==================== design 1
[config.mk]
export PLATFORM = sky130hd
export DESIGN_NAME = iob_post_queue
export DESIGN_NICKNAME = d
export VERILOG_FILES = /design/src/rtl/iob_pkg.sv /design/src/rtl/iob_post_fifo.sv /design/src/rtl/iob_post_queue.sv
export SDC_FILE = /design/constraint.sdc
export NUM_CORES = 1
export LEC_CHECK = 0
export ABC_AREA = 0
export CAP_MARGIN = 25
export CORE_ASPECT_RATIO = 0.5
export CORE_MARGIN = 5
export CORE_UTILIZATION = 55
export CTS_CLUSTER_SIZE = 14
export DETAILED_ROUTE_END_ITERATION = 8
export HOLD_SLACK_MARGIN = 0.15
export PLACE_DENSITY = 0.8
export SYNTH_ARGS = -nofsm -noshare
export SYNTH_HDL_FRONTEND = slang
export SYNTH_SLANG_ARGS = --single-unit
export TNS_END_PERCENT = 20
[constraint.sdc]
create_clock -name CLK -period 4.9 [get_ports CLK]
set_input_delay 1.47 -clock CLK [delete_from_list [all_inputs] [get_ports CLK]]
set_output_delay 1.47 -clock CLK [all_outputs]
set_load 0.02 [all_outputs]
[src/rtl/iob_pkg.sv]
// Shared definitions for the IOB posted-write queue.
// Covers the 42-bit entry layout {RW,UDS,LDS,A,D} and the master FSM states.
package iob_pkg;
  localparam int ENTRY_W = 42;
  localparam int D_LSB   = 0;
  localparam int A_LSB   = 16;
  localparam int LDS_BIT = 39;
  localparam int UDS_BIT = 40;
  localparam int RW_BIT  = 41;

  typedef enum logic [1:0] {IDLE, REQ, ACT} ioState_t;

  function automatic logic [ENTRY_W-1:0] packEntry(input logic rw, input logic uds,
                                                   input logic lds, input logic [22:0] a,
                                                   input logic [15:0] d);
    return {rw, uds, lds, a, d};
  endfunction
endpackage

[src/rtl/iob_post_fifo.sv]
// Circular entry store for the IOB posted-write queue.
// The head entry is read combinationally so the IOB master always sees it.
module iob_post_fifo
  import iob_pkg::*;
#(
  parameter int DEPTH = 4,
  parameter int AW    = 2
) (
  input  logic               CLK,
  input  logic               RES,
  input  logic               push,
  input  logic [ENTRY_W-1:0] pushData,
  input  logic               pop,
  output logic [ENTRY_W-1:0] headData,
  output logic               full,
  output logic               empty
);
  logic [ENTRY_W-1:0] mem [DEPTH];
  logic [AW-1:0]      wrPtr;
  logic [AW-1:0]      rdPtr;
  logic [AW:0]        count;

  // Storage is not reset; only the pointers and count define valid entries.
  always_ff @(posedge CLK) begin
    if (push) mem[wrPtr] <= pushData;
  end

  always_ff @(posedge CLK or posedge RES) begin
    if (RES) begin
      wrPtr <= '0;
      rdPtr <= '0;
      count <= '0;
    end else begin
      if (push) wrPtr <= wrPtr + AW'(1);
      if (pop)  rdPtr <= rdPtr + AW'(1);
      case ({push, pop})
        2'b10:   count <= count + (AW+1)'(1);
        2'b01:   count <= count - (AW+1)'(1);
        default: count <= count;
      endcase
    end
  end

  assign headData = mem[rdPtr];
  assign full     = (count == (AW+1)'(DEPTH));
  assign empty    = (count == '0);
endmodule

[src/rtl/iob_post_queue.sv]
// Posted-write queue between the FSB IO slave and the IOB master: writes are acked on entry,
// reads on IOB completion. Define IOB_BERR_STICKY_EN to latch posted-write bus errors.
module iob_post_queue
  import iob_pkg::*;
#(
  parameter int DEPTH = 4,
  parameter int AW    = 2
) (
  input  logic        CLK,
  input  logic        RES,
  input  logic        S_REQ,
  input  logic        S_RW,
  input  logic [22:0] S_A,
  input  logic [15:0] S_D,
  input  logic        S_LDS,
  input  logic        S_UDS,
  output logic        S_RDY,
  output logic        S_BERR,
  output logic [15:0] S_Q,
  output logic        IOREQ,
  output logic        IORW,
  output logic [22:0] IOA,
  output logic [15:0] IOD,
  output logic        IOL,
  output logic        IOU,
  input  logic        IOACT,
  input  logic        IODONE,
  input  logic        IOBERR,
  input  logic [15:0] IOQ,
  output logic        EMPTY,
  output logic        FULL
`ifdef IOB_BERR_STICKY_EN
  ,
  output logic        BERR_STKY
`endif
);
  logic               pendValid;
  logic [ENTRY_W-1:0] pendEntry;
  logic [ENTRY_W-1:0] headEntry;
  logic               fifoFull;
  logic               fifoEmpty;
  logic               push;
  logic               pop;
  logic               dropWrite;
  logic               stickyErr;
  ioState_t           state;

`ifdef IOB_BERR_STICKY_EN
  assign stickyErr = BERR_STKY;
`else
  assign stickyErr = 1'b0;
`endif

  // A write arriving after a latched posted-write error is refused rather than queued.
  assign dropWrite = pendValid && !pendEntry[RW_BIT] && stickyErr;
  assign push      = pendValid && !fifoFull && !dropWrite;
  assign pop       = IODONE && ((state == REQ) || (state == ACT));

  iob_post_fifo #(.DEPTH(DEPTH), .AW(AW)) fifo (
    .CLK      (CLK),
    .RES      (RES),
    .push     (push),
    .pushData (pendEntry),
    .pop      (pop),
    .headData (headEntry),
    .full     (fifoFull),
    .empty    (fifoEmpty)
  );

  assign IORW  = headEntry[RW_BIT];
  assign IOU   = headEntry[UDS_BIT];
  assign IOL   = headEntry[LDS_BIT];
  assign IOA   = headEntry[A_LSB +: 23];
  assign IOD   = headEntry[D_LSB +: 16];
  assign EMPTY = fifoEmpty && (state == IDLE);
  assign FULL  = fifoFull;

  always_ff @(posedge CLK or posedge RES) begin
    if (RES) begin
      pendValid <= 1'b0;
      pendEntry <= '0;
      S_RDY     <= 1'b0;
      S_BERR    <= 1'b0;
      S_Q       <= '0;
      IOREQ     <= 1'b0;
      state     <= IDLE;
    end else begin
      S_RDY  <= 1'b0;
      S_BERR <= 1'b0;
      if (push || dropWrite) begin
        pendValid <= 1'b0;
      end else if (S_REQ && !pendValid) begin
        pendValid <= 1'b1;
        pendEntry <= packEntry(S_RW, S_UDS, S_LDS, S_A, S_D);
      end
      if (push && !pendEntry[RW_BIT]) S_RDY <= 1'b1;
      if (dropWrite) S_BERR <= 1'b1;
      // Reads terminate on the FSB only once the IOB has returned the data.
      if (pop && IORW) begin
        S_Q    <= IOQ;
        S_RDY  <= !IOBERR;
        S_BERR <= IOBERR;
      end
      case (state)
        IDLE: if (!fifoEmpty) begin
          state <= REQ;
          IOREQ <= 1'b1;
        end
        REQ: if (IODONE) begin
          state <= IDLE;
          IOREQ <= 1'b0;
        end else if (IOACT) begin
          state <= ACT;
          IOREQ <= 1'b0;
        end
        ACT: if (IODONE) state <= IDLE;
        default: begin
          state <= IDLE;
          IOREQ <= 1'b0;
        end
      endcase
    end
  end

`ifdef IOB_BERR_STICKY_EN
  always_ff @(posedge CLK or posedge RES) begin
    if (RES) BERR_STKY <= 1'b0;
    else if (pop && !IORW && IOBERR) BERR_STKY <= 1'b1;
  end
`endif
endmodule

==================== design 2
<file path="config.mk">
export PLATFORM = sky130hd
export DESIGN_NAME = rvm_mem_arbiter_flat
export DESIGN_NICKNAME = d
export VERILOG_FILES = /design/src/rtl/rvm_mem_arbiter_if.sv /design/src/rtl/rvm_mem_arbiter.sv /design/src/flat_wrapper.sv
export SDC_FILE = /design/constraint.sdc
export NUM_CORES = 1
export LEC_CHECK = 0
export ABC_AREA = 1
export CAP_MARGIN = 15
export CORE_AREA = 3 3 113 115
export CTS_CLUSTER_SIZE = 30
export DETAILED_ROUTE_END_ITERATION = 10
export DIE_AREA = 0 0 116 118
export GPL_ROUTABILITY_DRIVEN = 0
export HOLD_SLACK_MARGIN = 0.05
export PLACE_DENSITY = 0.78
export RECOVER_POWER = 25
export SLEW_MARGIN = 25
export SYNTH_ARGS = -nofsm -noshare
export SYNTH_HDL_FRONTEND = slang
export SYNTH_SLANG_ARGS = --single-unit
export TNS_END_PERCENT = 50
</file>
<file path="constraint.sdc">
create_clock -name clk -period 4.7 [get_ports clk]
set_clock_uncertainty 0.15 [all_clocks]
set_input_delay 0.94 -clock clk [delete_from_list [all_inputs] [get_ports clk]]
set_output_delay 0.94 -clock clk [all_outputs]
set_load 0.005 [all_outputs]
</file>
<file path="src/rtl/rvm_mem_arbiter_if.sv">
// Bundle for rvm_mem_arbiter: fetch and data requester handshakes plus the memory port.
// The arbiter takes the slave view; the requesters/memory side takes the master view.
interface rvm_mem_arbiter_if;
  // Fetch requester
  logic        f_req;
  logic [31:0] f_addr;
  logic        f_gnt;
  logic        f_rsp_valid;

  // Data requester
  logic        d_req;
  logic [31:0] d_addr;
  logic [31:0] d_wdata;
  logic [3:0]  d_ben;
  logic        d_gnt;
  logic        d_rsp_valid;

  // Shared response
  logic [31:0] rsp_rdata;
  logic        rsp_error;

  // Memory port
  logic [31:0] mem_addr;
  logic [31:0] mem_wdata;
  logic        mem_c_en;
  logic [3:0]  mem_b_en;
  logic [31:0] mem_rdata;
  logic        mem_error;
  logic        mem_stall;

  modport slave (
    input  f_req, f_addr, d_req, d_addr, d_wdata, d_ben,
    input  mem_rdata, mem_error, mem_stall,
    output f_gnt, f_rsp_valid, d_gnt, d_rsp_valid, rsp_rdata, rsp_error,
    output mem_addr, mem_wdata, mem_c_en, mem_b_en
  );

  modport master (
    output f_req, f_addr, d_req, d_addr, d_wdata, d_ben,
    output mem_rdata, mem_error, mem_stall,
    input  f_gnt, f_rsp_valid, d_gnt, d_rsp_valid, rsp_rdata, rsp_error,
    input  mem_addr, mem_wdata, mem_c_en, mem_b_en
  );
endinterface

</file>
<file path="src/rtl/rvm_mem_arbiter.sv">
// Two-requester (fetch / data) arbiter for a single memory port, one transaction in flight.
// Define RVM_MEM_ARB_RR_EN for round-robin on simultaneous requests; otherwise data wins.
module rvm_mem_arbiter #(
  parameter int unsigned STALL_LIMIT = 0
) (
  input  logic                    clk,
  input  logic                    reset,
  rvm_mem_arbiter_if.slave        arb_if
);

  typedef enum logic {IDLE, ACCESS} state_e;

  state_e      state_q;
  logic [31:0] addr_q;
  logic [31:0] wdata_q;
  logic [3:0]  ben_q;
  logic        c_en_q;
  logic        owner_d_q;
  logic [31:0] rdata_q;
  logic        err_q;
  logic        f_vld_q;
  logic        d_vld_q;
  logic [7:0]  stall_cnt_q;
  logic [7:0]  stall_cnt_d;
`ifdef RVM_MEM_ARB_RR_EN
  logic        last_d_q;
`endif

  logic pick_d;
  logic grant_d;
  logic grant_f;
  logic wd_expire;

  // NOTE: every variable written here gets a value on every path, so no latch is inferred.
  always_comb begin
`ifdef RVM_MEM_ARB_RR_EN
    pick_d = ~last_d_q;
`else
    pick_d = 1'b1;
`endif
    grant_d     = ~reset && (state_q == IDLE) && arb_if.d_req && (~arb_if.f_req || pick_d);
    grant_f     = ~reset && (state_q == IDLE) && arb_if.f_req && ~grant_d;
    stall_cnt_d = stall_cnt_q + 8'd1;
    // Abort in the stalled cycle that brings the count up to the limit.
    wd_expire   = (STALL_LIMIT != 0) && arb_if.mem_stall && (stall_cnt_d == 8'(STALL_LIMIT));
  end

  // NOTE: async reset with non-blocking updates; mem_c_en falls the moment reset rises.
  always_ff @(posedge clk or posedge reset) begin
    if (reset) begin
      state_q     <= IDLE;
      addr_q      <= '0;
      wdata_q     <= '0;
      ben_q       <= '0;
      c_en_q      <= 1'b0;
      owner_d_q   <= 1'b0;
      rdata_q     <= '0;
      err_q       <= 1'b0;
      f_vld_q     <= 1'b0;
      d_vld_q     <= 1'b0;
      stall_cnt_q <= '0;
`ifdef RVM_MEM_ARB_RR_EN
      last_d_q    <= 1'b0;
`endif
    end else begin
      f_vld_q <= 1'b0;
      d_vld_q <= 1'b0;
      case (state_q)
        IDLE: begin
          if (grant_d || grant_f) begin
            state_q     <= ACCESS;
            c_en_q      <= 1'b1;
            owner_d_q   <= grant_d;
            stall_cnt_q <= '0;
            addr_q      <= grant_d ? arb_if.d_addr  : arb_if.f_addr;
            wdata_q     <= grant_d ? arb_if.d_wdata : 32'd0;
            ben_q       <= grant_d ? arb_if.d_ben   : 4'd0;
`ifdef RVM_MEM_ARB_RR_EN
            last_d_q    <= grant_d;
`endif
          end
        end
        ACCESS: begin
          if (arb_if.mem_stall) begin
            stall_cnt_q <= stall_cnt_d;
          end
          if (~arb_if.mem_stall || wd_expire) begin
            state_q <= IDLE;
            c_en_q  <= 1'b0;
            rdata_q <= arb_if.mem_stall ? 32'd0 : arb_if.mem_rdata;
            err_q   <= arb_if.mem_stall | arb_if.mem_error;
            f_vld_q <= ~owner_d_q;
            d_vld_q <= owner_d_q;
          end
        end
        default: state_q <= IDLE;
      endcase
    end
  end

  assign arb_if.f_gnt       = grant_f;
  assign arb_if.d_gnt       = grant_d;
  assign arb_if.f_rsp_valid = f_vld_q;
  assign arb_if.d_rsp_valid = d_vld_q;
  assign arb_if.rsp_rdata   = rdata_q;
  assign arb_if.rsp_error   = err_q;
  assign arb_if.mem_addr    = addr_q;
  assign arb_if.mem_wdata   = wdata_q;
  assign arb_if.mem_b_en    = ben_q;
  assign arb_if.mem_c_en    = c_en_q;

endmodule

</file>
<file path="src/flat_wrapper.sv">
// flat-port wrapper written by rule: the top's interface ports become plain ports
module rvm_mem_arbiter_flat 
#(
  parameter int unsigned STALL_LIMIT = 0
)
  (clk, reset, arb_if_f_req, arb_if_f_addr, arb_if_d_req, arb_if_d_addr, arb_if_d_wdata, arb_if_d_ben, arb_if_mem_rdata, arb_if_mem_error, arb_if_mem_stall, arb_if_f_gnt, arb_if_f_rsp_valid, arb_if_d_gnt, arb_if_d_rsp_valid, arb_if_rsp_rdata, arb_if_rsp_error, arb_if_mem_addr, arb_if_mem_wdata, arb_if_mem_c_en, arb_if_mem_b_en);
  rvm_mem_arbiter_if arb_if_i ();
  input  logic clk;
  input  logic reset;
  input wire logic [$bits(arb_if_i.f_req)-1:0] arb_if_f_req;
  input wire logic [$bits(arb_if_i.f_addr)-1:0] arb_if_f_addr;
  input wire logic [$bits(arb_if_i.d_req)-1:0] arb_if_d_req;
  input wire logic [$bits(arb_if_i.d_addr)-1:0] arb_if_d_addr;
  input wire logic [$bits(arb_if_i.d_wdata)-1:0] arb_if_d_wdata;
  input wire logic [$bits(arb_if_i.d_ben)-1:0] arb_if_d_ben;
  input wire logic [$bits(arb_if_i.mem_rdata)-1:0] arb_if_mem_rdata;
  input wire logic [$bits(arb_if_i.mem_error)-1:0] arb_if_mem_error;
  input wire logic [$bits(arb_if_i.mem_stall)-1:0] arb_if_mem_stall;
  output wire logic [$bits(arb_if_i.f_gnt)-1:0] arb_if_f_gnt;
  output wire logic [$bits(arb_if_i.f_rsp_valid)-1:0] arb_if_f_rsp_valid;
  output wire logic [$bits(arb_if_i.d_gnt)-1:0] arb_if_d_gnt;
  output wire logic [$bits(arb_if_i.d_rsp_valid)-1:0] arb_if_d_rsp_valid;
  output wire logic [$bits(arb_if_i.rsp_rdata)-1:0] arb_if_rsp_rdata;
  output wire logic [$bits(arb_if_i.rsp_error)-1:0] arb_if_rsp_error;
  output wire logic [$bits(arb_if_i.mem_addr)-1:0] arb_if_mem_addr;
  output wire logic [$bits(arb_if_i.mem_wdata)-1:0] arb_if_mem_wdata;
  output wire logic [$bits(arb_if_i.mem_c_en)-1:0] arb_if_mem_c_en;
  output wire logic [$bits(arb_if_i.mem_b_en)-1:0] arb_if_mem_b_en;
  assign arb_if_i.f_req = arb_if_f_req;
  assign arb_if_i.f_addr = arb_if_f_addr;
  assign arb_if_i.d_req = arb_if_d_req;
  assign arb_if_i.d_addr = arb_if_d_addr;
  assign arb_if_i.d_wdata = arb_if_d_wdata;
  assign arb_if_i.d_ben = arb_if_d_ben;
  assign arb_if_i.mem_rdata = arb_if_mem_rdata;
  assign arb_if_i.mem_error = arb_if_mem_error;
  assign arb_if_i.mem_stall = arb_if_mem_stall;
  assign arb_if_f_gnt = arb_if_i.f_gnt;
  assign arb_if_f_rsp_valid = arb_if_i.f_rsp_valid;
  assign arb_if_d_gnt = arb_if_i.d_gnt;
  assign arb_if_d_rsp_valid = arb_if_i.d_rsp_valid;
  assign arb_if_rsp_rdata = arb_if_i.rsp_rdata;
  assign arb_if_rsp_error = arb_if_i.rsp_error;
  assign arb_if_mem_addr = arb_if_i.mem_addr;
  assign arb_if_mem_wdata = arb_if_i.mem_wdata;
  assign arb_if_mem_c_en = arb_if_i.mem_c_en;
  assign arb_if_mem_b_en = arb_if_i.mem_b_en;
  rvm_mem_arbiter #(.STALL_LIMIT(STALL_LIMIT)) u_core (.clk(clk), .reset(reset), .arb_if(arb_if_i));
endmodule
</file>
==================== design 3
## src/rtl/ps2_rx_frame.sv

```systemverilog
// PS/2 device-to-host frame receiver: synchronises and deglitches the bus, then
// deserialises start / 8 data (LSB first) / odd parity / stop into a byte strobe.
module ps2_rx_frame #(
    parameter int FILTER_LEN     = 8,
    parameter int TIMEOUT_CYCLES = 50000,
    parameter int CNT_W          = 16
) (
    input  logic       clk,
    input  logic       rst,
    input  logic       rx_en,
    input  logic       ps2_clk,
    input  logic       ps2_data,
    output logic [7:0] rx_data,
    output logic       rx_done,
    output logic       rx_parity_err,
    output logic       rx_frame_err,
    output logic       rx_timeout,
    output logic       rx_busy
);

    localparam int RUN_W = $clog2(FILTER_LEN + 1);

    typedef enum logic [1:0] {
        IDLE,
        DATA,
        PARITY,
        STOP
    } state_t;

    // Input conditioning registers
    logic             clk_meta_q,  clk_meta_d;
    logic             clk_sync_q,  clk_sync_d;
    logic             data_meta_q, data_meta_d;
    logic             data_sync_q, data_sync_d;
    logic             filt_q,      filt_d;
    logic [RUN_W-1:0] run_q,       run_d;
    logic             fall_evt_q,  fall_evt_d;

    // Frame FSM registers
    state_t           state_q,      state_d;
    logic [7:0]       shift_q,      shift_d;
    logic [2:0]       bit_cnt_q,    bit_cnt_d;
    logic             parity_q,     parity_d;
    logic [CNT_W-1:0] tmo_cnt_q,    tmo_cnt_d;
    logic [7:0]       rx_data_q,    rx_data_d;
    logic             done_q,       done_d;
    logic             perr_q,       perr_d;
    logic             ferr_q,       ferr_d;
    logic             tmo_pulse_q,  tmo_pulse_d;

    // NOTE: every variable gets a default at the top of an always_comb so no
    // path can leave it unassigned and infer a latch.
    always_comb begin
        clk_meta_d  = ps2_clk;
        clk_sync_d  = clk_meta_q;
        data_meta_d = ps2_data;
        data_sync_d = data_meta_q;

        filt_d     = filt_q;
        run_d      = '0;
        fall_evt_d = 1'b0;
        // Any sample agreeing with the current level restarts the run.
        if (clk_sync_q != filt_q) begin
            if (run_q == RUN_W'(FILTER_LEN - 1)) begin
                filt_d     = ~filt_q;
                fall_evt_d = filt_q;
            end else begin
                run_d = run_q + RUN_W'(1);
            end
        end
    end

    always_comb begin
        state_d     = state_q;
        shift_d     = shift_q;
        bit_cnt_d   = bit_cnt_q;
        parity_d    = parity_q;
        tmo_cnt_d   = tmo_cnt_q;
        rx_data_d   = rx_data_q;
        perr_d      = perr_q;
        ferr_d      = ferr_q;
        done_d      = 1'b0;
        tmo_pulse_d = 1'b0;

        if (!rx_en) begin
            state_d   = IDLE;
            bit_cnt_d = '0;
            tmo_cnt_d = '0;
        end else if (fall_evt_q) begin
            // An edge always beats a simultaneous timeout expiry.
            tmo_cnt_d = '0;
            unique case (state_q)
                IDLE: begin
                    if (!data_sync_q) begin
                        state_d   = DATA;
                        bit_cnt_d = '0;
                    end
                end
                DATA: begin
                    shift_d   = {data_sync_q, shift_q[7:1]};
                    bit_cnt_d = bit_cnt_q + 3'd1;
                    if (bit_cnt_q == 3'd7) begin
                        state_d = PARITY;
                    end
                end
                PARITY: begin
                    parity_d = data_sync_q;
                    state_d  = STOP;
                end
                STOP: begin
                    state_d   = IDLE;
                    done_d    = 1'b1;
                    rx_data_d = shift_q;
                    perr_d    = ~(^shift_q ^ parity_q);
                    ferr_d    = ~data_sync_q;
                end
                default: state_d = IDLE;
            endcase
        end else if (state_q != IDLE) begin
            if (tmo_cnt_q == CNT_W'(TIMEOUT_CYCLES - 1)) begin
                state_d     = IDLE;
                bit_cnt_d   = '0;
                tmo_cnt_d   = '0;
                tmo_pulse_d = 1'b1;
            end else begin
                tmo_cnt_d = tmo_cnt_q + CNT_W'(1);
            end
        end else begin
            tmo_cnt_d = '0;
        end
    end

    // NOTE: sequential state is updated only with non-blocking assignments so
    // every flop samples the pre-edge values regardless of statement order.
    always_ff @(posedge clk or posedge rst) begin
        if (rst) begin
            clk_meta_q  <= 1'b1;
            clk_sync_q  <= 1'b1;
            data_meta_q <= 1'b1;
            data_sync_q <= 1'b1;
            filt_q      <= 1'b1;
            run_q       <= '0;
            fall_evt_q  <= 1'b0;
        end else begin
            clk_meta_q  <= clk_meta_d;
            clk_sync_q  <= clk_sync_d;
            data_meta_q <= data_meta_d;
            data_sync_q <= data_sync_d;
            filt_q      <= filt_d;
            run_q       <= run_d;
            fall_evt_q  <= fall_evt_d;
        end
    end

    always_ff @(posedge clk or posedge rst) begin
        if (rst) begin
            state_q     <= IDLE;
            shift_q     <= '0;
            bit_cnt_q   <= '0;
            parity_q    <= 1'b0;
            tmo_cnt_q   <= '0;
            rx_data_q   <= '0;
            done_q      <= 1'b0;
            perr_q      <= 1'b0;
            ferr_q      <= 1'b0;
            tmo_pulse_q <= 1'b0;
        end else begin
            state_q     <= state_d;
            shift_q     <= shift_d;
            bit_cnt_q   <= bit_cnt_d;
            parity_q    <= parity_d;
            tmo_cnt_q   <= tmo_cnt_d;
            rx_data_q   <= rx_data_d;
            done_q      <= done_d;
            perr_q      <= perr_d;
            ferr_q      <= ferr_d;
            tmo_pulse_q <= tmo_pulse_d;
        end
    end

    assign rx_data       = rx_data_q;
    assign rx_done       = done_q;
    assign rx_parity_err = perr_q;
    assign rx_frame_err  = ferr_q;
    assign rx_timeout    = tmo_pulse_q;
    assign rx_busy       = (state_q != IDLE);

endmodule

```

## config.mk

```make
export PLATFORM = sky130hd
export DESIGN_NAME = ps2_rx_frame
export DESIGN_NICKNAME = d
export VERILOG_FILES = /design/src/rtl/ps2_rx_frame.sv
export SDC_FILE = /design/constraint.sdc
export NUM_CORES = 1
export LEC_CHECK = 0
export CAP_MARGIN = 20
export CORE_MARGIN = 2
export CORE_UTILIZATION = 54
export CTS_BUF_LIST = sky130_fd_sc_hd__clkbuf_4
export CTS_CLUSTER_SIZE = 16
export DETAILED_ROUTE_END_ITERATION = 10
export HOLD_SLACK_MARGIN = 0.02
export PLACE_DENSITY_LB_ADDON = 0.08
export REMOVE_ABC_BUFFERS = 1
export SLEW_MARGIN = 15
export SYNTH_ARGS = -nofsm -noshare
export SYNTH_HDL_FRONTEND = slang
export SYNTH_SLANG_ARGS = --single-unit
```

## constraint.sdc

```tcl
create_clock -name clk -period 1.8 [get_ports clk]
set_input_delay 0.36 -clock clk [delete_from_list [all_inputs] [get_ports clk]]
set_output_delay 0.36 -clock clk [all_outputs]
set_load 0.005 [all_outputs]
```

==================== design 4
### src/rtl/nbseq_pkg.sv
// Shared definitions for the mod-6 non-binary sequence decoder.
// Covers the legal codes, the FSM states and the code-to-position/successor mapping.
package nbseq_pkg;

  localparam int unsigned CODE_W = 3;
  localparam int unsigned IDX_W  = 3;

  localparam logic [CODE_W-1:0] C0 = 3'b000;
  localparam logic [CODE_W-1:0] C1 = 3'b001;
  localparam logic [CODE_W-1:0] C2 = 3'b010;
  localparam logic [CODE_W-1:0] C3 = 3'b100;
  localparam logic [CODE_W-1:0] C4 = 3'b101;
  localparam logic [CODE_W-1:0] C5 = 3'b110;

  localparam logic [IDX_W-1:0] IDX_ILLEGAL = 3'd7;

  typedef enum logic [1:0] {HUNT, ACQ, LOCKED} state_t;

  typedef struct packed {
    logic              legal;
    logic [IDX_W-1:0]  index;
    logic [CODE_W-1:0] succ;
  } map_t;

  // Position and successor of a code; 011 and 111 have neither.
  function automatic map_t nb_map(input logic [CODE_W-1:0] code);
    map_t m;
    m = '{legal: 1'b0, index: IDX_ILLEGAL, succ: C0};
    case (code)
      C0:      m = '{legal: 1'b1, index: 3'd0, succ: C1};
      C1:      m = '{legal: 1'b1, index: 3'd1, succ: C2};
      C2:      m = '{legal: 1'b1, index: 3'd2, succ: C3};
      C3:      m = '{legal: 1'b1, index: 3'd3, succ: C4};
      C4:      m = '{legal: 1'b1, index: 3'd4, succ: C5};
      C5:      m = '{legal: 1'b1, index: 3'd5, succ: C0};
      default: m = '{legal: 1'b0, index: IDX_ILLEGAL, succ: C0};
    endcase
    return m;
  endfunction

endpackage

### src/rtl/nbseq_map.sv
// Combinational decode of one sequence code into index, legality and successor.
import nbseq_pkg::*;

module nbseq_map (
  input  logic [CODE_W-1:0] code,
  output logic [IDX_W-1:0]  index_c,
  output logic              legal_c,
  output logic [CODE_W-1:0] succ_c
);

  map_t m;

  assign m       = nb_map(code);
  assign index_c = m.index;
  assign legal_c = m.legal;
  assign succ_c  = m.succ;

endmodule

### src/rtl/nbseq_decoder.sv
// Tracks a mod-6 non-binary counter stream: hunts, acquires and locks onto the
// sequence, flagging illegal codes, sequence breaks and completed wraps.
import nbseq_pkg::*;

module nbseq_decoder #(
  parameter int unsigned LOCK_LEN = 2,
  parameter int unsigned CNT_W    = 8
) (
  input  logic              clk,
  input  logic              clear,
  input  logic              code_valid,
  input  logic [2:0]        code,
  output logic              out_valid,
  output logic [2:0]        index,
  output logic              locked,
  output logic              illegal,
  output logic              seq_err,
  output logic [CNT_W-1:0]  wrap_count
);

  localparam int unsigned RUN_W = 3;

  state_t             state, state_n;
  logic [RUN_W-1:0]   run, run_n;
  logic [CODE_W-1:0]  prev_code, prev_n;
  logic [CODE_W-1:0]  exp_code, exp_n;
  logic [CNT_W-1:0]   wrap_n;
  logic               ill_n, se_n;

  logic [IDX_W-1:0]   index_c;
  logic               legal_c;
  logic [CODE_W-1:0]  succ_c;
  logic               seq_ok_c;

  nbseq_map u_map (
    .code    (code),
    .index_c (index_c),
    .legal_c (legal_c),
    .succ_c  (succ_c)
  );

  // exp_code caches succ(prev_code) so only the incoming code needs decoding.
  assign seq_ok_c = legal_c && (code == exp_code);

  always_comb begin
    state_n = state;
    run_n   = run;
    prev_n  = prev_code;
    exp_n   = exp_code;
    wrap_n  = wrap_count;
    ill_n   = 1'b0;
    se_n    = 1'b0;
    if (code_valid) begin
      ill_n = !legal_c;
      if (legal_c) begin
        prev_n = code;
        exp_n  = succ_c;
      end
      case (state)
        HUNT: begin
          if (legal_c) begin
            state_n = ACQ;
            run_n   = '0;
          end
        end
        ACQ: begin
          if (!legal_c) begin
            state_n = HUNT;
          end else if (seq_ok_c) begin
            run_n = run + RUN_W'(1);
            if (run_n == RUN_W'(LOCK_LEN)) state_n = LOCKED;
          end else begin
            run_n = '0;
          end
        end
        LOCKED: begin
          if (seq_ok_c) begin
            if (prev_code == C5) wrap_n = wrap_count + CNT_W'(1);
          end else begin
            se_n    = 1'b1;
            run_n   = '0;
            state_n = legal_c ? ACQ : HUNT;
          end
        end
        default: state_n = HUNT;
      endcase
    end
  end

  always_ff @(posedge clk) begin
    if (clear) begin
      state      <= HUNT;
      run        <= '0;
      prev_code  <= C0;
      exp_code   <= C1;
      out_valid  <= 1'b0;
      index      <= '0;
      locked     <= 1'b0;
      illegal    <= 1'b0;
      seq_err    <= 1'b0;
      wrap_count <= '0;
    end else begin
      state      <= state_n;
      run        <= run_n;
      prev_code  <= prev_n;
      exp_code   <= exp_n;
      out_valid  <= code_valid;
      if (code_valid) index <= index_c;
      locked     <= (state_n == LOCKED);
      illegal    <= ill_n;
      seq_err    <= se_n;
      wrap_count <= wrap_n;
    end
  end

endmodule

### config.mk
export PLATFORM = sky130hd
export DESIGN_NAME = nbseq_decoder
export DESIGN_NICKNAME = d
export VERILOG_FILES = /design/src/rtl/nbseq_pkg.sv /design/src/rtl/nbseq_map.sv /design/src/rtl/nbseq_decoder.sv
export SDC_FILE = /design/constraint.sdc
export NUM_CORES = 1
export LEC_CHECK = 0
export ABC_AREA = 1
export CORE_MARGIN = 1
export CORE_UTILIZATION = 55
export CTS_CLUSTER_DIAMETER = 30
export CTS_CLUSTER_SIZE = 25
export DETAILED_ROUTE_END_ITERATION = 12
export DONT_BUFFER_PORTS = 1
export PLACE_DENSITY_LB_ADDON = 0.2
export SYNTH_ARGS = -nofsm -noshare
export SYNTH_HDL_FRONTEND = slang
export SYNTH_SLANG_ARGS = --single-unit
### constraint.sdc
create_clock -name clk -period 1.34 [get_ports clk]
set_input_delay 0.201 -clock clk [delete_from_list [all_inputs] [get_ports clk]]
set_output_delay 0.201 -clock clk [all_outputs]
set_load 0.05 [all_outputs]
### Cell outlines without signal wires, design 3

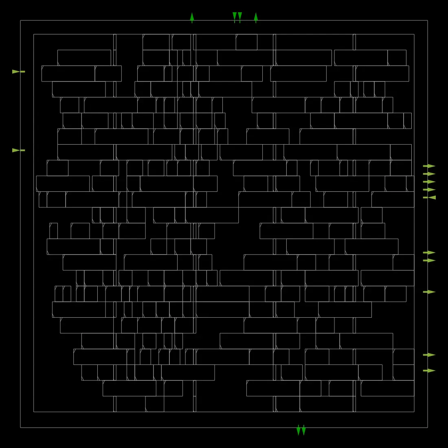
Fill cells: 332
n_taps: 52

==> CHANGELOG.md, design 3 <==
## Flow update

* Setup Viol. Count Final at 0
* Total power at 1.898 mW
* Internal Pwr Total at 1.446 mW
* Max-slew violations at 0
* Die height at 70.40 µm
* Clock Skew at between 0.02 and 0.025 ns
* Count of input and output buffers at 17
* Max_slew headroom at between 70% and 80%
* Critical path startpoint category: flip-flop
* RR Startpoint: tmo_cnt_q[1]
* Register Area at 1308 µm²
* Minimum clock period at roughly 1.7 ns
* Clock sink total at roughly 52
* Detail-routed via count per cell at ~5.5
* Multiplexer share at 8.986%
* LEAKAGE at 1.278 nW
* Final clock-cell share at a little over 2%
* Clock share of power at between 20% and 30%
* Wire length on met3 at approximately 100 µm
* DR WL met2 at 1892 µm
* Final hold viol count at 0
* Reg with most FFs: tmo_cnt_q
* Most used logic cell in the final layout: dfrtp_1
* Gr usage total at 17.47%
* Simple-Gate Fraction of Synth Area at 15.03%
* Leading cell kind: registers
* Die Wd at 70.40 µm
* Final Cell Area at ~2800 µm²
* Combinational Power at roughly 120 µW
* Via Count at between 1500 and 2000
* Share of layout cells above drive strength 1 at roughly 24%
* IO Pins at 18
* Core area at approximately 4300 µm²
* Critical Path Sink: tmo_cnt_q[14]
* Synthesized flop and latch total at roughly 52
* Setup CP Type: flip-flop to flip-flop
* Max FFs per register at 16
* Largest net degree at the start of global routing at roughly 53
* Worst path cell trace: ha_2, buf_4, nand2_1, or3_4, or3_1, a21oi_1
* Util after Layout at around 65%
* Post-Synth AOI/OAI Area at under 10%
* Adder Share, Synth at 4.729%
* H-tree depth at 2
* NumNets Final at 242
* M1 wire length at around 1800 µm
* Top cells by count: 47 x dfrtp_1, 19 x mux2_2, 16 x nor2_1
* Initial antenna violation count at 0
* Status: finished, final reports clean
* WP buf/inv at 1
* Max Clk Rate at between 500 and 600 MHz
* Clk. pwr at around 530 µW
* Yosys stat cell total at slightly below 200
* WL per Instance at 13.67 µm
* YS warnings at 0
* Most used routing layer: met2
* Non-clock inverters at 10
### Pin map, design 1

Scale: 3 px per µm. Pins as bars across the die edge, other pins in gray.
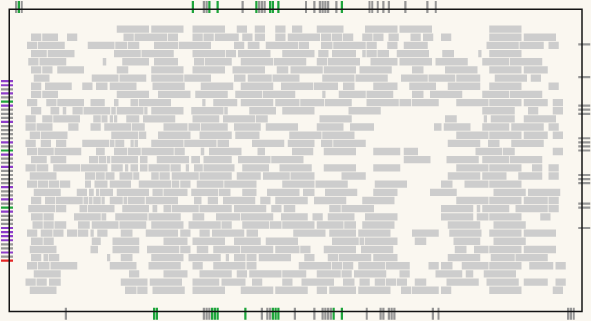
- `S_Q`: purple (pins 16; direction output; edge left)
- `RES`: red (pins 1; direction input; edge left)
- `S_A`: green (pins 23; direction input; edge 11 bottom, 9 top, 3 left)

==> CHANGELOG.md, design 1 <==
## Flow update

* Critical Path Source: fifo.rdPtr[1]
* Post-Syn Instances at 412
* Logic pwr share at between 30% and 40%
* LEAKAGE at 3.953 nW
* Synth Area per Inst at between 20 and 25 µm²
* Worst Tran Pin Value at 0.9787 ns
* Clock share of power at ~22%
* Post-DP Area at roughly 11000 µm²
* Combinational Power at 2.37 mW
* Setup Viol. Count Final at 0
* CP max stage delay at ~1.0 ns
* Sequential share of power at around 45%
* Sw Share at around 30%
* YS chip area at between 8000 and 9000 µm²
* Initial antenna violation count at 1
* Most used logic cell in the final layout: edfxtp_1
* PwrDens at 639.8 nW/µm²
* Internal Pwr Total at between 5 and 6 mW
* DR WL met2 at between 8000 and 9000 µm
* Critical Path AT at 2.72 ns
* Count of input and output buffers at 126
* Multiplexer share at between 10% and 20%
* Synth top area share at 56.35%
* Met2 Track Usage GR at 29.67%
* #MultiIn Comb at roughly 150
* RSZ-0062 raised after global routing: no
* Worst Hold Class: flip-flop to flip-flop
* Routed Wire Length at around 16000 µm
* WL per Instance at about 21 µm
* DP Worst Slack at between 1 and 1.5 ns
* Setup TNS at 0 ns
* Minimum clock period at approximately 4.2 ns
* Post-Synth AOI/OAI Area at less than 1%
* Setup CP Type: flip-flop to output port
* Yosys stat cell total at roughly 410
* Late-Pin Clk Latency at approximately 0.5 ns
* Seq pwr at ~3.2 mW
* Critical-path cell with the highest stage delay: dfrtp_2
* YS warnings at 0
* R2R depth at 3
* Pre-antenna DRT Iters at 4
* Gr usage total at 17.75%
* N_taps at 227
* Hold Crit Depth at 1
* Main logic family: multiplexers
* Final Cell Area at approximately 11000 µm²
* Synth Area in XOR/XNOR at 0.5870%
* Global route overflow at 0
* Ys flop type: edfxtp_1
* Non-clock buffer share at between 10% and 20%
* Netlist Area Pre-Place at 8952 µm²
* Unique masters post-synth at 32
* Largest delay share family, worst path: flip-flops
* Status: finished, final reports clean
* Root Buffer: clkbuf_16
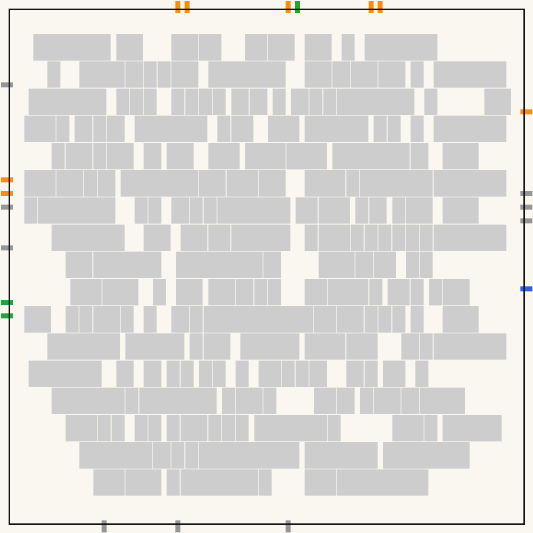
*Pin map, design 4*
Scale: 10 px per µm. Pins as bars across the die edge, other pins in gray.
- `illegal`: blue (pins 1; direction output; edge right)
- `wrap_count`: orange (pins 8; direction output; edge 5 top, 2 left, 1 right)
- `index`: green (pins 3; direction output; edge 2 left, 1 top)
count of input and output buffers: 0
Die Wd: 51.34 µm
die height: 51.34 µm

==> CHANGELOG.md, design 4 <==
## Flow update

* RR Startpoint: state[1]
* Min Hold Slack at -0.1076 ns
* Critical Path AT at 1.63 ns
* Violated checks: negative hold slack, negative setup slack
* Clkbuf count at 3
* Post-DP Area at 1480 µm²
* Post-synthesis async set-or-reset flop share at 0%
* Status: finished with violations
* Final hold viol count at 7
* Synth Area per Inst at 7.198 µm²
* CTS tree: built
* Combinational Power at between 200 and 300 µW
* Setup Viol. Count Final at 4
* Share of layout cells above drive strength 1 at a little under a third
* Dominant cell type by area after synthesis: dfxtp_1
* Final WS setup at -0.03810 ns
* Met1 GRT Util at 32.06%
* Util after Layout at slightly below 80%
* First-pass GRT wire length at ~5100 µm
* Root Buffer: clkbuf_4
### Gate families picked out, design 2

Scale: 4 px per µm.
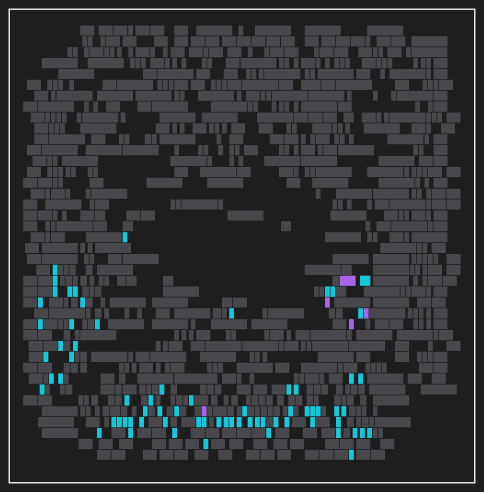
- NOR gates: purple (cells 5)
- inverters: cyan (cells 70)
non-filler cells, final: 971
most used logic cell in the final layout: nand2_1
Comb area share: 20.46%

==> CHANGELOG.md, design 2 <==
## Flow update

* Status: finished with violations
* Violated checks: max-capacitance violations, max-slew violations
* Max layer used: met4
* DRC Markers at 0
* Initial antenna violation count at 0
* Synth Area in XOR/XNOR at 0%
* CP max stage delay at ~0.70 ns
* Die ar. at ~14000 µm²
* DP Worst Slack at between 1 and 1.5 ns
* Pre-antenna DRT Iters at 4
* Sequential cell count at between 100 and 150
* Die Wd at approximately 120 µm
* YS warnings at 0
* Rows at 40
* Yosys stat cell total at 585
* Synthesized flop and latch total at 106
* Crit-path most repeated cell: clkdlybuf4s50_1
* Max-slew violations at roughly 88
* Leading power group: registers
* Final clock-cell share at 4.110%
* MaxCap Viol Count at 1
* Total power at about 3.0 mW
* Hold Crit Depth at 1
* Wire length on met3 at around 800 µm
* Post-Synth AOI/OAI Area at 0.1094%
* Netlist Area Pre-Place at about 4600 µm²
* Crit-path max FO at 25
* Worst Hold Class: flip-flop to flip-flop
* Via Count at between 4000 and 5000
* Synth Area per Inst at 7.817 µm²
* Critical Path Source: arb_if_d_req

==================== design 5
### Cell outlines without signal wires, design 5

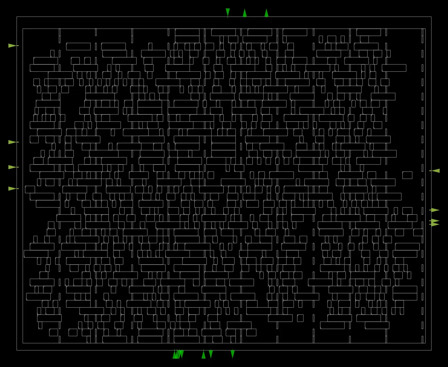

## src/rtl/control_input_decoder.sv

```systemverilog
// rtl/control_input_decoder.sv - debounced switch/key front end with zoom state and scaler start handshake
module control_input_decoder #(
  parameter int DEBOUNCE_CYCLES = 500000,
  parameter int MAX_ZOOM_IN     = 2,
  parameter int MAX_ZOOM_OUT    = 2
) (
  input  logic       clk,
  input  logic       reset,
  input  logic [3:0] sw,
  input  logic       key_zoom_in_n,
  input  logic       key_zoom_out_n,
  input  logic       scaler_busy,
  output logic [1:0] algorithm_select,
  output logic       no_switch_selected_error,
  output logic       multiple_switches_error,
  output logic       invalid_zoom_error,
  output logic [2:0] zoom_exp,
  output logic       scale_start
);

  localparam int CW = $clog2(DEBOUNCE_CYCLES + 1);
  localparam logic [5:0] RAW_RST = 6'b110000;  // keys idle high, switches low
  localparam logic signed [3:0] ZOOM_HI = 4'(MAX_ZOOM_IN);
  localparam logic signed [3:0] ZOOM_LO = 4'(-MAX_ZOOM_OUT);

  logic [5:0] sync1_q, sync2_q, stable_q, stable_d;
  logic [5:0][CW-1:0] cnt_q, cnt_d;
  logic [1:0] key_prev_q, key_prev_d;
  logic [1:0] alg_q, alg_d;
  logic       no_sw_q, no_sw_d, multi_q, multi_d;
  logic       inv_q, inv_d, start_q, start_d, pending_q, pending_d;
  logic [2:0] zexp_q, zexp_d;

  logic [3:0] sw_s;
  logic [2:0] ones;
  logic [1:0] code;
  logic       press_in, press_out, press_ok, err_q, err_d;
  logic       alg_change, err_fall, err_rise, restart;
  logic signed [3:0] exp_s, exp_inc, exp_dec, lim_hi, lim_lo;

  always_ff @(posedge clk or posedge reset) begin
    if (reset) begin
      sync1_q    <= RAW_RST;
      sync2_q    <= RAW_RST;
      stable_q   <= RAW_RST;
      cnt_q      <= '0;
      key_prev_q <= 2'b11;
      alg_q      <= 2'b00;
      no_sw_q    <= 1'b0;
      multi_q    <= 1'b0;
      inv_q      <= 1'b0;
      start_q    <= 1'b0;
      pending_q  <= 1'b0;
      zexp_q     <= 3'b000;
    end else begin
      sync1_q    <= {key_zoom_out_n, key_zoom_in_n, sw};
      sync2_q    <= sync1_q;
      stable_q   <= stable_d;
      cnt_q      <= cnt_d;
      key_prev_q <= key_prev_d;
      alg_q      <= alg_d;
      no_sw_q    <= no_sw_d;
      multi_q    <= multi_d;
      inv_q      <= inv_d;
      start_q    <= start_d;
      pending_q  <= pending_d;
      zexp_q     <= zexp_d;
    end
  end

  always_comb begin
    stable_d = stable_q;
    cnt_d    = cnt_q;
    for (int i = 0; i < 6; i++) begin
      if (sync2_q[i] != stable_q[i]) begin
        if (cnt_q[i] == CW'(DEBOUNCE_CYCLES - 1)) begin
          stable_d[i] = sync2_q[i];
          cnt_d[i]    = '0;
        end else begin
          cnt_d[i] = cnt_q[i] + CW'(1);
        end
      end else begin
        cnt_d[i] = '0;
      end
    end
  end

  assign sw_s       = stable_q[3:0];
  assign ones       = 3'(sw_s[0]) + 3'(sw_s[1]) + 3'(sw_s[2]) + 3'(sw_s[3]);
  assign key_prev_d = stable_q[5:4];
  assign press_in   = key_prev_q[0] & ~stable_q[4];
  assign press_out  = key_prev_q[1] & ~stable_q[5];

  always_comb begin
    code = alg_q;
    case (sw_s)
      4'b0001: code = 2'b00;
      4'b0010: code = 2'b01;
      4'b0100: code = 2'b10;
      4'b1000: code = 2'b11;
      default: code = alg_q;
    endcase
  end

  // Error state seen after this edge decides gating, so a clearing error can restart at once
  assign no_sw_d    = (ones == 3'd0);
  assign multi_d    = (ones >= 3'd2);
  assign err_q      = no_sw_q | multi_q;
  assign err_d      = no_sw_d | multi_d;
  assign err_fall   = err_q & ~err_d;
  assign err_rise   = ~err_q & err_d;
  assign alg_change = (ones == 3'd1) & (code != alg_q);
  assign press_ok   = ~err_q & ~err_d & ~scaler_busy & ~pending_q & (press_in ^ press_out);

  assign exp_s   = {zexp_q[2], zexp_q};
  assign exp_inc = exp_s + 4'sd1;
  assign exp_dec = exp_s - 4'sd1;
  assign lim_hi  = alg_q[1] ? 4'sd0 : ZOOM_HI;
  assign lim_lo  = alg_q[1] ? ZOOM_LO : 4'sd0;

  always_comb begin
    alg_d     = alg_q;
    zexp_d    = zexp_q;
    inv_d     = inv_q;
    pending_d = pending_q;
    start_d   = 1'b0;
    restart   = 1'b0;
    if (alg_change) begin
      alg_d   = code;
      zexp_d  = 3'b000;
      inv_d   = 1'b0;
      restart = 1'b1;
    end else if (press_ok) begin
      if (press_in) begin
        if (exp_inc <= lim_hi) begin
          zexp_d  = exp_inc[2:0];
          inv_d   = 1'b0;
          restart = 1'b1;
        end else begin
          inv_d = 1'b1;
        end
      end else begin
        if (exp_dec >= lim_lo) begin
          zexp_d  = exp_dec[2:0];
          inv_d   = 1'b0;
          restart = 1'b1;
        end else begin
          inv_d = 1'b1;
        end
      end
    end
    if (err_rise) inv_d = 1'b0;
    if (err_fall) restart = 1'b1;
    if (err_d || scaler_busy) begin
      pending_d = pending_q | restart;
    end else begin
      start_d   = restart | pending_q;
      pending_d = 1'b0;
    end
  end

  assign algorithm_select         = alg_q;
  assign no_switch_selected_error = no_sw_q;
  assign multiple_switches_error  = multi_q;
  assign invalid_zoom_error       = inv_q;
  assign zoom_exp                 = zexp_q;
  assign scale_start              = start_q;

endmodule

```

## config.mk

```make
export PLATFORM = sky130hd
export DESIGN_NAME = control_input_decoder
export DESIGN_NICKNAME = d
export VERILOG_FILES = /design/src/rtl/control_input_decoder.sv
export SDC_FILE = /design/constraint.sdc
export NUM_CORES = 1
export LEC_CHECK = 0
export CELL_PAD_IN_SITES_DETAIL_PLACEMENT = 2
export CELL_PAD_IN_SITES_GLOBAL_PLACEMENT = 2
export CORE_ASPECT_RATIO = 0.8
export CORE_MARGIN = 2
export CORE_UTILIZATION = 37
export DETAILED_ROUTE_END_ITERATION = 8
export GPL_TIMING_DRIVEN = 0
export PLACE_DENSITY = 0.77
export SETUP_SLACK_MARGIN = 0.05
export SYNTH_ARGS = -nofsm -noshare
export SYNTH_HDL_FRONTEND = slang
export SYNTH_SLANG_ARGS = --single-unit
```

## constraint.sdc

```tcl
create_clock -name clk -period 4.78 [get_ports clk]
set_input_delay 0.956 -clock clk [delete_from_list [all_inputs] [get_ports clk]]
set_output_delay 0.956 -clock clk [all_outputs]
set_load 0.01 [all_outputs]
```

==================== design 6
File: config.mk
export PLATFORM = sky130hd
export DESIGN_NAME = conv_ctrl_gen
export DESIGN_NICKNAME = d
export VERILOG_FILES = /design/src/rtl/conv_ctrl_gen.sv
export SDC_FILE = /design/constraint.sdc
export NUM_CORES = 1
export LEC_CHECK = 0
export ABC_AREA = 1
export ABC_CLOCK_PERIOD_IN_PS = 15600
export CORE_UTILIZATION = 40
export CTS_CLUSTER_DIAMETER = 80
export DETAILED_ROUTE_END_ITERATION = 12
export GPL_TIMING_DRIVEN = 1
export SLEW_MARGIN = 20
export SYNTH_ARGS = -nofsm -noshare
export SYNTH_HDL_FRONTEND = slang
export SYNTH_SLANG_ARGS = --single-unit
File: constraint.sdc
create_clock -name clk -period 15.6 [get_ports clk]
set_input_delay 4.68 -clock clk [delete_from_list [all_inputs] [get_ports clk]]
set_output_delay 4.68 -clock clk [all_outputs]
set_load 0.05 [all_outputs]
File: src/rtl/conv_ctrl_gen.sv
// ============================================================================
// conv_ctrl_gen : parametrised valid-padding 2-D convolution sequencer
// Rev 1.0
// ============================================================================
`default_nettype none

module conv_ctrl_gen #(
  parameter int                ADDR_W   = 16,
  parameter int                DIM_W    = 8,
  parameter int                K        = 3,
  parameter logic [ADDR_W-1:0] SRC_BASE = 16'h0000,
  parameter logic [ADDR_W-1:0] W_BASE   = 16'h4000,
  parameter logic [ADDR_W-1:0] B_BASE   = 16'h8000,
  parameter logic [ADDR_W-1:0] DST_BASE = 16'hC000
) (
  input  logic              clk,
  input  logic              reset,
  input  logic              en_ctrl,
  input  logic [DIM_W-1:0]  in_w,
  input  logic [DIM_W-1:0]  in_h,
  input  logic [DIM_W-1:0]  in_ch,
  input  logic [DIM_W-1:0]  out_ch,
  input  logic [1:0]        stride,
  input  logic              mem_ready,
  output logic [ADDR_W-1:0] s_addr,
  output logic [ADDR_W-1:0] w_addr,
  output logic [ADDR_W-1:0] b_addr,
  output logic [ADDR_W-1:0] save_addr,
  output logic              en_read,
  output logic              acc_clr,
  output logic              en_mac,
  output logic              en_sum,
  output logic              en_save,
  output logic              en_write,
  output logic              finish,
  output logic              err
);

  localparam int                KW     = (K > 1) ? $clog2(K) : 1;
  localparam logic [KW-1:0]     K_LAST = KW'(K - 1);
  localparam logic [DIM_W-1:0]  K_D    = DIM_W'(K);
  localparam logic [ADDR_W-1:0] K_A    = ADDR_W'(K);

  typedef enum logic [2:0] {
    S_IDLE  = 3'd0,
    S_LOAD  = 3'd1,
    S_READ  = 3'd2,
    S_DRAIN = 3'd3,
    S_SUM   = 3'd4,
    S_SAVE  = 3'd5,
    S_WRITE = 3'd6,
    S_DONE  = 3'd7
  } state_t;

  state_t state_q, state_d;

  logic [DIM_W-1:0]  in_w_q, in_w_d;
  logic [DIM_W-1:0]  in_h_q, in_h_d;
  logic [DIM_W-1:0]  in_ch_q, in_ch_d;
  logic [DIM_W-1:0]  out_ch_q, out_ch_d;
  logic [1:0]        stride_q, stride_d;
  logic [DIM_W-1:0]  out_w_q, out_w_d;
  logic [DIM_W-1:0]  out_h_q, out_h_d;
  logic [DIM_W-1:0]  f_q, f_d;
  logic [DIM_W-1:0]  oy_q, oy_d;
  logic [DIM_W-1:0]  ox_q, ox_d;
  logic [DIM_W-1:0]  c_q, c_d;
  logic [KW-1:0]     ky_q, ky_d;
  logic [KW-1:0]     kx_q, kx_d;
  logic [ADDR_W-1:0] out_idx_q, out_idx_d;
  logic              err_q, err_d;
  logic              mac_q, mac_d;

  logic              cfg_bad;
  logic [ADDR_W-1:0] s_raw;
  logic [ADDR_W-1:0] w_raw;

  // Stride is 1..3, so the divide collapses to a shift or a constant divide.
  function automatic logic [DIM_W-1:0] div_stride(input logic [DIM_W-1:0] v,
                                                  input logic [1:0]       s);
    case (s)
      2'd2:    return v >> 1;
      2'd3:    return v / DIM_W'(3);
      default: return v;
    endcase
  endfunction

  assign cfg_bad = (in_w < K_D) | (in_h < K_D) | (in_ch == '0) |
                   (out_ch == '0) | (stride == 2'd0);

  always_ff @(posedge clk or posedge reset) begin
    if (reset) begin
      state_q   <= S_IDLE;
      in_w_q    <= '0;
      in_h_q    <= '0;
      in_ch_q   <= '0;
      out_ch_q  <= '0;
      stride_q  <= '0;
      out_w_q   <= '0;
      out_h_q   <= '0;
      f_q       <= '0;
      oy_q      <= '0;
      ox_q      <= '0;
      c_q       <= '0;
      ky_q      <= '0;
      kx_q      <= '0;
      out_idx_q <= '0;
      err_q     <= 1'b0;
      mac_q     <= 1'b0;
    end else begin
      state_q   <= state_d;
      in_w_q    <= in_w_d;
      in_h_q    <= in_h_d;
      in_ch_q   <= in_ch_d;
      out_ch_q  <= out_ch_d;
      stride_q  <= stride_d;
      out_w_q   <= out_w_d;
      out_h_q   <= out_h_d;
      f_q       <= f_d;
      oy_q      <= oy_d;
      ox_q      <= ox_d;
      c_q       <= c_d;
      ky_q      <= ky_d;
      kx_q      <= kx_d;
      out_idx_q <= out_idx_d;
      err_q     <= err_d;
      mac_q     <= mac_d;
    end
  end

  always_comb begin
    state_d   = state_q;
    in_w_d    = in_w_q;
    in_h_d    = in_h_q;
    in_ch_d   = in_ch_q;
    out_ch_d  = out_ch_q;
    stride_d  = stride_q;
    out_w_d   = out_w_q;
    out_h_d   = out_h_q;
    f_d       = f_q;
    oy_d      = oy_q;
    ox_d      = ox_q;
    c_d       = c_q;
    ky_d      = ky_q;
    kx_d      = kx_q;
    out_idx_d = out_idx_q;
    err_d     = err_q;
    mac_d     = 1'b0;

    case (state_q)
      S_IDLE: begin
        if (en_ctrl) state_d = S_LOAD;
      end

      S_LOAD: begin
        in_w_d    = in_w;
        in_h_d    = in_h;
        in_ch_d   = in_ch;
        out_ch_d  = out_ch;
        stride_d  = stride;
        out_w_d   = div_stride(in_w - K_D, stride) + 1'b1;
        out_h_d   = div_stride(in_h - K_D, stride) + 1'b1;
        f_d       = '0;
        oy_d      = '0;
        ox_d      = '0;
        c_d       = '0;
        ky_d      = '0;
        kx_d      = '0;
        out_idx_d = '0;
        err_d     = cfg_bad;
        state_d   = cfg_bad ? S_DONE : S_READ;
      end

      S_READ: begin
        if (mem_ready) begin
          mac_d = 1'b1;
          if (kx_q != K_LAST) begin
            kx_d = kx_q + 1'b1;
          end else begin
            kx_d = '0;
            if (ky_q != K_LAST) begin
              ky_d = ky_q + 1'b1;
            end else begin
              ky_d = '0;
              if (c_q != in_ch_q - 1'b1) begin
                c_d = c_q + 1'b1;
              end else begin
                c_d     = '0;
                state_d = S_DRAIN;
              end
            end
          end
        end
      end

      S_DRAIN: state_d = S_SUM;
      S_SUM:   state_d = S_SAVE;
      S_SAVE:  state_d = S_WRITE;

      // Pixel order is f, oy, ox with ox fastest.
      S_WRITE: begin
        if (mem_ready) begin
          out_idx_d = out_idx_q + 1'b1;
          state_d   = S_READ;
          if (ox_q != out_w_q - 1'b1) begin
            ox_d = ox_q + 1'b1;
          end else begin
            ox_d = '0;
            if (oy_q != out_h_q - 1'b1) begin
              oy_d = oy_q + 1'b1;
            end else begin
              oy_d = '0;
              if (f_q != out_ch_q - 1'b1) begin
                f_d = f_q + 1'b1;
              end else begin
                f_d     = '0;
                state_d = S_DONE;
              end
            end
          end
        end
      end

      S_DONE: begin
        if (!en_ctrl) begin
          state_d = S_IDLE;
          err_d   = 1'b0;
        end
      end

      default: state_d = S_IDLE;
    endcase
  end

  always_comb begin
    s_raw = SRC_BASE
          + ((ADDR_W'(c_q) * ADDR_W'(in_h_q)
              + ADDR_W'(oy_q) * ADDR_W'(stride_q)
              + ADDR_W'(ky_q)) * ADDR_W'(in_w_q))
          + ADDR_W'(ox_q) * ADDR_W'(stride_q)
          + ADDR_W'(kx_q);
    w_raw = W_BASE
          + ((ADDR_W'(f_q) * ADDR_W'(in_ch_q) + ADDR_W'(c_q)) * K_A
             + ADDR_W'(ky_q)) * K_A
          + ADDR_W'(kx_q);
  end

  // Addresses are forced to zero outside their strobe so idle outputs stay quiet.
  assign en_read   = (state_q == S_READ);
  assign acc_clr   = en_read && (c_q == '0) && (ky_q == '0) && (kx_q == '0);
  assign s_addr    = en_read ? s_raw : '0;
  assign w_addr    = en_read ? w_raw : '0;
  assign en_mac    = mac_q;
  assign en_sum    = (state_q == S_SUM);
  assign b_addr    = en_sum ? (B_BASE + ADDR_W'(f_q)) : '0;
  assign en_save   = (state_q == S_SAVE);
  assign en_write  = (state_q == S_WRITE);
  assign save_addr = en_write ? (DST_BASE + out_idx_q) : '0;
  assign finish    = (state_q == S_DONE);
  assign err       = finish && err_q;

endmodule

`default_nettype wire
### Gate families picked out, design 5

Scale: 3 px per µm.
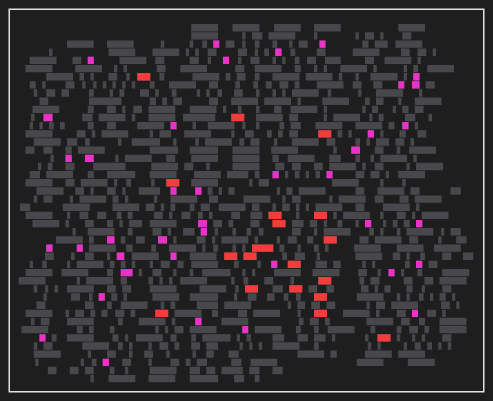
- adder and majority cells: red (cells 19)
- AND and OR gates: magenta (cells 39; where widely spread)
most used logic cell in the final layout: nor2_1
non-filler cells, final: 1004

About 'Cell outlines without signal wires' of design 5:
sequential cell count: 144
Rows: 44
n_taps: 253
core area: 18330 µm²
Util after Layout: 44.47%

==> CHANGELOG.md, design 5 <==
## Flow update

* Status: finished, final reports clean
* Biggest area cells: dfrtp_1 49%, xor2_1 8.8%, nor2_1 7.5%
* Adder Share, Synth at 3.507%
* Wire length on met3 at 356 µm
* Reg2reg setup slack at ~1.9 ns
* Reg with most FFs: cnt_q
* Synthesized Nets at between 700 and 800
* Final WS setup at 1.880 ns
* CP max stage delay at around 0.50 ns
* Non-clock buffer share at 4.374%
* Post-placement cell count at just under 1000
* Yosys stat cell total at between 600 and 700
* Worst path cell trace: buf_2, inv_1, fa_1, inv_1, ha_1, ha_1, o21ai_0, nor2_1, and3_1, o21ai_1, a311oi_1
* Setup CP Type: flip-flop to flip-flop
* Met1 GRT Util at between 20% and 30%
* RSZ-0062 raised after global routing: no
* Register area share after synthesis at 51.67%
* Max FFs per register at 114
* WL per Instance at 17.41 µm
* Synthesized flop and latch total at about 140
* Max Clk Rate at between 300 and 400 MHz
* Cts bufs inserted at 17
* Clock transition at path regs at roughly 0.060 ns
* Post-Synth AOI/OAI Area at 3.561%
* Routed Wire Length at 17480 µm
* Ys flop type: dfrtp_1
* Global route overflow at 0
* Setup Viol. Count Final at 0
* Non-clock inverters at 30
* Worst Setup End Kind: flip-flop
* YS warnings at 0
* Initial antenna violation count at 0
* Via Count at slightly above 5000
* Max layer used: met4
* DP Wirelength at approximately 12000 µm
* Setup TNS at 0 ns
* YS chip area at around 7000 µm²
* Critical-path cell with the highest stage delay: fa_1
* RR Startpoint: stable_q[3]
### Pin map, design 6

Scale: 2 px per µm. Pins as bars across the die edge, other pins in gray.
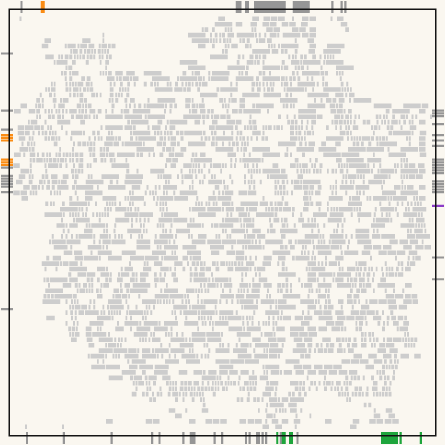
- `mem_ready`: purple (pins 1; direction input; edge right)
- `in_h`: orange (pins 8; direction input; edge 6 left, 2 top)
- `w_addr`: green (pins 16; direction output; edge bottom)

==> CHANGELOG.md, design 6 <==
## Flow update

* Status: finished, final reports clean
* Critical Path AT at a little over 10 ns
* RR Startpoint: state_q[1]
* DR WL met2 at approximately 21000 µm
* Detail-routed via count per cell at ~4.9
* Non-clock inverters at between 500 and 600
* Hold Path Origin: out_ch_q[7]
* Yosys stat cell total at about 2500
* Comb area share at approximately 65%
* Share of layout cells above drive strength 1 at 3.711%
* Simple-Gate Fraction of Synth Area at roughly 23%
* Most common cell in the netlist: inv_1
* Final hold viol count at 0
* Post-Synth AOI/OAI Area at slightly below 9%
* Post-DP Area at a little under 20000 µm²
* Setup TNS at 0 ns
* Gr usage total at roughly a fifth
* M1 wire length at 19530 µm
* Diodes inserted at 0
* CP max stage delay at 0.68 ns
* Reg with most FFs: out_idx_q
* Critical-path cell with the highest stage delay: dfrtp_1
* Routability Congestion at just over 0.9
* CTS tree: built
* Die Wd at around 210 µm
* Setup CP Type: flip-flop to output port
* Non-clock buffer share at between 5 and 6%
* Max FFs per register at 16
* Non-Clock Buffer Count at 111
* Min Hold Slack at 0.5006 ns
* Most used logic cell in the final layout: inv_1
* Critical path startpoint category: flip-flop
* Global route overflow at 0
* Initial antenna violation count at 0
* Clkbuf count at 9
* Vias in the first global route at roughly 15000
* Deepest clock path buffer count at 2
* Flop share of the area at a little over an eighth
* Crit-path most repeated cell: fa_1
* Sequential cell count at roughly 110
* Post-CTS Hold Fix Bufs at 0
* Final Cell Area at 19580 µm²
* Via Count at around 15000
* Crit share post-route at a little over nine tenths
* Clock Skew at roughly 0.023 ns
* Post-Syn Instances at 2450
* Max layer used: met4
* Setup Fix Bufs, Post-CTS at 0
* Biggest area cells: fa_1 20%, dfrtp_1 15%, ha_1 14%
* Non-filler cells, final at 3091
* Reg2reg setup slack at 11.94 ns
* Worst Tran Pin Value at approximately 0.85 ns
* Leading cell kind: combinational gates
* Unique masters post-synth at 60
* Rows at 76
* Count of input and output buffers at 102
* Logic area at 12650 µm²
* YS chip area at between 15000 and 20000 µm²
* H-tree depth at 3
* Starting Density at about two fifths
* Synth Area in XOR/XNOR at 5.479%
* Area added between synthesis and finish at 10.46%
* Util after Layout at a little under half

==================== design 7
==> config.mk <==
export PLATFORM = sky130hd
export DESIGN_NAME = serial_subtractor
export DESIGN_NICKNAME = d
export VERILOG_FILES = /design/src/rtl/serial_subtractor.sv
export SDC_FILE = /design/constraint.sdc
export NUM_CORES = 1
export LEC_CHECK = 0
export CORE_MARGIN = 2
export CORE_UTILIZATION = 50
export CTS_CLUSTER_SIZE = 24
export DETAILED_ROUTE_END_ITERATION = 8
export DONT_BUFFER_PORTS = 1
export GPL_TIMING_DRIVEN = 1
export PLACE_DENSITY = 0.77
export SYNTH_ARGS = -nofsm -noshare
export SYNTH_HDL_FRONTEND = slang
export SYNTH_SLANG_ARGS = --single-unit
==> constraint.sdc <==
create_clock -name clk -period 1.6 [get_ports clk]
set_input_delay 0.24 -clock clk [delete_from_list [all_inputs] [get_ports clk]]
set_output_delay 0.24 -clock clk [all_outputs]
set_load 0.02 [all_outputs]
==> src/rtl/serial_subtractor.sv <==
// rtl/serial_subtractor.sv - bit-serial a - b - bin, one bit per cycle, valid/ready in and out.
// Optional signed-overflow output enabled by SERIAL_SUBTRACTOR_OVERFLOW_EN.
module serial_subtractor #(
  parameter int WIDTH = 8
) (
  input  logic             clk,
  input  logic             rst_n,
  input  logic             start_valid,
  output logic             start_ready,
  input  logic [WIDTH-1:0] a,
  input  logic [WIDTH-1:0] b,
  input  logic             bin,
  output logic             result_valid,
  input  logic             result_ready,
  output logic [WIDTH-1:0] diff,
  output logic             bout
`ifdef SERIAL_SUBTRACTOR_OVERFLOW_EN
  ,
  output logic             ovf
`endif
);

  localparam int CW = $clog2(WIDTH);

  typedef enum logic [1:0] {IDLE, SHIFT, DONE} state_t;

  state_t           state_q;
  logic [WIDTH-1:0] a_sr_q;
  logic [WIDTH-1:0] b_sr_q;
  logic [WIDTH-1:0] res_q;
  logic             br_q;
  logic [CW-1:0]    cnt_q;
  logic             result_valid_q;
  logic [WIDTH-1:0] diff_q;
  logic             bout_q;

  logic             ai;
  logic             bi;
  logic             d_bit;
  logic             br_d;
  logic [WIDTH-1:0] res_d;
  logic             last_bit;

  // Single full-subtractor cell operating on the LSBs of the shift registers.
  assign ai       = a_sr_q[0];
  assign bi       = b_sr_q[0];
  assign d_bit    = ai ^ bi ^ br_q;
  assign br_d     = (~ai & bi) | (~(ai ^ bi) & br_q);
  assign res_d    = {d_bit, res_q[WIDTH-1:1]};
  assign last_bit = (cnt_q == CW'(WIDTH - 1));

  assign start_ready  = (state_q == IDLE);
  assign result_valid = result_valid_q;
  assign diff         = diff_q;
  assign bout         = bout_q;

`ifdef SERIAL_SUBTRACTOR_OVERFLOW_EN
  logic a_msb_q;
  logic b_msb_q;
  logic ovf_q;
  assign ovf = ovf_q;
`endif

  always_ff @(posedge clk or negedge rst_n) begin
    if (!rst_n) begin
      state_q        <= IDLE;
      a_sr_q         <= '0;
      b_sr_q         <= '0;
      res_q          <= '0;
      br_q           <= 1'b0;
      cnt_q          <= '0;
      result_valid_q <= 1'b0;
      diff_q         <= '0;
      bout_q         <= 1'b0;
`ifdef SERIAL_SUBTRACTOR_OVERFLOW_EN
      a_msb_q        <= 1'b0;
      b_msb_q        <= 1'b0;
      ovf_q          <= 1'b0;
`endif
    end else begin
      case (state_q)
        IDLE: begin
          if (start_valid) begin
            a_sr_q  <= a;
            b_sr_q  <= b;
            br_q    <= bin;
            cnt_q   <= '0;
            state_q <= SHIFT;
`ifdef SERIAL_SUBTRACTOR_OVERFLOW_EN
            a_msb_q <= a[WIDTH-1];
            b_msb_q <= b[WIDTH-1];
`endif
          end
        end
        SHIFT: begin
          a_sr_q <= a_sr_q >> 1;
          b_sr_q <= b_sr_q >> 1;
          res_q  <= res_d;
          br_q   <= br_d;
          cnt_q  <= cnt_q + CW'(1);
          if (last_bit) begin
            // Outputs get their own copy so they hold through the next operation.
            cnt_q          <= '0;
            state_q        <= DONE;
            result_valid_q <= 1'b1;
            diff_q         <= res_d;
            bout_q         <= br_d;
`ifdef SERIAL_SUBTRACTOR_OVERFLOW_EN
            ovf_q          <= (a_msb_q ^ b_msb_q) & (a_msb_q ^ d_bit);
`endif
          end
        end
        DONE: begin
          if (result_ready) begin
            result_valid_q <= 1'b0;
            state_q        <= IDLE;
          end
        end
        default: state_q <= IDLE;
      endcase
    end
  end

endmodule
==================== design 8
===== src/rtl/pipe_hazard_ctrl_if.sv =====
// Signal bundle between the pipeline datapath and the hazard/sequencing controller.
// master: datapath side (drives hazard inputs); slave: controller side.
interface pipe_hazard_ctrl_if #(
  parameter int CNT_W = 16
);
  logic [4:0]       Rs1D, Rs2D;
  logic [4:0]       Rs1E, Rs2E, RdE;
  logic             ResultSrcE0;
  logic             PCSrcE;
  logic [4:0]       RdM, RdW;
  logic             RegWriteM, RegWriteW;
  logic             MemReqM, MemReadyM;
  logic             EnF, EnD, EnE, EnM, EnW;
  logic             FlushD, FlushE;
  logic [1:0]       ForwardAE, ForwardBE;
  logic             MemTimeout;
  logic [CNT_W-1:0] StallCount, RedirectCount;

  modport master (
    output Rs1D, Rs2D, Rs1E, Rs2E, RdE, ResultSrcE0, PCSrcE,
           RdM, RdW, RegWriteM, RegWriteW, MemReqM, MemReadyM,
    input  EnF, EnD, EnE, EnM, EnW, FlushD, FlushE,
           ForwardAE, ForwardBE, MemTimeout, StallCount, RedirectCount
  );

  modport slave (
    input  Rs1D, Rs2D, Rs1E, Rs2E, RdE, ResultSrcE0, PCSrcE,
           RdM, RdW, RegWriteM, RegWriteW, MemReqM, MemReadyM,
    output EnF, EnD, EnE, EnM, EnW, FlushD, FlushE,
           ForwardAE, ForwardBE, MemTimeout, StallCount, RedirectCount
  );
endinterface


===== src/rtl/pipe_hazard_ctrl.sv =====
// Five-stage pipeline sequencer: boot NOP-fill, memory freeze, redirect/load-use
// handling, E-stage forwarding select and saturating performance counters.
//
// state   | meaning
// BOOT    | after reset: fetch held, D/E flushed for BOOT_CYCLES edges
// RUN     | normal issue; redirect / load-use / freeze resolved combinationally
// MEMWAIT | data-memory access outstanding, whole pipeline frozen
module pipe_hazard_ctrl #(
  parameter int BOOT_CYCLES = 4,
  parameter int MEM_TIMEOUT = 64,
  parameter int CNT_W       = 16
) (
  input  logic              clk,
  input  logic              reset_n,
  pipe_hazard_ctrl_if.slave hz
);

  localparam int BOOT_W    = (BOOT_CYCLES > 1) ? $clog2(BOOT_CYCLES) : 1;
  localparam int BOOT_LAST = (BOOT_CYCLES > 0) ? BOOT_CYCLES - 1 : 0;
  localparam int WAIT_W    = (MEM_TIMEOUT > 0) ? $clog2(MEM_TIMEOUT + 1) : 1;

  typedef enum logic [1:0] {
    BOOT    = 2'd0,
    RUN     = 2'd1,
    MEMWAIT = 2'd2
  } state_t;

  state_t             state_q, state_nxt;
  logic [BOOT_W-1:0]  boot_cnt;
  logic [WAIT_W-1:0]  wait_cnt, wait_nxt;
  logic               timeout_q;
  logic [CNT_W-1:0]   stall_cnt, redirect_cnt;

  logic running, freeze, load_use, redirect, lu_stall, boot_done, timeout_set;

  assign running   = (state_q != BOOT);
  assign freeze    = running & hz.MemReqM & ~hz.MemReadyM;
  assign load_use  = hz.ResultSrcE0 & (hz.RdE != 5'd0) &
                     ((hz.RdE == hz.Rs1D) | (hz.RdE == hz.Rs2D));
  // Redirect wins over load-use: the stalled D instruction is discarded anyway.
  assign redirect  = running & ~freeze & hz.PCSrcE;
  assign lu_stall  = running & ~freeze & ~hz.PCSrcE & load_use;
  assign boot_done = (boot_cnt == BOOT_W'(BOOT_LAST));

  always_comb begin
    state_nxt = state_q;
    case (state_q)
      BOOT:    if (boot_done) state_nxt = RUN;
      RUN:     if (freeze)    state_nxt = MEMWAIT;
      MEMWAIT: if (!freeze)   state_nxt = RUN;
      default: state_nxt = BOOT;
    endcase
  end

  always_comb begin
    hz.EnF    = 1'b1;
    hz.EnD    = 1'b1;
    hz.EnE    = 1'b1;
    hz.EnM    = 1'b1;
    hz.EnW    = 1'b1;
    hz.FlushD = 1'b0;
    hz.FlushE = 1'b0;
    if (!running) begin
      hz.EnF    = 1'b0;
      hz.FlushD = 1'b1;
      hz.FlushE = 1'b1;
    end else if (freeze) begin
      hz.EnF = 1'b0;
      hz.EnD = 1'b0;
      hz.EnE = 1'b0;
      hz.EnM = 1'b0;
      hz.EnW = 1'b0;
    end else if (redirect) begin
      hz.FlushD = 1'b1;
      hz.FlushE = 1'b1;
    end else if (lu_stall) begin
      hz.EnF    = 1'b0;
      hz.EnD    = 1'b0;
      hz.FlushE = 1'b1;
    end
  end

  function automatic logic [1:0] fwd_sel(input logic [4:0] rs, input logic [4:0] rd_m,
                                         input logic wr_m, input logic [4:0] rd_w,
                                         input logic wr_w);
    if (wr_m && (rd_m != 5'd0) && (rd_m == rs))      return 2'b10;
    else if (wr_w && (rd_w != 5'd0) && (rd_w == rs)) return 2'b01;
    else                                             return 2'b00;
  endfunction

  assign hz.ForwardAE = fwd_sel(hz.Rs1E, hz.RdM, hz.RegWriteM, hz.RdW, hz.RegWriteW);
  assign hz.ForwardBE = fwd_sel(hz.Rs2E, hz.RdM, hz.RegWriteM, hz.RdW, hz.RegWriteW);

  always_comb begin
    wait_nxt = '0;
    if (freeze) begin
      wait_nxt = (wait_cnt == WAIT_W'(MEM_TIMEOUT)) ? wait_cnt : wait_cnt + WAIT_W'(1);
    end
  end

  assign timeout_set = freeze && (MEM_TIMEOUT != 0) && (wait_nxt == WAIT_W'(MEM_TIMEOUT));

  always_ff @(posedge clk or negedge reset_n) begin
    if (!reset_n) begin
      state_q      <= BOOT;
      boot_cnt     <= '0;
      wait_cnt     <= '0;
      timeout_q    <= 1'b0;
      stall_cnt    <= '0;
      redirect_cnt <= '0;
    end else begin
      state_q  <= state_nxt;
      wait_cnt <= wait_nxt;
      if (state_q == BOOT && !boot_done) boot_cnt <= boot_cnt + BOOT_W'(1);
      if (timeout_set) timeout_q <= 1'b1;
      if ((freeze || lu_stall) && (stall_cnt != '1))
        stall_cnt <= stall_cnt + CNT_W'(1);
      if (redirect && (redirect_cnt != '1))
        redirect_cnt <= redirect_cnt + CNT_W'(1);
    end
  end

  assign hz.MemTimeout    = timeout_q;
  assign hz.StallCount    = stall_cnt;
  assign hz.RedirectCount = redirect_cnt;

endmodule


===== src/flat_wrapper.sv =====
// flat-port wrapper written by rule: the top's interface ports become plain ports
module pipe_hazard_ctrl_flat 
#(
  parameter int BOOT_CYCLES = 4,
  parameter int MEM_TIMEOUT = 64,
  parameter int CNT_W       = 16
)
  (clk, reset_n, hz_Rs1D, hz_Rs2D, hz_Rs1E, hz_Rs2E, hz_RdE, hz_ResultSrcE0, hz_PCSrcE, hz_RdM, hz_RdW, hz_RegWriteM, hz_RegWriteW, hz_MemReqM, hz_MemReadyM, hz_EnF, hz_EnD, hz_EnE, hz_EnM, hz_EnW, hz_FlushD, hz_FlushE, hz_ForwardAE, hz_ForwardBE, hz_MemTimeout, hz_StallCount, hz_RedirectCount);
  pipe_hazard_ctrl_if #(.CNT_W(CNT_W)) hz_i ();
  input  logic clk;
  input  logic reset_n;
  input wire logic [$bits(hz_i.Rs1D)-1:0] hz_Rs1D;
  input wire logic [$bits(hz_i.Rs2D)-1:0] hz_Rs2D;
  input wire logic [$bits(hz_i.Rs1E)-1:0] hz_Rs1E;
  input wire logic [$bits(hz_i.Rs2E)-1:0] hz_Rs2E;
  input wire logic [$bits(hz_i.RdE)-1:0] hz_RdE;
  input wire logic [$bits(hz_i.ResultSrcE0)-1:0] hz_ResultSrcE0;
  input wire logic [$bits(hz_i.PCSrcE)-1:0] hz_PCSrcE;
  input wire logic [$bits(hz_i.RdM)-1:0] hz_RdM;
  input wire logic [$bits(hz_i.RdW)-1:0] hz_RdW;
  input wire logic [$bits(hz_i.RegWriteM)-1:0] hz_RegWriteM;
  input wire logic [$bits(hz_i.RegWriteW)-1:0] hz_RegWriteW;
  input wire logic [$bits(hz_i.MemReqM)-1:0] hz_MemReqM;
  input wire logic [$bits(hz_i.MemReadyM)-1:0] hz_MemReadyM;
  output wire logic [$bits(hz_i.EnF)-1:0] hz_EnF;
  output wire logic [$bits(hz_i.EnD)-1:0] hz_EnD;
  output wire logic [$bits(hz_i.EnE)-1:0] hz_EnE;
  output wire logic [$bits(hz_i.EnM)-1:0] hz_EnM;
  output wire logic [$bits(hz_i.EnW)-1:0] hz_EnW;
  output wire logic [$bits(hz_i.FlushD)-1:0] hz_FlushD;
  output wire logic [$bits(hz_i.FlushE)-1:0] hz_FlushE;
  output wire logic [$bits(hz_i.ForwardAE)-1:0] hz_ForwardAE;
  output wire logic [$bits(hz_i.ForwardBE)-1:0] hz_ForwardBE;
  output wire logic [$bits(hz_i.MemTimeout)-1:0] hz_MemTimeout;
  output wire logic [$bits(hz_i.StallCount)-1:0] hz_StallCount;
  output wire logic [$bits(hz_i.RedirectCount)-1:0] hz_RedirectCount;
  assign hz_i.Rs1D = hz_Rs1D;
  assign hz_i.Rs2D = hz_Rs2D;
  assign hz_i.Rs1E = hz_Rs1E;
  assign hz_i.Rs2E = hz_Rs2E;
  assign hz_i.RdE = hz_RdE;
  assign hz_i.ResultSrcE0 = hz_ResultSrcE0;
  assign hz_i.PCSrcE = hz_PCSrcE;
  assign hz_i.RdM = hz_RdM;
  assign hz_i.RdW = hz_RdW;
  assign hz_i.RegWriteM = hz_RegWriteM;
  assign hz_i.RegWriteW = hz_RegWriteW;
  assign hz_i.MemReqM = hz_MemReqM;
  assign hz_i.MemReadyM = hz_MemReadyM;
  assign hz_EnF = hz_i.EnF;
  assign hz_EnD = hz_i.EnD;
  assign hz_EnE = hz_i.EnE;
  assign hz_EnM = hz_i.EnM;
  assign hz_EnW = hz_i.EnW;
  assign hz_FlushD = hz_i.FlushD;
  assign hz_FlushE = hz_i.FlushE;
  assign hz_ForwardAE = hz_i.ForwardAE;
  assign hz_ForwardBE = hz_i.ForwardBE;
  assign hz_MemTimeout = hz_i.MemTimeout;
  assign hz_StallCount = hz_i.StallCount;
  assign hz_RedirectCount = hz_i.RedirectCount;
  pipe_hazard_ctrl #(.BOOT_CYCLES(BOOT_CYCLES), .MEM_TIMEOUT(MEM_TIMEOUT), .CNT_W(CNT_W)) u_core (.clk(clk), .reset_n(reset_n), .hz(hz_i));
endmodule

===== config.mk =====
export PLATFORM = sky130hd
export DESIGN_NAME = pipe_hazard_ctrl_flat
export DESIGN_NICKNAME = d
export VERILOG_FILES = /design/src/rtl/pipe_hazard_ctrl_if.sv /design/src/rtl/pipe_hazard_ctrl.sv /design/src/flat_wrapper.sv
export SDC_FILE = /design/constraint.sdc
export NUM_CORES = 1
export LEC_CHECK = 0
export CORE_AREA = 2 2 83 85
export DETAILED_ROUTE_END_ITERATION = 8
export DIE_AREA = 0 0 85 87
export PLACE_DENSITY_LB_ADDON = 0.15
export SLEW_MARGIN = 20
export SYNTH_ARGS = -nofsm -noshare
export SYNTH_HDL_FRONTEND = slang
export SYNTH_SLANG_ARGS = --single-unit

===== constraint.sdc =====
create_clock -name clk -period 1.65 [get_ports clk]
set_input_delay 0.2475 -clock clk [delete_from_list [all_inputs] [get_ports clk]]
set_output_delay 0.2475 -clock clk [all_outputs]
set_load 0.005 [all_outputs]


==> notes/layouts.md <==
Pictures saved along the way, in no particular order.

Gate families picked out.
panel A
Scale: 6 px per µm.
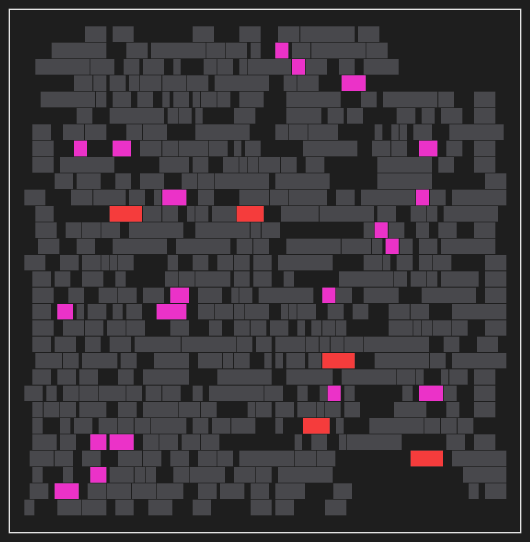
panel B
Scale: 8 px per µm.
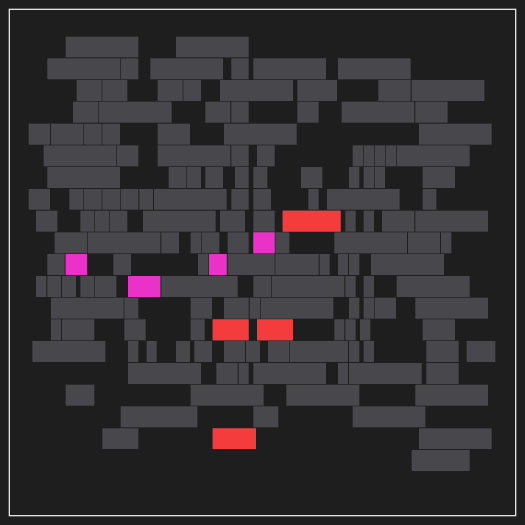
Of these, largest die: panel A
Of these, most cells: panel A
Panel A comes from design 8.
Panel B comes from design 7.

Key to panel B:
- AND and OR gates: magenta (cells 4)
- adder and majority cells: red (cells 4)

### Pin map, design 7

Scale: 8 px per µm. Pins as bars across the die edge, other pins in gray.
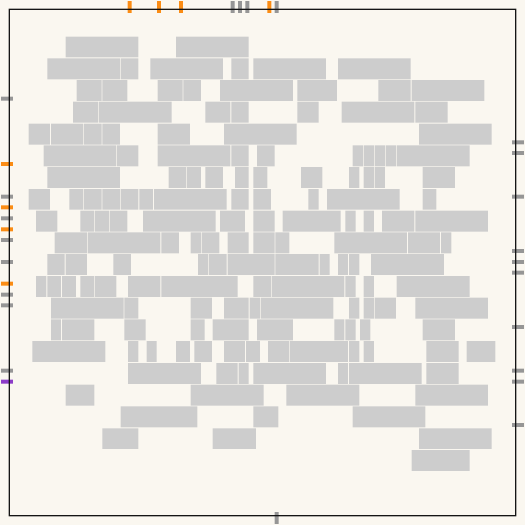
- `result_valid`: purple (pins 1; direction output; edge left)
- `a`: orange (pins 8; direction input; edge 4 top, 4 left)
Die Wd: 63.11 µm
count of input and output buffers: 0
die height: 63.11 µm

==> CHANGELOG.md, design 7 <==
## Flow update

* Sw power at ~1.5 mW
* Register area share after synthesis at between 50% and 60%
* Post-CTS Hold Fix Bufs at 3
* Worst Hold Class: input pin to flip-flop
* N_taps at approximately 46
* Setup Fix Bufs, Post-CTS at 1
* Non-clock inverters at 4
* Internal Pwr Total at 2.328 mW
* Util after Layout at a little under three fifths
* Setup Viol. Count Final at 0
* Cts bufs inserted at 5
* Critical Path Source: cnt_q[0]
* Status: finished, final reports clean
* Comb area share at between 30 and 40%
* Dominant cell type by area after synthesis: dfrtp_1
* Clk. pwr at 505 µW
* Sw Share at ~39%
* Hold Crit Depth at 2
* Synth top area share at between 50% and 60%
* Root Buffer: clkbuf_4
* WL per Instance at roughly 17 µm
* RR Startpoint: cnt_q[0]
* Largest delay share family, worst path: flip-flops
* H-tree depth at 2
* Met1 GRT Util at a little under a quarter
* Initial antenna violation count at 0
* IO Pins at 32
* Non-clock buffer share at 5.526%
* First-pass GRT wire length at between 5000 and 6000 µm
* Main logic family: AND-OR/OR-AND gates
* Starting Density at between 50% and 60%
* Max-slew violations at 0
* Area added between synthesis and finish at 8.882%
* Clkbuf count at 6
* YS chip area at roughly 1700 µm²
* Post-DP Area at roughly 1800 µm²
* Final Cell Area at about 1900 µm²
* Logic area at just under 700 µm²
* Max layer used: met4
* Most common cell in the netlist: dfrtp_1
* Routability Congestion at approximately 0.77
* Max VDD drop at roughly 0.86 mV
* Core area at around 3300 µm²
* Non-filler cells, final at a little over 200
* Logic pwr share at approximately 37%
* Combinational Power at about 1.4 mW
* Final clock-cell share at about 3.0%
* M1 wire length at 1435 µm
* Clock Skew at roughly 0.0035 ns
* Netlist Area Pre-Place at between 1500 and 2000 µm²
### Cell outlines without signal wires, design 8

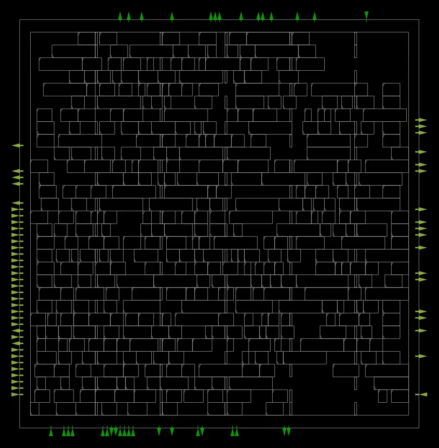
flop share of the area: 24.58%
non-filler cells, final: 505
n_taps: 80
core area: 6569 µm²

==> CHANGELOG.md, design 8 <==
## Flow update

* Worst Tran Pin Value at 0.2890 ns
* Synth Area per Inst at 10.04 µm²
* RSZ-0062 raised after global routing: yes
* Max-slew violations at 0
* Largest delay share family, worst path: simple AND/OR/NAND/NOR gates
* Top cells by count: 44 x dfrtp_1, 32 x xnor2_1, 30 x xor2_1
* DP Wirelength at ~5100 µm
* Worst Setup End Kind: output port
* Crit-path max FO at 3
* PwrDens at 878.9 nW/µm²
* Clk. pwr at 881 µW
* Critical path startpoint category: input pin
* Violated checks: negative setup slack
* Most used logic cell in the final layout: buf_4
* Status: finished with violations
* Final Cell Area at between 4000 and 5000 µm²
* Setup Viol. Count Final at 24
* Final WS setup at -0.3589 ns
* Critical Path Source: hz_PCSrcE
* Most common cell in the netlist: dfrtp_1

==================== design 9
**src/rtl/inv_pi_walker.sv**
```systemverilog
// Inverse lane walker: starting from (x,y) it emits one beat per step t = tStart-1 .. 0,
// applying the inverse of the forward lane step after every accepted beat.
module inv_pi_walker (
  input  logic       clk,
  input  logic       rst,
  input  logic       start,
  input  logic [4:0] tStart,
  input  logic [2:0] xInit,
  input  logic [2:0] yInit,
  input  logic       outReady,
  output logic       outValid,
  output logic [4:0] laneIdx,
  output logic [5:0] rotOff,
  output logic [4:0] stepT,
  output logic       busy,
  output logic       done
);

  localparam logic [1:0] ST_IDLE = 2'd0;
  localparam logic [1:0] ST_WALK = 2'd1;
  localparam logic [1:0] ST_DONE = 2'd2;

  logic [1:0] state_q, state_d;
  logic [2:0] x_q, x_d;
  logic [2:0] y_q, y_d;
  logic [4:0] t_q, t_d;

  logic       outValid_q, outValid_d;
  logic [4:0] laneIdx_q, laneIdx_d;
  logic [5:0] rotOff_q, rotOff_d;
  logic [4:0] stepT_q, stepT_d;
  logic       busy_q, busy_d;
  logic       done_q, done_d;
  logic       walk_d;

  function automatic logic [2:0] mod5_3(input logic [2:0] v);
    return 3'(v % 3'd5);
  endfunction

  function automatic logic [4:0] lane_of(input logic [2:0] x, input logic [2:0] y);
    logic [4:0] xs;
    logic [4:0] ys;
    xs = 5'(({2'b00, x} + 5'd2) % 5'd5);
    ys = 5'(({2'b00, y} + 5'd2) % 5'd5);
    return 5'd24 - (ys * 5'd5 + xs);
  endfunction

  // Triangular number of (t+1); the product needs 10 bits before halving.
  function automatic logic [5:0] rot_of(input logic [4:0] t);
    logic [9:0] prod;
    prod = ({5'd0, t} + 10'd1) * ({5'd0, t} + 10'd2);
    return 6'(prod >> 1);
  endfunction

  function automatic logic [2:0] inv_x(input logic [2:0] x, input logic [2:0] y);
    logic [4:0] sum;
    sum = {2'b00, x} + 5'd3 * {2'b00, y};
    return 3'(sum % 5'd5);
  endfunction

  // FSM and walk-coordinate next state
  always_comb begin
    state_d = state_q;
    x_d     = x_q;
    y_d     = y_q;
    t_d     = t_q;
    case (state_q)
      ST_IDLE: begin
        if (start) begin
          if ((tStart != 5'd0) && (tStart <= 5'd24)) begin
            x_d     = mod5_3(xInit);
            y_d     = mod5_3(yInit);
            t_d     = tStart - 5'd1;
            state_d = ST_WALK;
          end else begin
            state_d = ST_DONE;
          end
        end else begin
          state_d = ST_IDLE;
        end
      end
      ST_WALK: begin
        if (outValid_q && outReady) begin
          if (t_q != 5'd0) begin
            t_d = t_q - 5'd1;
            x_d = inv_x(x_q, y_q);
            y_d = x_q;
          end else begin
            state_d = ST_DONE;
          end
        end else begin
          state_d = ST_WALK;
        end
      end
      ST_DONE: state_d = ST_IDLE;
      default: state_d = ST_IDLE;
    endcase
  end

  // Outputs are computed from next state so they can be registered without extra latency
  always_comb begin
    walk_d     = (state_d == ST_WALK);
    outValid_d = walk_d;
    busy_d     = walk_d;
    done_d     = (state_d == ST_DONE);
    if (walk_d) begin
      laneIdx_d = lane_of(x_d, y_d);
      rotOff_d  = rot_of(t_d);
      stepT_d   = t_d;
    end else begin
      laneIdx_d = 5'd0;
      rotOff_d  = 6'd0;
      stepT_d   = 5'd0;
    end
  end

  // State, coordinate and output registers
  always_ff @(posedge clk or negedge rst) begin
    if (!rst) begin
      state_q    <= ST_IDLE;
      x_q        <= 3'd0;
      y_q        <= 3'd0;
      t_q        <= 5'd0;
      outValid_q <= 1'b0;
      laneIdx_q  <= 5'd0;
      rotOff_q   <= 6'd0;
      stepT_q    <= 5'd0;
      busy_q     <= 1'b0;
      done_q     <= 1'b0;
    end else begin
      state_q    <= state_d;
      x_q        <= x_d;
      y_q        <= y_d;
      t_q        <= t_d;
      outValid_q <= outValid_d;
      laneIdx_q  <= laneIdx_d;
      rotOff_q   <= rotOff_d;
      stepT_q    <= stepT_d;
      busy_q     <= busy_d;
      done_q     <= done_d;
    end
  end

  assign outValid = outValid_q;
  assign laneIdx  = laneIdx_q;
  assign rotOff   = rotOff_q;
  assign stepT    = stepT_q;
  assign busy     = busy_q;
  assign done     = done_q;

endmodule

```
**config.mk**
```make
export PLATFORM = sky130hd
export DESIGN_NAME = inv_pi_walker
export DESIGN_NICKNAME = d
export VERILOG_FILES = /design/src/rtl/inv_pi_walker.sv
export SDC_FILE = /design/constraint.sdc
export NUM_CORES = 1
export LEC_CHECK = 0
export CELL_PAD_IN_SITES_DETAIL_PLACEMENT = 0
export CELL_PAD_IN_SITES_GLOBAL_PLACEMENT = 1
export CORE_AREA = 5 5 73 126
export CTS_CLUSTER_DIAMETER = 60
export DETAILED_ROUTE_END_ITERATION = 6
export DIE_AREA = 0 0 78 131
export PLACE_DENSITY_LB_ADDON = 0.05
export RECOVER_POWER = 50
export SYNTH_ARGS = -nofsm -noshare
export SYNTH_HDL_FRONTEND = slang
export SYNTH_SLANG_ARGS = --single-unit
```
**constraint.sdc**
```tcl
create_clock -name clk -period 12.19 [get_ports clk]
set_input_delay 3.0475 -clock clk [delete_from_list [all_inputs] [get_ports clk]]
set_output_delay 3.0475 -clock clk [all_outputs]
set_load 0.1 [all_outputs]
```
==================== design 10
**config.mk**
```make
export PLATFORM = sky130hd
export DESIGN_NAME = uart_mode2_rx_buf_flat
export DESIGN_NICKNAME = d
export VERILOG_FILES = /design/src/rtl/uart_mode2_rx_buf_pkg.sv /design/src/rtl/uart_mode2_rx_buf_if.sv /design/src/rtl/uart_mode2_rx_buf_sync_fifo.sv /design/src/rtl/uart_mode2_rx_buf.sv /design/src/flat_wrapper.sv
export SDC_FILE = /design/constraint.sdc
export NUM_CORES = 1
export LEC_CHECK = 0
export CAP_MARGIN = 0
export CORE_AREA = 2 2 71 73
export CTS_CLUSTER_DIAMETER = 150
export CTS_CLUSTER_SIZE = 30
export DETAILED_ROUTE_END_ITERATION = 7
export DIE_AREA = 0 0 73 75
export HOLD_SLACK_MARGIN = 0.1
export SLEW_MARGIN = 5
export SYNTH_ARGS = -nofsm -noshare
export SYNTH_HDL_FRONTEND = slang
export SYNTH_HIERARCHICAL = 1
export SYNTH_SLANG_ARGS = --single-unit
```
**constraint.sdc**
```tcl
create_clock -name clk -period 3.81 [get_ports clk]
set_input_delay 0.5715 -clock clk [delete_from_list [all_inputs] [get_ports clk]]
set_output_delay 0.5715 -clock clk [all_outputs]
set_load 0.05 [all_outputs]
```
**src/rtl/uart_mode2_rx_buf_pkg.sv**
```systemverilog
// rtl/uart_mode2_rx_buf_pkg.sv - shared UART constants, frame type and mode-2 qualification rule
package uart_mode2_rx_buf_pkg;

  localparam int FRAME_W       = 9;
  localparam int DEFAULT_DEPTH = 4;

  // RB8 value that marks an address frame when SM2 filtering is active
  localparam logic SM2_ADDR_RB8 = 1'b1;

  typedef struct packed {
    logic       rb8;
    logic [7:0] data;
  } frame_t;

  function automatic logic frame_qualified(input logic rx_done, input logic ren,
                                           input logic sm2, input logic rx_rb8);
    return rx_done && ren && (!sm2 || (rx_rb8 == SM2_ADDR_RB8));
  endfunction

endpackage

```
**src/rtl/uart_mode2_rx_buf_if.sv**
```systemverilog
// rtl/uart_mode2_rx_buf_if.sv - receiver strobe, CPU read side and status of the mode-2 receive buffer
interface uart_mode2_rx_buf_if
  import uart_mode2_rx_buf_pkg::*;
#(
  parameter int DEPTH = DEFAULT_DEPTH
);
  localparam int CW = $clog2(DEPTH) + 1;

  logic [7:0]    rx_data;
  logic          rx_rb8;
  logic          rx_done;
  logic          ren;
  logic          sm2;
  logic          rd_en;
  logic          ovr_clr;
  logic [7:0]    sbuf;
  logic          rb8;
  logic          ri;
  logic          overrun;
  logic [CW-1:0] count;

  modport master (
    output rx_data, rx_rb8, rx_done, ren, sm2, rd_en, ovr_clr,
    input  sbuf, rb8, ri, overrun, count
  );

  modport slave (
    input  rx_data, rx_rb8, rx_done, ren, sm2, rd_en, ovr_clr,
    output sbuf, rb8, ri, overrun, count
  );

endinterface

```
**src/rtl/uart_mode2_rx_buf_sync_fifo.sv**
```systemverilog
// rtl/uart_mode2_rx_buf_sync_fifo.sv - uart_sync_fifo: power-of-two synchronous FIFO, push/pop/count
module uart_sync_fifo #(
  parameter int WIDTH = 9,
  parameter int DEPTH = 4
) (
  input  logic                   clk,
  input  logic                   rst_n,
  input  logic                   push,
  input  logic [WIDTH-1:0]       wdata,
  input  logic                   pop,
  output logic [WIDTH-1:0]       rdata,
  output logic [$clog2(DEPTH):0] count
);
  localparam int PW = $clog2(DEPTH);
  localparam int CW = PW + 1;

  logic [PW-1:0]    wr_ptr_q, wr_ptr_d;
  logic [PW-1:0]    rd_ptr_q, rd_ptr_d;
  logic [CW-1:0]    count_q, count_d;
  logic [WIDTH-1:0] mem_q [DEPTH];
  logic             do_push, do_pop;

  // A pop on a full FIFO frees the slot the same-cycle push lands in
  always_comb begin
    do_pop   = pop && (count_q != '0);
    do_push  = push && ((count_q != CW'(DEPTH)) || do_pop);
    wr_ptr_d = do_push ? wr_ptr_q + 1'b1 : wr_ptr_q;
    rd_ptr_d = do_pop  ? rd_ptr_q + 1'b1 : rd_ptr_q;
    count_d  = count_q;
    case ({do_push, do_pop})
      2'b10:   count_d = count_q + 1'b1;
      2'b01:   count_d = count_q - 1'b1;
      default: count_d = count_q;
    endcase
  end

  always_ff @(posedge clk or negedge rst_n) begin
    if (!rst_n) begin
      wr_ptr_q <= '0;
      rd_ptr_q <= '0;
      count_q  <= '0;
    end else begin
      wr_ptr_q <= wr_ptr_d;
      rd_ptr_q <= rd_ptr_d;
      count_q  <= count_d;
    end
  end

  always_ff @(posedge clk) begin
    if (do_push) mem_q[wr_ptr_q] <= wdata;
  end

  assign rdata = mem_q[rd_ptr_q];
  assign count = count_q;

endmodule

```
**src/rtl/uart_mode2_rx_buf.sv**
```systemverilog
// rtl/uart_mode2_rx_buf.sv - mode-2 receive buffer: SM2/REN filtering, FIFO, sticky overrun
module uart_mode2_rx_buf
  import uart_mode2_rx_buf_pkg::*;
#(
  parameter int DEPTH = DEFAULT_DEPTH
) (
  input  logic                clk,
  input  logic                rst_n,
  uart_mode2_rx_buf_if.slave  bus
);
  localparam int CW = $clog2(DEPTH) + 1;

  logic [CW-1:0]      count;
  logic [FRAME_W-1:0] head_raw;
  frame_t             head;
  frame_t             wframe;
  logic               qual, full, pop, drop;
  logic               overrun_q, overrun_d;

  // A drop beats a coincident clear so no lost frame goes unreported
  always_comb begin
    qual      = frame_qualified(bus.rx_done, bus.ren, bus.sm2, bus.rx_rb8);
    full      = (count == CW'(DEPTH));
    pop       = bus.rd_en && (count != '0);
    drop      = qual && full && !pop;
    wframe    = '{rb8: bus.rx_rb8, data: bus.rx_data};
    overrun_d = overrun_q;
    if (drop)             overrun_d = 1'b1;
    else if (bus.ovr_clr) overrun_d = 1'b0;
  end

  always_ff @(posedge clk or negedge rst_n) begin
    if (!rst_n) overrun_q <= 1'b0;
    else        overrun_q <= overrun_d;
  end

  uart_sync_fifo #(
    .WIDTH (FRAME_W),
    .DEPTH (DEPTH)
  ) u_fifo (
    .clk   (clk),
    .rst_n (rst_n),
    .push  (qual),
    .wdata (wframe),
    .pop   (bus.rd_en),
    .rdata (head_raw),
    .count (count)
  );

  assign head        = frame_t'(head_raw);
  assign bus.ri      = (count != '0);
  assign bus.sbuf    = bus.ri ? head.data : 8'h00;
  assign bus.rb8     = bus.ri ? head.rb8  : 1'b0;
  assign bus.overrun = overrun_q;
  assign bus.count   = count;

endmodule

```
**src/flat_wrapper.sv**
```systemverilog
// flat-port wrapper written by rule: the top's interface ports become plain ports
module uart_mode2_rx_buf_flat import uart_mode2_rx_buf_pkg::*;
#(
  parameter int DEPTH = DEFAULT_DEPTH
)
  (clk, rst_n, bus_rx_data, bus_rx_rb8, bus_rx_done, bus_ren, bus_sm2, bus_rd_en, bus_ovr_clr, bus_sbuf, bus_rb8, bus_ri, bus_overrun, bus_count);
  uart_mode2_rx_buf_if #(.DEPTH(DEPTH)) bus_i ();
  input  logic clk;
  input  logic rst_n;
  input wire logic [$bits(bus_i.rx_data)-1:0] bus_rx_data;
  input wire logic [$bits(bus_i.rx_rb8)-1:0] bus_rx_rb8;
  input wire logic [$bits(bus_i.rx_done)-1:0] bus_rx_done;
  input wire logic [$bits(bus_i.ren)-1:0] bus_ren;
  input wire logic [$bits(bus_i.sm2)-1:0] bus_sm2;
  input wire logic [$bits(bus_i.rd_en)-1:0] bus_rd_en;
  input wire logic [$bits(bus_i.ovr_clr)-1:0] bus_ovr_clr;
  output wire logic [$bits(bus_i.sbuf)-1:0] bus_sbuf;
  output wire logic [$bits(bus_i.rb8)-1:0] bus_rb8;
  output wire logic [$bits(bus_i.ri)-1:0] bus_ri;
  output wire logic [$bits(bus_i.overrun)-1:0] bus_overrun;
  output wire logic [$bits(bus_i.count)-1:0] bus_count;
  assign bus_i.rx_data = bus_rx_data;
  assign bus_i.rx_rb8 = bus_rx_rb8;
  assign bus_i.rx_done = bus_rx_done;
  assign bus_i.ren = bus_ren;
  assign bus_i.sm2 = bus_sm2;
  assign bus_i.rd_en = bus_rd_en;
  assign bus_i.ovr_clr = bus_ovr_clr;
  assign bus_sbuf = bus_i.sbuf;
  assign bus_rb8 = bus_i.rb8;
  assign bus_ri = bus_i.ri;
  assign bus_overrun = bus_i.overrun;
  assign bus_count = bus_i.count;
  uart_mode2_rx_buf #(.DEPTH(DEPTH)) u_core (.clk(clk), .rst_n(rst_n), .bus(bus_i));
endmodule
```
==================== design 11
===== config.mk =====
export PLATFORM = sky130hd
export DESIGN_NAME = mem_access_ctrl
export DESIGN_NICKNAME = d
export VERILOG_FILES = /design/src/rtl/mem_access_ctrl.sv
export SDC_FILE = /design/constraint.sdc
export NUM_CORES = 1
export LEC_CHECK = 0
export ABC_AREA = 0
export CAP_MARGIN = 40
export CORE_AREA = 2 2 108 78
export DETAILED_ROUTE_END_ITERATION = 8
export DIE_AREA = 0 0 110 80
export PLACE_DENSITY_LB_ADDON = 0.05
export SYNTH_ARGS = -nofsm -noshare
export SYNTH_HDL_FRONTEND = slang
export SYNTH_SLANG_ARGS = --single-unit

===== constraint.sdc =====
create_clock -name clk -period 4.3 [get_ports clk]
set_input_delay 0.86 -clock clk [delete_from_list [all_inputs] [get_ports clk]]
set_output_delay 0.86 -clock clk [all_outputs]
set_load 0.05 [all_outputs]

===== src/rtl/mem_access_ctrl.sv =====
// Memory access controller: latches a single read/write command from the control unit and
// handshakes with a variable-latency memory. Optional `MEM_TIMEOUT_EN` adds an abort on missing ack.
module mem_access_ctrl #(
    parameter int ADDR_W  = 9,
    parameter int DATA_W  = 32,
    parameter int TIMEOUT = 15
) (
    input  logic              clk,
    input  logic              clr_n,
    input  logic              read,
    input  logic              write,
    input  logic [31:0]       mar_q,
    input  logic [DATA_W-1:0] mdr_q,
    output logic [ADDR_W-1:0] mem_addr,
    output logic [DATA_W-1:0] mem_wdata,
    output logic              mem_req,
    output logic              mem_we,
    input  logic              mem_ack,
    input  logic [DATA_W-1:0] mem_rdata,
    output logic [DATA_W-1:0] mdata_in,
    output logic              mdata_valid,
    output logic              busy,
    output logic              done,
    output logic              err,
    output logic [1:0]        dbg_state
);

    // Handshake: mem_req stays high for the whole ACCESS phase; the memory completes it by
    // raising mem_ack for one cycle (read data valid in that same cycle). Acks seen while
    // mem_req is low are ignored.
    typedef enum logic [1:0] {
        S_IDLE   = 2'd0,
        S_ACCESS = 2'd1,
        S_DONE   = 2'd2
    } state_t;

    state_t            r_state;
    logic [ADDR_W-1:0] r_addr;
    logic [DATA_W-1:0] r_wdata;
    logic [DATA_W-1:0] r_mdata;
    logic              r_req;
    logic              r_we;
    logic              r_busy;
    logic              r_done;
    logic              r_mdata_valid;

    logic              w_unused_mar;
    assign w_unused_mar = ^mar_q[31:ADDR_W];

`ifdef MEM_TIMEOUT_EN
    localparam logic [7:0] TIMEOUT_CNT = 8'(TIMEOUT);
    logic [7:0]        r_wait_cnt;
    logic              r_err;
    assign err = r_err;
`else
    logic              w_unused_timeout;
    assign w_unused_timeout = (TIMEOUT != 0);
    assign err = 1'b0;
`endif

    always_ff @(posedge clk or negedge clr_n) begin
        if (!clr_n) begin
            r_state       <= S_IDLE;
            r_addr        <= '0;
            r_wdata       <= '0;
            r_mdata       <= '0;
            r_req         <= 1'b0;
            r_we          <= 1'b0;
            r_busy        <= 1'b0;
            r_done        <= 1'b0;
            r_mdata_valid <= 1'b0;
`ifdef MEM_TIMEOUT_EN
            r_wait_cnt    <= '0;
            r_err         <= 1'b0;
`endif
        end else begin
            r_done        <= 1'b0;
            r_mdata_valid <= 1'b0;
            case (r_state)
                S_IDLE: begin
                    if (read || write) begin
                        r_addr  <= mar_q[ADDR_W-1:0];
                        // read wins when both are high; the write data is then not latched
                        if (!read) begin
                            r_wdata <= mdr_q;
                        end
                        r_we    <= !read;
                        r_req   <= 1'b1;
                        r_busy  <= 1'b1;
                        r_state <= S_ACCESS;
`ifdef MEM_TIMEOUT_EN
                        r_err      <= 1'b0;
                        r_wait_cnt <= '0;
`endif
                    end
                end
                S_ACCESS: begin
                    if (mem_ack) begin
                        if (!r_we) begin
                            r_mdata       <= mem_rdata;
                            r_mdata_valid <= 1'b1;
                        end
                        r_req   <= 1'b0;
                        r_we    <= 1'b0;
                        r_done  <= 1'b1;
                        r_state <= S_DONE;
                    end
`ifdef MEM_TIMEOUT_EN
                    else if (r_wait_cnt == TIMEOUT_CNT) begin
                        r_err   <= 1'b1;
                        r_req   <= 1'b0;
                        r_we    <= 1'b0;
                        r_done  <= 1'b1;
                        r_state <= S_DONE;
                    end else begin
                        r_wait_cnt <= r_wait_cnt + 8'd1;
                    end
`endif
                end
                S_DONE: begin
                    r_busy  <= 1'b0;
                    r_state <= S_IDLE;
                end
                default: begin
                    r_req   <= 1'b0;
                    r_we    <= 1'b0;
                    r_busy  <= 1'b0;
                    r_state <= S_IDLE;
                end
            endcase
        end
    end

    assign mem_addr    = r_addr;
    assign mem_wdata   = r_wdata;
    assign mem_req     = r_req;
    assign mem_we      = r_we;
    assign mdata_in    = r_mdata;
    assign mdata_valid = r_mdata_valid;
    assign busy        = r_busy;
    assign done        = r_done;
    assign dbg_state   = r_state;

endmodule


==================== design 12
--- config.mk ---
export PLATFORM = sky130hd
export DESIGN_NAME = day_countdown
export DESIGN_NICKNAME = d
export VERILOG_FILES = /design/src/rtl/day_pkg.sv /design/src/rtl/seg7_encode.sv /design/src/rtl/day_countdown.sv
export SDC_FILE = /design/constraint.sdc
export NUM_CORES = 1
export LEC_CHECK = 0
export CORE_MARGIN = 3
export CORE_UTILIZATION = 45
export CTS_BUF_LIST = sky130_fd_sc_hd__clkbuf_8 sky130_fd_sc_hd__clkbuf_16
export CTS_CLUSTER_SIZE = 14
export DETAILED_ROUTE_END_ITERATION = 12
export DONT_BUFFER_PORTS = 1
export GPL_ROUTABILITY_DRIVEN = 0
export PLACE_DENSITY = 0.71
export REMOVE_ABC_BUFFERS = 1
export SLEW_MARGIN = 10
export SYNTH_ARGS = -nofsm -noshare
export SYNTH_HDL_FRONTEND = slang
export SYNTH_HIERARCHICAL = 1
export SYNTH_SLANG_ARGS = --single-unit
--- constraint.sdc ---
create_clock -name ADC_CLK_10 -period 2.45 [get_ports ADC_CLK_10]
set_input_delay 0.49 -clock ADC_CLK_10 [delete_from_list [all_inputs] [get_ports ADC_CLK_10]]
set_output_delay 0.49 -clock ADC_CLK_10 [all_outputs]
set_load 0.03 [all_outputs]
--- src/rtl/day_pkg.sv ---
// Shared types and constants for the day counter family: state encoding,
// seven-segment table and BCD digit saturation.
package day_pkg;

  typedef enum logic [1:0] {
    IDLE = 2'd0,
    RUN  = 2'd1,
    DONE = 2'd2
  } state_t;

  localparam logic [7:0] SEG_BLANK = 8'hFF;

  // Active-low {dp,g,f,e,d,c,b,a}, dp always off.
  localparam logic [7:0] SEG_TABLE [0:9] = '{
    8'hC0, 8'hF9, 8'hA4, 8'hB0, 8'h99,
    8'h92, 8'h82, 8'hF8, 8'h80, 8'h90
  };

  function automatic logic [3:0] bcd_sat(input logic [3:0] digit);
    return (digit > 4'd9) ? 4'd9 : digit;
  endfunction

endpackage

--- src/rtl/seg7_encode.sv ---
// BCD digit to active-low seven-segment pattern; combinational, no latency.
// No flow control; non-BCD codes render as blank.
module seg7_encode
  import day_pkg::*;
(
  input  logic [3:0] bcd,
  output logic [7:0] seg
);

  always_comb begin
    seg = SEG_BLANK;
    if (bcd <= 4'd9) begin
      seg = SEG_TABLE[bcd];
    end
  end

endmodule

--- src/rtl/day_countdown.sv ---
// Two-digit BCD countdown, one decrement per CLK_DIV-cycle tick; HEX/LED0 registered (1-cycle lag).
// No backpressure: pause freezes prescaler and digits, load/start are sampled every edge.
module day_countdown
  import day_pkg::*;
#(
  parameter int CLK_DIV    = 10000000,
  parameter int START_TENS = 9,
  parameter int START_ONES = 9
) (
  input  logic       ADC_CLK_10,
  input  logic       reset,
  input  logic       start,
  input  logic       pause,
  input  logic       load,
  input  logic [3:0] load_tens,
  input  logic [3:0] load_ones,
  output logic       LED0,
  output logic [7:0] HEX0,
  output logic [7:0] HEX1,
  output logic [7:0] HEX2,
  output logic [7:0] HEX3,
  output logic [7:0] HEX4,
  output logic [7:0] HEX5
);

  localparam int PW = (CLK_DIV > 2) ? $clog2(CLK_DIV) : 1;
  localparam logic [PW-1:0] PRESC_MAX = PW'(CLK_DIV - 1);
  localparam logic [3:0] START_T = (START_TENS > 9) ? 4'd9 : 4'(START_TENS);
  localparam logic [3:0] START_O = (START_ONES > 9) ? 4'd9 : 4'(START_ONES);

  state_t        state;
  logic [3:0]    tens;
  logic [3:0]    ones;
  logic [PW-1:0] presc;

  logic          tick;
  logic          count_zero;
  logic [3:0]    dec_tens;
  logic [3:0]    dec_ones;
  logic          dec_zero;
  logic [3:0]    disp_tens;
  logic [3:0]    disp_ones;
  logic [7:0]    seg_tens;
  logic [7:0]    seg_ones;

  always_comb begin
    tick       = (state == RUN) && !pause && (presc == PRESC_MAX);
    count_zero = (tens == 4'd0) && (ones == 4'd0);
    dec_ones   = (ones == 4'd0) ? 4'd9 : ones - 4'd1;
    dec_tens   = (ones == 4'd0) ? tens - 4'd1 : tens;
    dec_zero   = (dec_tens == 4'd0) && (dec_ones == 4'd0);
  end

  // During reset the encoders see the start digits so the display reloads on the same edge.
  always_comb begin
    disp_tens = reset ? START_T : tens;
    disp_ones = reset ? START_O : ones;
  end

  seg7_encode u_enc_tens (
    .bcd (disp_tens),
    .seg (seg_tens)
  );

  seg7_encode u_enc_ones (
    .bcd (disp_ones),
    .seg (seg_ones)
  );

  always_ff @(posedge ADC_CLK_10) begin
    HEX5 <= seg_tens;
    HEX4 <= seg_ones;
    if (reset) begin
      state <= IDLE;
      tens  <= START_T;
      ones  <= START_O;
      presc <= '0;
      LED0  <= 1'b0;
    end else begin
      LED0 <= (state == DONE);
      if (load) begin
        tens  <= bcd_sat(load_tens);
        ones  <= bcd_sat(load_ones);
        presc <= '0;
        state <= IDLE;
      end else begin
        case (state)
          IDLE: begin
            presc <= '0;
            if (start) begin
              state <= count_zero ? DONE : RUN;
            end
          end
          RUN: begin
            if (tick) begin
              presc <= '0;
              tens  <= dec_tens;
              ones  <= dec_ones;
              if (dec_zero) begin
                state <= DONE;
              end
            end else if (!pause) begin
              presc <= presc + PW'(1);
            end
          end
          DONE: begin
            presc <= '0;
          end
          default: begin
            state <= IDLE;
            presc <= '0;
          end
        endcase
      end
    end
  end

  always_comb begin
    HEX0 = SEG_BLANK;
    HEX1 = SEG_BLANK;
    HEX2 = SEG_BLANK;
    HEX3 = SEG_BLANK;
  end

endmodule

### Cell outlines without signal wires, design 12

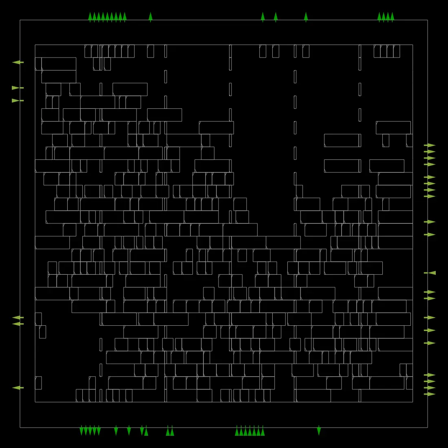
non-filler cells, final: 420
Rows: 28

==> CHANGELOG.md, design 12 <==
## Flow update

* Status: finished, final reports clean
* Worst Tran Pin Value at about 0.62 ns
* Hold Crit Depth at 1
* Stages on worst setup path at 4
* Crit share post-route at 86.47%
* Vias in the first global route at between 2000 and 2500
* Reg-to-Reg End: tens[1]
* Share of layout cells above drive strength 1 at 6.667%
* DR WL met2 at ~2600 µm
* Clock Skew at between 0.005 and 0.006 ns
* Most used logic cell in the final layout: dfxtp_1
* Max FFs per register at 24
* Late-Pin Clk Latency at slightly above 0.3 ns
* Leading cell kind: combinational gates
* DP Wirelength at roughly 4100 µm
* Reg with most FFs: presc
* YS warnings at 6
* Dominant cell type by area after synthesis: dfxtp_1
* Area added between synthesis and finish at 0.5525%
* Critical path startpoint category: flip-flop
* Max_slew headroom at between 50% and 60%
* Simple-Gate Fraction of Synth Area at 26.01%
* Adder Share, Synth at under 10%
* Synth Area in XOR/XNOR at ~3.6%
* Main logic family: simple AND/OR/NAND/NOR gates
* Gr usage total at approximately 15%
* Count of input and output buffers at 0
* Largest net degree at the start of global routing at 25
* Crit-path max FO at 9
* Max Clk Rate at 472.0 MHz
* Register Area at between 1000 and 1500 µm²
* Final Cell Area at 2960 µm²
* Worst Setup End Kind: flip-flop
* WP data required at approximately 2.7 ns
* Worst Hold Class: input pin to flip-flop
* Pre-antenna DRT Iters at 4
* Sequential cell count at roughly 51
* Setup Viol. Count Final at 0
* Starting Density at around half
* GR Util met3 at 3.217%
* Global route overflow at 0
### Cell outlines without signal wires, design 11

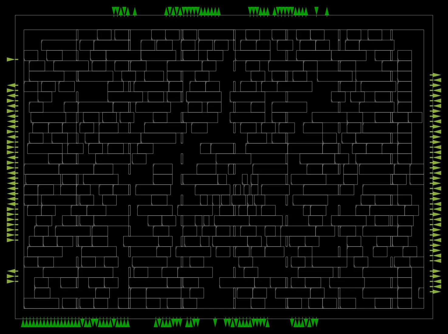
Fill cells: 658
Util after Layout: 64.10%

==> CHANGELOG.md, design 11 <==
## Flow update

* Max layer used: met4
* GR Util met3 at 8.327%
* Stages on worst setup path at 1
* Met1 GRT Util at around 18%
* Post-Syn Instances at between 150 and 200
* Ys flop type: dfrtp_1
* WL per Instance at 15.06 µm
* Worst path cell trace: clkdlybuf4s50_1
* Biggest area cells: dfrtp_1 66%, mux2_2 26%, buf_6 1.9%
* Setup CP Type: flip-flop to output port
* Status: finished, final reports clean
* Non-clock buffer share at between 30% and 40%
* Crit share post-route at a little over three fifths
* Worst Setup End Kind: output port
* #MultiIn Comb at roughly 91
* DR WL met2 at about 3100 µm
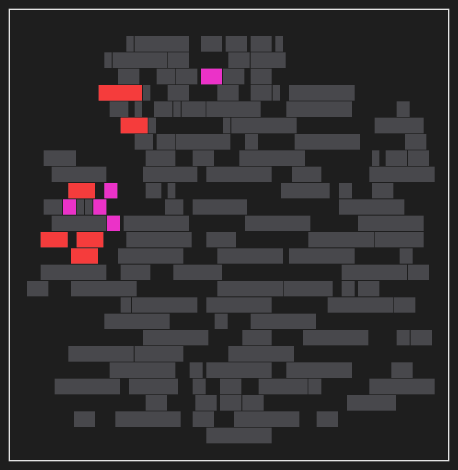
*Gate families picked out, design 10*
Scale: 6 px per µm.
- adder and majority cells: red (cells 6; where middle left)
- AND and OR gates: magenta (cells 5; where middle left)

### Cells by drive strength, design 10

Scale: 6 px per µm.
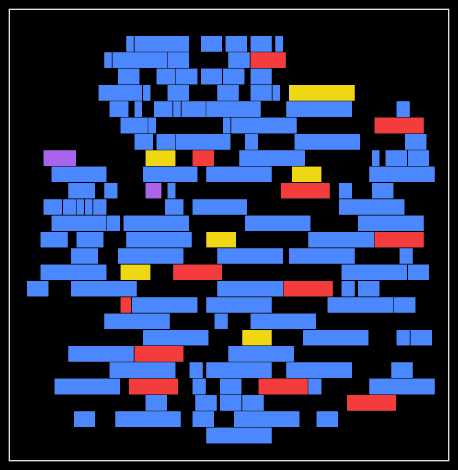
- drive 6 and up: yellow (cells 6; share 4.4%; most used clkbuf_8)
- drive 3 to 4: purple (cells 2; share 1.5%)
- drive 2: red (cells 12; share 8.8%; most used mux4_2)
- drive 1 or less: blue (cells 116; share 85%; most used edfxtp_1)
area added between synthesis and finish: 24.86%
Final WS setup: 0.6886 ns
Non-Clock Buffer Count: 29

==> CHANGELOG.md, design 10 <==
## Flow update

* YS chip area at 1847 µm²
* Die ar. at roughly 5500 µm²
* Vias in the first global route at between 1000 and 1500
* DR WL met2 at between 1500 and 2000 µm
* Main logic family: multiplexers
* Largest net degree at the start of global routing at 15
* Max Clk Rate at 320.4 MHz
* Simple-Gate Fraction of Synth Area at 6.640%
* Most used logic cell in the final layout: edfxtp_1
* Crit share post-route at about four fifths
* First-pass GRT wire length at a little over 5000 µm
* Worst Tran Pin Value at roughly 0.75 ns
* Die Wd at 73 µm
* Clock sink total at about 44
* Biggest area cells: edfxtp_1 59%, mux4_2 11%, dfrtp_1 11%
* Util after Layout at between 40% and 50%
* DP Worst Slack at roughly 0.96 ns
* Setup CP Type: flip-flop to output port
* M1 wire length at roughly 1400 µm
* Worst Hold Class: input pin to asynchronous set/reset pin
* DP Wirelength at 2169 µm
* Yosys stat cell total at about 100
* Post-synth EDFFs at 36
* IO Pins at 30
* Largest delay share family, worst path: flip-flops
* Core area at 4661 µm²
* Non-clock buffer share at between 10% and 20%
* CTS resizes at 0
* Post-placement cell count at about 180
* Dominant cell type by area after synthesis: edfxtp_1
* Most common cell in the netlist: edfxtp_1
* Post-DP Area at approximately 2200 µm²
* Netlist Area Pre-Place at roughly 1800 µm²
* Synthesized Nets at roughly 120
* CP max stage delay at 0.79 ns
* Unique masters post-synth at 20
* Reg with most FFs: u_core/u_fifo/mem_q
* MaxCap Viol Count at 0
* Status: finished, final reports clean
* Max-slew violations at 0
* Reg-to-Reg End: u_core/u_fifo/count[2]
* Final Cell Area at 2306 µm²
* Late-Pin Clk Latency at 0.29 ns
* Synth top area share at 58.54%
* Leading cell kind: registers
* Post-Synth AOI/OAI Area at 1.965%
* Comb area share at about 23%
* Synth Area per Inst at around 18 µm²
* Setup Viol. Count Final at 0
* Wire length on met3 at 91 µm
* Sequential cell count at between 40 and 50
* Reg2reg setup slack at between 1.5 and 2 ns
* Register Area at between 1000 and 1500 µm²
* Starting Density at about two fifths
* Non-filler cells, final at roughly 190
* Critical Path Source: u_core/u_fifo/rd_ptr_q[0]
* N_taps at about 54
* Clock transition at path regs at 0.08 ns
* Final clock-cell share at under 10%
### Cell outlines without signal wires, design 9

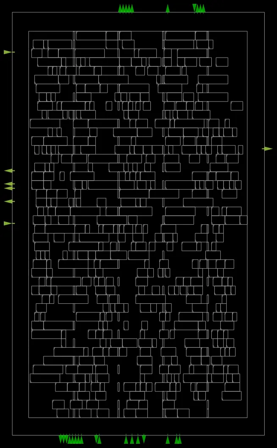
n_taps: 92
flop share of the area: 17.78%
sequential cell count: 31

==> CHANGELOG.md, design 9 <==
## Flow update

* Status: finished with violations
* Violated checks: max-capacitance violations, max-slew violations
* Max-slew violations at 32
* R2R depth at 33
* Post-synth EDFFs at 0
* Hold Path Origin: t_q[1]
* Late-Pin Clk Latency at 0.28 ns
* MaxCap Viol Count at 1
* DP Worst Slack at roughly 2.9 ns
* DP Wirelength at ~7800 µm
* Synth top area share at between 20% and 30%
* Final clock-cell share at ~3.2%
* Tally of OpenROAD warnings at between 40 and 50
* Util after Layout at a little over half
* Final WS setup at 3.001 ns
* Crit-path most repeated cell: ha_1
* Post-placement cell count at 556
* Netlist Area Pre-Place at between 3000 and 4000 µm²
* Cts bufs inserted at 5
* H-tree depth at 2
* Post-CTS Hold Fix Bufs at 0

## Gallery

I/O nets highlighted.
Plate I
Scale: 3 px per µm.
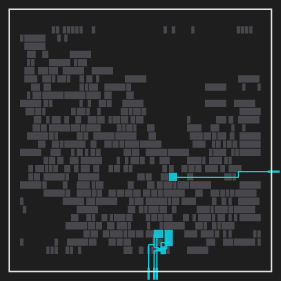
Plate II
Scale: 2 px per µm.
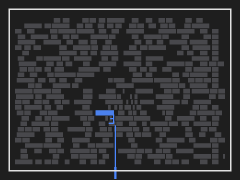
Plate III
Scale: 4 px per µm.
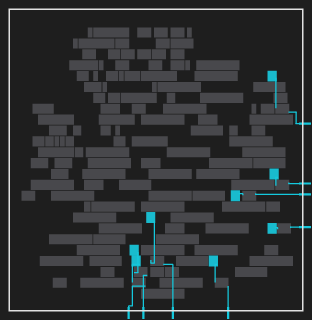
Plate IV
Scale: 3 px per µm.
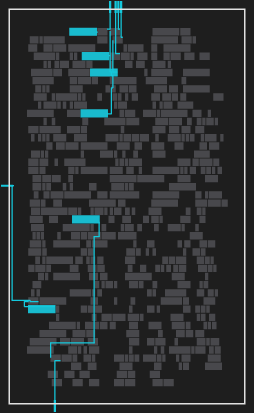
design 11: Plate II
design 9: Plate IV
design 12: Plate I
design 10: Plate III

Key to Plate III:
- `bus_sbuf`: cyan (bits 8; direction output; edge 4 right, 4 bottom; end cells 8; buffers 8; wire 101 µm)


==================== design 13
### Cell outlines without signal wires, design 13

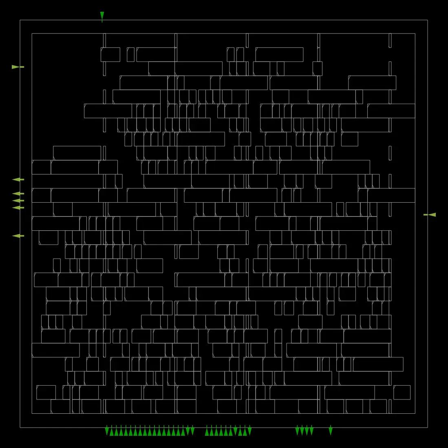

[src/rtl/seven_seg_scan_driver.sv]
// ---------------------------------------------------------------------------
// seven_seg_scan_driver
//
// Time-multiplexed N-digit 7-segment display driver. A prescaler divides
// clk_osc into digit slots. Each slot selects one digit's anode, and that
// digit's hex value is decoded onto the shared segment bus. A slot-tick
// counter drives a blink phase that can suppress the anodes of individual
// digits. Each digit also has its own decimal point.
//
// Optional feature (compile-time macro):
//   SEG_LEADING_ZERO_BLANK_EN - when defined, leading zero digits are blanked
//   (seg = 0). Digit 0 is never blanked. When undefined, every zero decodes
//   as '0'.
//
// Outputs anode/seg/dp are registered and are computed from the pre-edge
// scan state, so they trail scan_idx by one cycle.
// ---------------------------------------------------------------------------
module seven_seg_scan_driver #(
    parameter int NUM_DIGITS  = 4,
    parameter int SCAN_DIV    = 65536,
    parameter int BLINK_SLOTS = 512,
    localparam int IDX_W   = (NUM_DIGITS  > 1) ? $clog2(NUM_DIGITS)  : 1,
    localparam int PRE_W   = (SCAN_DIV    > 1) ? $clog2(SCAN_DIV)    : 1,
    localparam int BLINK_W = (BLINK_SLOTS > 1) ? $clog2(BLINK_SLOTS) : 1
) (
    input  logic                    clk_osc,
    input  logic                    reset,
    input  logic                    enable,
    input  logic [4*NUM_DIGITS-1:0] digits,
    input  logic [NUM_DIGITS-1:0]   blink_mask,
    input  logic [NUM_DIGITS-1:0]   dp_mask,
    output logic [NUM_DIGITS-1:0]   anode,
    output logic [6:0]              seg,
    output logic                    dp,
    output logic [IDX_W-1:0]        scan_idx,
    output logic                    blink_phase
);

    // -----------------------------------------------------------------------
    // Constants
    // -----------------------------------------------------------------------
    localparam logic [PRE_W-1:0]   PRE_LAST   = PRE_W'(SCAN_DIV - 1);
    localparam logic [BLINK_W-1:0] BLINK_LAST = BLINK_W'(BLINK_SLOTS - 1);
    localparam logic [IDX_W-1:0]   IDX_LAST   = IDX_W'(NUM_DIGITS - 1);

    // -----------------------------------------------------------------------
    // State registers and their next-state values
    // -----------------------------------------------------------------------
    logic [PRE_W-1:0]      pre_q,         pre_d;
    logic [IDX_W-1:0]      scan_idx_q,    scan_idx_d;
    logic [BLINK_W-1:0]    blink_cnt_q,   blink_cnt_d;
    logic                  blink_phase_q, blink_phase_d;
    logic [NUM_DIGITS-1:0] anode_q,       anode_d;
    logic [6:0]            seg_q,         seg_d;
    logic                  dp_q,          dp_d;

    // -----------------------------------------------------------------------
    // Combinational helpers
    // -----------------------------------------------------------------------
    logic                  slot_tick;
    logic [3:0]            digit_val [NUM_DIGITS];
    logic [NUM_DIGITS-1:0] anode_sel;
    logic [3:0]            cur_digit;
    logic [6:0]            seg_dec;
    logic                  digit_blank;

    // Hex-to-segment decode (seg[6]=g ... seg[0]=a). F is shown as blank.
    function automatic logic [6:0] decode_hex(input logic [3:0] v);
        logic [6:0] s;
        case (v)
            4'h0:    s = 7'b0111111;
            4'h1:    s = 7'b0000110;
            4'h2:    s = 7'b1011011;
            4'h3:    s = 7'b1001111;
            4'h4:    s = 7'b1100110;
            4'h5:    s = 7'b1101101;
            4'h6:    s = 7'b1111101;
            4'h7:    s = 7'b0000111;
            4'h8:    s = 7'b1111111;
            4'h9:    s = 7'b1101111;
            4'hA:    s = 7'b1110111;
            4'hB:    s = 7'b1111100;
            4'hC:    s = 7'b0111001;
            4'hD:    s = 7'b1011110;
            4'hE:    s = 7'b1111001;
            default: s = 7'b0000000;
        endcase
        return s;
    endfunction

    // Unpack the digit bus and build the one-hot-low anode pattern per slot.
    generate
        for (genvar gi = 0; gi < NUM_DIGITS; gi++) begin : g_digit
            assign digit_val[gi] = digits[4*gi +: 4];
            assign anode_sel[gi] = (scan_idx_q != IDX_W'(gi));
        end
    endgenerate

`ifdef SEG_LEADING_ZERO_BLANK_EN
    // upper_zero[i] is set when digit i and every digit above it are zero.
    logic [NUM_DIGITS-1:0] digit_zero;
    logic [NUM_DIGITS-1:0] upper_zero;
    logic [NUM_DIGITS-1:0] lz_blank;

    generate
        for (genvar gi = 0; gi < NUM_DIGITS; gi++) begin : g_lz
            assign digit_zero[gi] = (digit_val[gi] == 4'h0);
            if (gi == NUM_DIGITS - 1) begin : g_top
                assign upper_zero[gi] = digit_zero[gi];
            end else begin : g_chain
                assign upper_zero[gi] = digit_zero[gi] & upper_zero[gi+1];
            end
            // The rightmost digit always shows, so a value of zero stays visible.
            if (gi == 0) begin : g_units
                assign lz_blank[gi] = 1'b0;
            end else begin : g_upper
                assign lz_blank[gi] = upper_zero[gi];
            end
        end
    endgenerate

    assign digit_blank = lz_blank[scan_idx_q];
`else
    assign digit_blank = 1'b0;
`endif

    // A slot ends on the last prescaler count, but only while scanning is enabled.
    assign slot_tick = enable && (pre_q == PRE_LAST);

    assign cur_digit = digit_val[scan_idx_q];
    assign seg_dec   = digit_blank ? 7'b0000000 : decode_hex(cur_digit);

    // Next-state logic for the prescaler, scan index and blink counter.
    always_comb begin
        pre_d         = pre_q;
        scan_idx_d    = scan_idx_q;
        blink_cnt_d   = blink_cnt_q;
        blink_phase_d = blink_phase_q;

        if (enable) begin
            if (pre_q == PRE_LAST) begin
                pre_d = '0;
            end else begin
                pre_d = pre_q + PRE_W'(1);
            end
        end

        if (slot_tick) begin
            // With a single digit, IDX_LAST is 0 and the index stays at 0.
            if (scan_idx_q == IDX_LAST) begin
                scan_idx_d = '0;
            end else begin
                scan_idx_d = scan_idx_q + IDX_W'(1);
            end

            if (blink_cnt_q == BLINK_LAST) begin
                blink_cnt_d   = '0;
                blink_phase_d = ~blink_phase_q;
            end else begin
                blink_cnt_d = blink_cnt_q + BLINK_W'(1);
            end
        end
    end

    // Output next values are computed from the current (pre-edge) scan state and inputs.
    always_comb begin
        anode_d = '1;
        seg_d   = 7'b0000000;
        dp_d    = 1'b0;

        if (enable) begin
            // A blinking digit loses its anode in the off phase.
            // Segments and dp are still driven while the anode is off.
            if (blink_phase_q && blink_mask[scan_idx_q]) begin
                anode_d = '1;
            end else begin
                anode_d = anode_sel;
            end
            seg_d = seg_dec;
            dp_d  = dp_mask[scan_idx_q];
        end
    end

    // Scan/blink state register; holds its value whenever enable is low.
    always_ff @(posedge clk_osc or posedge reset) begin
        if (reset) begin
            pre_q         <= '0;
            scan_idx_q    <= '0;
            blink_cnt_q   <= '0;
            blink_phase_q <= 1'b0;
        end else begin
            pre_q         <= pre_d;
            scan_idx_q    <= scan_idx_d;
            blink_cnt_q   <= blink_cnt_d;
            blink_phase_q <= blink_phase_d;
        end
    end

    // Registered display outputs; reset leaves the display dark.
    always_ff @(posedge clk_osc or posedge reset) begin
        if (reset) begin
            anode_q <= '1;
            seg_q   <= 7'b0000000;
            dp_q    <= 1'b0;
        end else begin
            anode_q <= anode_d;
            seg_q   <= seg_d;
            dp_q    <= dp_d;
        end
    end

    assign anode       = anode_q;
    assign seg         = seg_q;
    assign dp          = dp_q;
    assign scan_idx    = scan_idx_q;
    assign blink_phase = blink_phase_q;

endmodule
[config.mk]
export PLATFORM = sky130hd
export DESIGN_NAME = seven_seg_scan_driver
export DESIGN_NICKNAME = d
export VERILOG_FILES = /design/src/rtl/seven_seg_scan_driver.sv
export SDC_FILE = /design/constraint.sdc
export NUM_CORES = 1
export LEC_CHECK = 0
export ABC_AREA = 1
export CAP_MARGIN = 30
export CORE_MARGIN = 2
export CORE_UTILIZATION = 45
export DETAILED_ROUTE_END_ITERATION = 7
export GPL_ROUTABILITY_DRIVEN = 0
export GPL_TIMING_DRIVEN = 0
export PLACE_DENSITY = 0.69
export SLEW_MARGIN = 30
export SYNTH_ARGS = -nofsm -noshare
export SYNTH_HDL_FRONTEND = slang
export SYNTH_SLANG_ARGS = --single-unit
[constraint.sdc]
create_clock -name clk_osc -period 1.9 [get_ports clk_osc]
set_input_delay 0.285 -clock clk_osc [delete_from_list [all_inputs] [get_ports clk_osc]]
set_output_delay 0.285 -clock clk_osc [all_outputs]
set_load 0.05 [all_outputs]
==================== design 14
<file path="src/rtl/m68k_bus_master.sv">
// m68k_bus_master: runs one 68000-style asynchronous bus cycle (read or write) per accepted request.
// Latency: a read completes 5 edges after it is accepted and a write 6 edges after, when DTACK answers at once.
// Backpressure: a request is sampled only in IDLE, so REQ raised while BUSY is ignored until the cycle that pulses DONE.
// Ports:
//   CLK, RST            clock and reset (synchronous, active-low)
//   i_req*              request strobe (level), direction, byte address, write data, byte enables
//   o_busy/o_done/o_err transaction status; o_done pulses for one cycle, and o_err is valid with it
//   o_rdata             last successful read data, held until the next read completes
//   o_addr_out..o_data_oe  registered bus drive (A23:A1, active-low AS/UDS/LDS, RW, data out, drive enable)
//   i_data_in, i_dtack, i_berr  bus read data and active-low responses
module m68k_bus_master #(
    parameter int TIMEOUT_CYCLES = 64   // legal range 2..255
) (
    input  logic        CLK,
    input  logic        RST,
    input  logic        i_req,
    input  logic        i_req_rw,
    input  logic [23:0] i_req_addr,
    input  logic [15:0] i_req_wdata,
    input  logic [1:0]  i_req_be,
    output logic        o_busy,
    output logic        o_done,
    output logic        o_err,
    output logic [15:0] o_rdata,
    output logic [22:0] o_addr_out,
    output logic        o_as,
    output logic        o_uds,
    output logic        o_lds,
    output logic        o_rw,
    output logic [15:0] o_data_out,
    output logic        o_data_oe,
    input  logic [15:0] i_data_in,
    input  logic        i_dtack,
    input  logic        i_berr
);

    typedef enum logic [2:0] {
        S_IDLE, S_ADDR, S_ASSERT, S_WDS, S_WAIT, S_TERM, S_RECOVER
    } state_t;

    localparam logic [7:0] LP_CNT_LAST = 8'(TIMEOUT_CYCLES - 1);

    state_t      r_state;
    state_t      w_state_nxt;
    logic [7:0]  r_cnt;
    logic [1:0]  r_be;
    logic        r_err_flag;

    logic        r_busy, r_done, r_err, r_as, r_uds, r_lds, r_rw, r_doe;
    logic [15:0] r_rdata, r_dout;
    logic [22:0] r_addr;

    logic        w_busy_nxt, w_done_nxt, w_err_nxt, w_as_nxt, w_uds_nxt, w_lds_nxt, w_rw_nxt, w_doe_nxt;
    logic [15:0] w_rdata_nxt, w_dout_nxt;
    logic [22:0] w_addr_nxt;

    logic        w_cnt_last;
    logic        w_release;
    logic        w_accept;
    logic        w_unused;

    // Address bit 0 is meaningless on a 16-bit bus; byte lanes come from the enables.
    assign w_unused   = i_req_addr[0];
    assign w_cnt_last = (r_cnt == LP_CNT_LAST);
    assign w_release  = i_dtack & i_berr;
    assign w_accept   = i_req & (i_req_be != 2'b00);

    // State register, plus the timeout counter and the sticky error flag.
    always_ff @(posedge CLK) begin
        if (!RST) begin
            r_state    <= S_IDLE;
            r_cnt      <= 8'd0;
            r_be       <= 2'b00;
            r_err_flag <= 1'b0;
        end else begin
            r_state <= w_state_nxt;
            // Counter restarts on every state change, so it counts edges spent in WAIT or RECOVER.
            if (w_state_nxt != r_state)
                r_cnt <= 8'd0;
            else if (r_state == S_WAIT || r_state == S_RECOVER)
                r_cnt <= r_cnt + 8'd1;

            if (r_state == S_IDLE && w_accept) begin
                r_be       <= i_req_be;
                r_err_flag <= 1'b0;
            end else if (r_state == S_WAIT) begin
                // BERR wins over DTACK; DTACK arriving on the last edge still counts as success.
                if (!i_berr || (i_dtack && w_cnt_last))
                    r_err_flag <= 1'b1;
            end
        end
    end

    // Next-state logic.
    always_comb begin
        w_state_nxt = r_state;
        case (r_state)
            S_IDLE:    if (w_accept) w_state_nxt = S_ADDR;
            S_ADDR:    w_state_nxt = S_ASSERT;
            S_ASSERT:  w_state_nxt = r_rw ? S_WAIT : S_WDS;
            S_WDS:     w_state_nxt = S_WAIT;
            S_WAIT:    if (!i_berr || !i_dtack || w_cnt_last) w_state_nxt = S_TERM;
            S_TERM:    w_state_nxt = S_RECOVER;
            S_RECOVER: if (w_release || w_cnt_last) w_state_nxt = S_IDLE;
            default:   w_state_nxt = S_IDLE;
        endcase
    end

    // Output logic: next values of the registered outputs.
    always_comb begin
        w_busy_nxt  = r_busy;
        w_done_nxt  = 1'b0;
        w_err_nxt   = 1'b0;
        w_rdata_nxt = r_rdata;
        w_addr_nxt  = r_addr;
        w_as_nxt    = r_as;
        w_uds_nxt   = r_uds;
        w_lds_nxt   = r_lds;
        w_rw_nxt    = r_rw;
        w_dout_nxt  = r_dout;
        w_doe_nxt   = r_doe;
        case (r_state)
            S_IDLE: begin
                if (w_accept) begin
                    w_addr_nxt = i_req_addr[23:1];
                    w_rw_nxt   = i_req_rw;
                    w_dout_nxt = i_req_wdata;
                    w_doe_nxt  = ~i_req_rw;
                    w_busy_nxt = 1'b1;
                end else if (i_req) begin
                    // No byte lanes enabled: reject without touching the bus.
                    w_done_nxt = 1'b1;
                    w_err_nxt  = 1'b1;
                end
            end
            S_ADDR: begin
                w_as_nxt = 1'b0;
                if (r_rw) begin
                    w_uds_nxt = ~r_be[1];
                    w_lds_nxt = ~r_be[0];
                end
            end
            S_ASSERT: begin
                // Writes raise the data strobes one cycle after AS, once data has settled.
                if (!r_rw) begin
                    w_uds_nxt = ~r_be[1];
                    w_lds_nxt = ~r_be[0];
                end
            end
            S_WAIT: begin
                if (w_state_nxt == S_TERM) begin
                    w_as_nxt  = 1'b1;
                    w_uds_nxt = 1'b1;
                    w_lds_nxt = 1'b1;
                    if (i_berr && !i_dtack && r_rw)
                        w_rdata_nxt = i_data_in;
                end
            end
            S_TERM: begin
                w_rw_nxt  = 1'b1;
                w_doe_nxt = 1'b0;
            end
            S_RECOVER: begin
                if (w_state_nxt == S_IDLE) begin
                    w_done_nxt = 1'b1;
                    w_busy_nxt = 1'b0;
                    w_err_nxt  = w_release ? r_err_flag : 1'b1;
                end
            end
            default: ;
        endcase
    end

    // Output registers.
    always_ff @(posedge CLK) begin
        if (!RST) begin
            r_busy  <= 1'b0;
            r_done  <= 1'b0;
            r_err   <= 1'b0;
            r_rdata <= 16'h0000;
            r_addr  <= 23'd0;
            r_as    <= 1'b1;
            r_uds   <= 1'b1;
            r_lds   <= 1'b1;
            r_rw    <= 1'b1;
            r_dout  <= 16'h0000;
            r_doe   <= 1'b0;
        end else begin
            r_busy  <= w_busy_nxt;
            r_done  <= w_done_nxt;
            r_err   <= w_err_nxt;
            r_rdata <= w_rdata_nxt;
            r_addr  <= w_addr_nxt;
            r_as    <= w_as_nxt;
            r_uds   <= w_uds_nxt;
            r_lds   <= w_lds_nxt;
            r_rw    <= w_rw_nxt;
            r_dout  <= w_dout_nxt;
            r_doe   <= w_doe_nxt;
        end
    end

    assign o_busy     = r_busy;
    assign o_done     = r_done;
    assign o_err      = r_err;
    assign o_rdata    = r_rdata;
    assign o_addr_out = r_addr;
    assign o_as       = r_as;
    assign o_uds      = r_uds;
    assign o_lds      = r_lds;
    assign o_rw       = r_rw;
    assign o_data_out = r_dout;
    assign o_data_oe  = r_doe;

endmodule

</file>
<file path="config.mk">
export PLATFORM = sky130hd
export DESIGN_NAME = m68k_bus_master
export DESIGN_NICKNAME = d
export VERILOG_FILES = /design/src/rtl/m68k_bus_master.sv
export SDC_FILE = /design/constraint.sdc
export NUM_CORES = 1
export LEC_CHECK = 0
export CELL_PAD_IN_SITES_DETAIL_PLACEMENT = 0
export CELL_PAD_IN_SITES_GLOBAL_PLACEMENT = 1
export CORE_MARGIN = 2
export CORE_UTILIZATION = 30
export DETAILED_ROUTE_END_ITERATION = 10
export HOLD_SLACK_MARGIN = 0.15
export PLACE_DENSITY = 0.85
export SYNTH_ARGS = -nofsm -noshare
export SYNTH_HDL_FRONTEND = slang
export SYNTH_SLANG_ARGS = --single-unit
export TNS_END_PERCENT = 50
</file>
<file path="constraint.sdc">
create_clock -name CLK -period 2.4 [get_ports CLK]
set_clock_uncertainty 0.1 [all_clocks]
set_input_delay 0.24 -clock CLK [delete_from_list [all_inputs] [get_ports CLK]]
set_output_delay 0.24 -clock CLK [all_outputs]
set_load 0.005 [all_outputs]
</file>
==================== design 15
<file path="config.mk">
export PLATFORM = sky130hd
export DESIGN_NAME = rr_mux_arbiter
export DESIGN_NICKNAME = d
export VERILOG_FILES = /design/src/rtl/rr_mux_pkg.sv /design/src/rtl/rr_pick4.sv /design/src/rtl/rr_mux_arbiter.sv
export SDC_FILE = /design/constraint.sdc
export NUM_CORES = 1
export LEC_CHECK = 0
export CORE_MARGIN = 2
export CORE_UTILIZATION = 46
export CTS_BUF_LIST = sky130_fd_sc_hd__clkbuf_2 sky130_fd_sc_hd__clkbuf_4 sky130_fd_sc_hd__clkbuf_8
export DETAILED_ROUTE_END_ITERATION = 12
export GPL_TIMING_DRIVEN = 0
export PLACE_DENSITY = 0.87
export RECOVER_POWER = 50
export SLEW_MARGIN = 10
export SYNTH_ARGS = -nofsm -noshare
export SYNTH_HDL_FRONTEND = slang
export SYNTH_SLANG_ARGS = --single-unit
</file>
<file path="constraint.sdc">
create_clock -name clk -period 4.6 [get_ports clk]
set_input_delay 0.92 -clock clk [delete_from_list [all_inputs] [get_ports clk]]
set_output_delay 0.92 -clock clk [all_outputs]
set_load 0.05 [all_outputs]
</file>
<file path="src/rtl/rr_mux_pkg.sv">
// Shared types and constants for the round-robin 4:1 mux arbiter.
// Burst locking is enabled by defining RR_BURST_LOCK_EN (see rr_mux_arbiter).
package rr_mux_pkg;

  localparam int NREQ  = 4;
  localparam int SEL_W = 2;

  typedef enum logic {
    UNLOCKED = 1'b0,
    LOCKED   = 1'b1
  } lock_state_e;

  function automatic logic [SEL_W-1:0] rot_next(input logic [SEL_W-1:0] ptr);
    return ptr + SEL_W'(1);
  endfunction

endpackage

</file>
<file path="src/rtl/rr_pick4.sv">
// Combinational round-robin picker: first eligible requester at or after ptr,
// wrapping modulo NREQ.
module rr_pick4
  import rr_mux_pkg::*;
(
  input  logic [NREQ-1:0]  req,
  input  logic [SEL_W-1:0] ptr,
  input  logic [NREQ-1:0]  lock_mask,
  output logic [SEL_W-1:0] win,
  output logic             found
);

  logic [NREQ-1:0]  elig;
  logic [SEL_W-1:0] idx;

  always_comb begin
    elig  = req & lock_mask;
    win   = '0;
    found = 1'b0;
    idx   = '0;
    for (int k = 0; k < NREQ; k++) begin
      idx = ptr + SEL_W'(k);
      if (!found && elig[idx]) begin
        win   = idx;
        found = 1'b1;
      end
    end
  end

endmodule

</file>
<file path="src/rtl/rr_mux_arbiter.sv">
// Round-robin arbiter feeding a registered 4:1 DW-bit valid/ready output stage.
// Define RR_BURST_LOCK_EN to add req_last and hold the grant across a burst.
module rr_mux_arbiter
  import rr_mux_pkg::*;
#(
  parameter int DW = 4
) (
  input  logic               clk,
  input  logic               rst,
  input  logic [NREQ-1:0]    req_valid,
  input  logic [NREQ*DW-1:0] req_data,
  output logic [NREQ-1:0]    req_ready,
`ifdef RR_BURST_LOCK_EN
  input  logic [NREQ-1:0]    req_last,
`endif
  output logic               out_valid,
  output logic [DW-1:0]      out_data,
  output logic [SEL_W-1:0]   out_sel,
  output logic [NREQ-1:0]    out_grant,
  input  logic               out_ready
);

  lock_state_e      state_q, state_d;
  logic [SEL_W-1:0] ptr_q, ptr_d;
  logic [SEL_W-1:0] lock_id_q, lock_id_d;
  logic             out_valid_q, out_valid_d;
  logic [DW-1:0]    out_data_q, out_data_d;
  logic [SEL_W-1:0] out_sel_q, out_sel_d;
  logic [NREQ-1:0]  out_grant_q, out_grant_d;

  logic [NREQ-1:0]  lock_mask;
  logic [SEL_W-1:0] win;
  logic             found;
  logic             can_load;
  logic             accept;
  logic             beat_last;
  logic [DW-1:0]    sel_data;

  // While locked only the burst owner may win, even if it is momentarily idle.
  assign lock_mask = (state_q == LOCKED) ? (NREQ'(1) << lock_id_q) : '1;

  rr_pick4 u_pick (
    .req       (req_valid),
    .ptr       (ptr_q),
    .lock_mask (lock_mask),
    .win       (win),
    .found     (found)
  );

  assign can_load  = !out_valid_q || out_ready;
  assign accept    = can_load && found && !rst;
  assign req_ready = accept ? (NREQ'(1) << win) : '0;

`ifdef RR_BURST_LOCK_EN
  assign beat_last = req_last[win];
`else
  assign beat_last = 1'b1;
`endif

  always_comb begin
    sel_data = '0;
    for (int i = 0; i < NREQ; i++) begin
      if (win == SEL_W'(i)) sel_data = req_data[DW*i +: DW];
    end
  end

  always_comb begin
    state_d     = state_q;
    ptr_d       = ptr_q;
    lock_id_d   = lock_id_q;
    out_valid_d = out_valid_q;
    out_data_d  = out_data_q;
    out_sel_d   = out_sel_q;
    out_grant_d = out_grant_q;
    if (can_load) begin
      if (found) begin
        out_valid_d = 1'b1;
        out_data_d  = sel_data;
        out_sel_d   = win;
        out_grant_d = NREQ'(1) << win;
        // Pointer only rotates when a burst (or single beat) completes.
        if (beat_last) begin
          state_d = UNLOCKED;
          ptr_d   = rot_next(win);
        end else begin
          state_d   = LOCKED;
          lock_id_d = win;
        end
      end else begin
        out_valid_d = 1'b0;
        out_grant_d = '0;
      end
    end
  end

  always_ff @(posedge clk or posedge rst) begin
    if (rst) begin
      state_q     <= UNLOCKED;
      ptr_q       <= '0;
      lock_id_q   <= '0;
      out_valid_q <= 1'b0;
      out_data_q  <= '0;
      out_sel_q   <= '0;
      out_grant_q <= '0;
    end else begin
      state_q     <= state_d;
      ptr_q       <= ptr_d;
      lock_id_q   <= lock_id_d;
      out_valid_q <= out_valid_d;
      out_data_q  <= out_data_d;
      out_sel_q   <= out_sel_d;
      out_grant_q <= out_grant_d;
    end
  end

  assign out_valid = out_valid_q;
  assign out_data  = out_data_q;
  assign out_sel   = out_sel_q;
  assign out_grant = out_grant_q;

endmodule

</file>
==================== design 16
## src/rtl/smoosh_pkg.sv

```systemverilog
// Shared types and constants for the fighter design: controller scan states
// and the pad bit position of each button.
package smoosh_pkg;

  typedef enum logic [1:0] {
    IDLE  = 2'd0,
    LATCH = 2'd1,
    SHIFT = 2'd2,
    DONE  = 2'd3
  } pad_state_t;

  localparam int BTN_ATK    = 0;
  localparam int BTN_SHIELD = 1;
  localparam int BTN_SELECT = 2;
  localparam int BTN_START  = 3;
  localparam int BTN_UP     = 4;
  localparam int BTN_DOWN   = 5;
  localparam int BTN_LEFT   = 6;
  localparam int BTN_RIGHT  = 7;

  localparam int PAD_BITS = 8;

endpackage

```

## src/rtl/pad_tick_gen.sv

```systemverilog
// Free-running poll counter; tick is high for the one cycle the counter
// holds its terminal value.
module pad_tick_gen #(
  parameter int POLL_PERIOD = 833333
) (
  input  logic clk,
  input  logic rst_n,
  output logic tick_o
);

  localparam int CW = $clog2(POLL_PERIOD);
  localparam logic [CW-1:0] CNT_LAST = CW'(POLL_PERIOD - 1);

  logic [CW-1:0] cnt_q;
  logic [CW-1:0] cnt_d;

  always_comb begin
    cnt_d = (cnt_q == CNT_LAST) ? '0 : cnt_q + 1'b1;
  end

  // NOTE: sequential state uses non-blocking assignments only, so every
  // register samples the pre-edge value of every other register.
  always_ff @(posedge clk) begin
    if (!rst_n) cnt_q <= '0;
    else        cnt_q <= cnt_d;
  end

  assign tick_o = (cnt_q == CNT_LAST);

endmodule

```

## src/rtl/pad_reader.sv

```systemverilog
// NES-style controller reader: latches the pad, clocks out 8 serial bits,
// and publishes debounced button levels plus rising-edge flags once per poll.
module pad_reader
  import smoosh_pkg::*;
#(
  parameter int CLK_DIV     = 300,
  parameter int POLL_PERIOD = 833333
) (
  input  logic       clk,
  input  logic       rst_n,
  input  logic       pad_data,
  output logic       pad_latch,
  output logic       pad_clk,
  output logic       btn_atk,
  output logic       btn_shield,
  output logic       btn_select,
  output logic       btn_start,
  output logic       btn_up,
  output logic       btn_down,
  output logic       btn_left,
  output logic       btn_right,
  output logic [7:0] btn_pressed,
  output logic       frame_valid
);

  if (CLK_DIV < 1 || POLL_PERIOD <= 18 * CLK_DIV + 2) begin : g_bad_params
    $error("pad_reader: CLK_DIV must be >= 1 and POLL_PERIOD > 18*CLK_DIV+2");
  end

  localparam int PW = $clog2(2 * CLK_DIV);
  localparam logic [PW-1:0] PH_LAST     = PW'(2 * CLK_DIV - 1);
  localparam logic [PW-1:0] PH_LOW_LAST = PW'(CLK_DIV - 1);

  logic tick;

  pad_tick_gen #(
    .POLL_PERIOD(POLL_PERIOD)
  ) u_tick_gen (
    .clk   (clk),
    .rst_n (rst_n),
    .tick_o(tick)
  );

  pad_state_t          state_q,   state_d;
  logic [PW-1:0]       phase_q,   phase_d;
  logic [2:0]          bit_q,     bit_d;
  logic [PAD_BITS-1:0] shift_q,   shift_d;
  logic [PAD_BITS-1:0] levels_q,  levels_d;
  logic [PAD_BITS-1:0] pressed_q, pressed_d;

  wire phase_end = (phase_q == PH_LAST);

  always_ff @(posedge clk) begin
    if (!rst_n) begin
      state_q   <= IDLE;
      phase_q   <= '0;
      bit_q     <= '0;
      shift_q   <= '0;
      levels_q  <= '0;
      pressed_q <= '0;
    end else begin
      state_q   <= state_d;
      phase_q   <= phase_d;
      bit_q     <= bit_d;
      shift_q   <= shift_d;
      levels_q  <= levels_d;
      pressed_q <= pressed_d;
    end
  end

  // NOTE: every combinational output gets a default before the case, so no
  // path leaves a signal unassigned and no latch is inferred.
  always_comb begin
    state_d = state_q;
    unique case (state_q)
      IDLE:  if (tick) state_d = LATCH;
      LATCH: if (phase_end) state_d = SHIFT;
      SHIFT: if (phase_end && bit_q == 3'd7) state_d = DONE;
      DONE:  state_d = IDLE;
      default: state_d = IDLE;
    endcase
  end

  always_comb begin
    phase_d   = '0;
    bit_d     = '0;
    shift_d   = shift_q;
    levels_d  = levels_q;
    pressed_d = '0;
    if ((state_q == LATCH || state_q == SHIFT) && !phase_end)
      phase_d = phase_q + 1'b1;
    if (state_q == SHIFT) begin
      bit_d = phase_end ? bit_q + 1'b1 : bit_q;
      if (phase_q == PH_LOW_LAST) shift_d[bit_q] = pad_data;
    end
    // Levels and edge flags load on the edge into DONE so they appear
    // together with frame_valid.
    if (state_q == SHIFT && state_d == DONE) begin
      levels_d  = ~shift_q;
      pressed_d = ~shift_q & ~levels_q;
    end
  end

  always_comb begin
    pad_latch   = (state_q == LATCH);
    pad_clk     = !(state_q == SHIFT && phase_q <= PH_LOW_LAST);
    frame_valid = (state_q == DONE);
  end

  assign btn_atk     = levels_q[BTN_ATK];
  assign btn_shield  = levels_q[BTN_SHIELD];
  assign btn_select  = levels_q[BTN_SELECT];
  assign btn_start   = levels_q[BTN_START];
  assign btn_up      = levels_q[BTN_UP];
  assign btn_down    = levels_q[BTN_DOWN];
  assign btn_left    = levels_q[BTN_LEFT];
  assign btn_right   = levels_q[BTN_RIGHT];
  assign btn_pressed = pressed_q;

endmodule

```

## config.mk

```make
export PLATFORM = sky130hd
export DESIGN_NAME = pad_reader
export DESIGN_NICKNAME = d
export VERILOG_FILES = /design/src/rtl/smoosh_pkg.sv /design/src/rtl/pad_tick_gen.sv /design/src/rtl/pad_reader.sv
export SDC_FILE = /design/constraint.sdc
export NUM_CORES = 1
export LEC_CHECK = 0
export ABC_AREA = 1
export CAP_MARGIN = 20
export CORE_MARGIN = 3
export CORE_UTILIZATION = 50
export CTS_CLUSTER_SIZE = 24
export DETAILED_ROUTE_END_ITERATION = 8
export PLACE_DENSITY = 0.7
export SLEW_MARGIN = 15
export SYNTH_ARGS = -nofsm -noshare
export SYNTH_HDL_FRONTEND = slang
export SYNTH_SLANG_ARGS = --single-unit
```

## constraint.sdc

```tcl
create_clock -name clk -period 2.26 [get_ports clk]
set_input_delay 0.565 -clock clk [delete_from_list [all_inputs] [get_ports clk]]
set_output_delay 0.565 -clock clk [all_outputs]
set_load 0.01 [all_outputs]
```

### Gate families picked out, design 13

Scale: 6 px per µm.
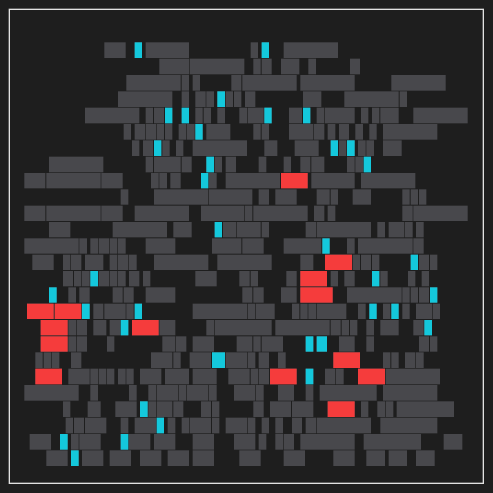
- inverters: cyan (cells 36; where widely spread)
- adder and majority cells: red (cells 14)

### Pin map, design 13

Scale: 6 px per µm. Pins as bars across the die edge, other pins in gray.
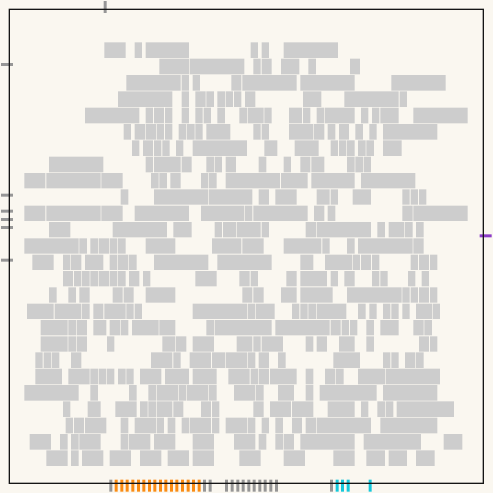
- `enable`: purple (pins 1; direction input; edge right)
- `digits`: orange (pins 16; direction input; edge bottom)
- `anode`: cyan (pins 4; direction output; edge bottom)
- all pins by edge: 34 bottom, 6 left, 1 right, 1 top

## Picture notes: 'Cell outlines without signal wires' of design 13
core area: 5439 µm²
flop share of the area: 31.96%
non-filler cells, final: 449
Util after Layout: 57.95%

==> CHANGELOG.md, design 13 <==
## Flow update

* YS chip area at roughly 2500 µm²
* Register Area at between 1000 and 1500 µm²
* Synth Area in XOR/XNOR at around 2.8%
* Vias in the first global route at slightly above 2000
* Critical Path Sink: scan_idx[0]
* RR Startpoint: scan_idx[0]
* Reg2reg setup slack at 0.10 ns
* Minimum clock period at 1.833 ns
* Worst Hold Class: input pin to asynchronous set/reset pin
* Clock share of power at 29.8%
* #MultiIn Comb at 244
* H-tree depth at 2
* Area added between synthesis and finish at 25.26%
* Leading cell kind: combinational gates
* Dominant cell type by area after synthesis: dfrtp_1
* Non-clock inverters at 36
* Post-DP Area at between 3000 and 4000 µm²
* N_taps at 72
* Cts bufs inserted at 5
* CTS resizes at 4
* Comb area share at between 40% and 50%
* MaxCap Viol Count at 0
* Sw Share at 29.14%
* Reg-to-Reg End: seg[3]
* Status: finished, final reports clean
* Combinational Power at 380 µW
* Die Wd at slightly below 80 µm
* Top cells by count: 94 x nand2_1, 41 x nor2_1, 36 x dfrtp_1
* Wire length on met3 at roughly 110 µm
* IO Pins at 42
* Post-synth EDFFs at 0
* Largest delay share family, worst path: buffers and inverters
* Setup CP Type: flip-flop to output port
* Setup Viol. Count Final at 0
* Multiplexer share at less than 1%
* Critical-path cell with the highest stage delay: clkdlybuf4s50_1
* WP data required at around 1.6 ns
* Worst path cell trace: clkdlybuf4s50_1
* Max-slew violations at 0
* Clk. pwr at approximately 600 µW
* Tally of OpenROAD warnings at 35
* Sw power at between 500 and 600 µW
* WP buf/inv at 1
* Most frequent cells in the layout: 94 x nand2_1, 41 x nor2_1, 36 x clkdlybuf4s50_1, 35 x dfrtp_1, 26 x nand3_1
* Final hold viol count at 0
* Stages on worst setup path at 1
* Synthesized Nets at approximately 370
* Share of layout cells above drive strength 1 at 15.92%
* Most common cell in the netlist: nand2_1
* DR WL met2 at around 2600 µm
* Clkbuf count at 8
* CTS tree: built
* PwrDens at around 620 nW/µm²
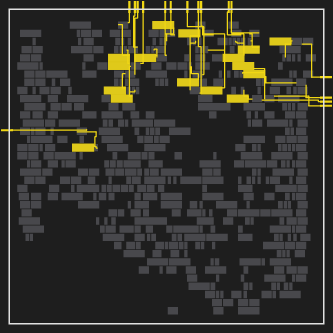
*I/O nets highlighted, design 14*
Scale: 3 px per µm.
- `o_data_out`: yellow (bits 16; direction output; edge 11 top, 4 right, 1 left; end cells 16; buffers 16; wire 472 µm)

==> CHANGELOG.md, design 14 <==
## Flow update

* Late-Pin Clk Latency at 0.34 ns
* GR Util met3 at 5.639%
* Core area at 9774 µm²
* Critical path startpoint category: flip-flop
* CTS tree: built
* WP data required at about 2.6 ns
* R2R depth at 5
* Max-slew violations at 0
* Setup Viol. Count Final at 0
* Status: finished, final reports clean
* Most used logic cell in the final layout: clkdlybuf4s50_1
* Netlist Area Pre-Place at between 3000 and 4000 µm²
* Sequential share of power at between 40% and 50%
* Simple-Gate Fraction of Synth Area at 22.25%
* Final hold viol count at 0
* Starting DRT DRC Count at 132
* Leading cell kind: registers
* Minimum clock period at 2.043 ns
* DRC Markers at 0
* Top cells by count: 90 x nand2_1, 77 x dfxtp_1, 46 x a21oi_1
* Critical-path cell with the highest stage delay: o221ai_1
* Dominant cell type by area after synthesis: dfxtp_1
* WL per Instance at between 10 and 15 µm
* YS chip area at between 3000 and 4000 µm²
* Final ANT Viol Nets at 0
* Cts bufs inserted at 9
* RSZ-0062 raised after global routing: no
* Pre-antenna DRT Iters at 4
* IO Pins at 127
* Sw power at about 830 µW
* Routability Congestion at 0.7542
* Final Cell Area at 4616 µm²
* Tally of OpenROAD warnings at 27
* Most used routing layer: met2
* Detail-routed via count per cell at roughly 4.7
* Most frequent cells in the layout: 125 x clkdlybuf4s50_1, 90 x nand2_1, 77 x dfxtp_1, 46 x a21oi_1, 21 x nor2_1
* Clkbuf count at 11
* Multiplexer share at 5.965%
* Non-clock buffer share at 28.79%
* LEAKAGE at ~1.6 nW
* Logic pwr share at 21.1%
* Non-filler cells, final at 601
* Final clock-cell share at between 4 and 5%
* Main logic family: simple AND/OR/NAND/NOR gates
* Root Buffer: clkbuf_8
* First-pass GRT wire length at ~13000 µm
* Synth top area share at 51.04%
* Hold Crit Depth at 3
* Register Area at 1541 µm²
* Fill cells at ~960
* Seq pwr at roughly 1.5 mW
* Stages on worst setup path at 5
* Non-clock inverters at 4
* YS warnings at 0
* CTS resizes at 0
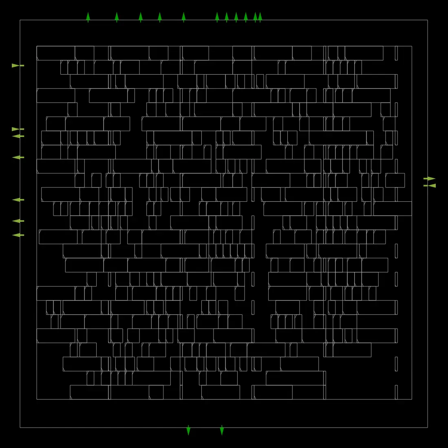
*Cell outlines without signal wires, design 16*
Fill cells: 443
Rows: 25
sequential cell count: 59
Util after Layout: 64.08%

==> CHANGELOG.md, design 16 <==
## Flow update

* CP max stage delay at ~0.56 ns
* Sequential share of power at 48.6%
* NumNets Final at about 400
* Final clock-cell share at 6.879%
* Critical Path Sink: pad_latch
* Most used logic cell in the final layout: nand2_1
* Diodes inserted at 0
* Worst Tran Pin Value at roughly 0.50 ns
* Post-DP Area at around 2900 µm²
* YS chip area at 2626 µm²
* Largest regs: u_tick_gen.cnt_q (20), phase_q (10)
* Die ar. at between 6000 and 7000 µm²
* Non-clock inverters at 49
* Max FFs per register at 20
* Critical Path AT at about 1.6 ns
* WP data required at 1.69 ns
* Reg with most FFs: u_tick_gen.cnt_q
* DRC Markers at 0
* Sw power at between 400 and 500 µW
* Netlist Area Pre-Place at 2626 µm²
* Area added between synthesis and finish at 19.82%
* Leading power group: registers
* Via Count at around 2200
* Hold Path Origin: levels_q[2]
* Main logic family: simple AND/OR/NAND/NOR gates
* Tally of OpenROAD warnings at 31
* Most common cell in the netlist: nand2_1
* DP Worst Slack at between 0.1 and 0.15 ns
* Unique masters post-synth at 32
* Synthesized Nets at between 300 and 400
* Detail-routed via count per cell at approximately 5
* Cts bufs inserted at 9
* Post-Synth AOI/OAI Area at 7.623%
* Status: finished, final reports clean
* DP Wirelength at between 3000 and 4000 µm
* RSZ-0062 raised after global routing: no
* Register area share after synthesis at 44.97%
* Routability Congestion at about 0.82
* Initial antenna violation count at 0
* Dominant cell type by area after synthesis: dfxtp_1
* Root Buffer: clkbuf_8
* Post-synth EDFFs at 0
* Synth Area in XOR/XNOR at approximately 4%
* Synthesized flop and latch total at between 50 and 60
* GR Util met3 at about 8.5%
* Synth top area share at between 40% and 50%
* Most used routing layer: met2
* Hold Crit Depth at 1
* Met2 Track Usage GR at between 30% and 40%
* Logic pwr share at 3.6%
* Worst Hold Class: flip-flop to flip-flop
* Hold path endpoint: btn_pressed[2]
* Simple-Gate Fraction of Synth Area at between 30% and 40%
* Worst path cell trace: inv_1, ha_1, clkdlybuf4s50_1
* Reg2reg setup slack at around 0.41 ns
* YS warnings at 0
* Internal Pwr Total at 1.690 mW
* Non-filler cells, final at about 450
* Gr usage total at about a fifth
* Routed Wire Length at 5005 µm
* Synth Area per Inst at 7.612 µm²
* Worst Setup End Kind: output port
* Most frequent cells in the layout: 60 x nand2_1, 59 x dfxtp_1, 53 x nor2_1, 44 x inv_1, 34 x nand3_1
* Max layer used: met4
* Pre-antenna DRT Iters at 4
* Max VDD drop at 0.4027 mV
### Gate families picked out, design 15

Scale: 10 px per µm.
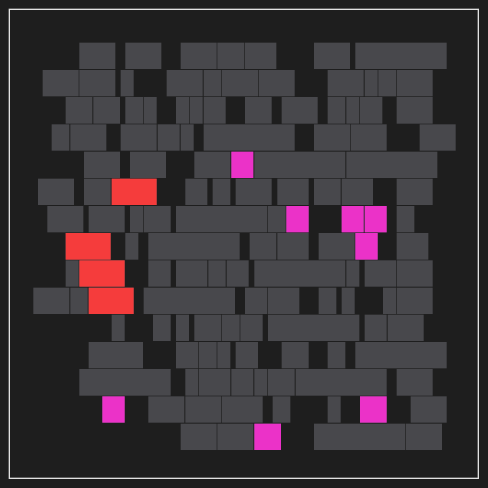
- adder and majority cells: red (cells 4; where middle left)
- AND and OR gates: magenta (cells 8)

==> CHANGELOG.md, design 15 <==
## Flow update

* CP max stage delay at 0.80 ns
* Met1 GRT Util at 26.75%
* Clock share of power at 11.2%
* First-pass GRT wire length at 3560 µm
* Final WS setup at 0.1747 ns
* Sw Share at around half
* Register area share after synthesis at slightly below 40%
* Die Wd at about 47 µm
* Unique masters post-synth at 33
* Reg-to-Reg End: out_data[0]
* Hold path endpoint: out_grant[1]
* Post-synth EDFFs at 0
* Die ar. at between 2000 and 2500 µm²
* Tally of OpenROAD warnings at 29
* Setup Fix Bufs, Post-CTS at 0
* Fill cells at ~160
* DR WL met2 at between 1000 and 1500 µm
* Synth top area share at between 30 and 40%
* Setup CP Type: input pin to output port
* Count of input and output buffers at 37
* Total power at approximately 710 µW
* Non-clock inverters at 6
* Hold Crit Depth at 1
* Max_slew headroom at between 50% and 60%
* Reg2reg setup slack at 2.18 ns
* DP Wirelength at roughly 1800 µm
* CTS resizes at 3
* Clock sink total at 13
* Status: finished, final reports clean
* Via Count at slightly below 900
* Non-filler cells, final at 157
* Post-synthesis async set-or-reset flop share at 100.0%
* Multiplexer share at approximately 1.8%
* Vias in the first global route at roughly 850
* Starting Density at between 40 and 50%
* Area added between synthesis and finish at 49.11%
* Max-slew violations at 0
* Synth Area in XOR/XNOR at 0%
* Worst Hold Class: flip-flop to flip-flop
* Internal Pwr Total at about 360 µW
* Routed Wire Length at around 2300 µm
* Post-CTS Hold Fix Bufs at 0
* Leading power group: combinational logic
* Critical-path cell with the highest stage delay: clkdlybuf4s50_1
* Yosys stat cell total at between 90 and 100
* CTS tree: built
* Most common cell in the netlist: dfrtp_1
* WP data required at 3.68 ns
* Routability Congestion at about 0.79
* RSZ-0062 raised after global routing: no
* Clock Skew at 0.002908 ns
* Adder Share, Synth at under 10%
* RR Startpoint: ptr_q[0]
* Sequential share of power at 26.8%
* YS warnings at 0
* M1 wire length at 974 µm
* Initial antenna violation count at 0

==================== design 17
### Cell outlines without signal wires, design 17

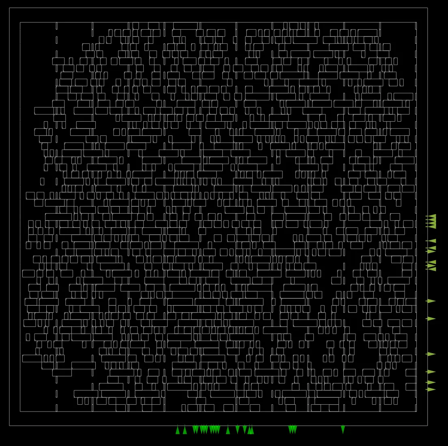

File: src/rtl/main_unit_pkg.sv
// main_unit_pkg: shared state, regime codes and step counts for the iterative arithmetic unit
package main_unit_pkg;
  typedef enum logic [1:0] {IDLE, CALC, DONE} state_t;
  localparam logic [1:0] REG_OFF  = 2'd0;
  localparam logic [1:0] REG_SQRT = 2'd1;
  localparam logic [1:0] REG_CBRT = 2'd2;
  localparam logic [1:0] REG_SQR  = 2'd3;
  localparam int STEPS_SQRT = 4;
  localparam int STEPS_CBRT = 3;
  localparam int STEPS_SQR  = 8;
  // Highest bit index visited for a regime; the counter walks down from here to 0.
  function automatic logic [2:0] first_bit(input logic [1:0] r);
    return (r == REG_SQRT) ? 3'(STEPS_SQRT - 1) :
           (r == REG_CBRT) ? 3'(STEPS_CBRT - 1) : 3'(STEPS_SQR - 1);
  endfunction
endpackage

File: src/rtl/main_unit_step.sv
// main_unit_step: one bit-serial iteration of sqrt, cbrt or square
module main_unit_step
  import main_unit_pkg::*;
(
  input  logic [1:0] regime_i,
  input  logic [7:0] acc_i,
  input  logic [2:0] k_i,
  input  logic [7:0] x_i,
  output logic [7:0] acc_o
);
  logic [7:0]  t;
  logic [15:0] t2;
  logic [23:0] t3;
  logic [7:0]  xs;
  // Trial bit for the roots, wide products so no compare can overflow, shifted addend for square
  always_comb begin
    t     = acc_i | (8'd1 << k_i);
    t2    = 16'(t) * 16'(t);
    t3    = 24'(t2) * 24'(t);
    xs    = x_i << k_i;
    acc_o = (regime_i == REG_SQRT) ? ((t2 <= 16'(x_i)) ? t : acc_i) :
            (regime_i == REG_CBRT) ? ((t3 <= 24'(x_i)) ? t : acc_i) :
            (regime_i == REG_SQR)  ? (x_i[k_i] ? acc_i + xs : acc_i) : acc_i;
  end
endmodule

File: src/rtl/main_unit.sv
// main_unit: multi-mode iterative sqrt / cbrt / square unit with debug observation
module main_unit
  import main_unit_pkg::*;
(
  input  logic       clk,
  input  logic       rst,
  input  logic [7:0] x,
  input  logic [1:0] on,
  input  logic       start,
  output logic [7:0] y,
  output logic [2:0] s,
  output logic       b,
  output logic       active,
  output logic [1:0] regime,
  output logic [7:0] real_state
);
  state_t     state_q;
  logic [1:0] regime_q;
  logic [7:0] acc_q, acc_d, y_q;
  logic [2:0] s_q;
  logic       b_q;
  logic [1:0] er;
  assign er = (on != REG_OFF) ? on : regime_q;
  main_unit_step u_step (
    .regime_i(regime_q),
    .acc_i   (acc_q),
    .k_i     (s_q),
    .x_i     (x),
    .acc_o   (acc_d)
  );
  // Control FSM: regime load and launch outside CALC, one result bit per CALC cycle
  always_ff @(posedge clk or posedge rst) begin
    if (rst) begin
      state_q  <= IDLE;
      regime_q <= REG_OFF;
      acc_q    <= 8'd0;
      y_q      <= 8'd0;
      s_q      <= 3'd0;
      b_q      <= 1'b0;
    end else if (state_q == CALC) begin
      acc_q <= acc_d;
      if (s_q == 3'd0) begin
        y_q     <= acc_d;
        b_q     <= 1'b0;
        state_q <= DONE;
      end else begin
        s_q <= s_q - 3'd1;
      end
    end else begin
      if (on != REG_OFF) regime_q <= on;
      if (start && er != REG_OFF) begin
        state_q <= CALC;
        b_q     <= 1'b1;
        acc_q   <= 8'd0;
        s_q     <= first_bit(er);
      end else begin
        state_q <= IDLE;
      end
    end
  end
  assign y          = y_q;
  assign s          = s_q;
  assign b          = b_q;
  assign active     = (regime_q != REG_OFF);
  assign regime     = regime_q;
  assign real_state = acc_q;
endmodule

File: config.mk
export PLATFORM = sky130hd
export DESIGN_NAME = main_unit
export DESIGN_NICKNAME = d
export VERILOG_FILES = /design/src/rtl/main_unit_pkg.sv /design/src/rtl/main_unit_step.sv /design/src/rtl/main_unit.sv
export SDC_FILE = /design/constraint.sdc
export NUM_CORES = 1
export LEC_CHECK = 0
export CAP_MARGIN = 0
export CELL_PAD_IN_SITES_DETAIL_PLACEMENT = 1
export CELL_PAD_IN_SITES_GLOBAL_PLACEMENT = 2
export CORE_MARGIN = 4
export CORE_UTILIZATION = 35
export DETAILED_ROUTE_END_ITERATION = 10
export HOLD_SLACK_MARGIN = 0.15
export PLACE_DENSITY_LB_ADDON = 0.1
export SKIP_CTS_REPAIR_TIMING = 1
export SYNTH_ARGS = -nofsm -noshare
export SYNTH_HDL_FRONTEND = slang
export SYNTH_SLANG_ARGS = --single-unit
export TNS_END_PERCENT = 100
File: constraint.sdc
create_clock -name clk -period 10.1 [get_ports clk]
set_input_delay 2.02 -clock clk [delete_from_list [all_inputs] [get_ports clk]]
set_output_delay 2.02 -clock clk [all_outputs]
set_load 0.05 [all_outputs]
==================== design 18
<file path="src/rtl/lab04_add_seq_if.sv">
`default_nettype none
// ============================================================================
// lab04_add_seq_if : request/result and adder-slice signals of lab04_add_seq
// Revision: 1.0
// ============================================================================
interface lab04_add_seq_if #(
  parameter int CHUNKS = 4
);
  localparam int N = 3 * CHUNKS;

  logic         start;
  logic         op;
  logic [N-1:0] A_in;
  logic [N-1:0] B_in;
  logic         CI_in;

  logic [2:0]   ADD_A;
  logic [2:0]   ADD_B;
  logic         ADD_CI;
  logic [2:0]   ADD_S;
  logic         ADD_CO;

  logic         busy;
  logic         done;
  logic [N-1:0] S_out;
  logic         CO_out;

  modport slave (
    input  start, op, A_in, B_in, CI_in, ADD_S, ADD_CO,
    output ADD_A, ADD_B, ADD_CI, busy, done, S_out, CO_out
  );

  modport master (
    output start, op, A_in, B_in, CI_in, ADD_S, ADD_CO,
    input  ADD_A, ADD_B, ADD_CI, busy, done, S_out, CO_out
  );
endinterface
`default_nettype wire

</file>
<file path="src/rtl/lab04_add_seq.sv">
`default_nettype none
// ============================================================================
// lab04_add_seq : wide add/subtract through one shared 3-bit adder slice,
//                 one chunk per clock, LSB chunk first.
// Revision: 1.0
// ============================================================================
module lab04_add_seq #(
  parameter int CHUNKS = 4
) (
  input  logic            clk,
  input  logic            rst_n,
  lab04_add_seq_if.slave  bus
);
  localparam int             IW     = $clog2(CHUNKS);
  localparam logic [IW-1:0]  C_LAST = IW'(CHUNKS - 1);

  typedef logic [CHUNKS-1:0][2:0] chunks_t;

  typedef enum logic [1:0] {
    S_IDLE = 2'd0,
    S_RUN  = 2'd1,
    S_DONE = 2'd2
  } state_t;

  state_t         state_q, state_d;
  chunks_t        opa_q, opa_d;
  chunks_t        opb_q, opb_d;
  chunks_t        result_q, result_d;
  logic           carry_q, carry_d;
  logic           co_q, co_d;
  logic [IW-1:0]  idx_q, idx_d;

  always_ff @(posedge clk or negedge rst_n) begin
    if (!rst_n) begin
      state_q  <= S_IDLE;
      opa_q    <= '0;
      opb_q    <= '0;
      result_q <= '0;
      carry_q  <= 1'b0;
      co_q     <= 1'b0;
      idx_q    <= '0;
    end else begin
      state_q  <= state_d;
      opa_q    <= opa_d;
      opb_q    <= opb_d;
      result_q <= result_d;
      carry_q  <= carry_d;
      co_q     <= co_d;
      idx_q    <= idx_d;
    end
  end

  always_comb begin
    state_d  = state_q;
    opa_d    = opa_q;
    opb_d    = opb_q;
    result_d = result_q;
    carry_d  = carry_q;
    co_d     = co_q;
    idx_d    = idx_q;

    case (state_q)
      S_IDLE, S_DONE: begin
        state_d = S_IDLE;
        if (bus.start) begin
          // Subtract is A + ~B + 1, so the inversion and the +1 are folded in here.
          opa_d    = bus.A_in;
          opb_d    = bus.op ? ~bus.B_in : bus.B_in;
          carry_d  = bus.op ? 1'b1 : bus.CI_in;
          idx_d    = '0;
          result_d = '0;
          co_d     = 1'b0;
          state_d  = S_RUN;
        end
      end
      S_RUN: begin
        result_d[idx_q] = bus.ADD_S;
        carry_d         = bus.ADD_CO;
        idx_d           = idx_q + IW'(1);
        if (idx_q == C_LAST) begin
          co_d    = bus.ADD_CO;
          state_d = S_DONE;
        end
      end
      default: state_d = S_IDLE;
    endcase
  end

  // Slice drive comes from registers only, so start has no path to the adder.
  assign bus.busy   = (state_q == S_RUN);
  assign bus.done   = (state_q == S_DONE);
  assign bus.ADD_A  = (state_q == S_RUN) ? opa_q[idx_q] : 3'b000;
  assign bus.ADD_B  = (state_q == S_RUN) ? opb_q[idx_q] : 3'b000;
  assign bus.ADD_CI = (state_q == S_RUN) ? carry_q : 1'b0;
  assign bus.S_out  = result_q;
  assign bus.CO_out = co_q;
endmodule
`default_nettype wire

</file>
<file path="src/flat_wrapper.sv">
// flat-port wrapper written by rule: the top's interface ports become plain ports
module lab04_add_seq_flat 
#(
  parameter int CHUNKS = 4
)
  (clk, rst_n, bus_start, bus_op, bus_A_in, bus_B_in, bus_CI_in, bus_ADD_S, bus_ADD_CO, bus_ADD_A, bus_ADD_B, bus_ADD_CI, bus_busy, bus_done, bus_S_out, bus_CO_out);
  lab04_add_seq_if #(.CHUNKS(CHUNKS)) bus_i ();
  input  logic clk;
  input  logic rst_n;
  input wire logic [$bits(bus_i.start)-1:0] bus_start;
  input wire logic [$bits(bus_i.op)-1:0] bus_op;
  input wire logic [$bits(bus_i.A_in)-1:0] bus_A_in;
  input wire logic [$bits(bus_i.B_in)-1:0] bus_B_in;
  input wire logic [$bits(bus_i.CI_in)-1:0] bus_CI_in;
  input wire logic [$bits(bus_i.ADD_S)-1:0] bus_ADD_S;
  input wire logic [$bits(bus_i.ADD_CO)-1:0] bus_ADD_CO;
  output wire logic [$bits(bus_i.ADD_A)-1:0] bus_ADD_A;
  output wire logic [$bits(bus_i.ADD_B)-1:0] bus_ADD_B;
  output wire logic [$bits(bus_i.ADD_CI)-1:0] bus_ADD_CI;
  output wire logic [$bits(bus_i.busy)-1:0] bus_busy;
  output wire logic [$bits(bus_i.done)-1:0] bus_done;
  output wire logic [$bits(bus_i.S_out)-1:0] bus_S_out;
  output wire logic [$bits(bus_i.CO_out)-1:0] bus_CO_out;
  assign bus_i.start = bus_start;
  assign bus_i.op = bus_op;
  assign bus_i.A_in = bus_A_in;
  assign bus_i.B_in = bus_B_in;
  assign bus_i.CI_in = bus_CI_in;
  assign bus_i.ADD_S = bus_ADD_S;
  assign bus_i.ADD_CO = bus_ADD_CO;
  assign bus_ADD_A = bus_i.ADD_A;
  assign bus_ADD_B = bus_i.ADD_B;
  assign bus_ADD_CI = bus_i.ADD_CI;
  assign bus_busy = bus_i.busy;
  assign bus_done = bus_i.done;
  assign bus_S_out = bus_i.S_out;
  assign bus_CO_out = bus_i.CO_out;
  lab04_add_seq #(.CHUNKS(CHUNKS)) u_core (.clk(clk), .rst_n(rst_n), .bus(bus_i));
endmodule
</file>
<file path="config.mk">
export PLATFORM = sky130hd
export DESIGN_NAME = lab04_add_seq_flat
export DESIGN_NICKNAME = d
export VERILOG_FILES = /design/src/rtl/lab04_add_seq_if.sv /design/src/rtl/lab04_add_seq.sv /design/src/flat_wrapper.sv
export SDC_FILE = /design/constraint.sdc
export NUM_CORES = 1
export LEC_CHECK = 0
export CAP_MARGIN = 20
export CORE_MARGIN = 4
export CORE_UTILIZATION = 35
export DETAILED_ROUTE_END_ITERATION = 10
export GPL_TIMING_DRIVEN = 0
export PLACE_DENSITY = 0.66
export SETUP_SLACK_MARGIN = 0.2
export SKIP_CTS_REPAIR_TIMING = 1
export SLEW_MARGIN = 5
export SYNTH_ARGS = -nofsm -noshare
export SYNTH_HDL_FRONTEND = slang
export SYNTH_SLANG_ARGS = --single-unit
</file>
<file path="constraint.sdc">
create_clock -name clk -period 1.8 [get_ports clk]
set_input_delay 0.18 -clock clk [delete_from_list [all_inputs] [get_ports clk]]
set_output_delay 0.18 -clock clk [all_outputs]
set_load 0.01 [all_outputs]
</file>
==================== design 19
## src/rtl/sig_mixer.sv

```systemverilog
// N-channel waveform mixer: ramped per-voice gains, gated LFSR noise voice,
// three-stage multiply / sum / saturate pipeline with a sticky clip flag.

// One mixer voice: click-free gain ramp plus the registered first-stage product.
module sig_mixer_voice #(
  parameter int W      = 16,
  parameter int GAIN_W = 4
) (
  input  logic                  clk,
  input  logic                  rst_n,
  input  logic                  sample_en,
  input  logic [W-1:0]          src,
  input  logic [GAIN_W-1:0]     target,
  output logic [W+GAIN_W-1:0]   p
);
  localparam int PW = W + GAIN_W;

  logic [GAIN_W-1:0] g_cur;

  // The product uses the gain from before this strobe's ramp step.
  always_ff @(posedge clk or negedge rst_n) begin
    if (!rst_n) begin
      g_cur <= '0;
      p     <= '0;
    end else if (sample_en) begin
      p <= PW'(src) * PW'(g_cur);
      if (g_cur < target) begin
        g_cur <= g_cur + 1'b1;
      end else if (g_cur > target) begin
        g_cur <= g_cur - 1'b1;
      end
    end
  end
endmodule

module sig_mixer #(
  parameter int          N_CH       = 4,
  parameter int          W          = 16,
  parameter int          GAIN_W     = 4,
  parameter logic [15:0] NOISE_SEED = 16'h0305
) (
  input  logic                     clk,
  input  logic                     rst_n,
  input  logic                     sample_en,
  input  logic [N_CH-1:0]          ch_en,
  input  logic [N_CH*W-1:0]        ch_sig,
  input  logic [N_CH*GAIN_W-1:0]   ch_gain,
  input  logic                     noise_en,
  input  logic [GAIN_W-1:0]        noise_gain,
  input  logic                     clip_clr,
  output logic [W-1:0]             sig,
  output logic                     sig_valid,
  output logic                     clip
);
  localparam int          NV   = N_CH + 1;
  localparam int          PW   = W + GAIN_W;
  localparam int          AW   = PW + $clog2(N_CH + 1);
  localparam logic [15:0] SEED = (NOISE_SEED == 16'd0) ? 16'h0001 : NOISE_SEED;

  logic [W-1:0]      src    [NV];
  logic [GAIN_W-1:0] target [NV];
  logic [PW-1:0]     p      [NV];

  logic [15:0]       lfsr;
  logic [W-1:0]      noise_term;

  logic              v1_reg;
  logic              v2_reg;
  logic [AW-1:0]     acc_reg;
  logic [AW-1:0]     sum_comb;
  logic [AW-1:0]     y_full;
  logic              sat;

  // Oscillator voices occupy slots 0..N_CH-1, the noise voice the last slot.
  generate
    for (genvar gi = 0; gi < N_CH; gi++) begin : g_ch
      assign src[gi]    = ch_sig[gi*W +: W];
      assign target[gi] = ch_en[gi] ? ch_gain[gi*GAIN_W +: GAIN_W] : '0;
    end
  endgenerate

  assign src[N_CH]    = noise_term;
  assign target[N_CH] = noise_en ? noise_gain : '0;

  generate
    if (W == 16) begin : g_noise_eq
      assign noise_term = lfsr;
    end else if (W > 16) begin : g_noise_wide
      assign noise_term = {lfsr, {(W-16){1'b0}}};
    end else begin : g_noise_narrow
      assign noise_term = lfsr[15 -: W];
    end
  endgenerate

  generate
    for (genvar gi = 0; gi < NV; gi++) begin : g_voice
      sig_mixer_voice #(
        .W      (W),
        .GAIN_W (GAIN_W)
      ) u_voice (
        .clk       (clk),
        .rst_n     (rst_n),
        .sample_en (sample_en),
        .src       (src[gi]),
        .target    (target[gi]),
        .p         (p[gi])
      );
    end
  endgenerate

  always_ff @(posedge clk or negedge rst_n) begin
    if (!rst_n) begin
      lfsr <= SEED;
    end else if (sample_en && noise_en) begin
      lfsr <= {lfsr[14:0], lfsr[15] ^ lfsr[14] ^ lfsr[12] ^ lfsr[3]};
    end
  end

  // Accumulator is wide enough for every voice at full scale and max gain.
  always_comb begin
    sum_comb = '0;
    for (int i = 0; i < NV; i++) begin
      sum_comb = sum_comb + AW'(p[i]);
    end
  end

  always_ff @(posedge clk or negedge rst_n) begin
    if (!rst_n) begin
      v1_reg  <= 1'b0;
      v2_reg  <= 1'b0;
      acc_reg <= '0;
    end else begin
      v1_reg  <= sample_en;
      v2_reg  <= v1_reg;
      acc_reg <= sum_comb;
    end
  end

  assign y_full = acc_reg >> (GAIN_W - 1);
  assign sat    = |y_full[AW-1:W];

  // Clip is set-dominant so a saturation is never lost to a coincident clear.
  always_ff @(posedge clk or negedge rst_n) begin
    if (!rst_n) begin
      sig       <= '0;
      sig_valid <= 1'b0;
      clip      <= 1'b0;
    end else begin
      sig_valid <= v2_reg;
      if (v2_reg) begin
        sig <= sat ? '1 : y_full[W-1:0];
      end
      if (v2_reg && sat) begin
        clip <= 1'b1;
      end else if (clip_clr) begin
        clip <= 1'b0;
      end
    end
  end
endmodule
```

## config.mk

```make
export PLATFORM = sky130hd
export DESIGN_NAME = sig_mixer
export DESIGN_NICKNAME = d
export VERILOG_FILES = /design/src/rtl/sig_mixer.sv
export SDC_FILE = /design/constraint.sdc
export NUM_CORES = 1
export LEC_CHECK = 0
export CAP_MARGIN = 20
export CORE_UTILIZATION = 45
export DETAILED_ROUTE_END_ITERATION = 12
export PLACE_DENSITY = 0.63
export RECOVER_POWER = 25
export SKIP_LAST_GASP = 1
export SLEW_MARGIN = 40
export SYNTH_ARGS = -nofsm -noshare
export SYNTH_HDL_FRONTEND = slang
export SYNTH_SLANG_ARGS = --single-unit
```

## constraint.sdc

```tcl
create_clock -name clk -period 3.8 [get_ports clk]
set_input_delay 0.57 -clock clk [delete_from_list [all_inputs] [get_ports clk]]
set_output_delay 0.57 -clock clk [all_outputs]
set_load 0.005 [all_outputs]
```

==================== design 20
--- config.mk ---
export PLATFORM = sky130hd
export DESIGN_NAME = uart_rx_fifo
export DESIGN_NICKNAME = d
export VERILOG_FILES = /design/src/rtl/uart_pkg.sv /design/src/rtl/fifo_regfile.sv /design/src/rtl/uart_rx_fifo.sv
export SDC_FILE = /design/constraint.sdc
export NUM_CORES = 1
export LEC_CHECK = 0
export ABC_AREA = 1
export CAP_MARGIN = 20
export CORE_MARGIN = 8
export CORE_UTILIZATION = 45
export CTS_CLUSTER_SIZE = 30
export DETAILED_ROUTE_END_ITERATION = 8
export PLACE_DENSITY_LB_ADDON = 0.25
export SYNTH_ARGS = -nofsm -noshare
export SYNTH_HDL_FRONTEND = slang
export SYNTH_SLANG_ARGS = --single-unit
--- constraint.sdc ---
create_clock -name clk -period 2.3 [get_ports clk]
set_input_delay 0.46 -clock clk [delete_from_list [all_inputs] [get_ports clk]]
set_output_delay 0.46 -clock clk [all_outputs]
set_load 0.03 [all_outputs]
--- src/rtl/uart_pkg.sv ---
// Shared types and defaults for the UART receive FIFO.
package uart_pkg;

  typedef logic [7:0] uart_byte_t;

  typedef enum logic {
    ERR_IDLE,
    ERR_CLEAR
  } err_state_t;

  localparam int UART_RX_FIFO_DEPTH_DEF = 8;

endpackage : uart_pkg

--- src/rtl/fifo_regfile.sv ---
// Register-array storage: one synchronous write port, one asynchronous read port.
// Entries are not reset; validity is tracked by the owner's count.
module fifo_regfile #(
  parameter int WIDTH = 8,
  parameter int DEPTH = 8,
  parameter int AW    = $clog2(DEPTH)
) (
  input  logic             clk,
  input  logic             wr_en,
  input  logic [AW-1:0]    wr_addr,
  input  logic [WIDTH-1:0] wr_data,
  input  logic [AW-1:0]    rd_addr,
  output logic [WIDTH-1:0] rd_data
);

  logic [WIDTH-1:0] mem [DEPTH];

  // Write the addressed entry on an accepted push.
  always_ff @(posedge clk) begin
    if (wr_en) mem[wr_addr] <= wr_data;
  end

  assign rd_data = mem[rd_addr];

endmodule : fifo_regfile

--- src/rtl/uart_rx_fifo.sv ---
// Show-ahead receive FIFO between a UART receiver and a host.
// Optional feature macro: UART_RX_FIFO_ERR_TAG_EN stores a framing-error tag
// with each byte and pulses clear_err back to the receiver after a tagged push.
module uart_rx_fifo
  import uart_pkg::*;
#(
  parameter int DEPTH     = UART_RX_FIFO_DEPTH_DEF,
  parameter int THRESHOLD = 4
) (
  input  logic                     clk,
  input  logic                     rst,
  input  logic [7:0]               in_data,
  input  logic                     in_valid,
  output logic                     in_ready,
  input  logic                     in_framing_err,
  output logic                     clear_err,
  output logic [7:0]               out_data,
  output logic                     out_err,
  output logic                     out_valid,
  input  logic                     out_ready,
  input  logic                     flush,
  output logic [$clog2(DEPTH):0]   count,
  output logic                     thresh_irq
);

  localparam int AW = $clog2(DEPTH);
  localparam int CW = AW + 1;
`ifdef UART_RX_FIFO_ERR_TAG_EN
  localparam int W = 9;
`else
  localparam int W = 8;
`endif
  localparam logic [CW-1:0] DEPTH_C  = CW'(DEPTH);
  localparam logic [CW-1:0] THRESH_C = CW'(THRESHOLD);

  logic [AW-1:0] wr_ptr, rd_ptr;
  logic [CW-1:0] count_q;
  logic [W-1:0]  wr_data, rd_data, last_q;
  logic          push, pop, empty;
  uart_byte_t    head_byte;

  assign empty      = (count_q == '0);
  assign in_ready   = (count_q != DEPTH_C);
  assign out_valid  = !empty;
  // flush wins over both directions of traffic
  assign push       = in_valid && in_ready && !flush;
  assign pop        = out_valid && out_ready && !flush;
  assign count      = count_q;
  assign thresh_irq = (count_q >= THRESH_C);

`ifdef UART_RX_FIFO_ERR_TAG_EN
  assign wr_data = {in_framing_err, in_data};
`else
  assign wr_data = in_data;
`endif

  fifo_regfile #(
    .WIDTH (W),
    .DEPTH (DEPTH),
    .AW    (AW)
  ) u_regfile (
    .clk     (clk),
    .wr_en   (push),
    .wr_addr (wr_ptr),
    .wr_data (wr_data),
    .rd_addr (rd_ptr),
    .rd_data (rd_data)
  );

  // Pointers wrap naturally since DEPTH is a power of two; count is explicit.
  always_ff @(posedge clk or posedge rst) begin
    if (rst) begin
      wr_ptr  <= '0;
      rd_ptr  <= '0;
      count_q <= '0;
    end else if (flush) begin
      wr_ptr  <= '0;
      rd_ptr  <= '0;
      count_q <= '0;
    end else begin
      if (push) wr_ptr <= wr_ptr + AW'(1);
      if (pop)  rd_ptr <= rd_ptr + AW'(1);
      case ({push, pop})
        2'b10:   count_q <= count_q + CW'(1);
        2'b01:   count_q <= count_q - CW'(1);
        default: count_q <= count_q;
      endcase
    end
  end

  // Remember the most recently popped entry so the outputs hold it when empty.
  always_ff @(posedge clk or posedge rst) begin
    if (rst)      last_q <= '0;
    else if (pop) last_q <= rd_data;
  end

  assign head_byte = empty ? last_q[7:0] : rd_data[7:0];
  assign out_data  = head_byte;

`ifdef UART_RX_FIFO_ERR_TAG_EN
  err_state_t err_state, err_next;

  assign out_err = empty ? last_q[8] : rd_data[8];

  // Error-clear FSM state register.
  always_ff @(posedge clk or posedge rst) begin
    if (rst) err_state <= ERR_IDLE;
    else     err_state <= err_next;
  end

  // A tagged push requests one clear pulse toward the receiver.
  always_comb begin
    err_next  = err_state;
    clear_err = 1'b0;
    case (err_state)
      ERR_IDLE:  if (push && in_framing_err) err_next = ERR_CLEAR;
      ERR_CLEAR: begin
        clear_err = 1'b1;
        err_next  = ERR_IDLE;
      end
      default:   err_next = ERR_IDLE;
    endcase
  end
`else
  logic unused_framing_err;

  assign unused_framing_err = in_framing_err;
  assign out_err            = 1'b0;
  assign clear_err          = 1'b0;
`endif

endmodule : uart_rx_fifo
### I/O nets highlighted, design 20

Scale: 3 px per µm.
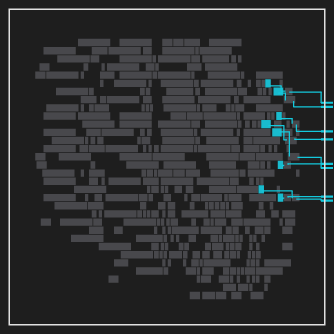
- `out_data`: cyan (bits 8; direction output; edge right; end cells 8; buffers 8; wire 146 µm)

==> CHANGELOG.md, design 20 <==
## Flow update

* Status: finished, final reports clean
* Global route overflow at 0
* WL per Instance at 16.81 µm
* Most used routing layer: met2
* Worst path cell trace: clkinv_4, clkbuf_16, nor2_4, o221ai_2, nand2_1, o21ai_1, buf_4
* Rows at 32
* Non-clock buffer share at about 12%
* Hold Crit Depth at 2
* Final ANT Viol Nets at 0
* Largest delay share family, worst path: buffers and inverters
* Met1 GRT Util at between 10% and 20%
* Met2 Track Usage GR at roughly a quarter
* WP buf/inv at 3
* Synthesized flop and latch total at slightly above 80
* Crit-path max FO at 7
* Leading cell kind: registers
* Worst Tran Pin Value at roughly 0.71 ns
* Reg-to-Reg End: count[3]
* Min Hold Slack at between 0.4 and 0.5 ns
* Wire length on met3 at 558 µm
* M1 wire length at about 3200 µm
* Most frequent cells in the layout: 64 x edfxtp_1, 45 x nand2_1, 36 x nor2_1, 24 x o21ai_0, 20 x buf_4
* Final hold viol count at 0
* CTS resizes at 6
* Final Cell Area at approximately 4600 µm²
* Yosys stat cell total at 309
* DP Worst Slack at 0.1160 ns
* NumNets Final at ~380
* Core area at slightly below 8000 µm²
* Post-synthesis async set-or-reset flop share at a little over a fifth
* Dominant cell type by area after synthesis: edfxtp_1
* Netlist Area Pre-Place at 3540 µm²
* N_taps at roughly 100
* Hold Path Origin: last_q[6]
* #MultiIn Comb at 192
* Die Wd at between 100 and 150 µm
* Minimum clock period at approximately 2.3 ns
* Starting DRT DRC Count at between 150 and 200
* Largest net degree at the start of global routing at 24
* R2R depth at 14
* Setup CP Type: flip-flop to output port
* Most used logic cell in the final layout: edfxtp_1
* Post-synth EDFFs at between 60 and 70
* Critical path startpoint category: flip-flop
* IO Pins at 31
* Unique masters post-synth at 26
* Cts bufs inserted at 9
* Non-filler cells, final at roughly 470
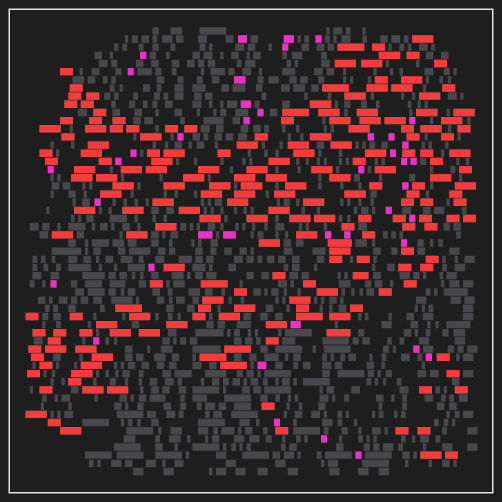
*Gate families picked out, design 17*
Scale: 3 px per µm.
- adder and majority cells: red (cells 203)
- AND and OR gates: magenta (cells 41; where widely spread)
non-filler cells, final: 1470
most used logic cell in the final layout: inv_1

About 'Cell outlines without signal wires' of design 17:
Fill cells: 2750
n_taps: 313
sequential cell count: 24
core area: 22780 µm²
flop share of the area: 5.852%

==> CHANGELOG.md, design 17 <==
## Flow update

* Critical-path cell with the highest stage delay: fa_1
* CTS tree: built
* Starting DRT DRC Count at ~500
* DP Worst Slack at -0.2046 ns
* GR Util met3 at roughly 1.4%
* Gr usage total at between 20% and 30%
* IO Pins at 36
* Largest delay share family, worst path: adder cells
* Vias in the first global route at approximately 8000
* WP buf/inv at 10
* Setup TNS at 0 ns
* H-tree depth at 1
* Status: finished, final reports clean
* Most frequent cells in the layout: 158 x inv_1, 128 x buf_4, 108 x nor2_1, 100 x fa_1, 95 x nand2_1
* Via Count at 7636
* Die height at ~160 µm
* Post-synth EDFFs at 0
* Main logic family: adder cells
* DRC Markers at 0
* Netlist Area Pre-Place at roughly 8200 µm²
* Post-DP Area at around 9600 µm²
### I/O nets highlighted, design 18

Scale: 3 px per µm.
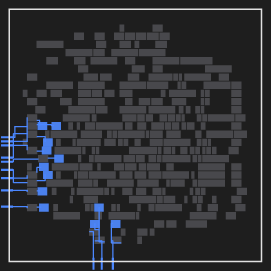
- `bus_B_in`: blue (bits 12; direction input; edge 9 left, 3 bottom; end cells 12; buffers 12; wire 161 µm)

### Cell outlines without signal wires, design 18

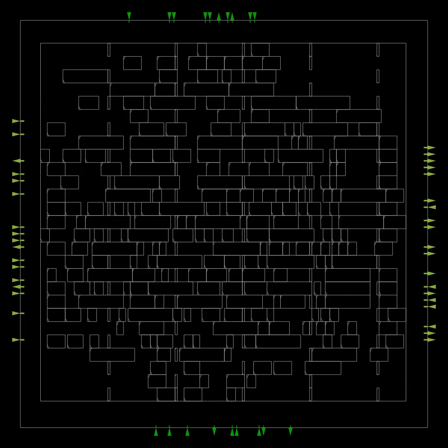
n_taps: 72
core area: 5507 µm²
flop share of the area: 35.72%

==> CHANGELOG.md, design 18 <==
## Flow update

* Pre-antenna DRT Iters at 4
* Late-Pin Clk Latency at 0.30 ns
* Routed Wire Length at 4460 µm
* R2R depth at 7
* CTS tree: built
* Worst Setup End Kind: output port
* Diodes inserted at 0
* Starting DRT DRC Count at ~75
* Dominant cell type by area after synthesis: dfrtp_1
* Hold Crit Depth at 3
* Status: finished, final reports clean
* Critical-path cell with the highest stage delay: dfrtp_1
* DR WL met2 at approximately 2000 µm
* IO Pins at approximately 55
* Most common cell in the netlist: dfrtp_1
* Count of input and output buffers at 53
* RR Startpoint: u_core.idx_q[0]
* Root Buffer: clkbuf_8
* Worst path cell trace: buf_6, buf_4, mux2i_1, o22ai_4, buf_2
* YS chip area at roughly 2000 µm²
* Most used logic cell in the final layout: clkdlybuf4s50_1
* Critical path startpoint category: flip-flop
* NumNets Final at roughly 300
* Comb area share at between 30% and 40%
* Post-Synth AOI/OAI Area at around 7.5%
* Logic area at 964.7 µm²
* Non-Clock Buffer Count at 76
* Register area share after synthesis at between 50% and 60%
* MaxCap Viol Count at 0
* Hold Path Origin: bus_op
* Starting Density at a little over a third
* Max Clk Rate at 613.0 MHz
* Unique masters post-synth at 25
* Min Hold Slack at ~0.24 ns
* Routability Congestion at approximately 0.73
* Synth top area share at 52.60%
* Met1 GRT Util at 17.68%
* Setup CP Type: flip-flop to output port
* Die ar. at 6982 µm²
* Final Cell Area at between 2000 and 3000 µm²
* Die Wd at 83.56 µm
* Crit-path max FO at 5
* Share of layout cells above drive strength 1 at about a quarter
* Post-synthesis async set-or-reset flop share at 100.0%
* Adder Share, Synth at around 3.1%
* Cts bufs inserted at 5
* Max-slew violations at 0
* Max_slew headroom at 79.28%
* DP Wirelength at 3223 µm
* CP max stage delay at a little under 0.4 ns
* Detail-routed via count per cell at between 4 and 5
* Stages on worst setup path at 5
* Non-filler cells, final at between 300 and 400
* WL per Instance at approximately 14 µm
### Gate families picked out, design 19

Scale: 2 px per µm.
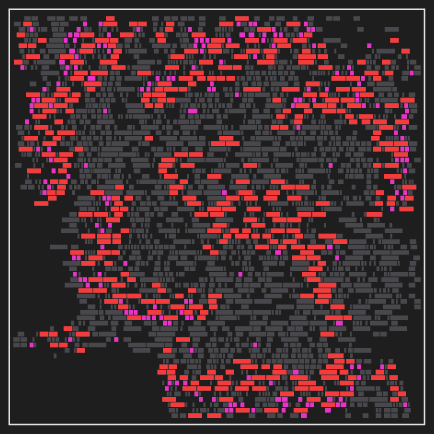
- AND and OR gates: magenta (cells 191; where widely spread)
- adder and majority cells: red (cells 374; where widely spread)

==> CHANGELOG.md, design 19 <==
## Flow update

* Starting DRT DRC Count at approximately 640
* Max-slew violations at 98
* Setup Viol. Count Final at 15
* DRC Markers at 7
* Share of layout cells above drive strength 1 at between 20 and 25%
* Fill cells at ~3700
* Violated checks: design-rule violations, max-capacitance violations, max-slew violations, negative setup slack
* Core area at ~40000 µm²
* MaxCap Viol Count at 2
* Final Cell Area at 23720 µm²
* Netlist Area Pre-Place at ~19000 µm²
* Biggest area cells: dfrtp_1 23%, fa_1 22%, ha_1 11%
* Post-CTS Hold Fix Bufs at 0
* Synthesized Nets at 2555
* Critical Path AT at 4.55 ns
* Post-placement cell count at 2896
* Max Clk Rate at 239.4 MHz
* Worst Setup End Kind: flip-flop
* DR WL met2 at roughly 22000 µm
* Logic area at between 10000 and 15000 µm²
* Min Hold Slack at 0.3587 ns
* Max FFs per register at 100
* Met1 GRT Util at ~29%
* Global route overflow at 0
* Hold path endpoint: v2_reg
* Non-clock buffer share at roughly an eighth
* IO Pins at 111
* First-pass GRT wire length at about 73000 µm
* Clock sink total at ~180
* Non-Clock Buffer Count at ~360
* Status: finished with violations
* Starting Density at 45.96%
* Critical-path cell with the highest stage delay: fa_1
* Critical Path Sink: acc_reg[21]
* Final WS setup at -0.3769 ns
* Late-Pin Clk Latency at ~0.45 ns
* CTS resizes at between 40 and 50
* Synthesized flop and latch total at about 180
* Comb area share at a little under three fifths
* Dominant cell type by area after synthesis: dfrtp_1
* Post-Synth AOI/OAI Area at a little under an eighth
* Most common cell in the netlist: inv_1
* Vias in the first global route at 15051

==> layout pictures side by side <==
Cells by drive strength.
image #1
Scale: 2 px per µm.
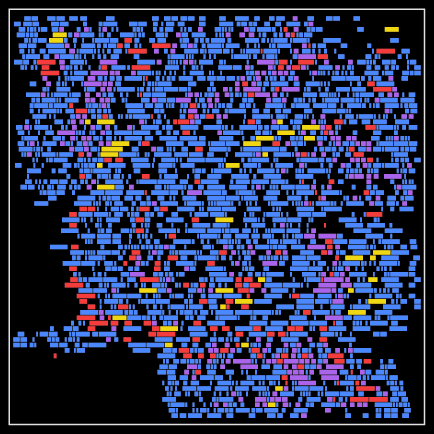
image #2
Scale: 3 px per µm.
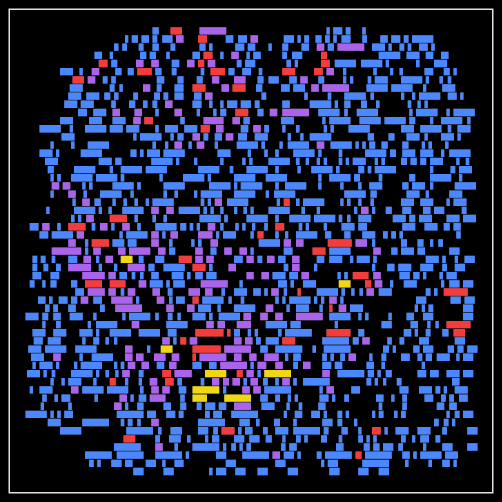
image #3
Scale: 4 px per µm.
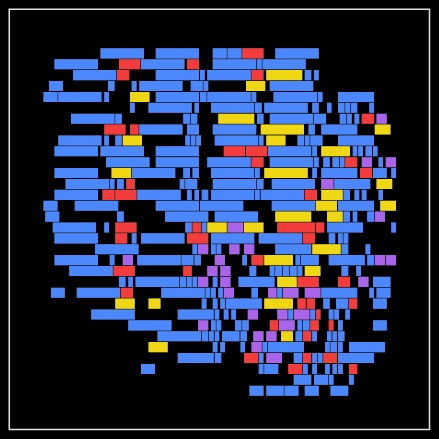
image #4
Scale: 6 px per µm.
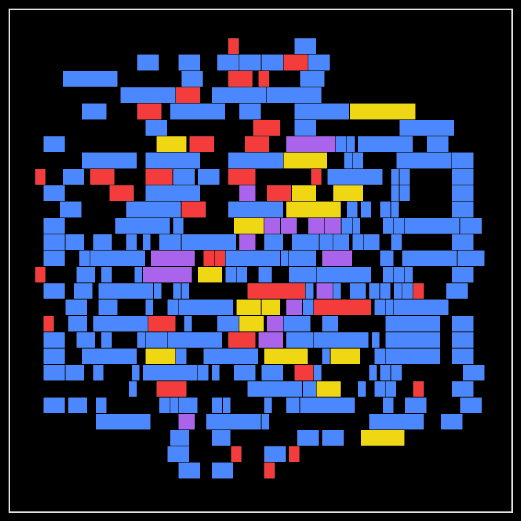
Image #4 is design 18.
Image #2 is design 17.
Image #1 is design 19.
Image #3 is design 20.



## Gallery

Cells by drive strength.
shot_01.png
Scale: 6 px per µm.
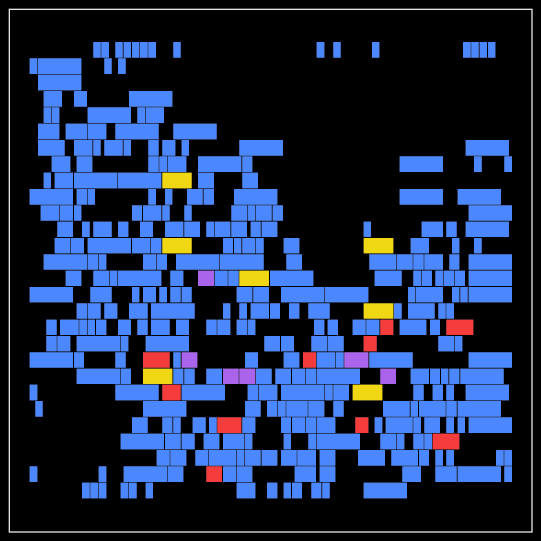
shot_02.png
Scale: 6 px per µm.
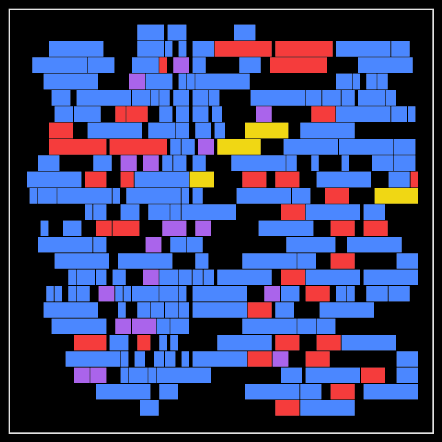
shot_03.png
Scale: 4 px per µm.
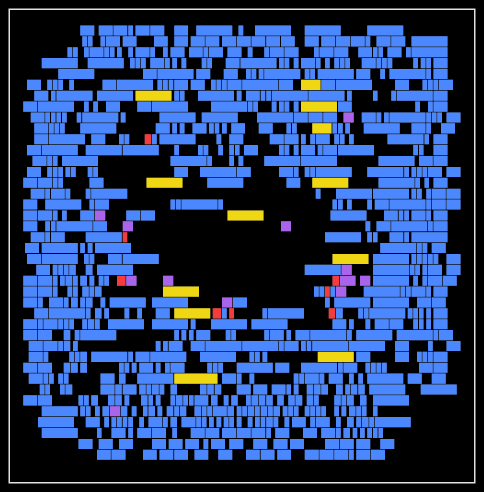
shot_04.png
Scale: 3 px per µm.
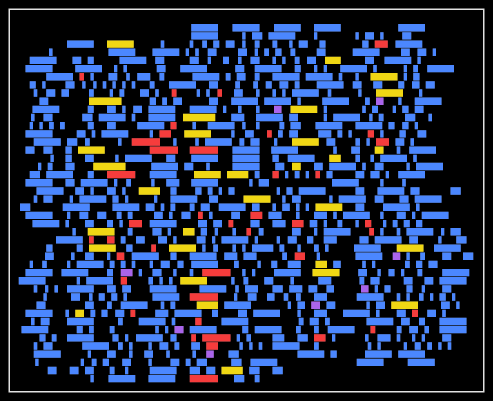
shot_05.png
Scale: 6 px per µm.
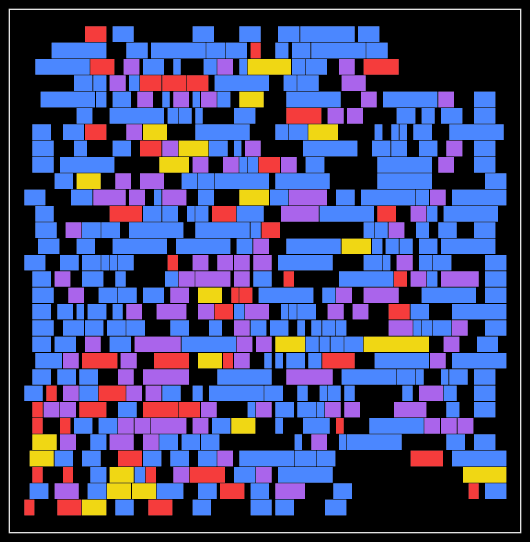
shot_06.png
Scale: 4 px per µm.
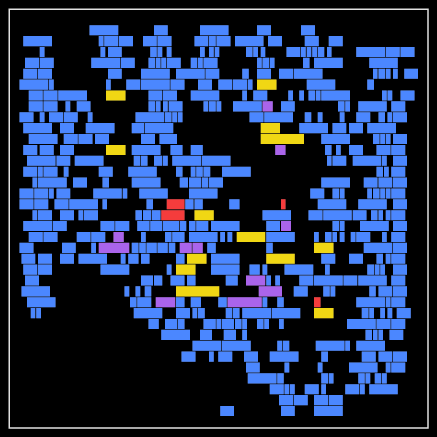
- design 12 = shot_01.png
- design 8 = shot_05.png
- design 3 = shot_02.png
- design 2 = shot_03.png
- design 14 = shot_06.png
- design 5 = shot_04.png


## Gallery

Pin map.
picture 1
Scale: 6 px per µm. Pins as bars across the die edge, other pins in gray.
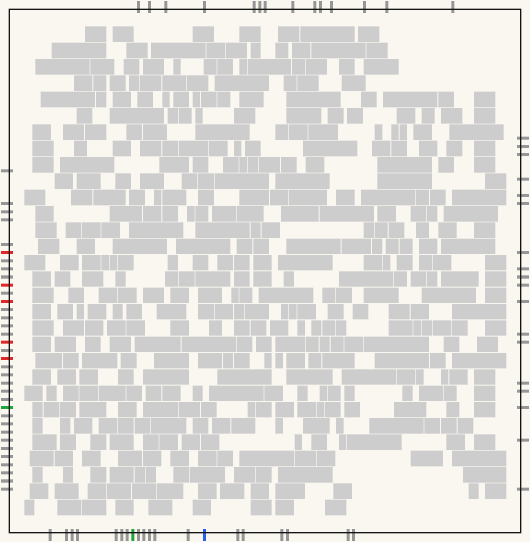
picture 2
Scale: 4 px per µm. Pins as bars across the die edge, other pins in gray.
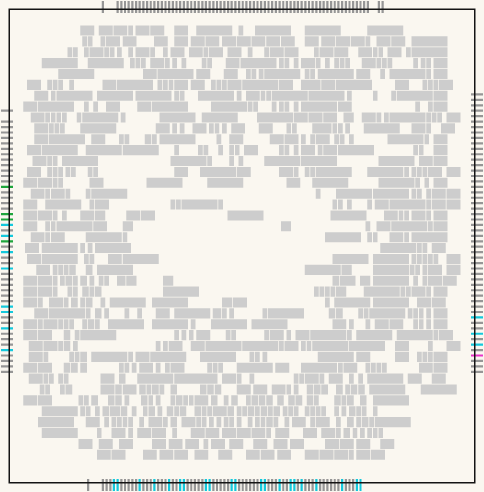
picture 3
Scale: 4 px per µm. Pins as bars across the die edge, other pins in gray.
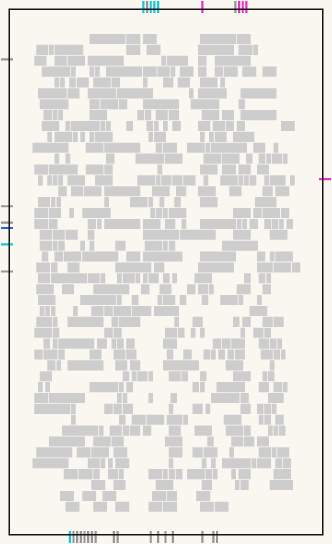
picture 4
Scale: 3 px per µm. Pins as bars across the die edge, other pins in gray.
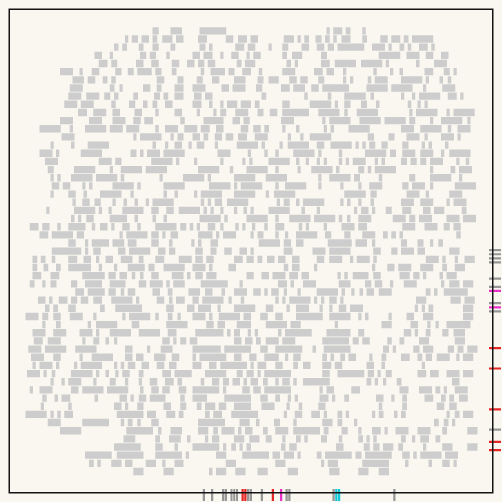
picture 5
Scale: 6 px per µm. Pins as bars across the die edge, other pins in gray.
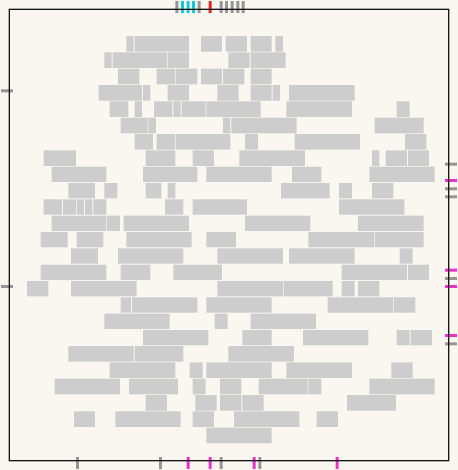
picture 6
Scale: 6 px per µm. Pins as bars across the die edge, other pins in gray.
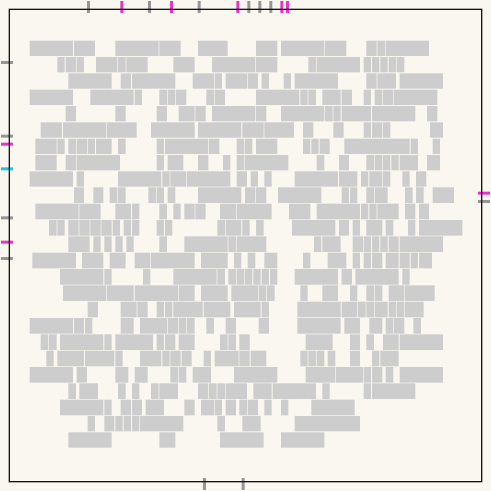
The one with the most pins is picture 2.
Picture 2 is design 2.
Picture 3 is design 9.
Picture 4 is design 17.
Picture 5 is design 10.
Picture 6 is design 16.
Picture 1 is design 8.

Key to picture 3:
- `laneIdx`: magenta (pins 5; direction output; edge 4 top, 1 right)
- `rotOff`: cyan (pins 6; direction output; edge 4 top, 1 left, 1 bottom)
- `busy`: blue (pins 1; direction output; edge left)
- all pins by edge: 17 bottom, 10 top, 6 left, 1 right

Power is estimated from default activity; no workload was simulated.
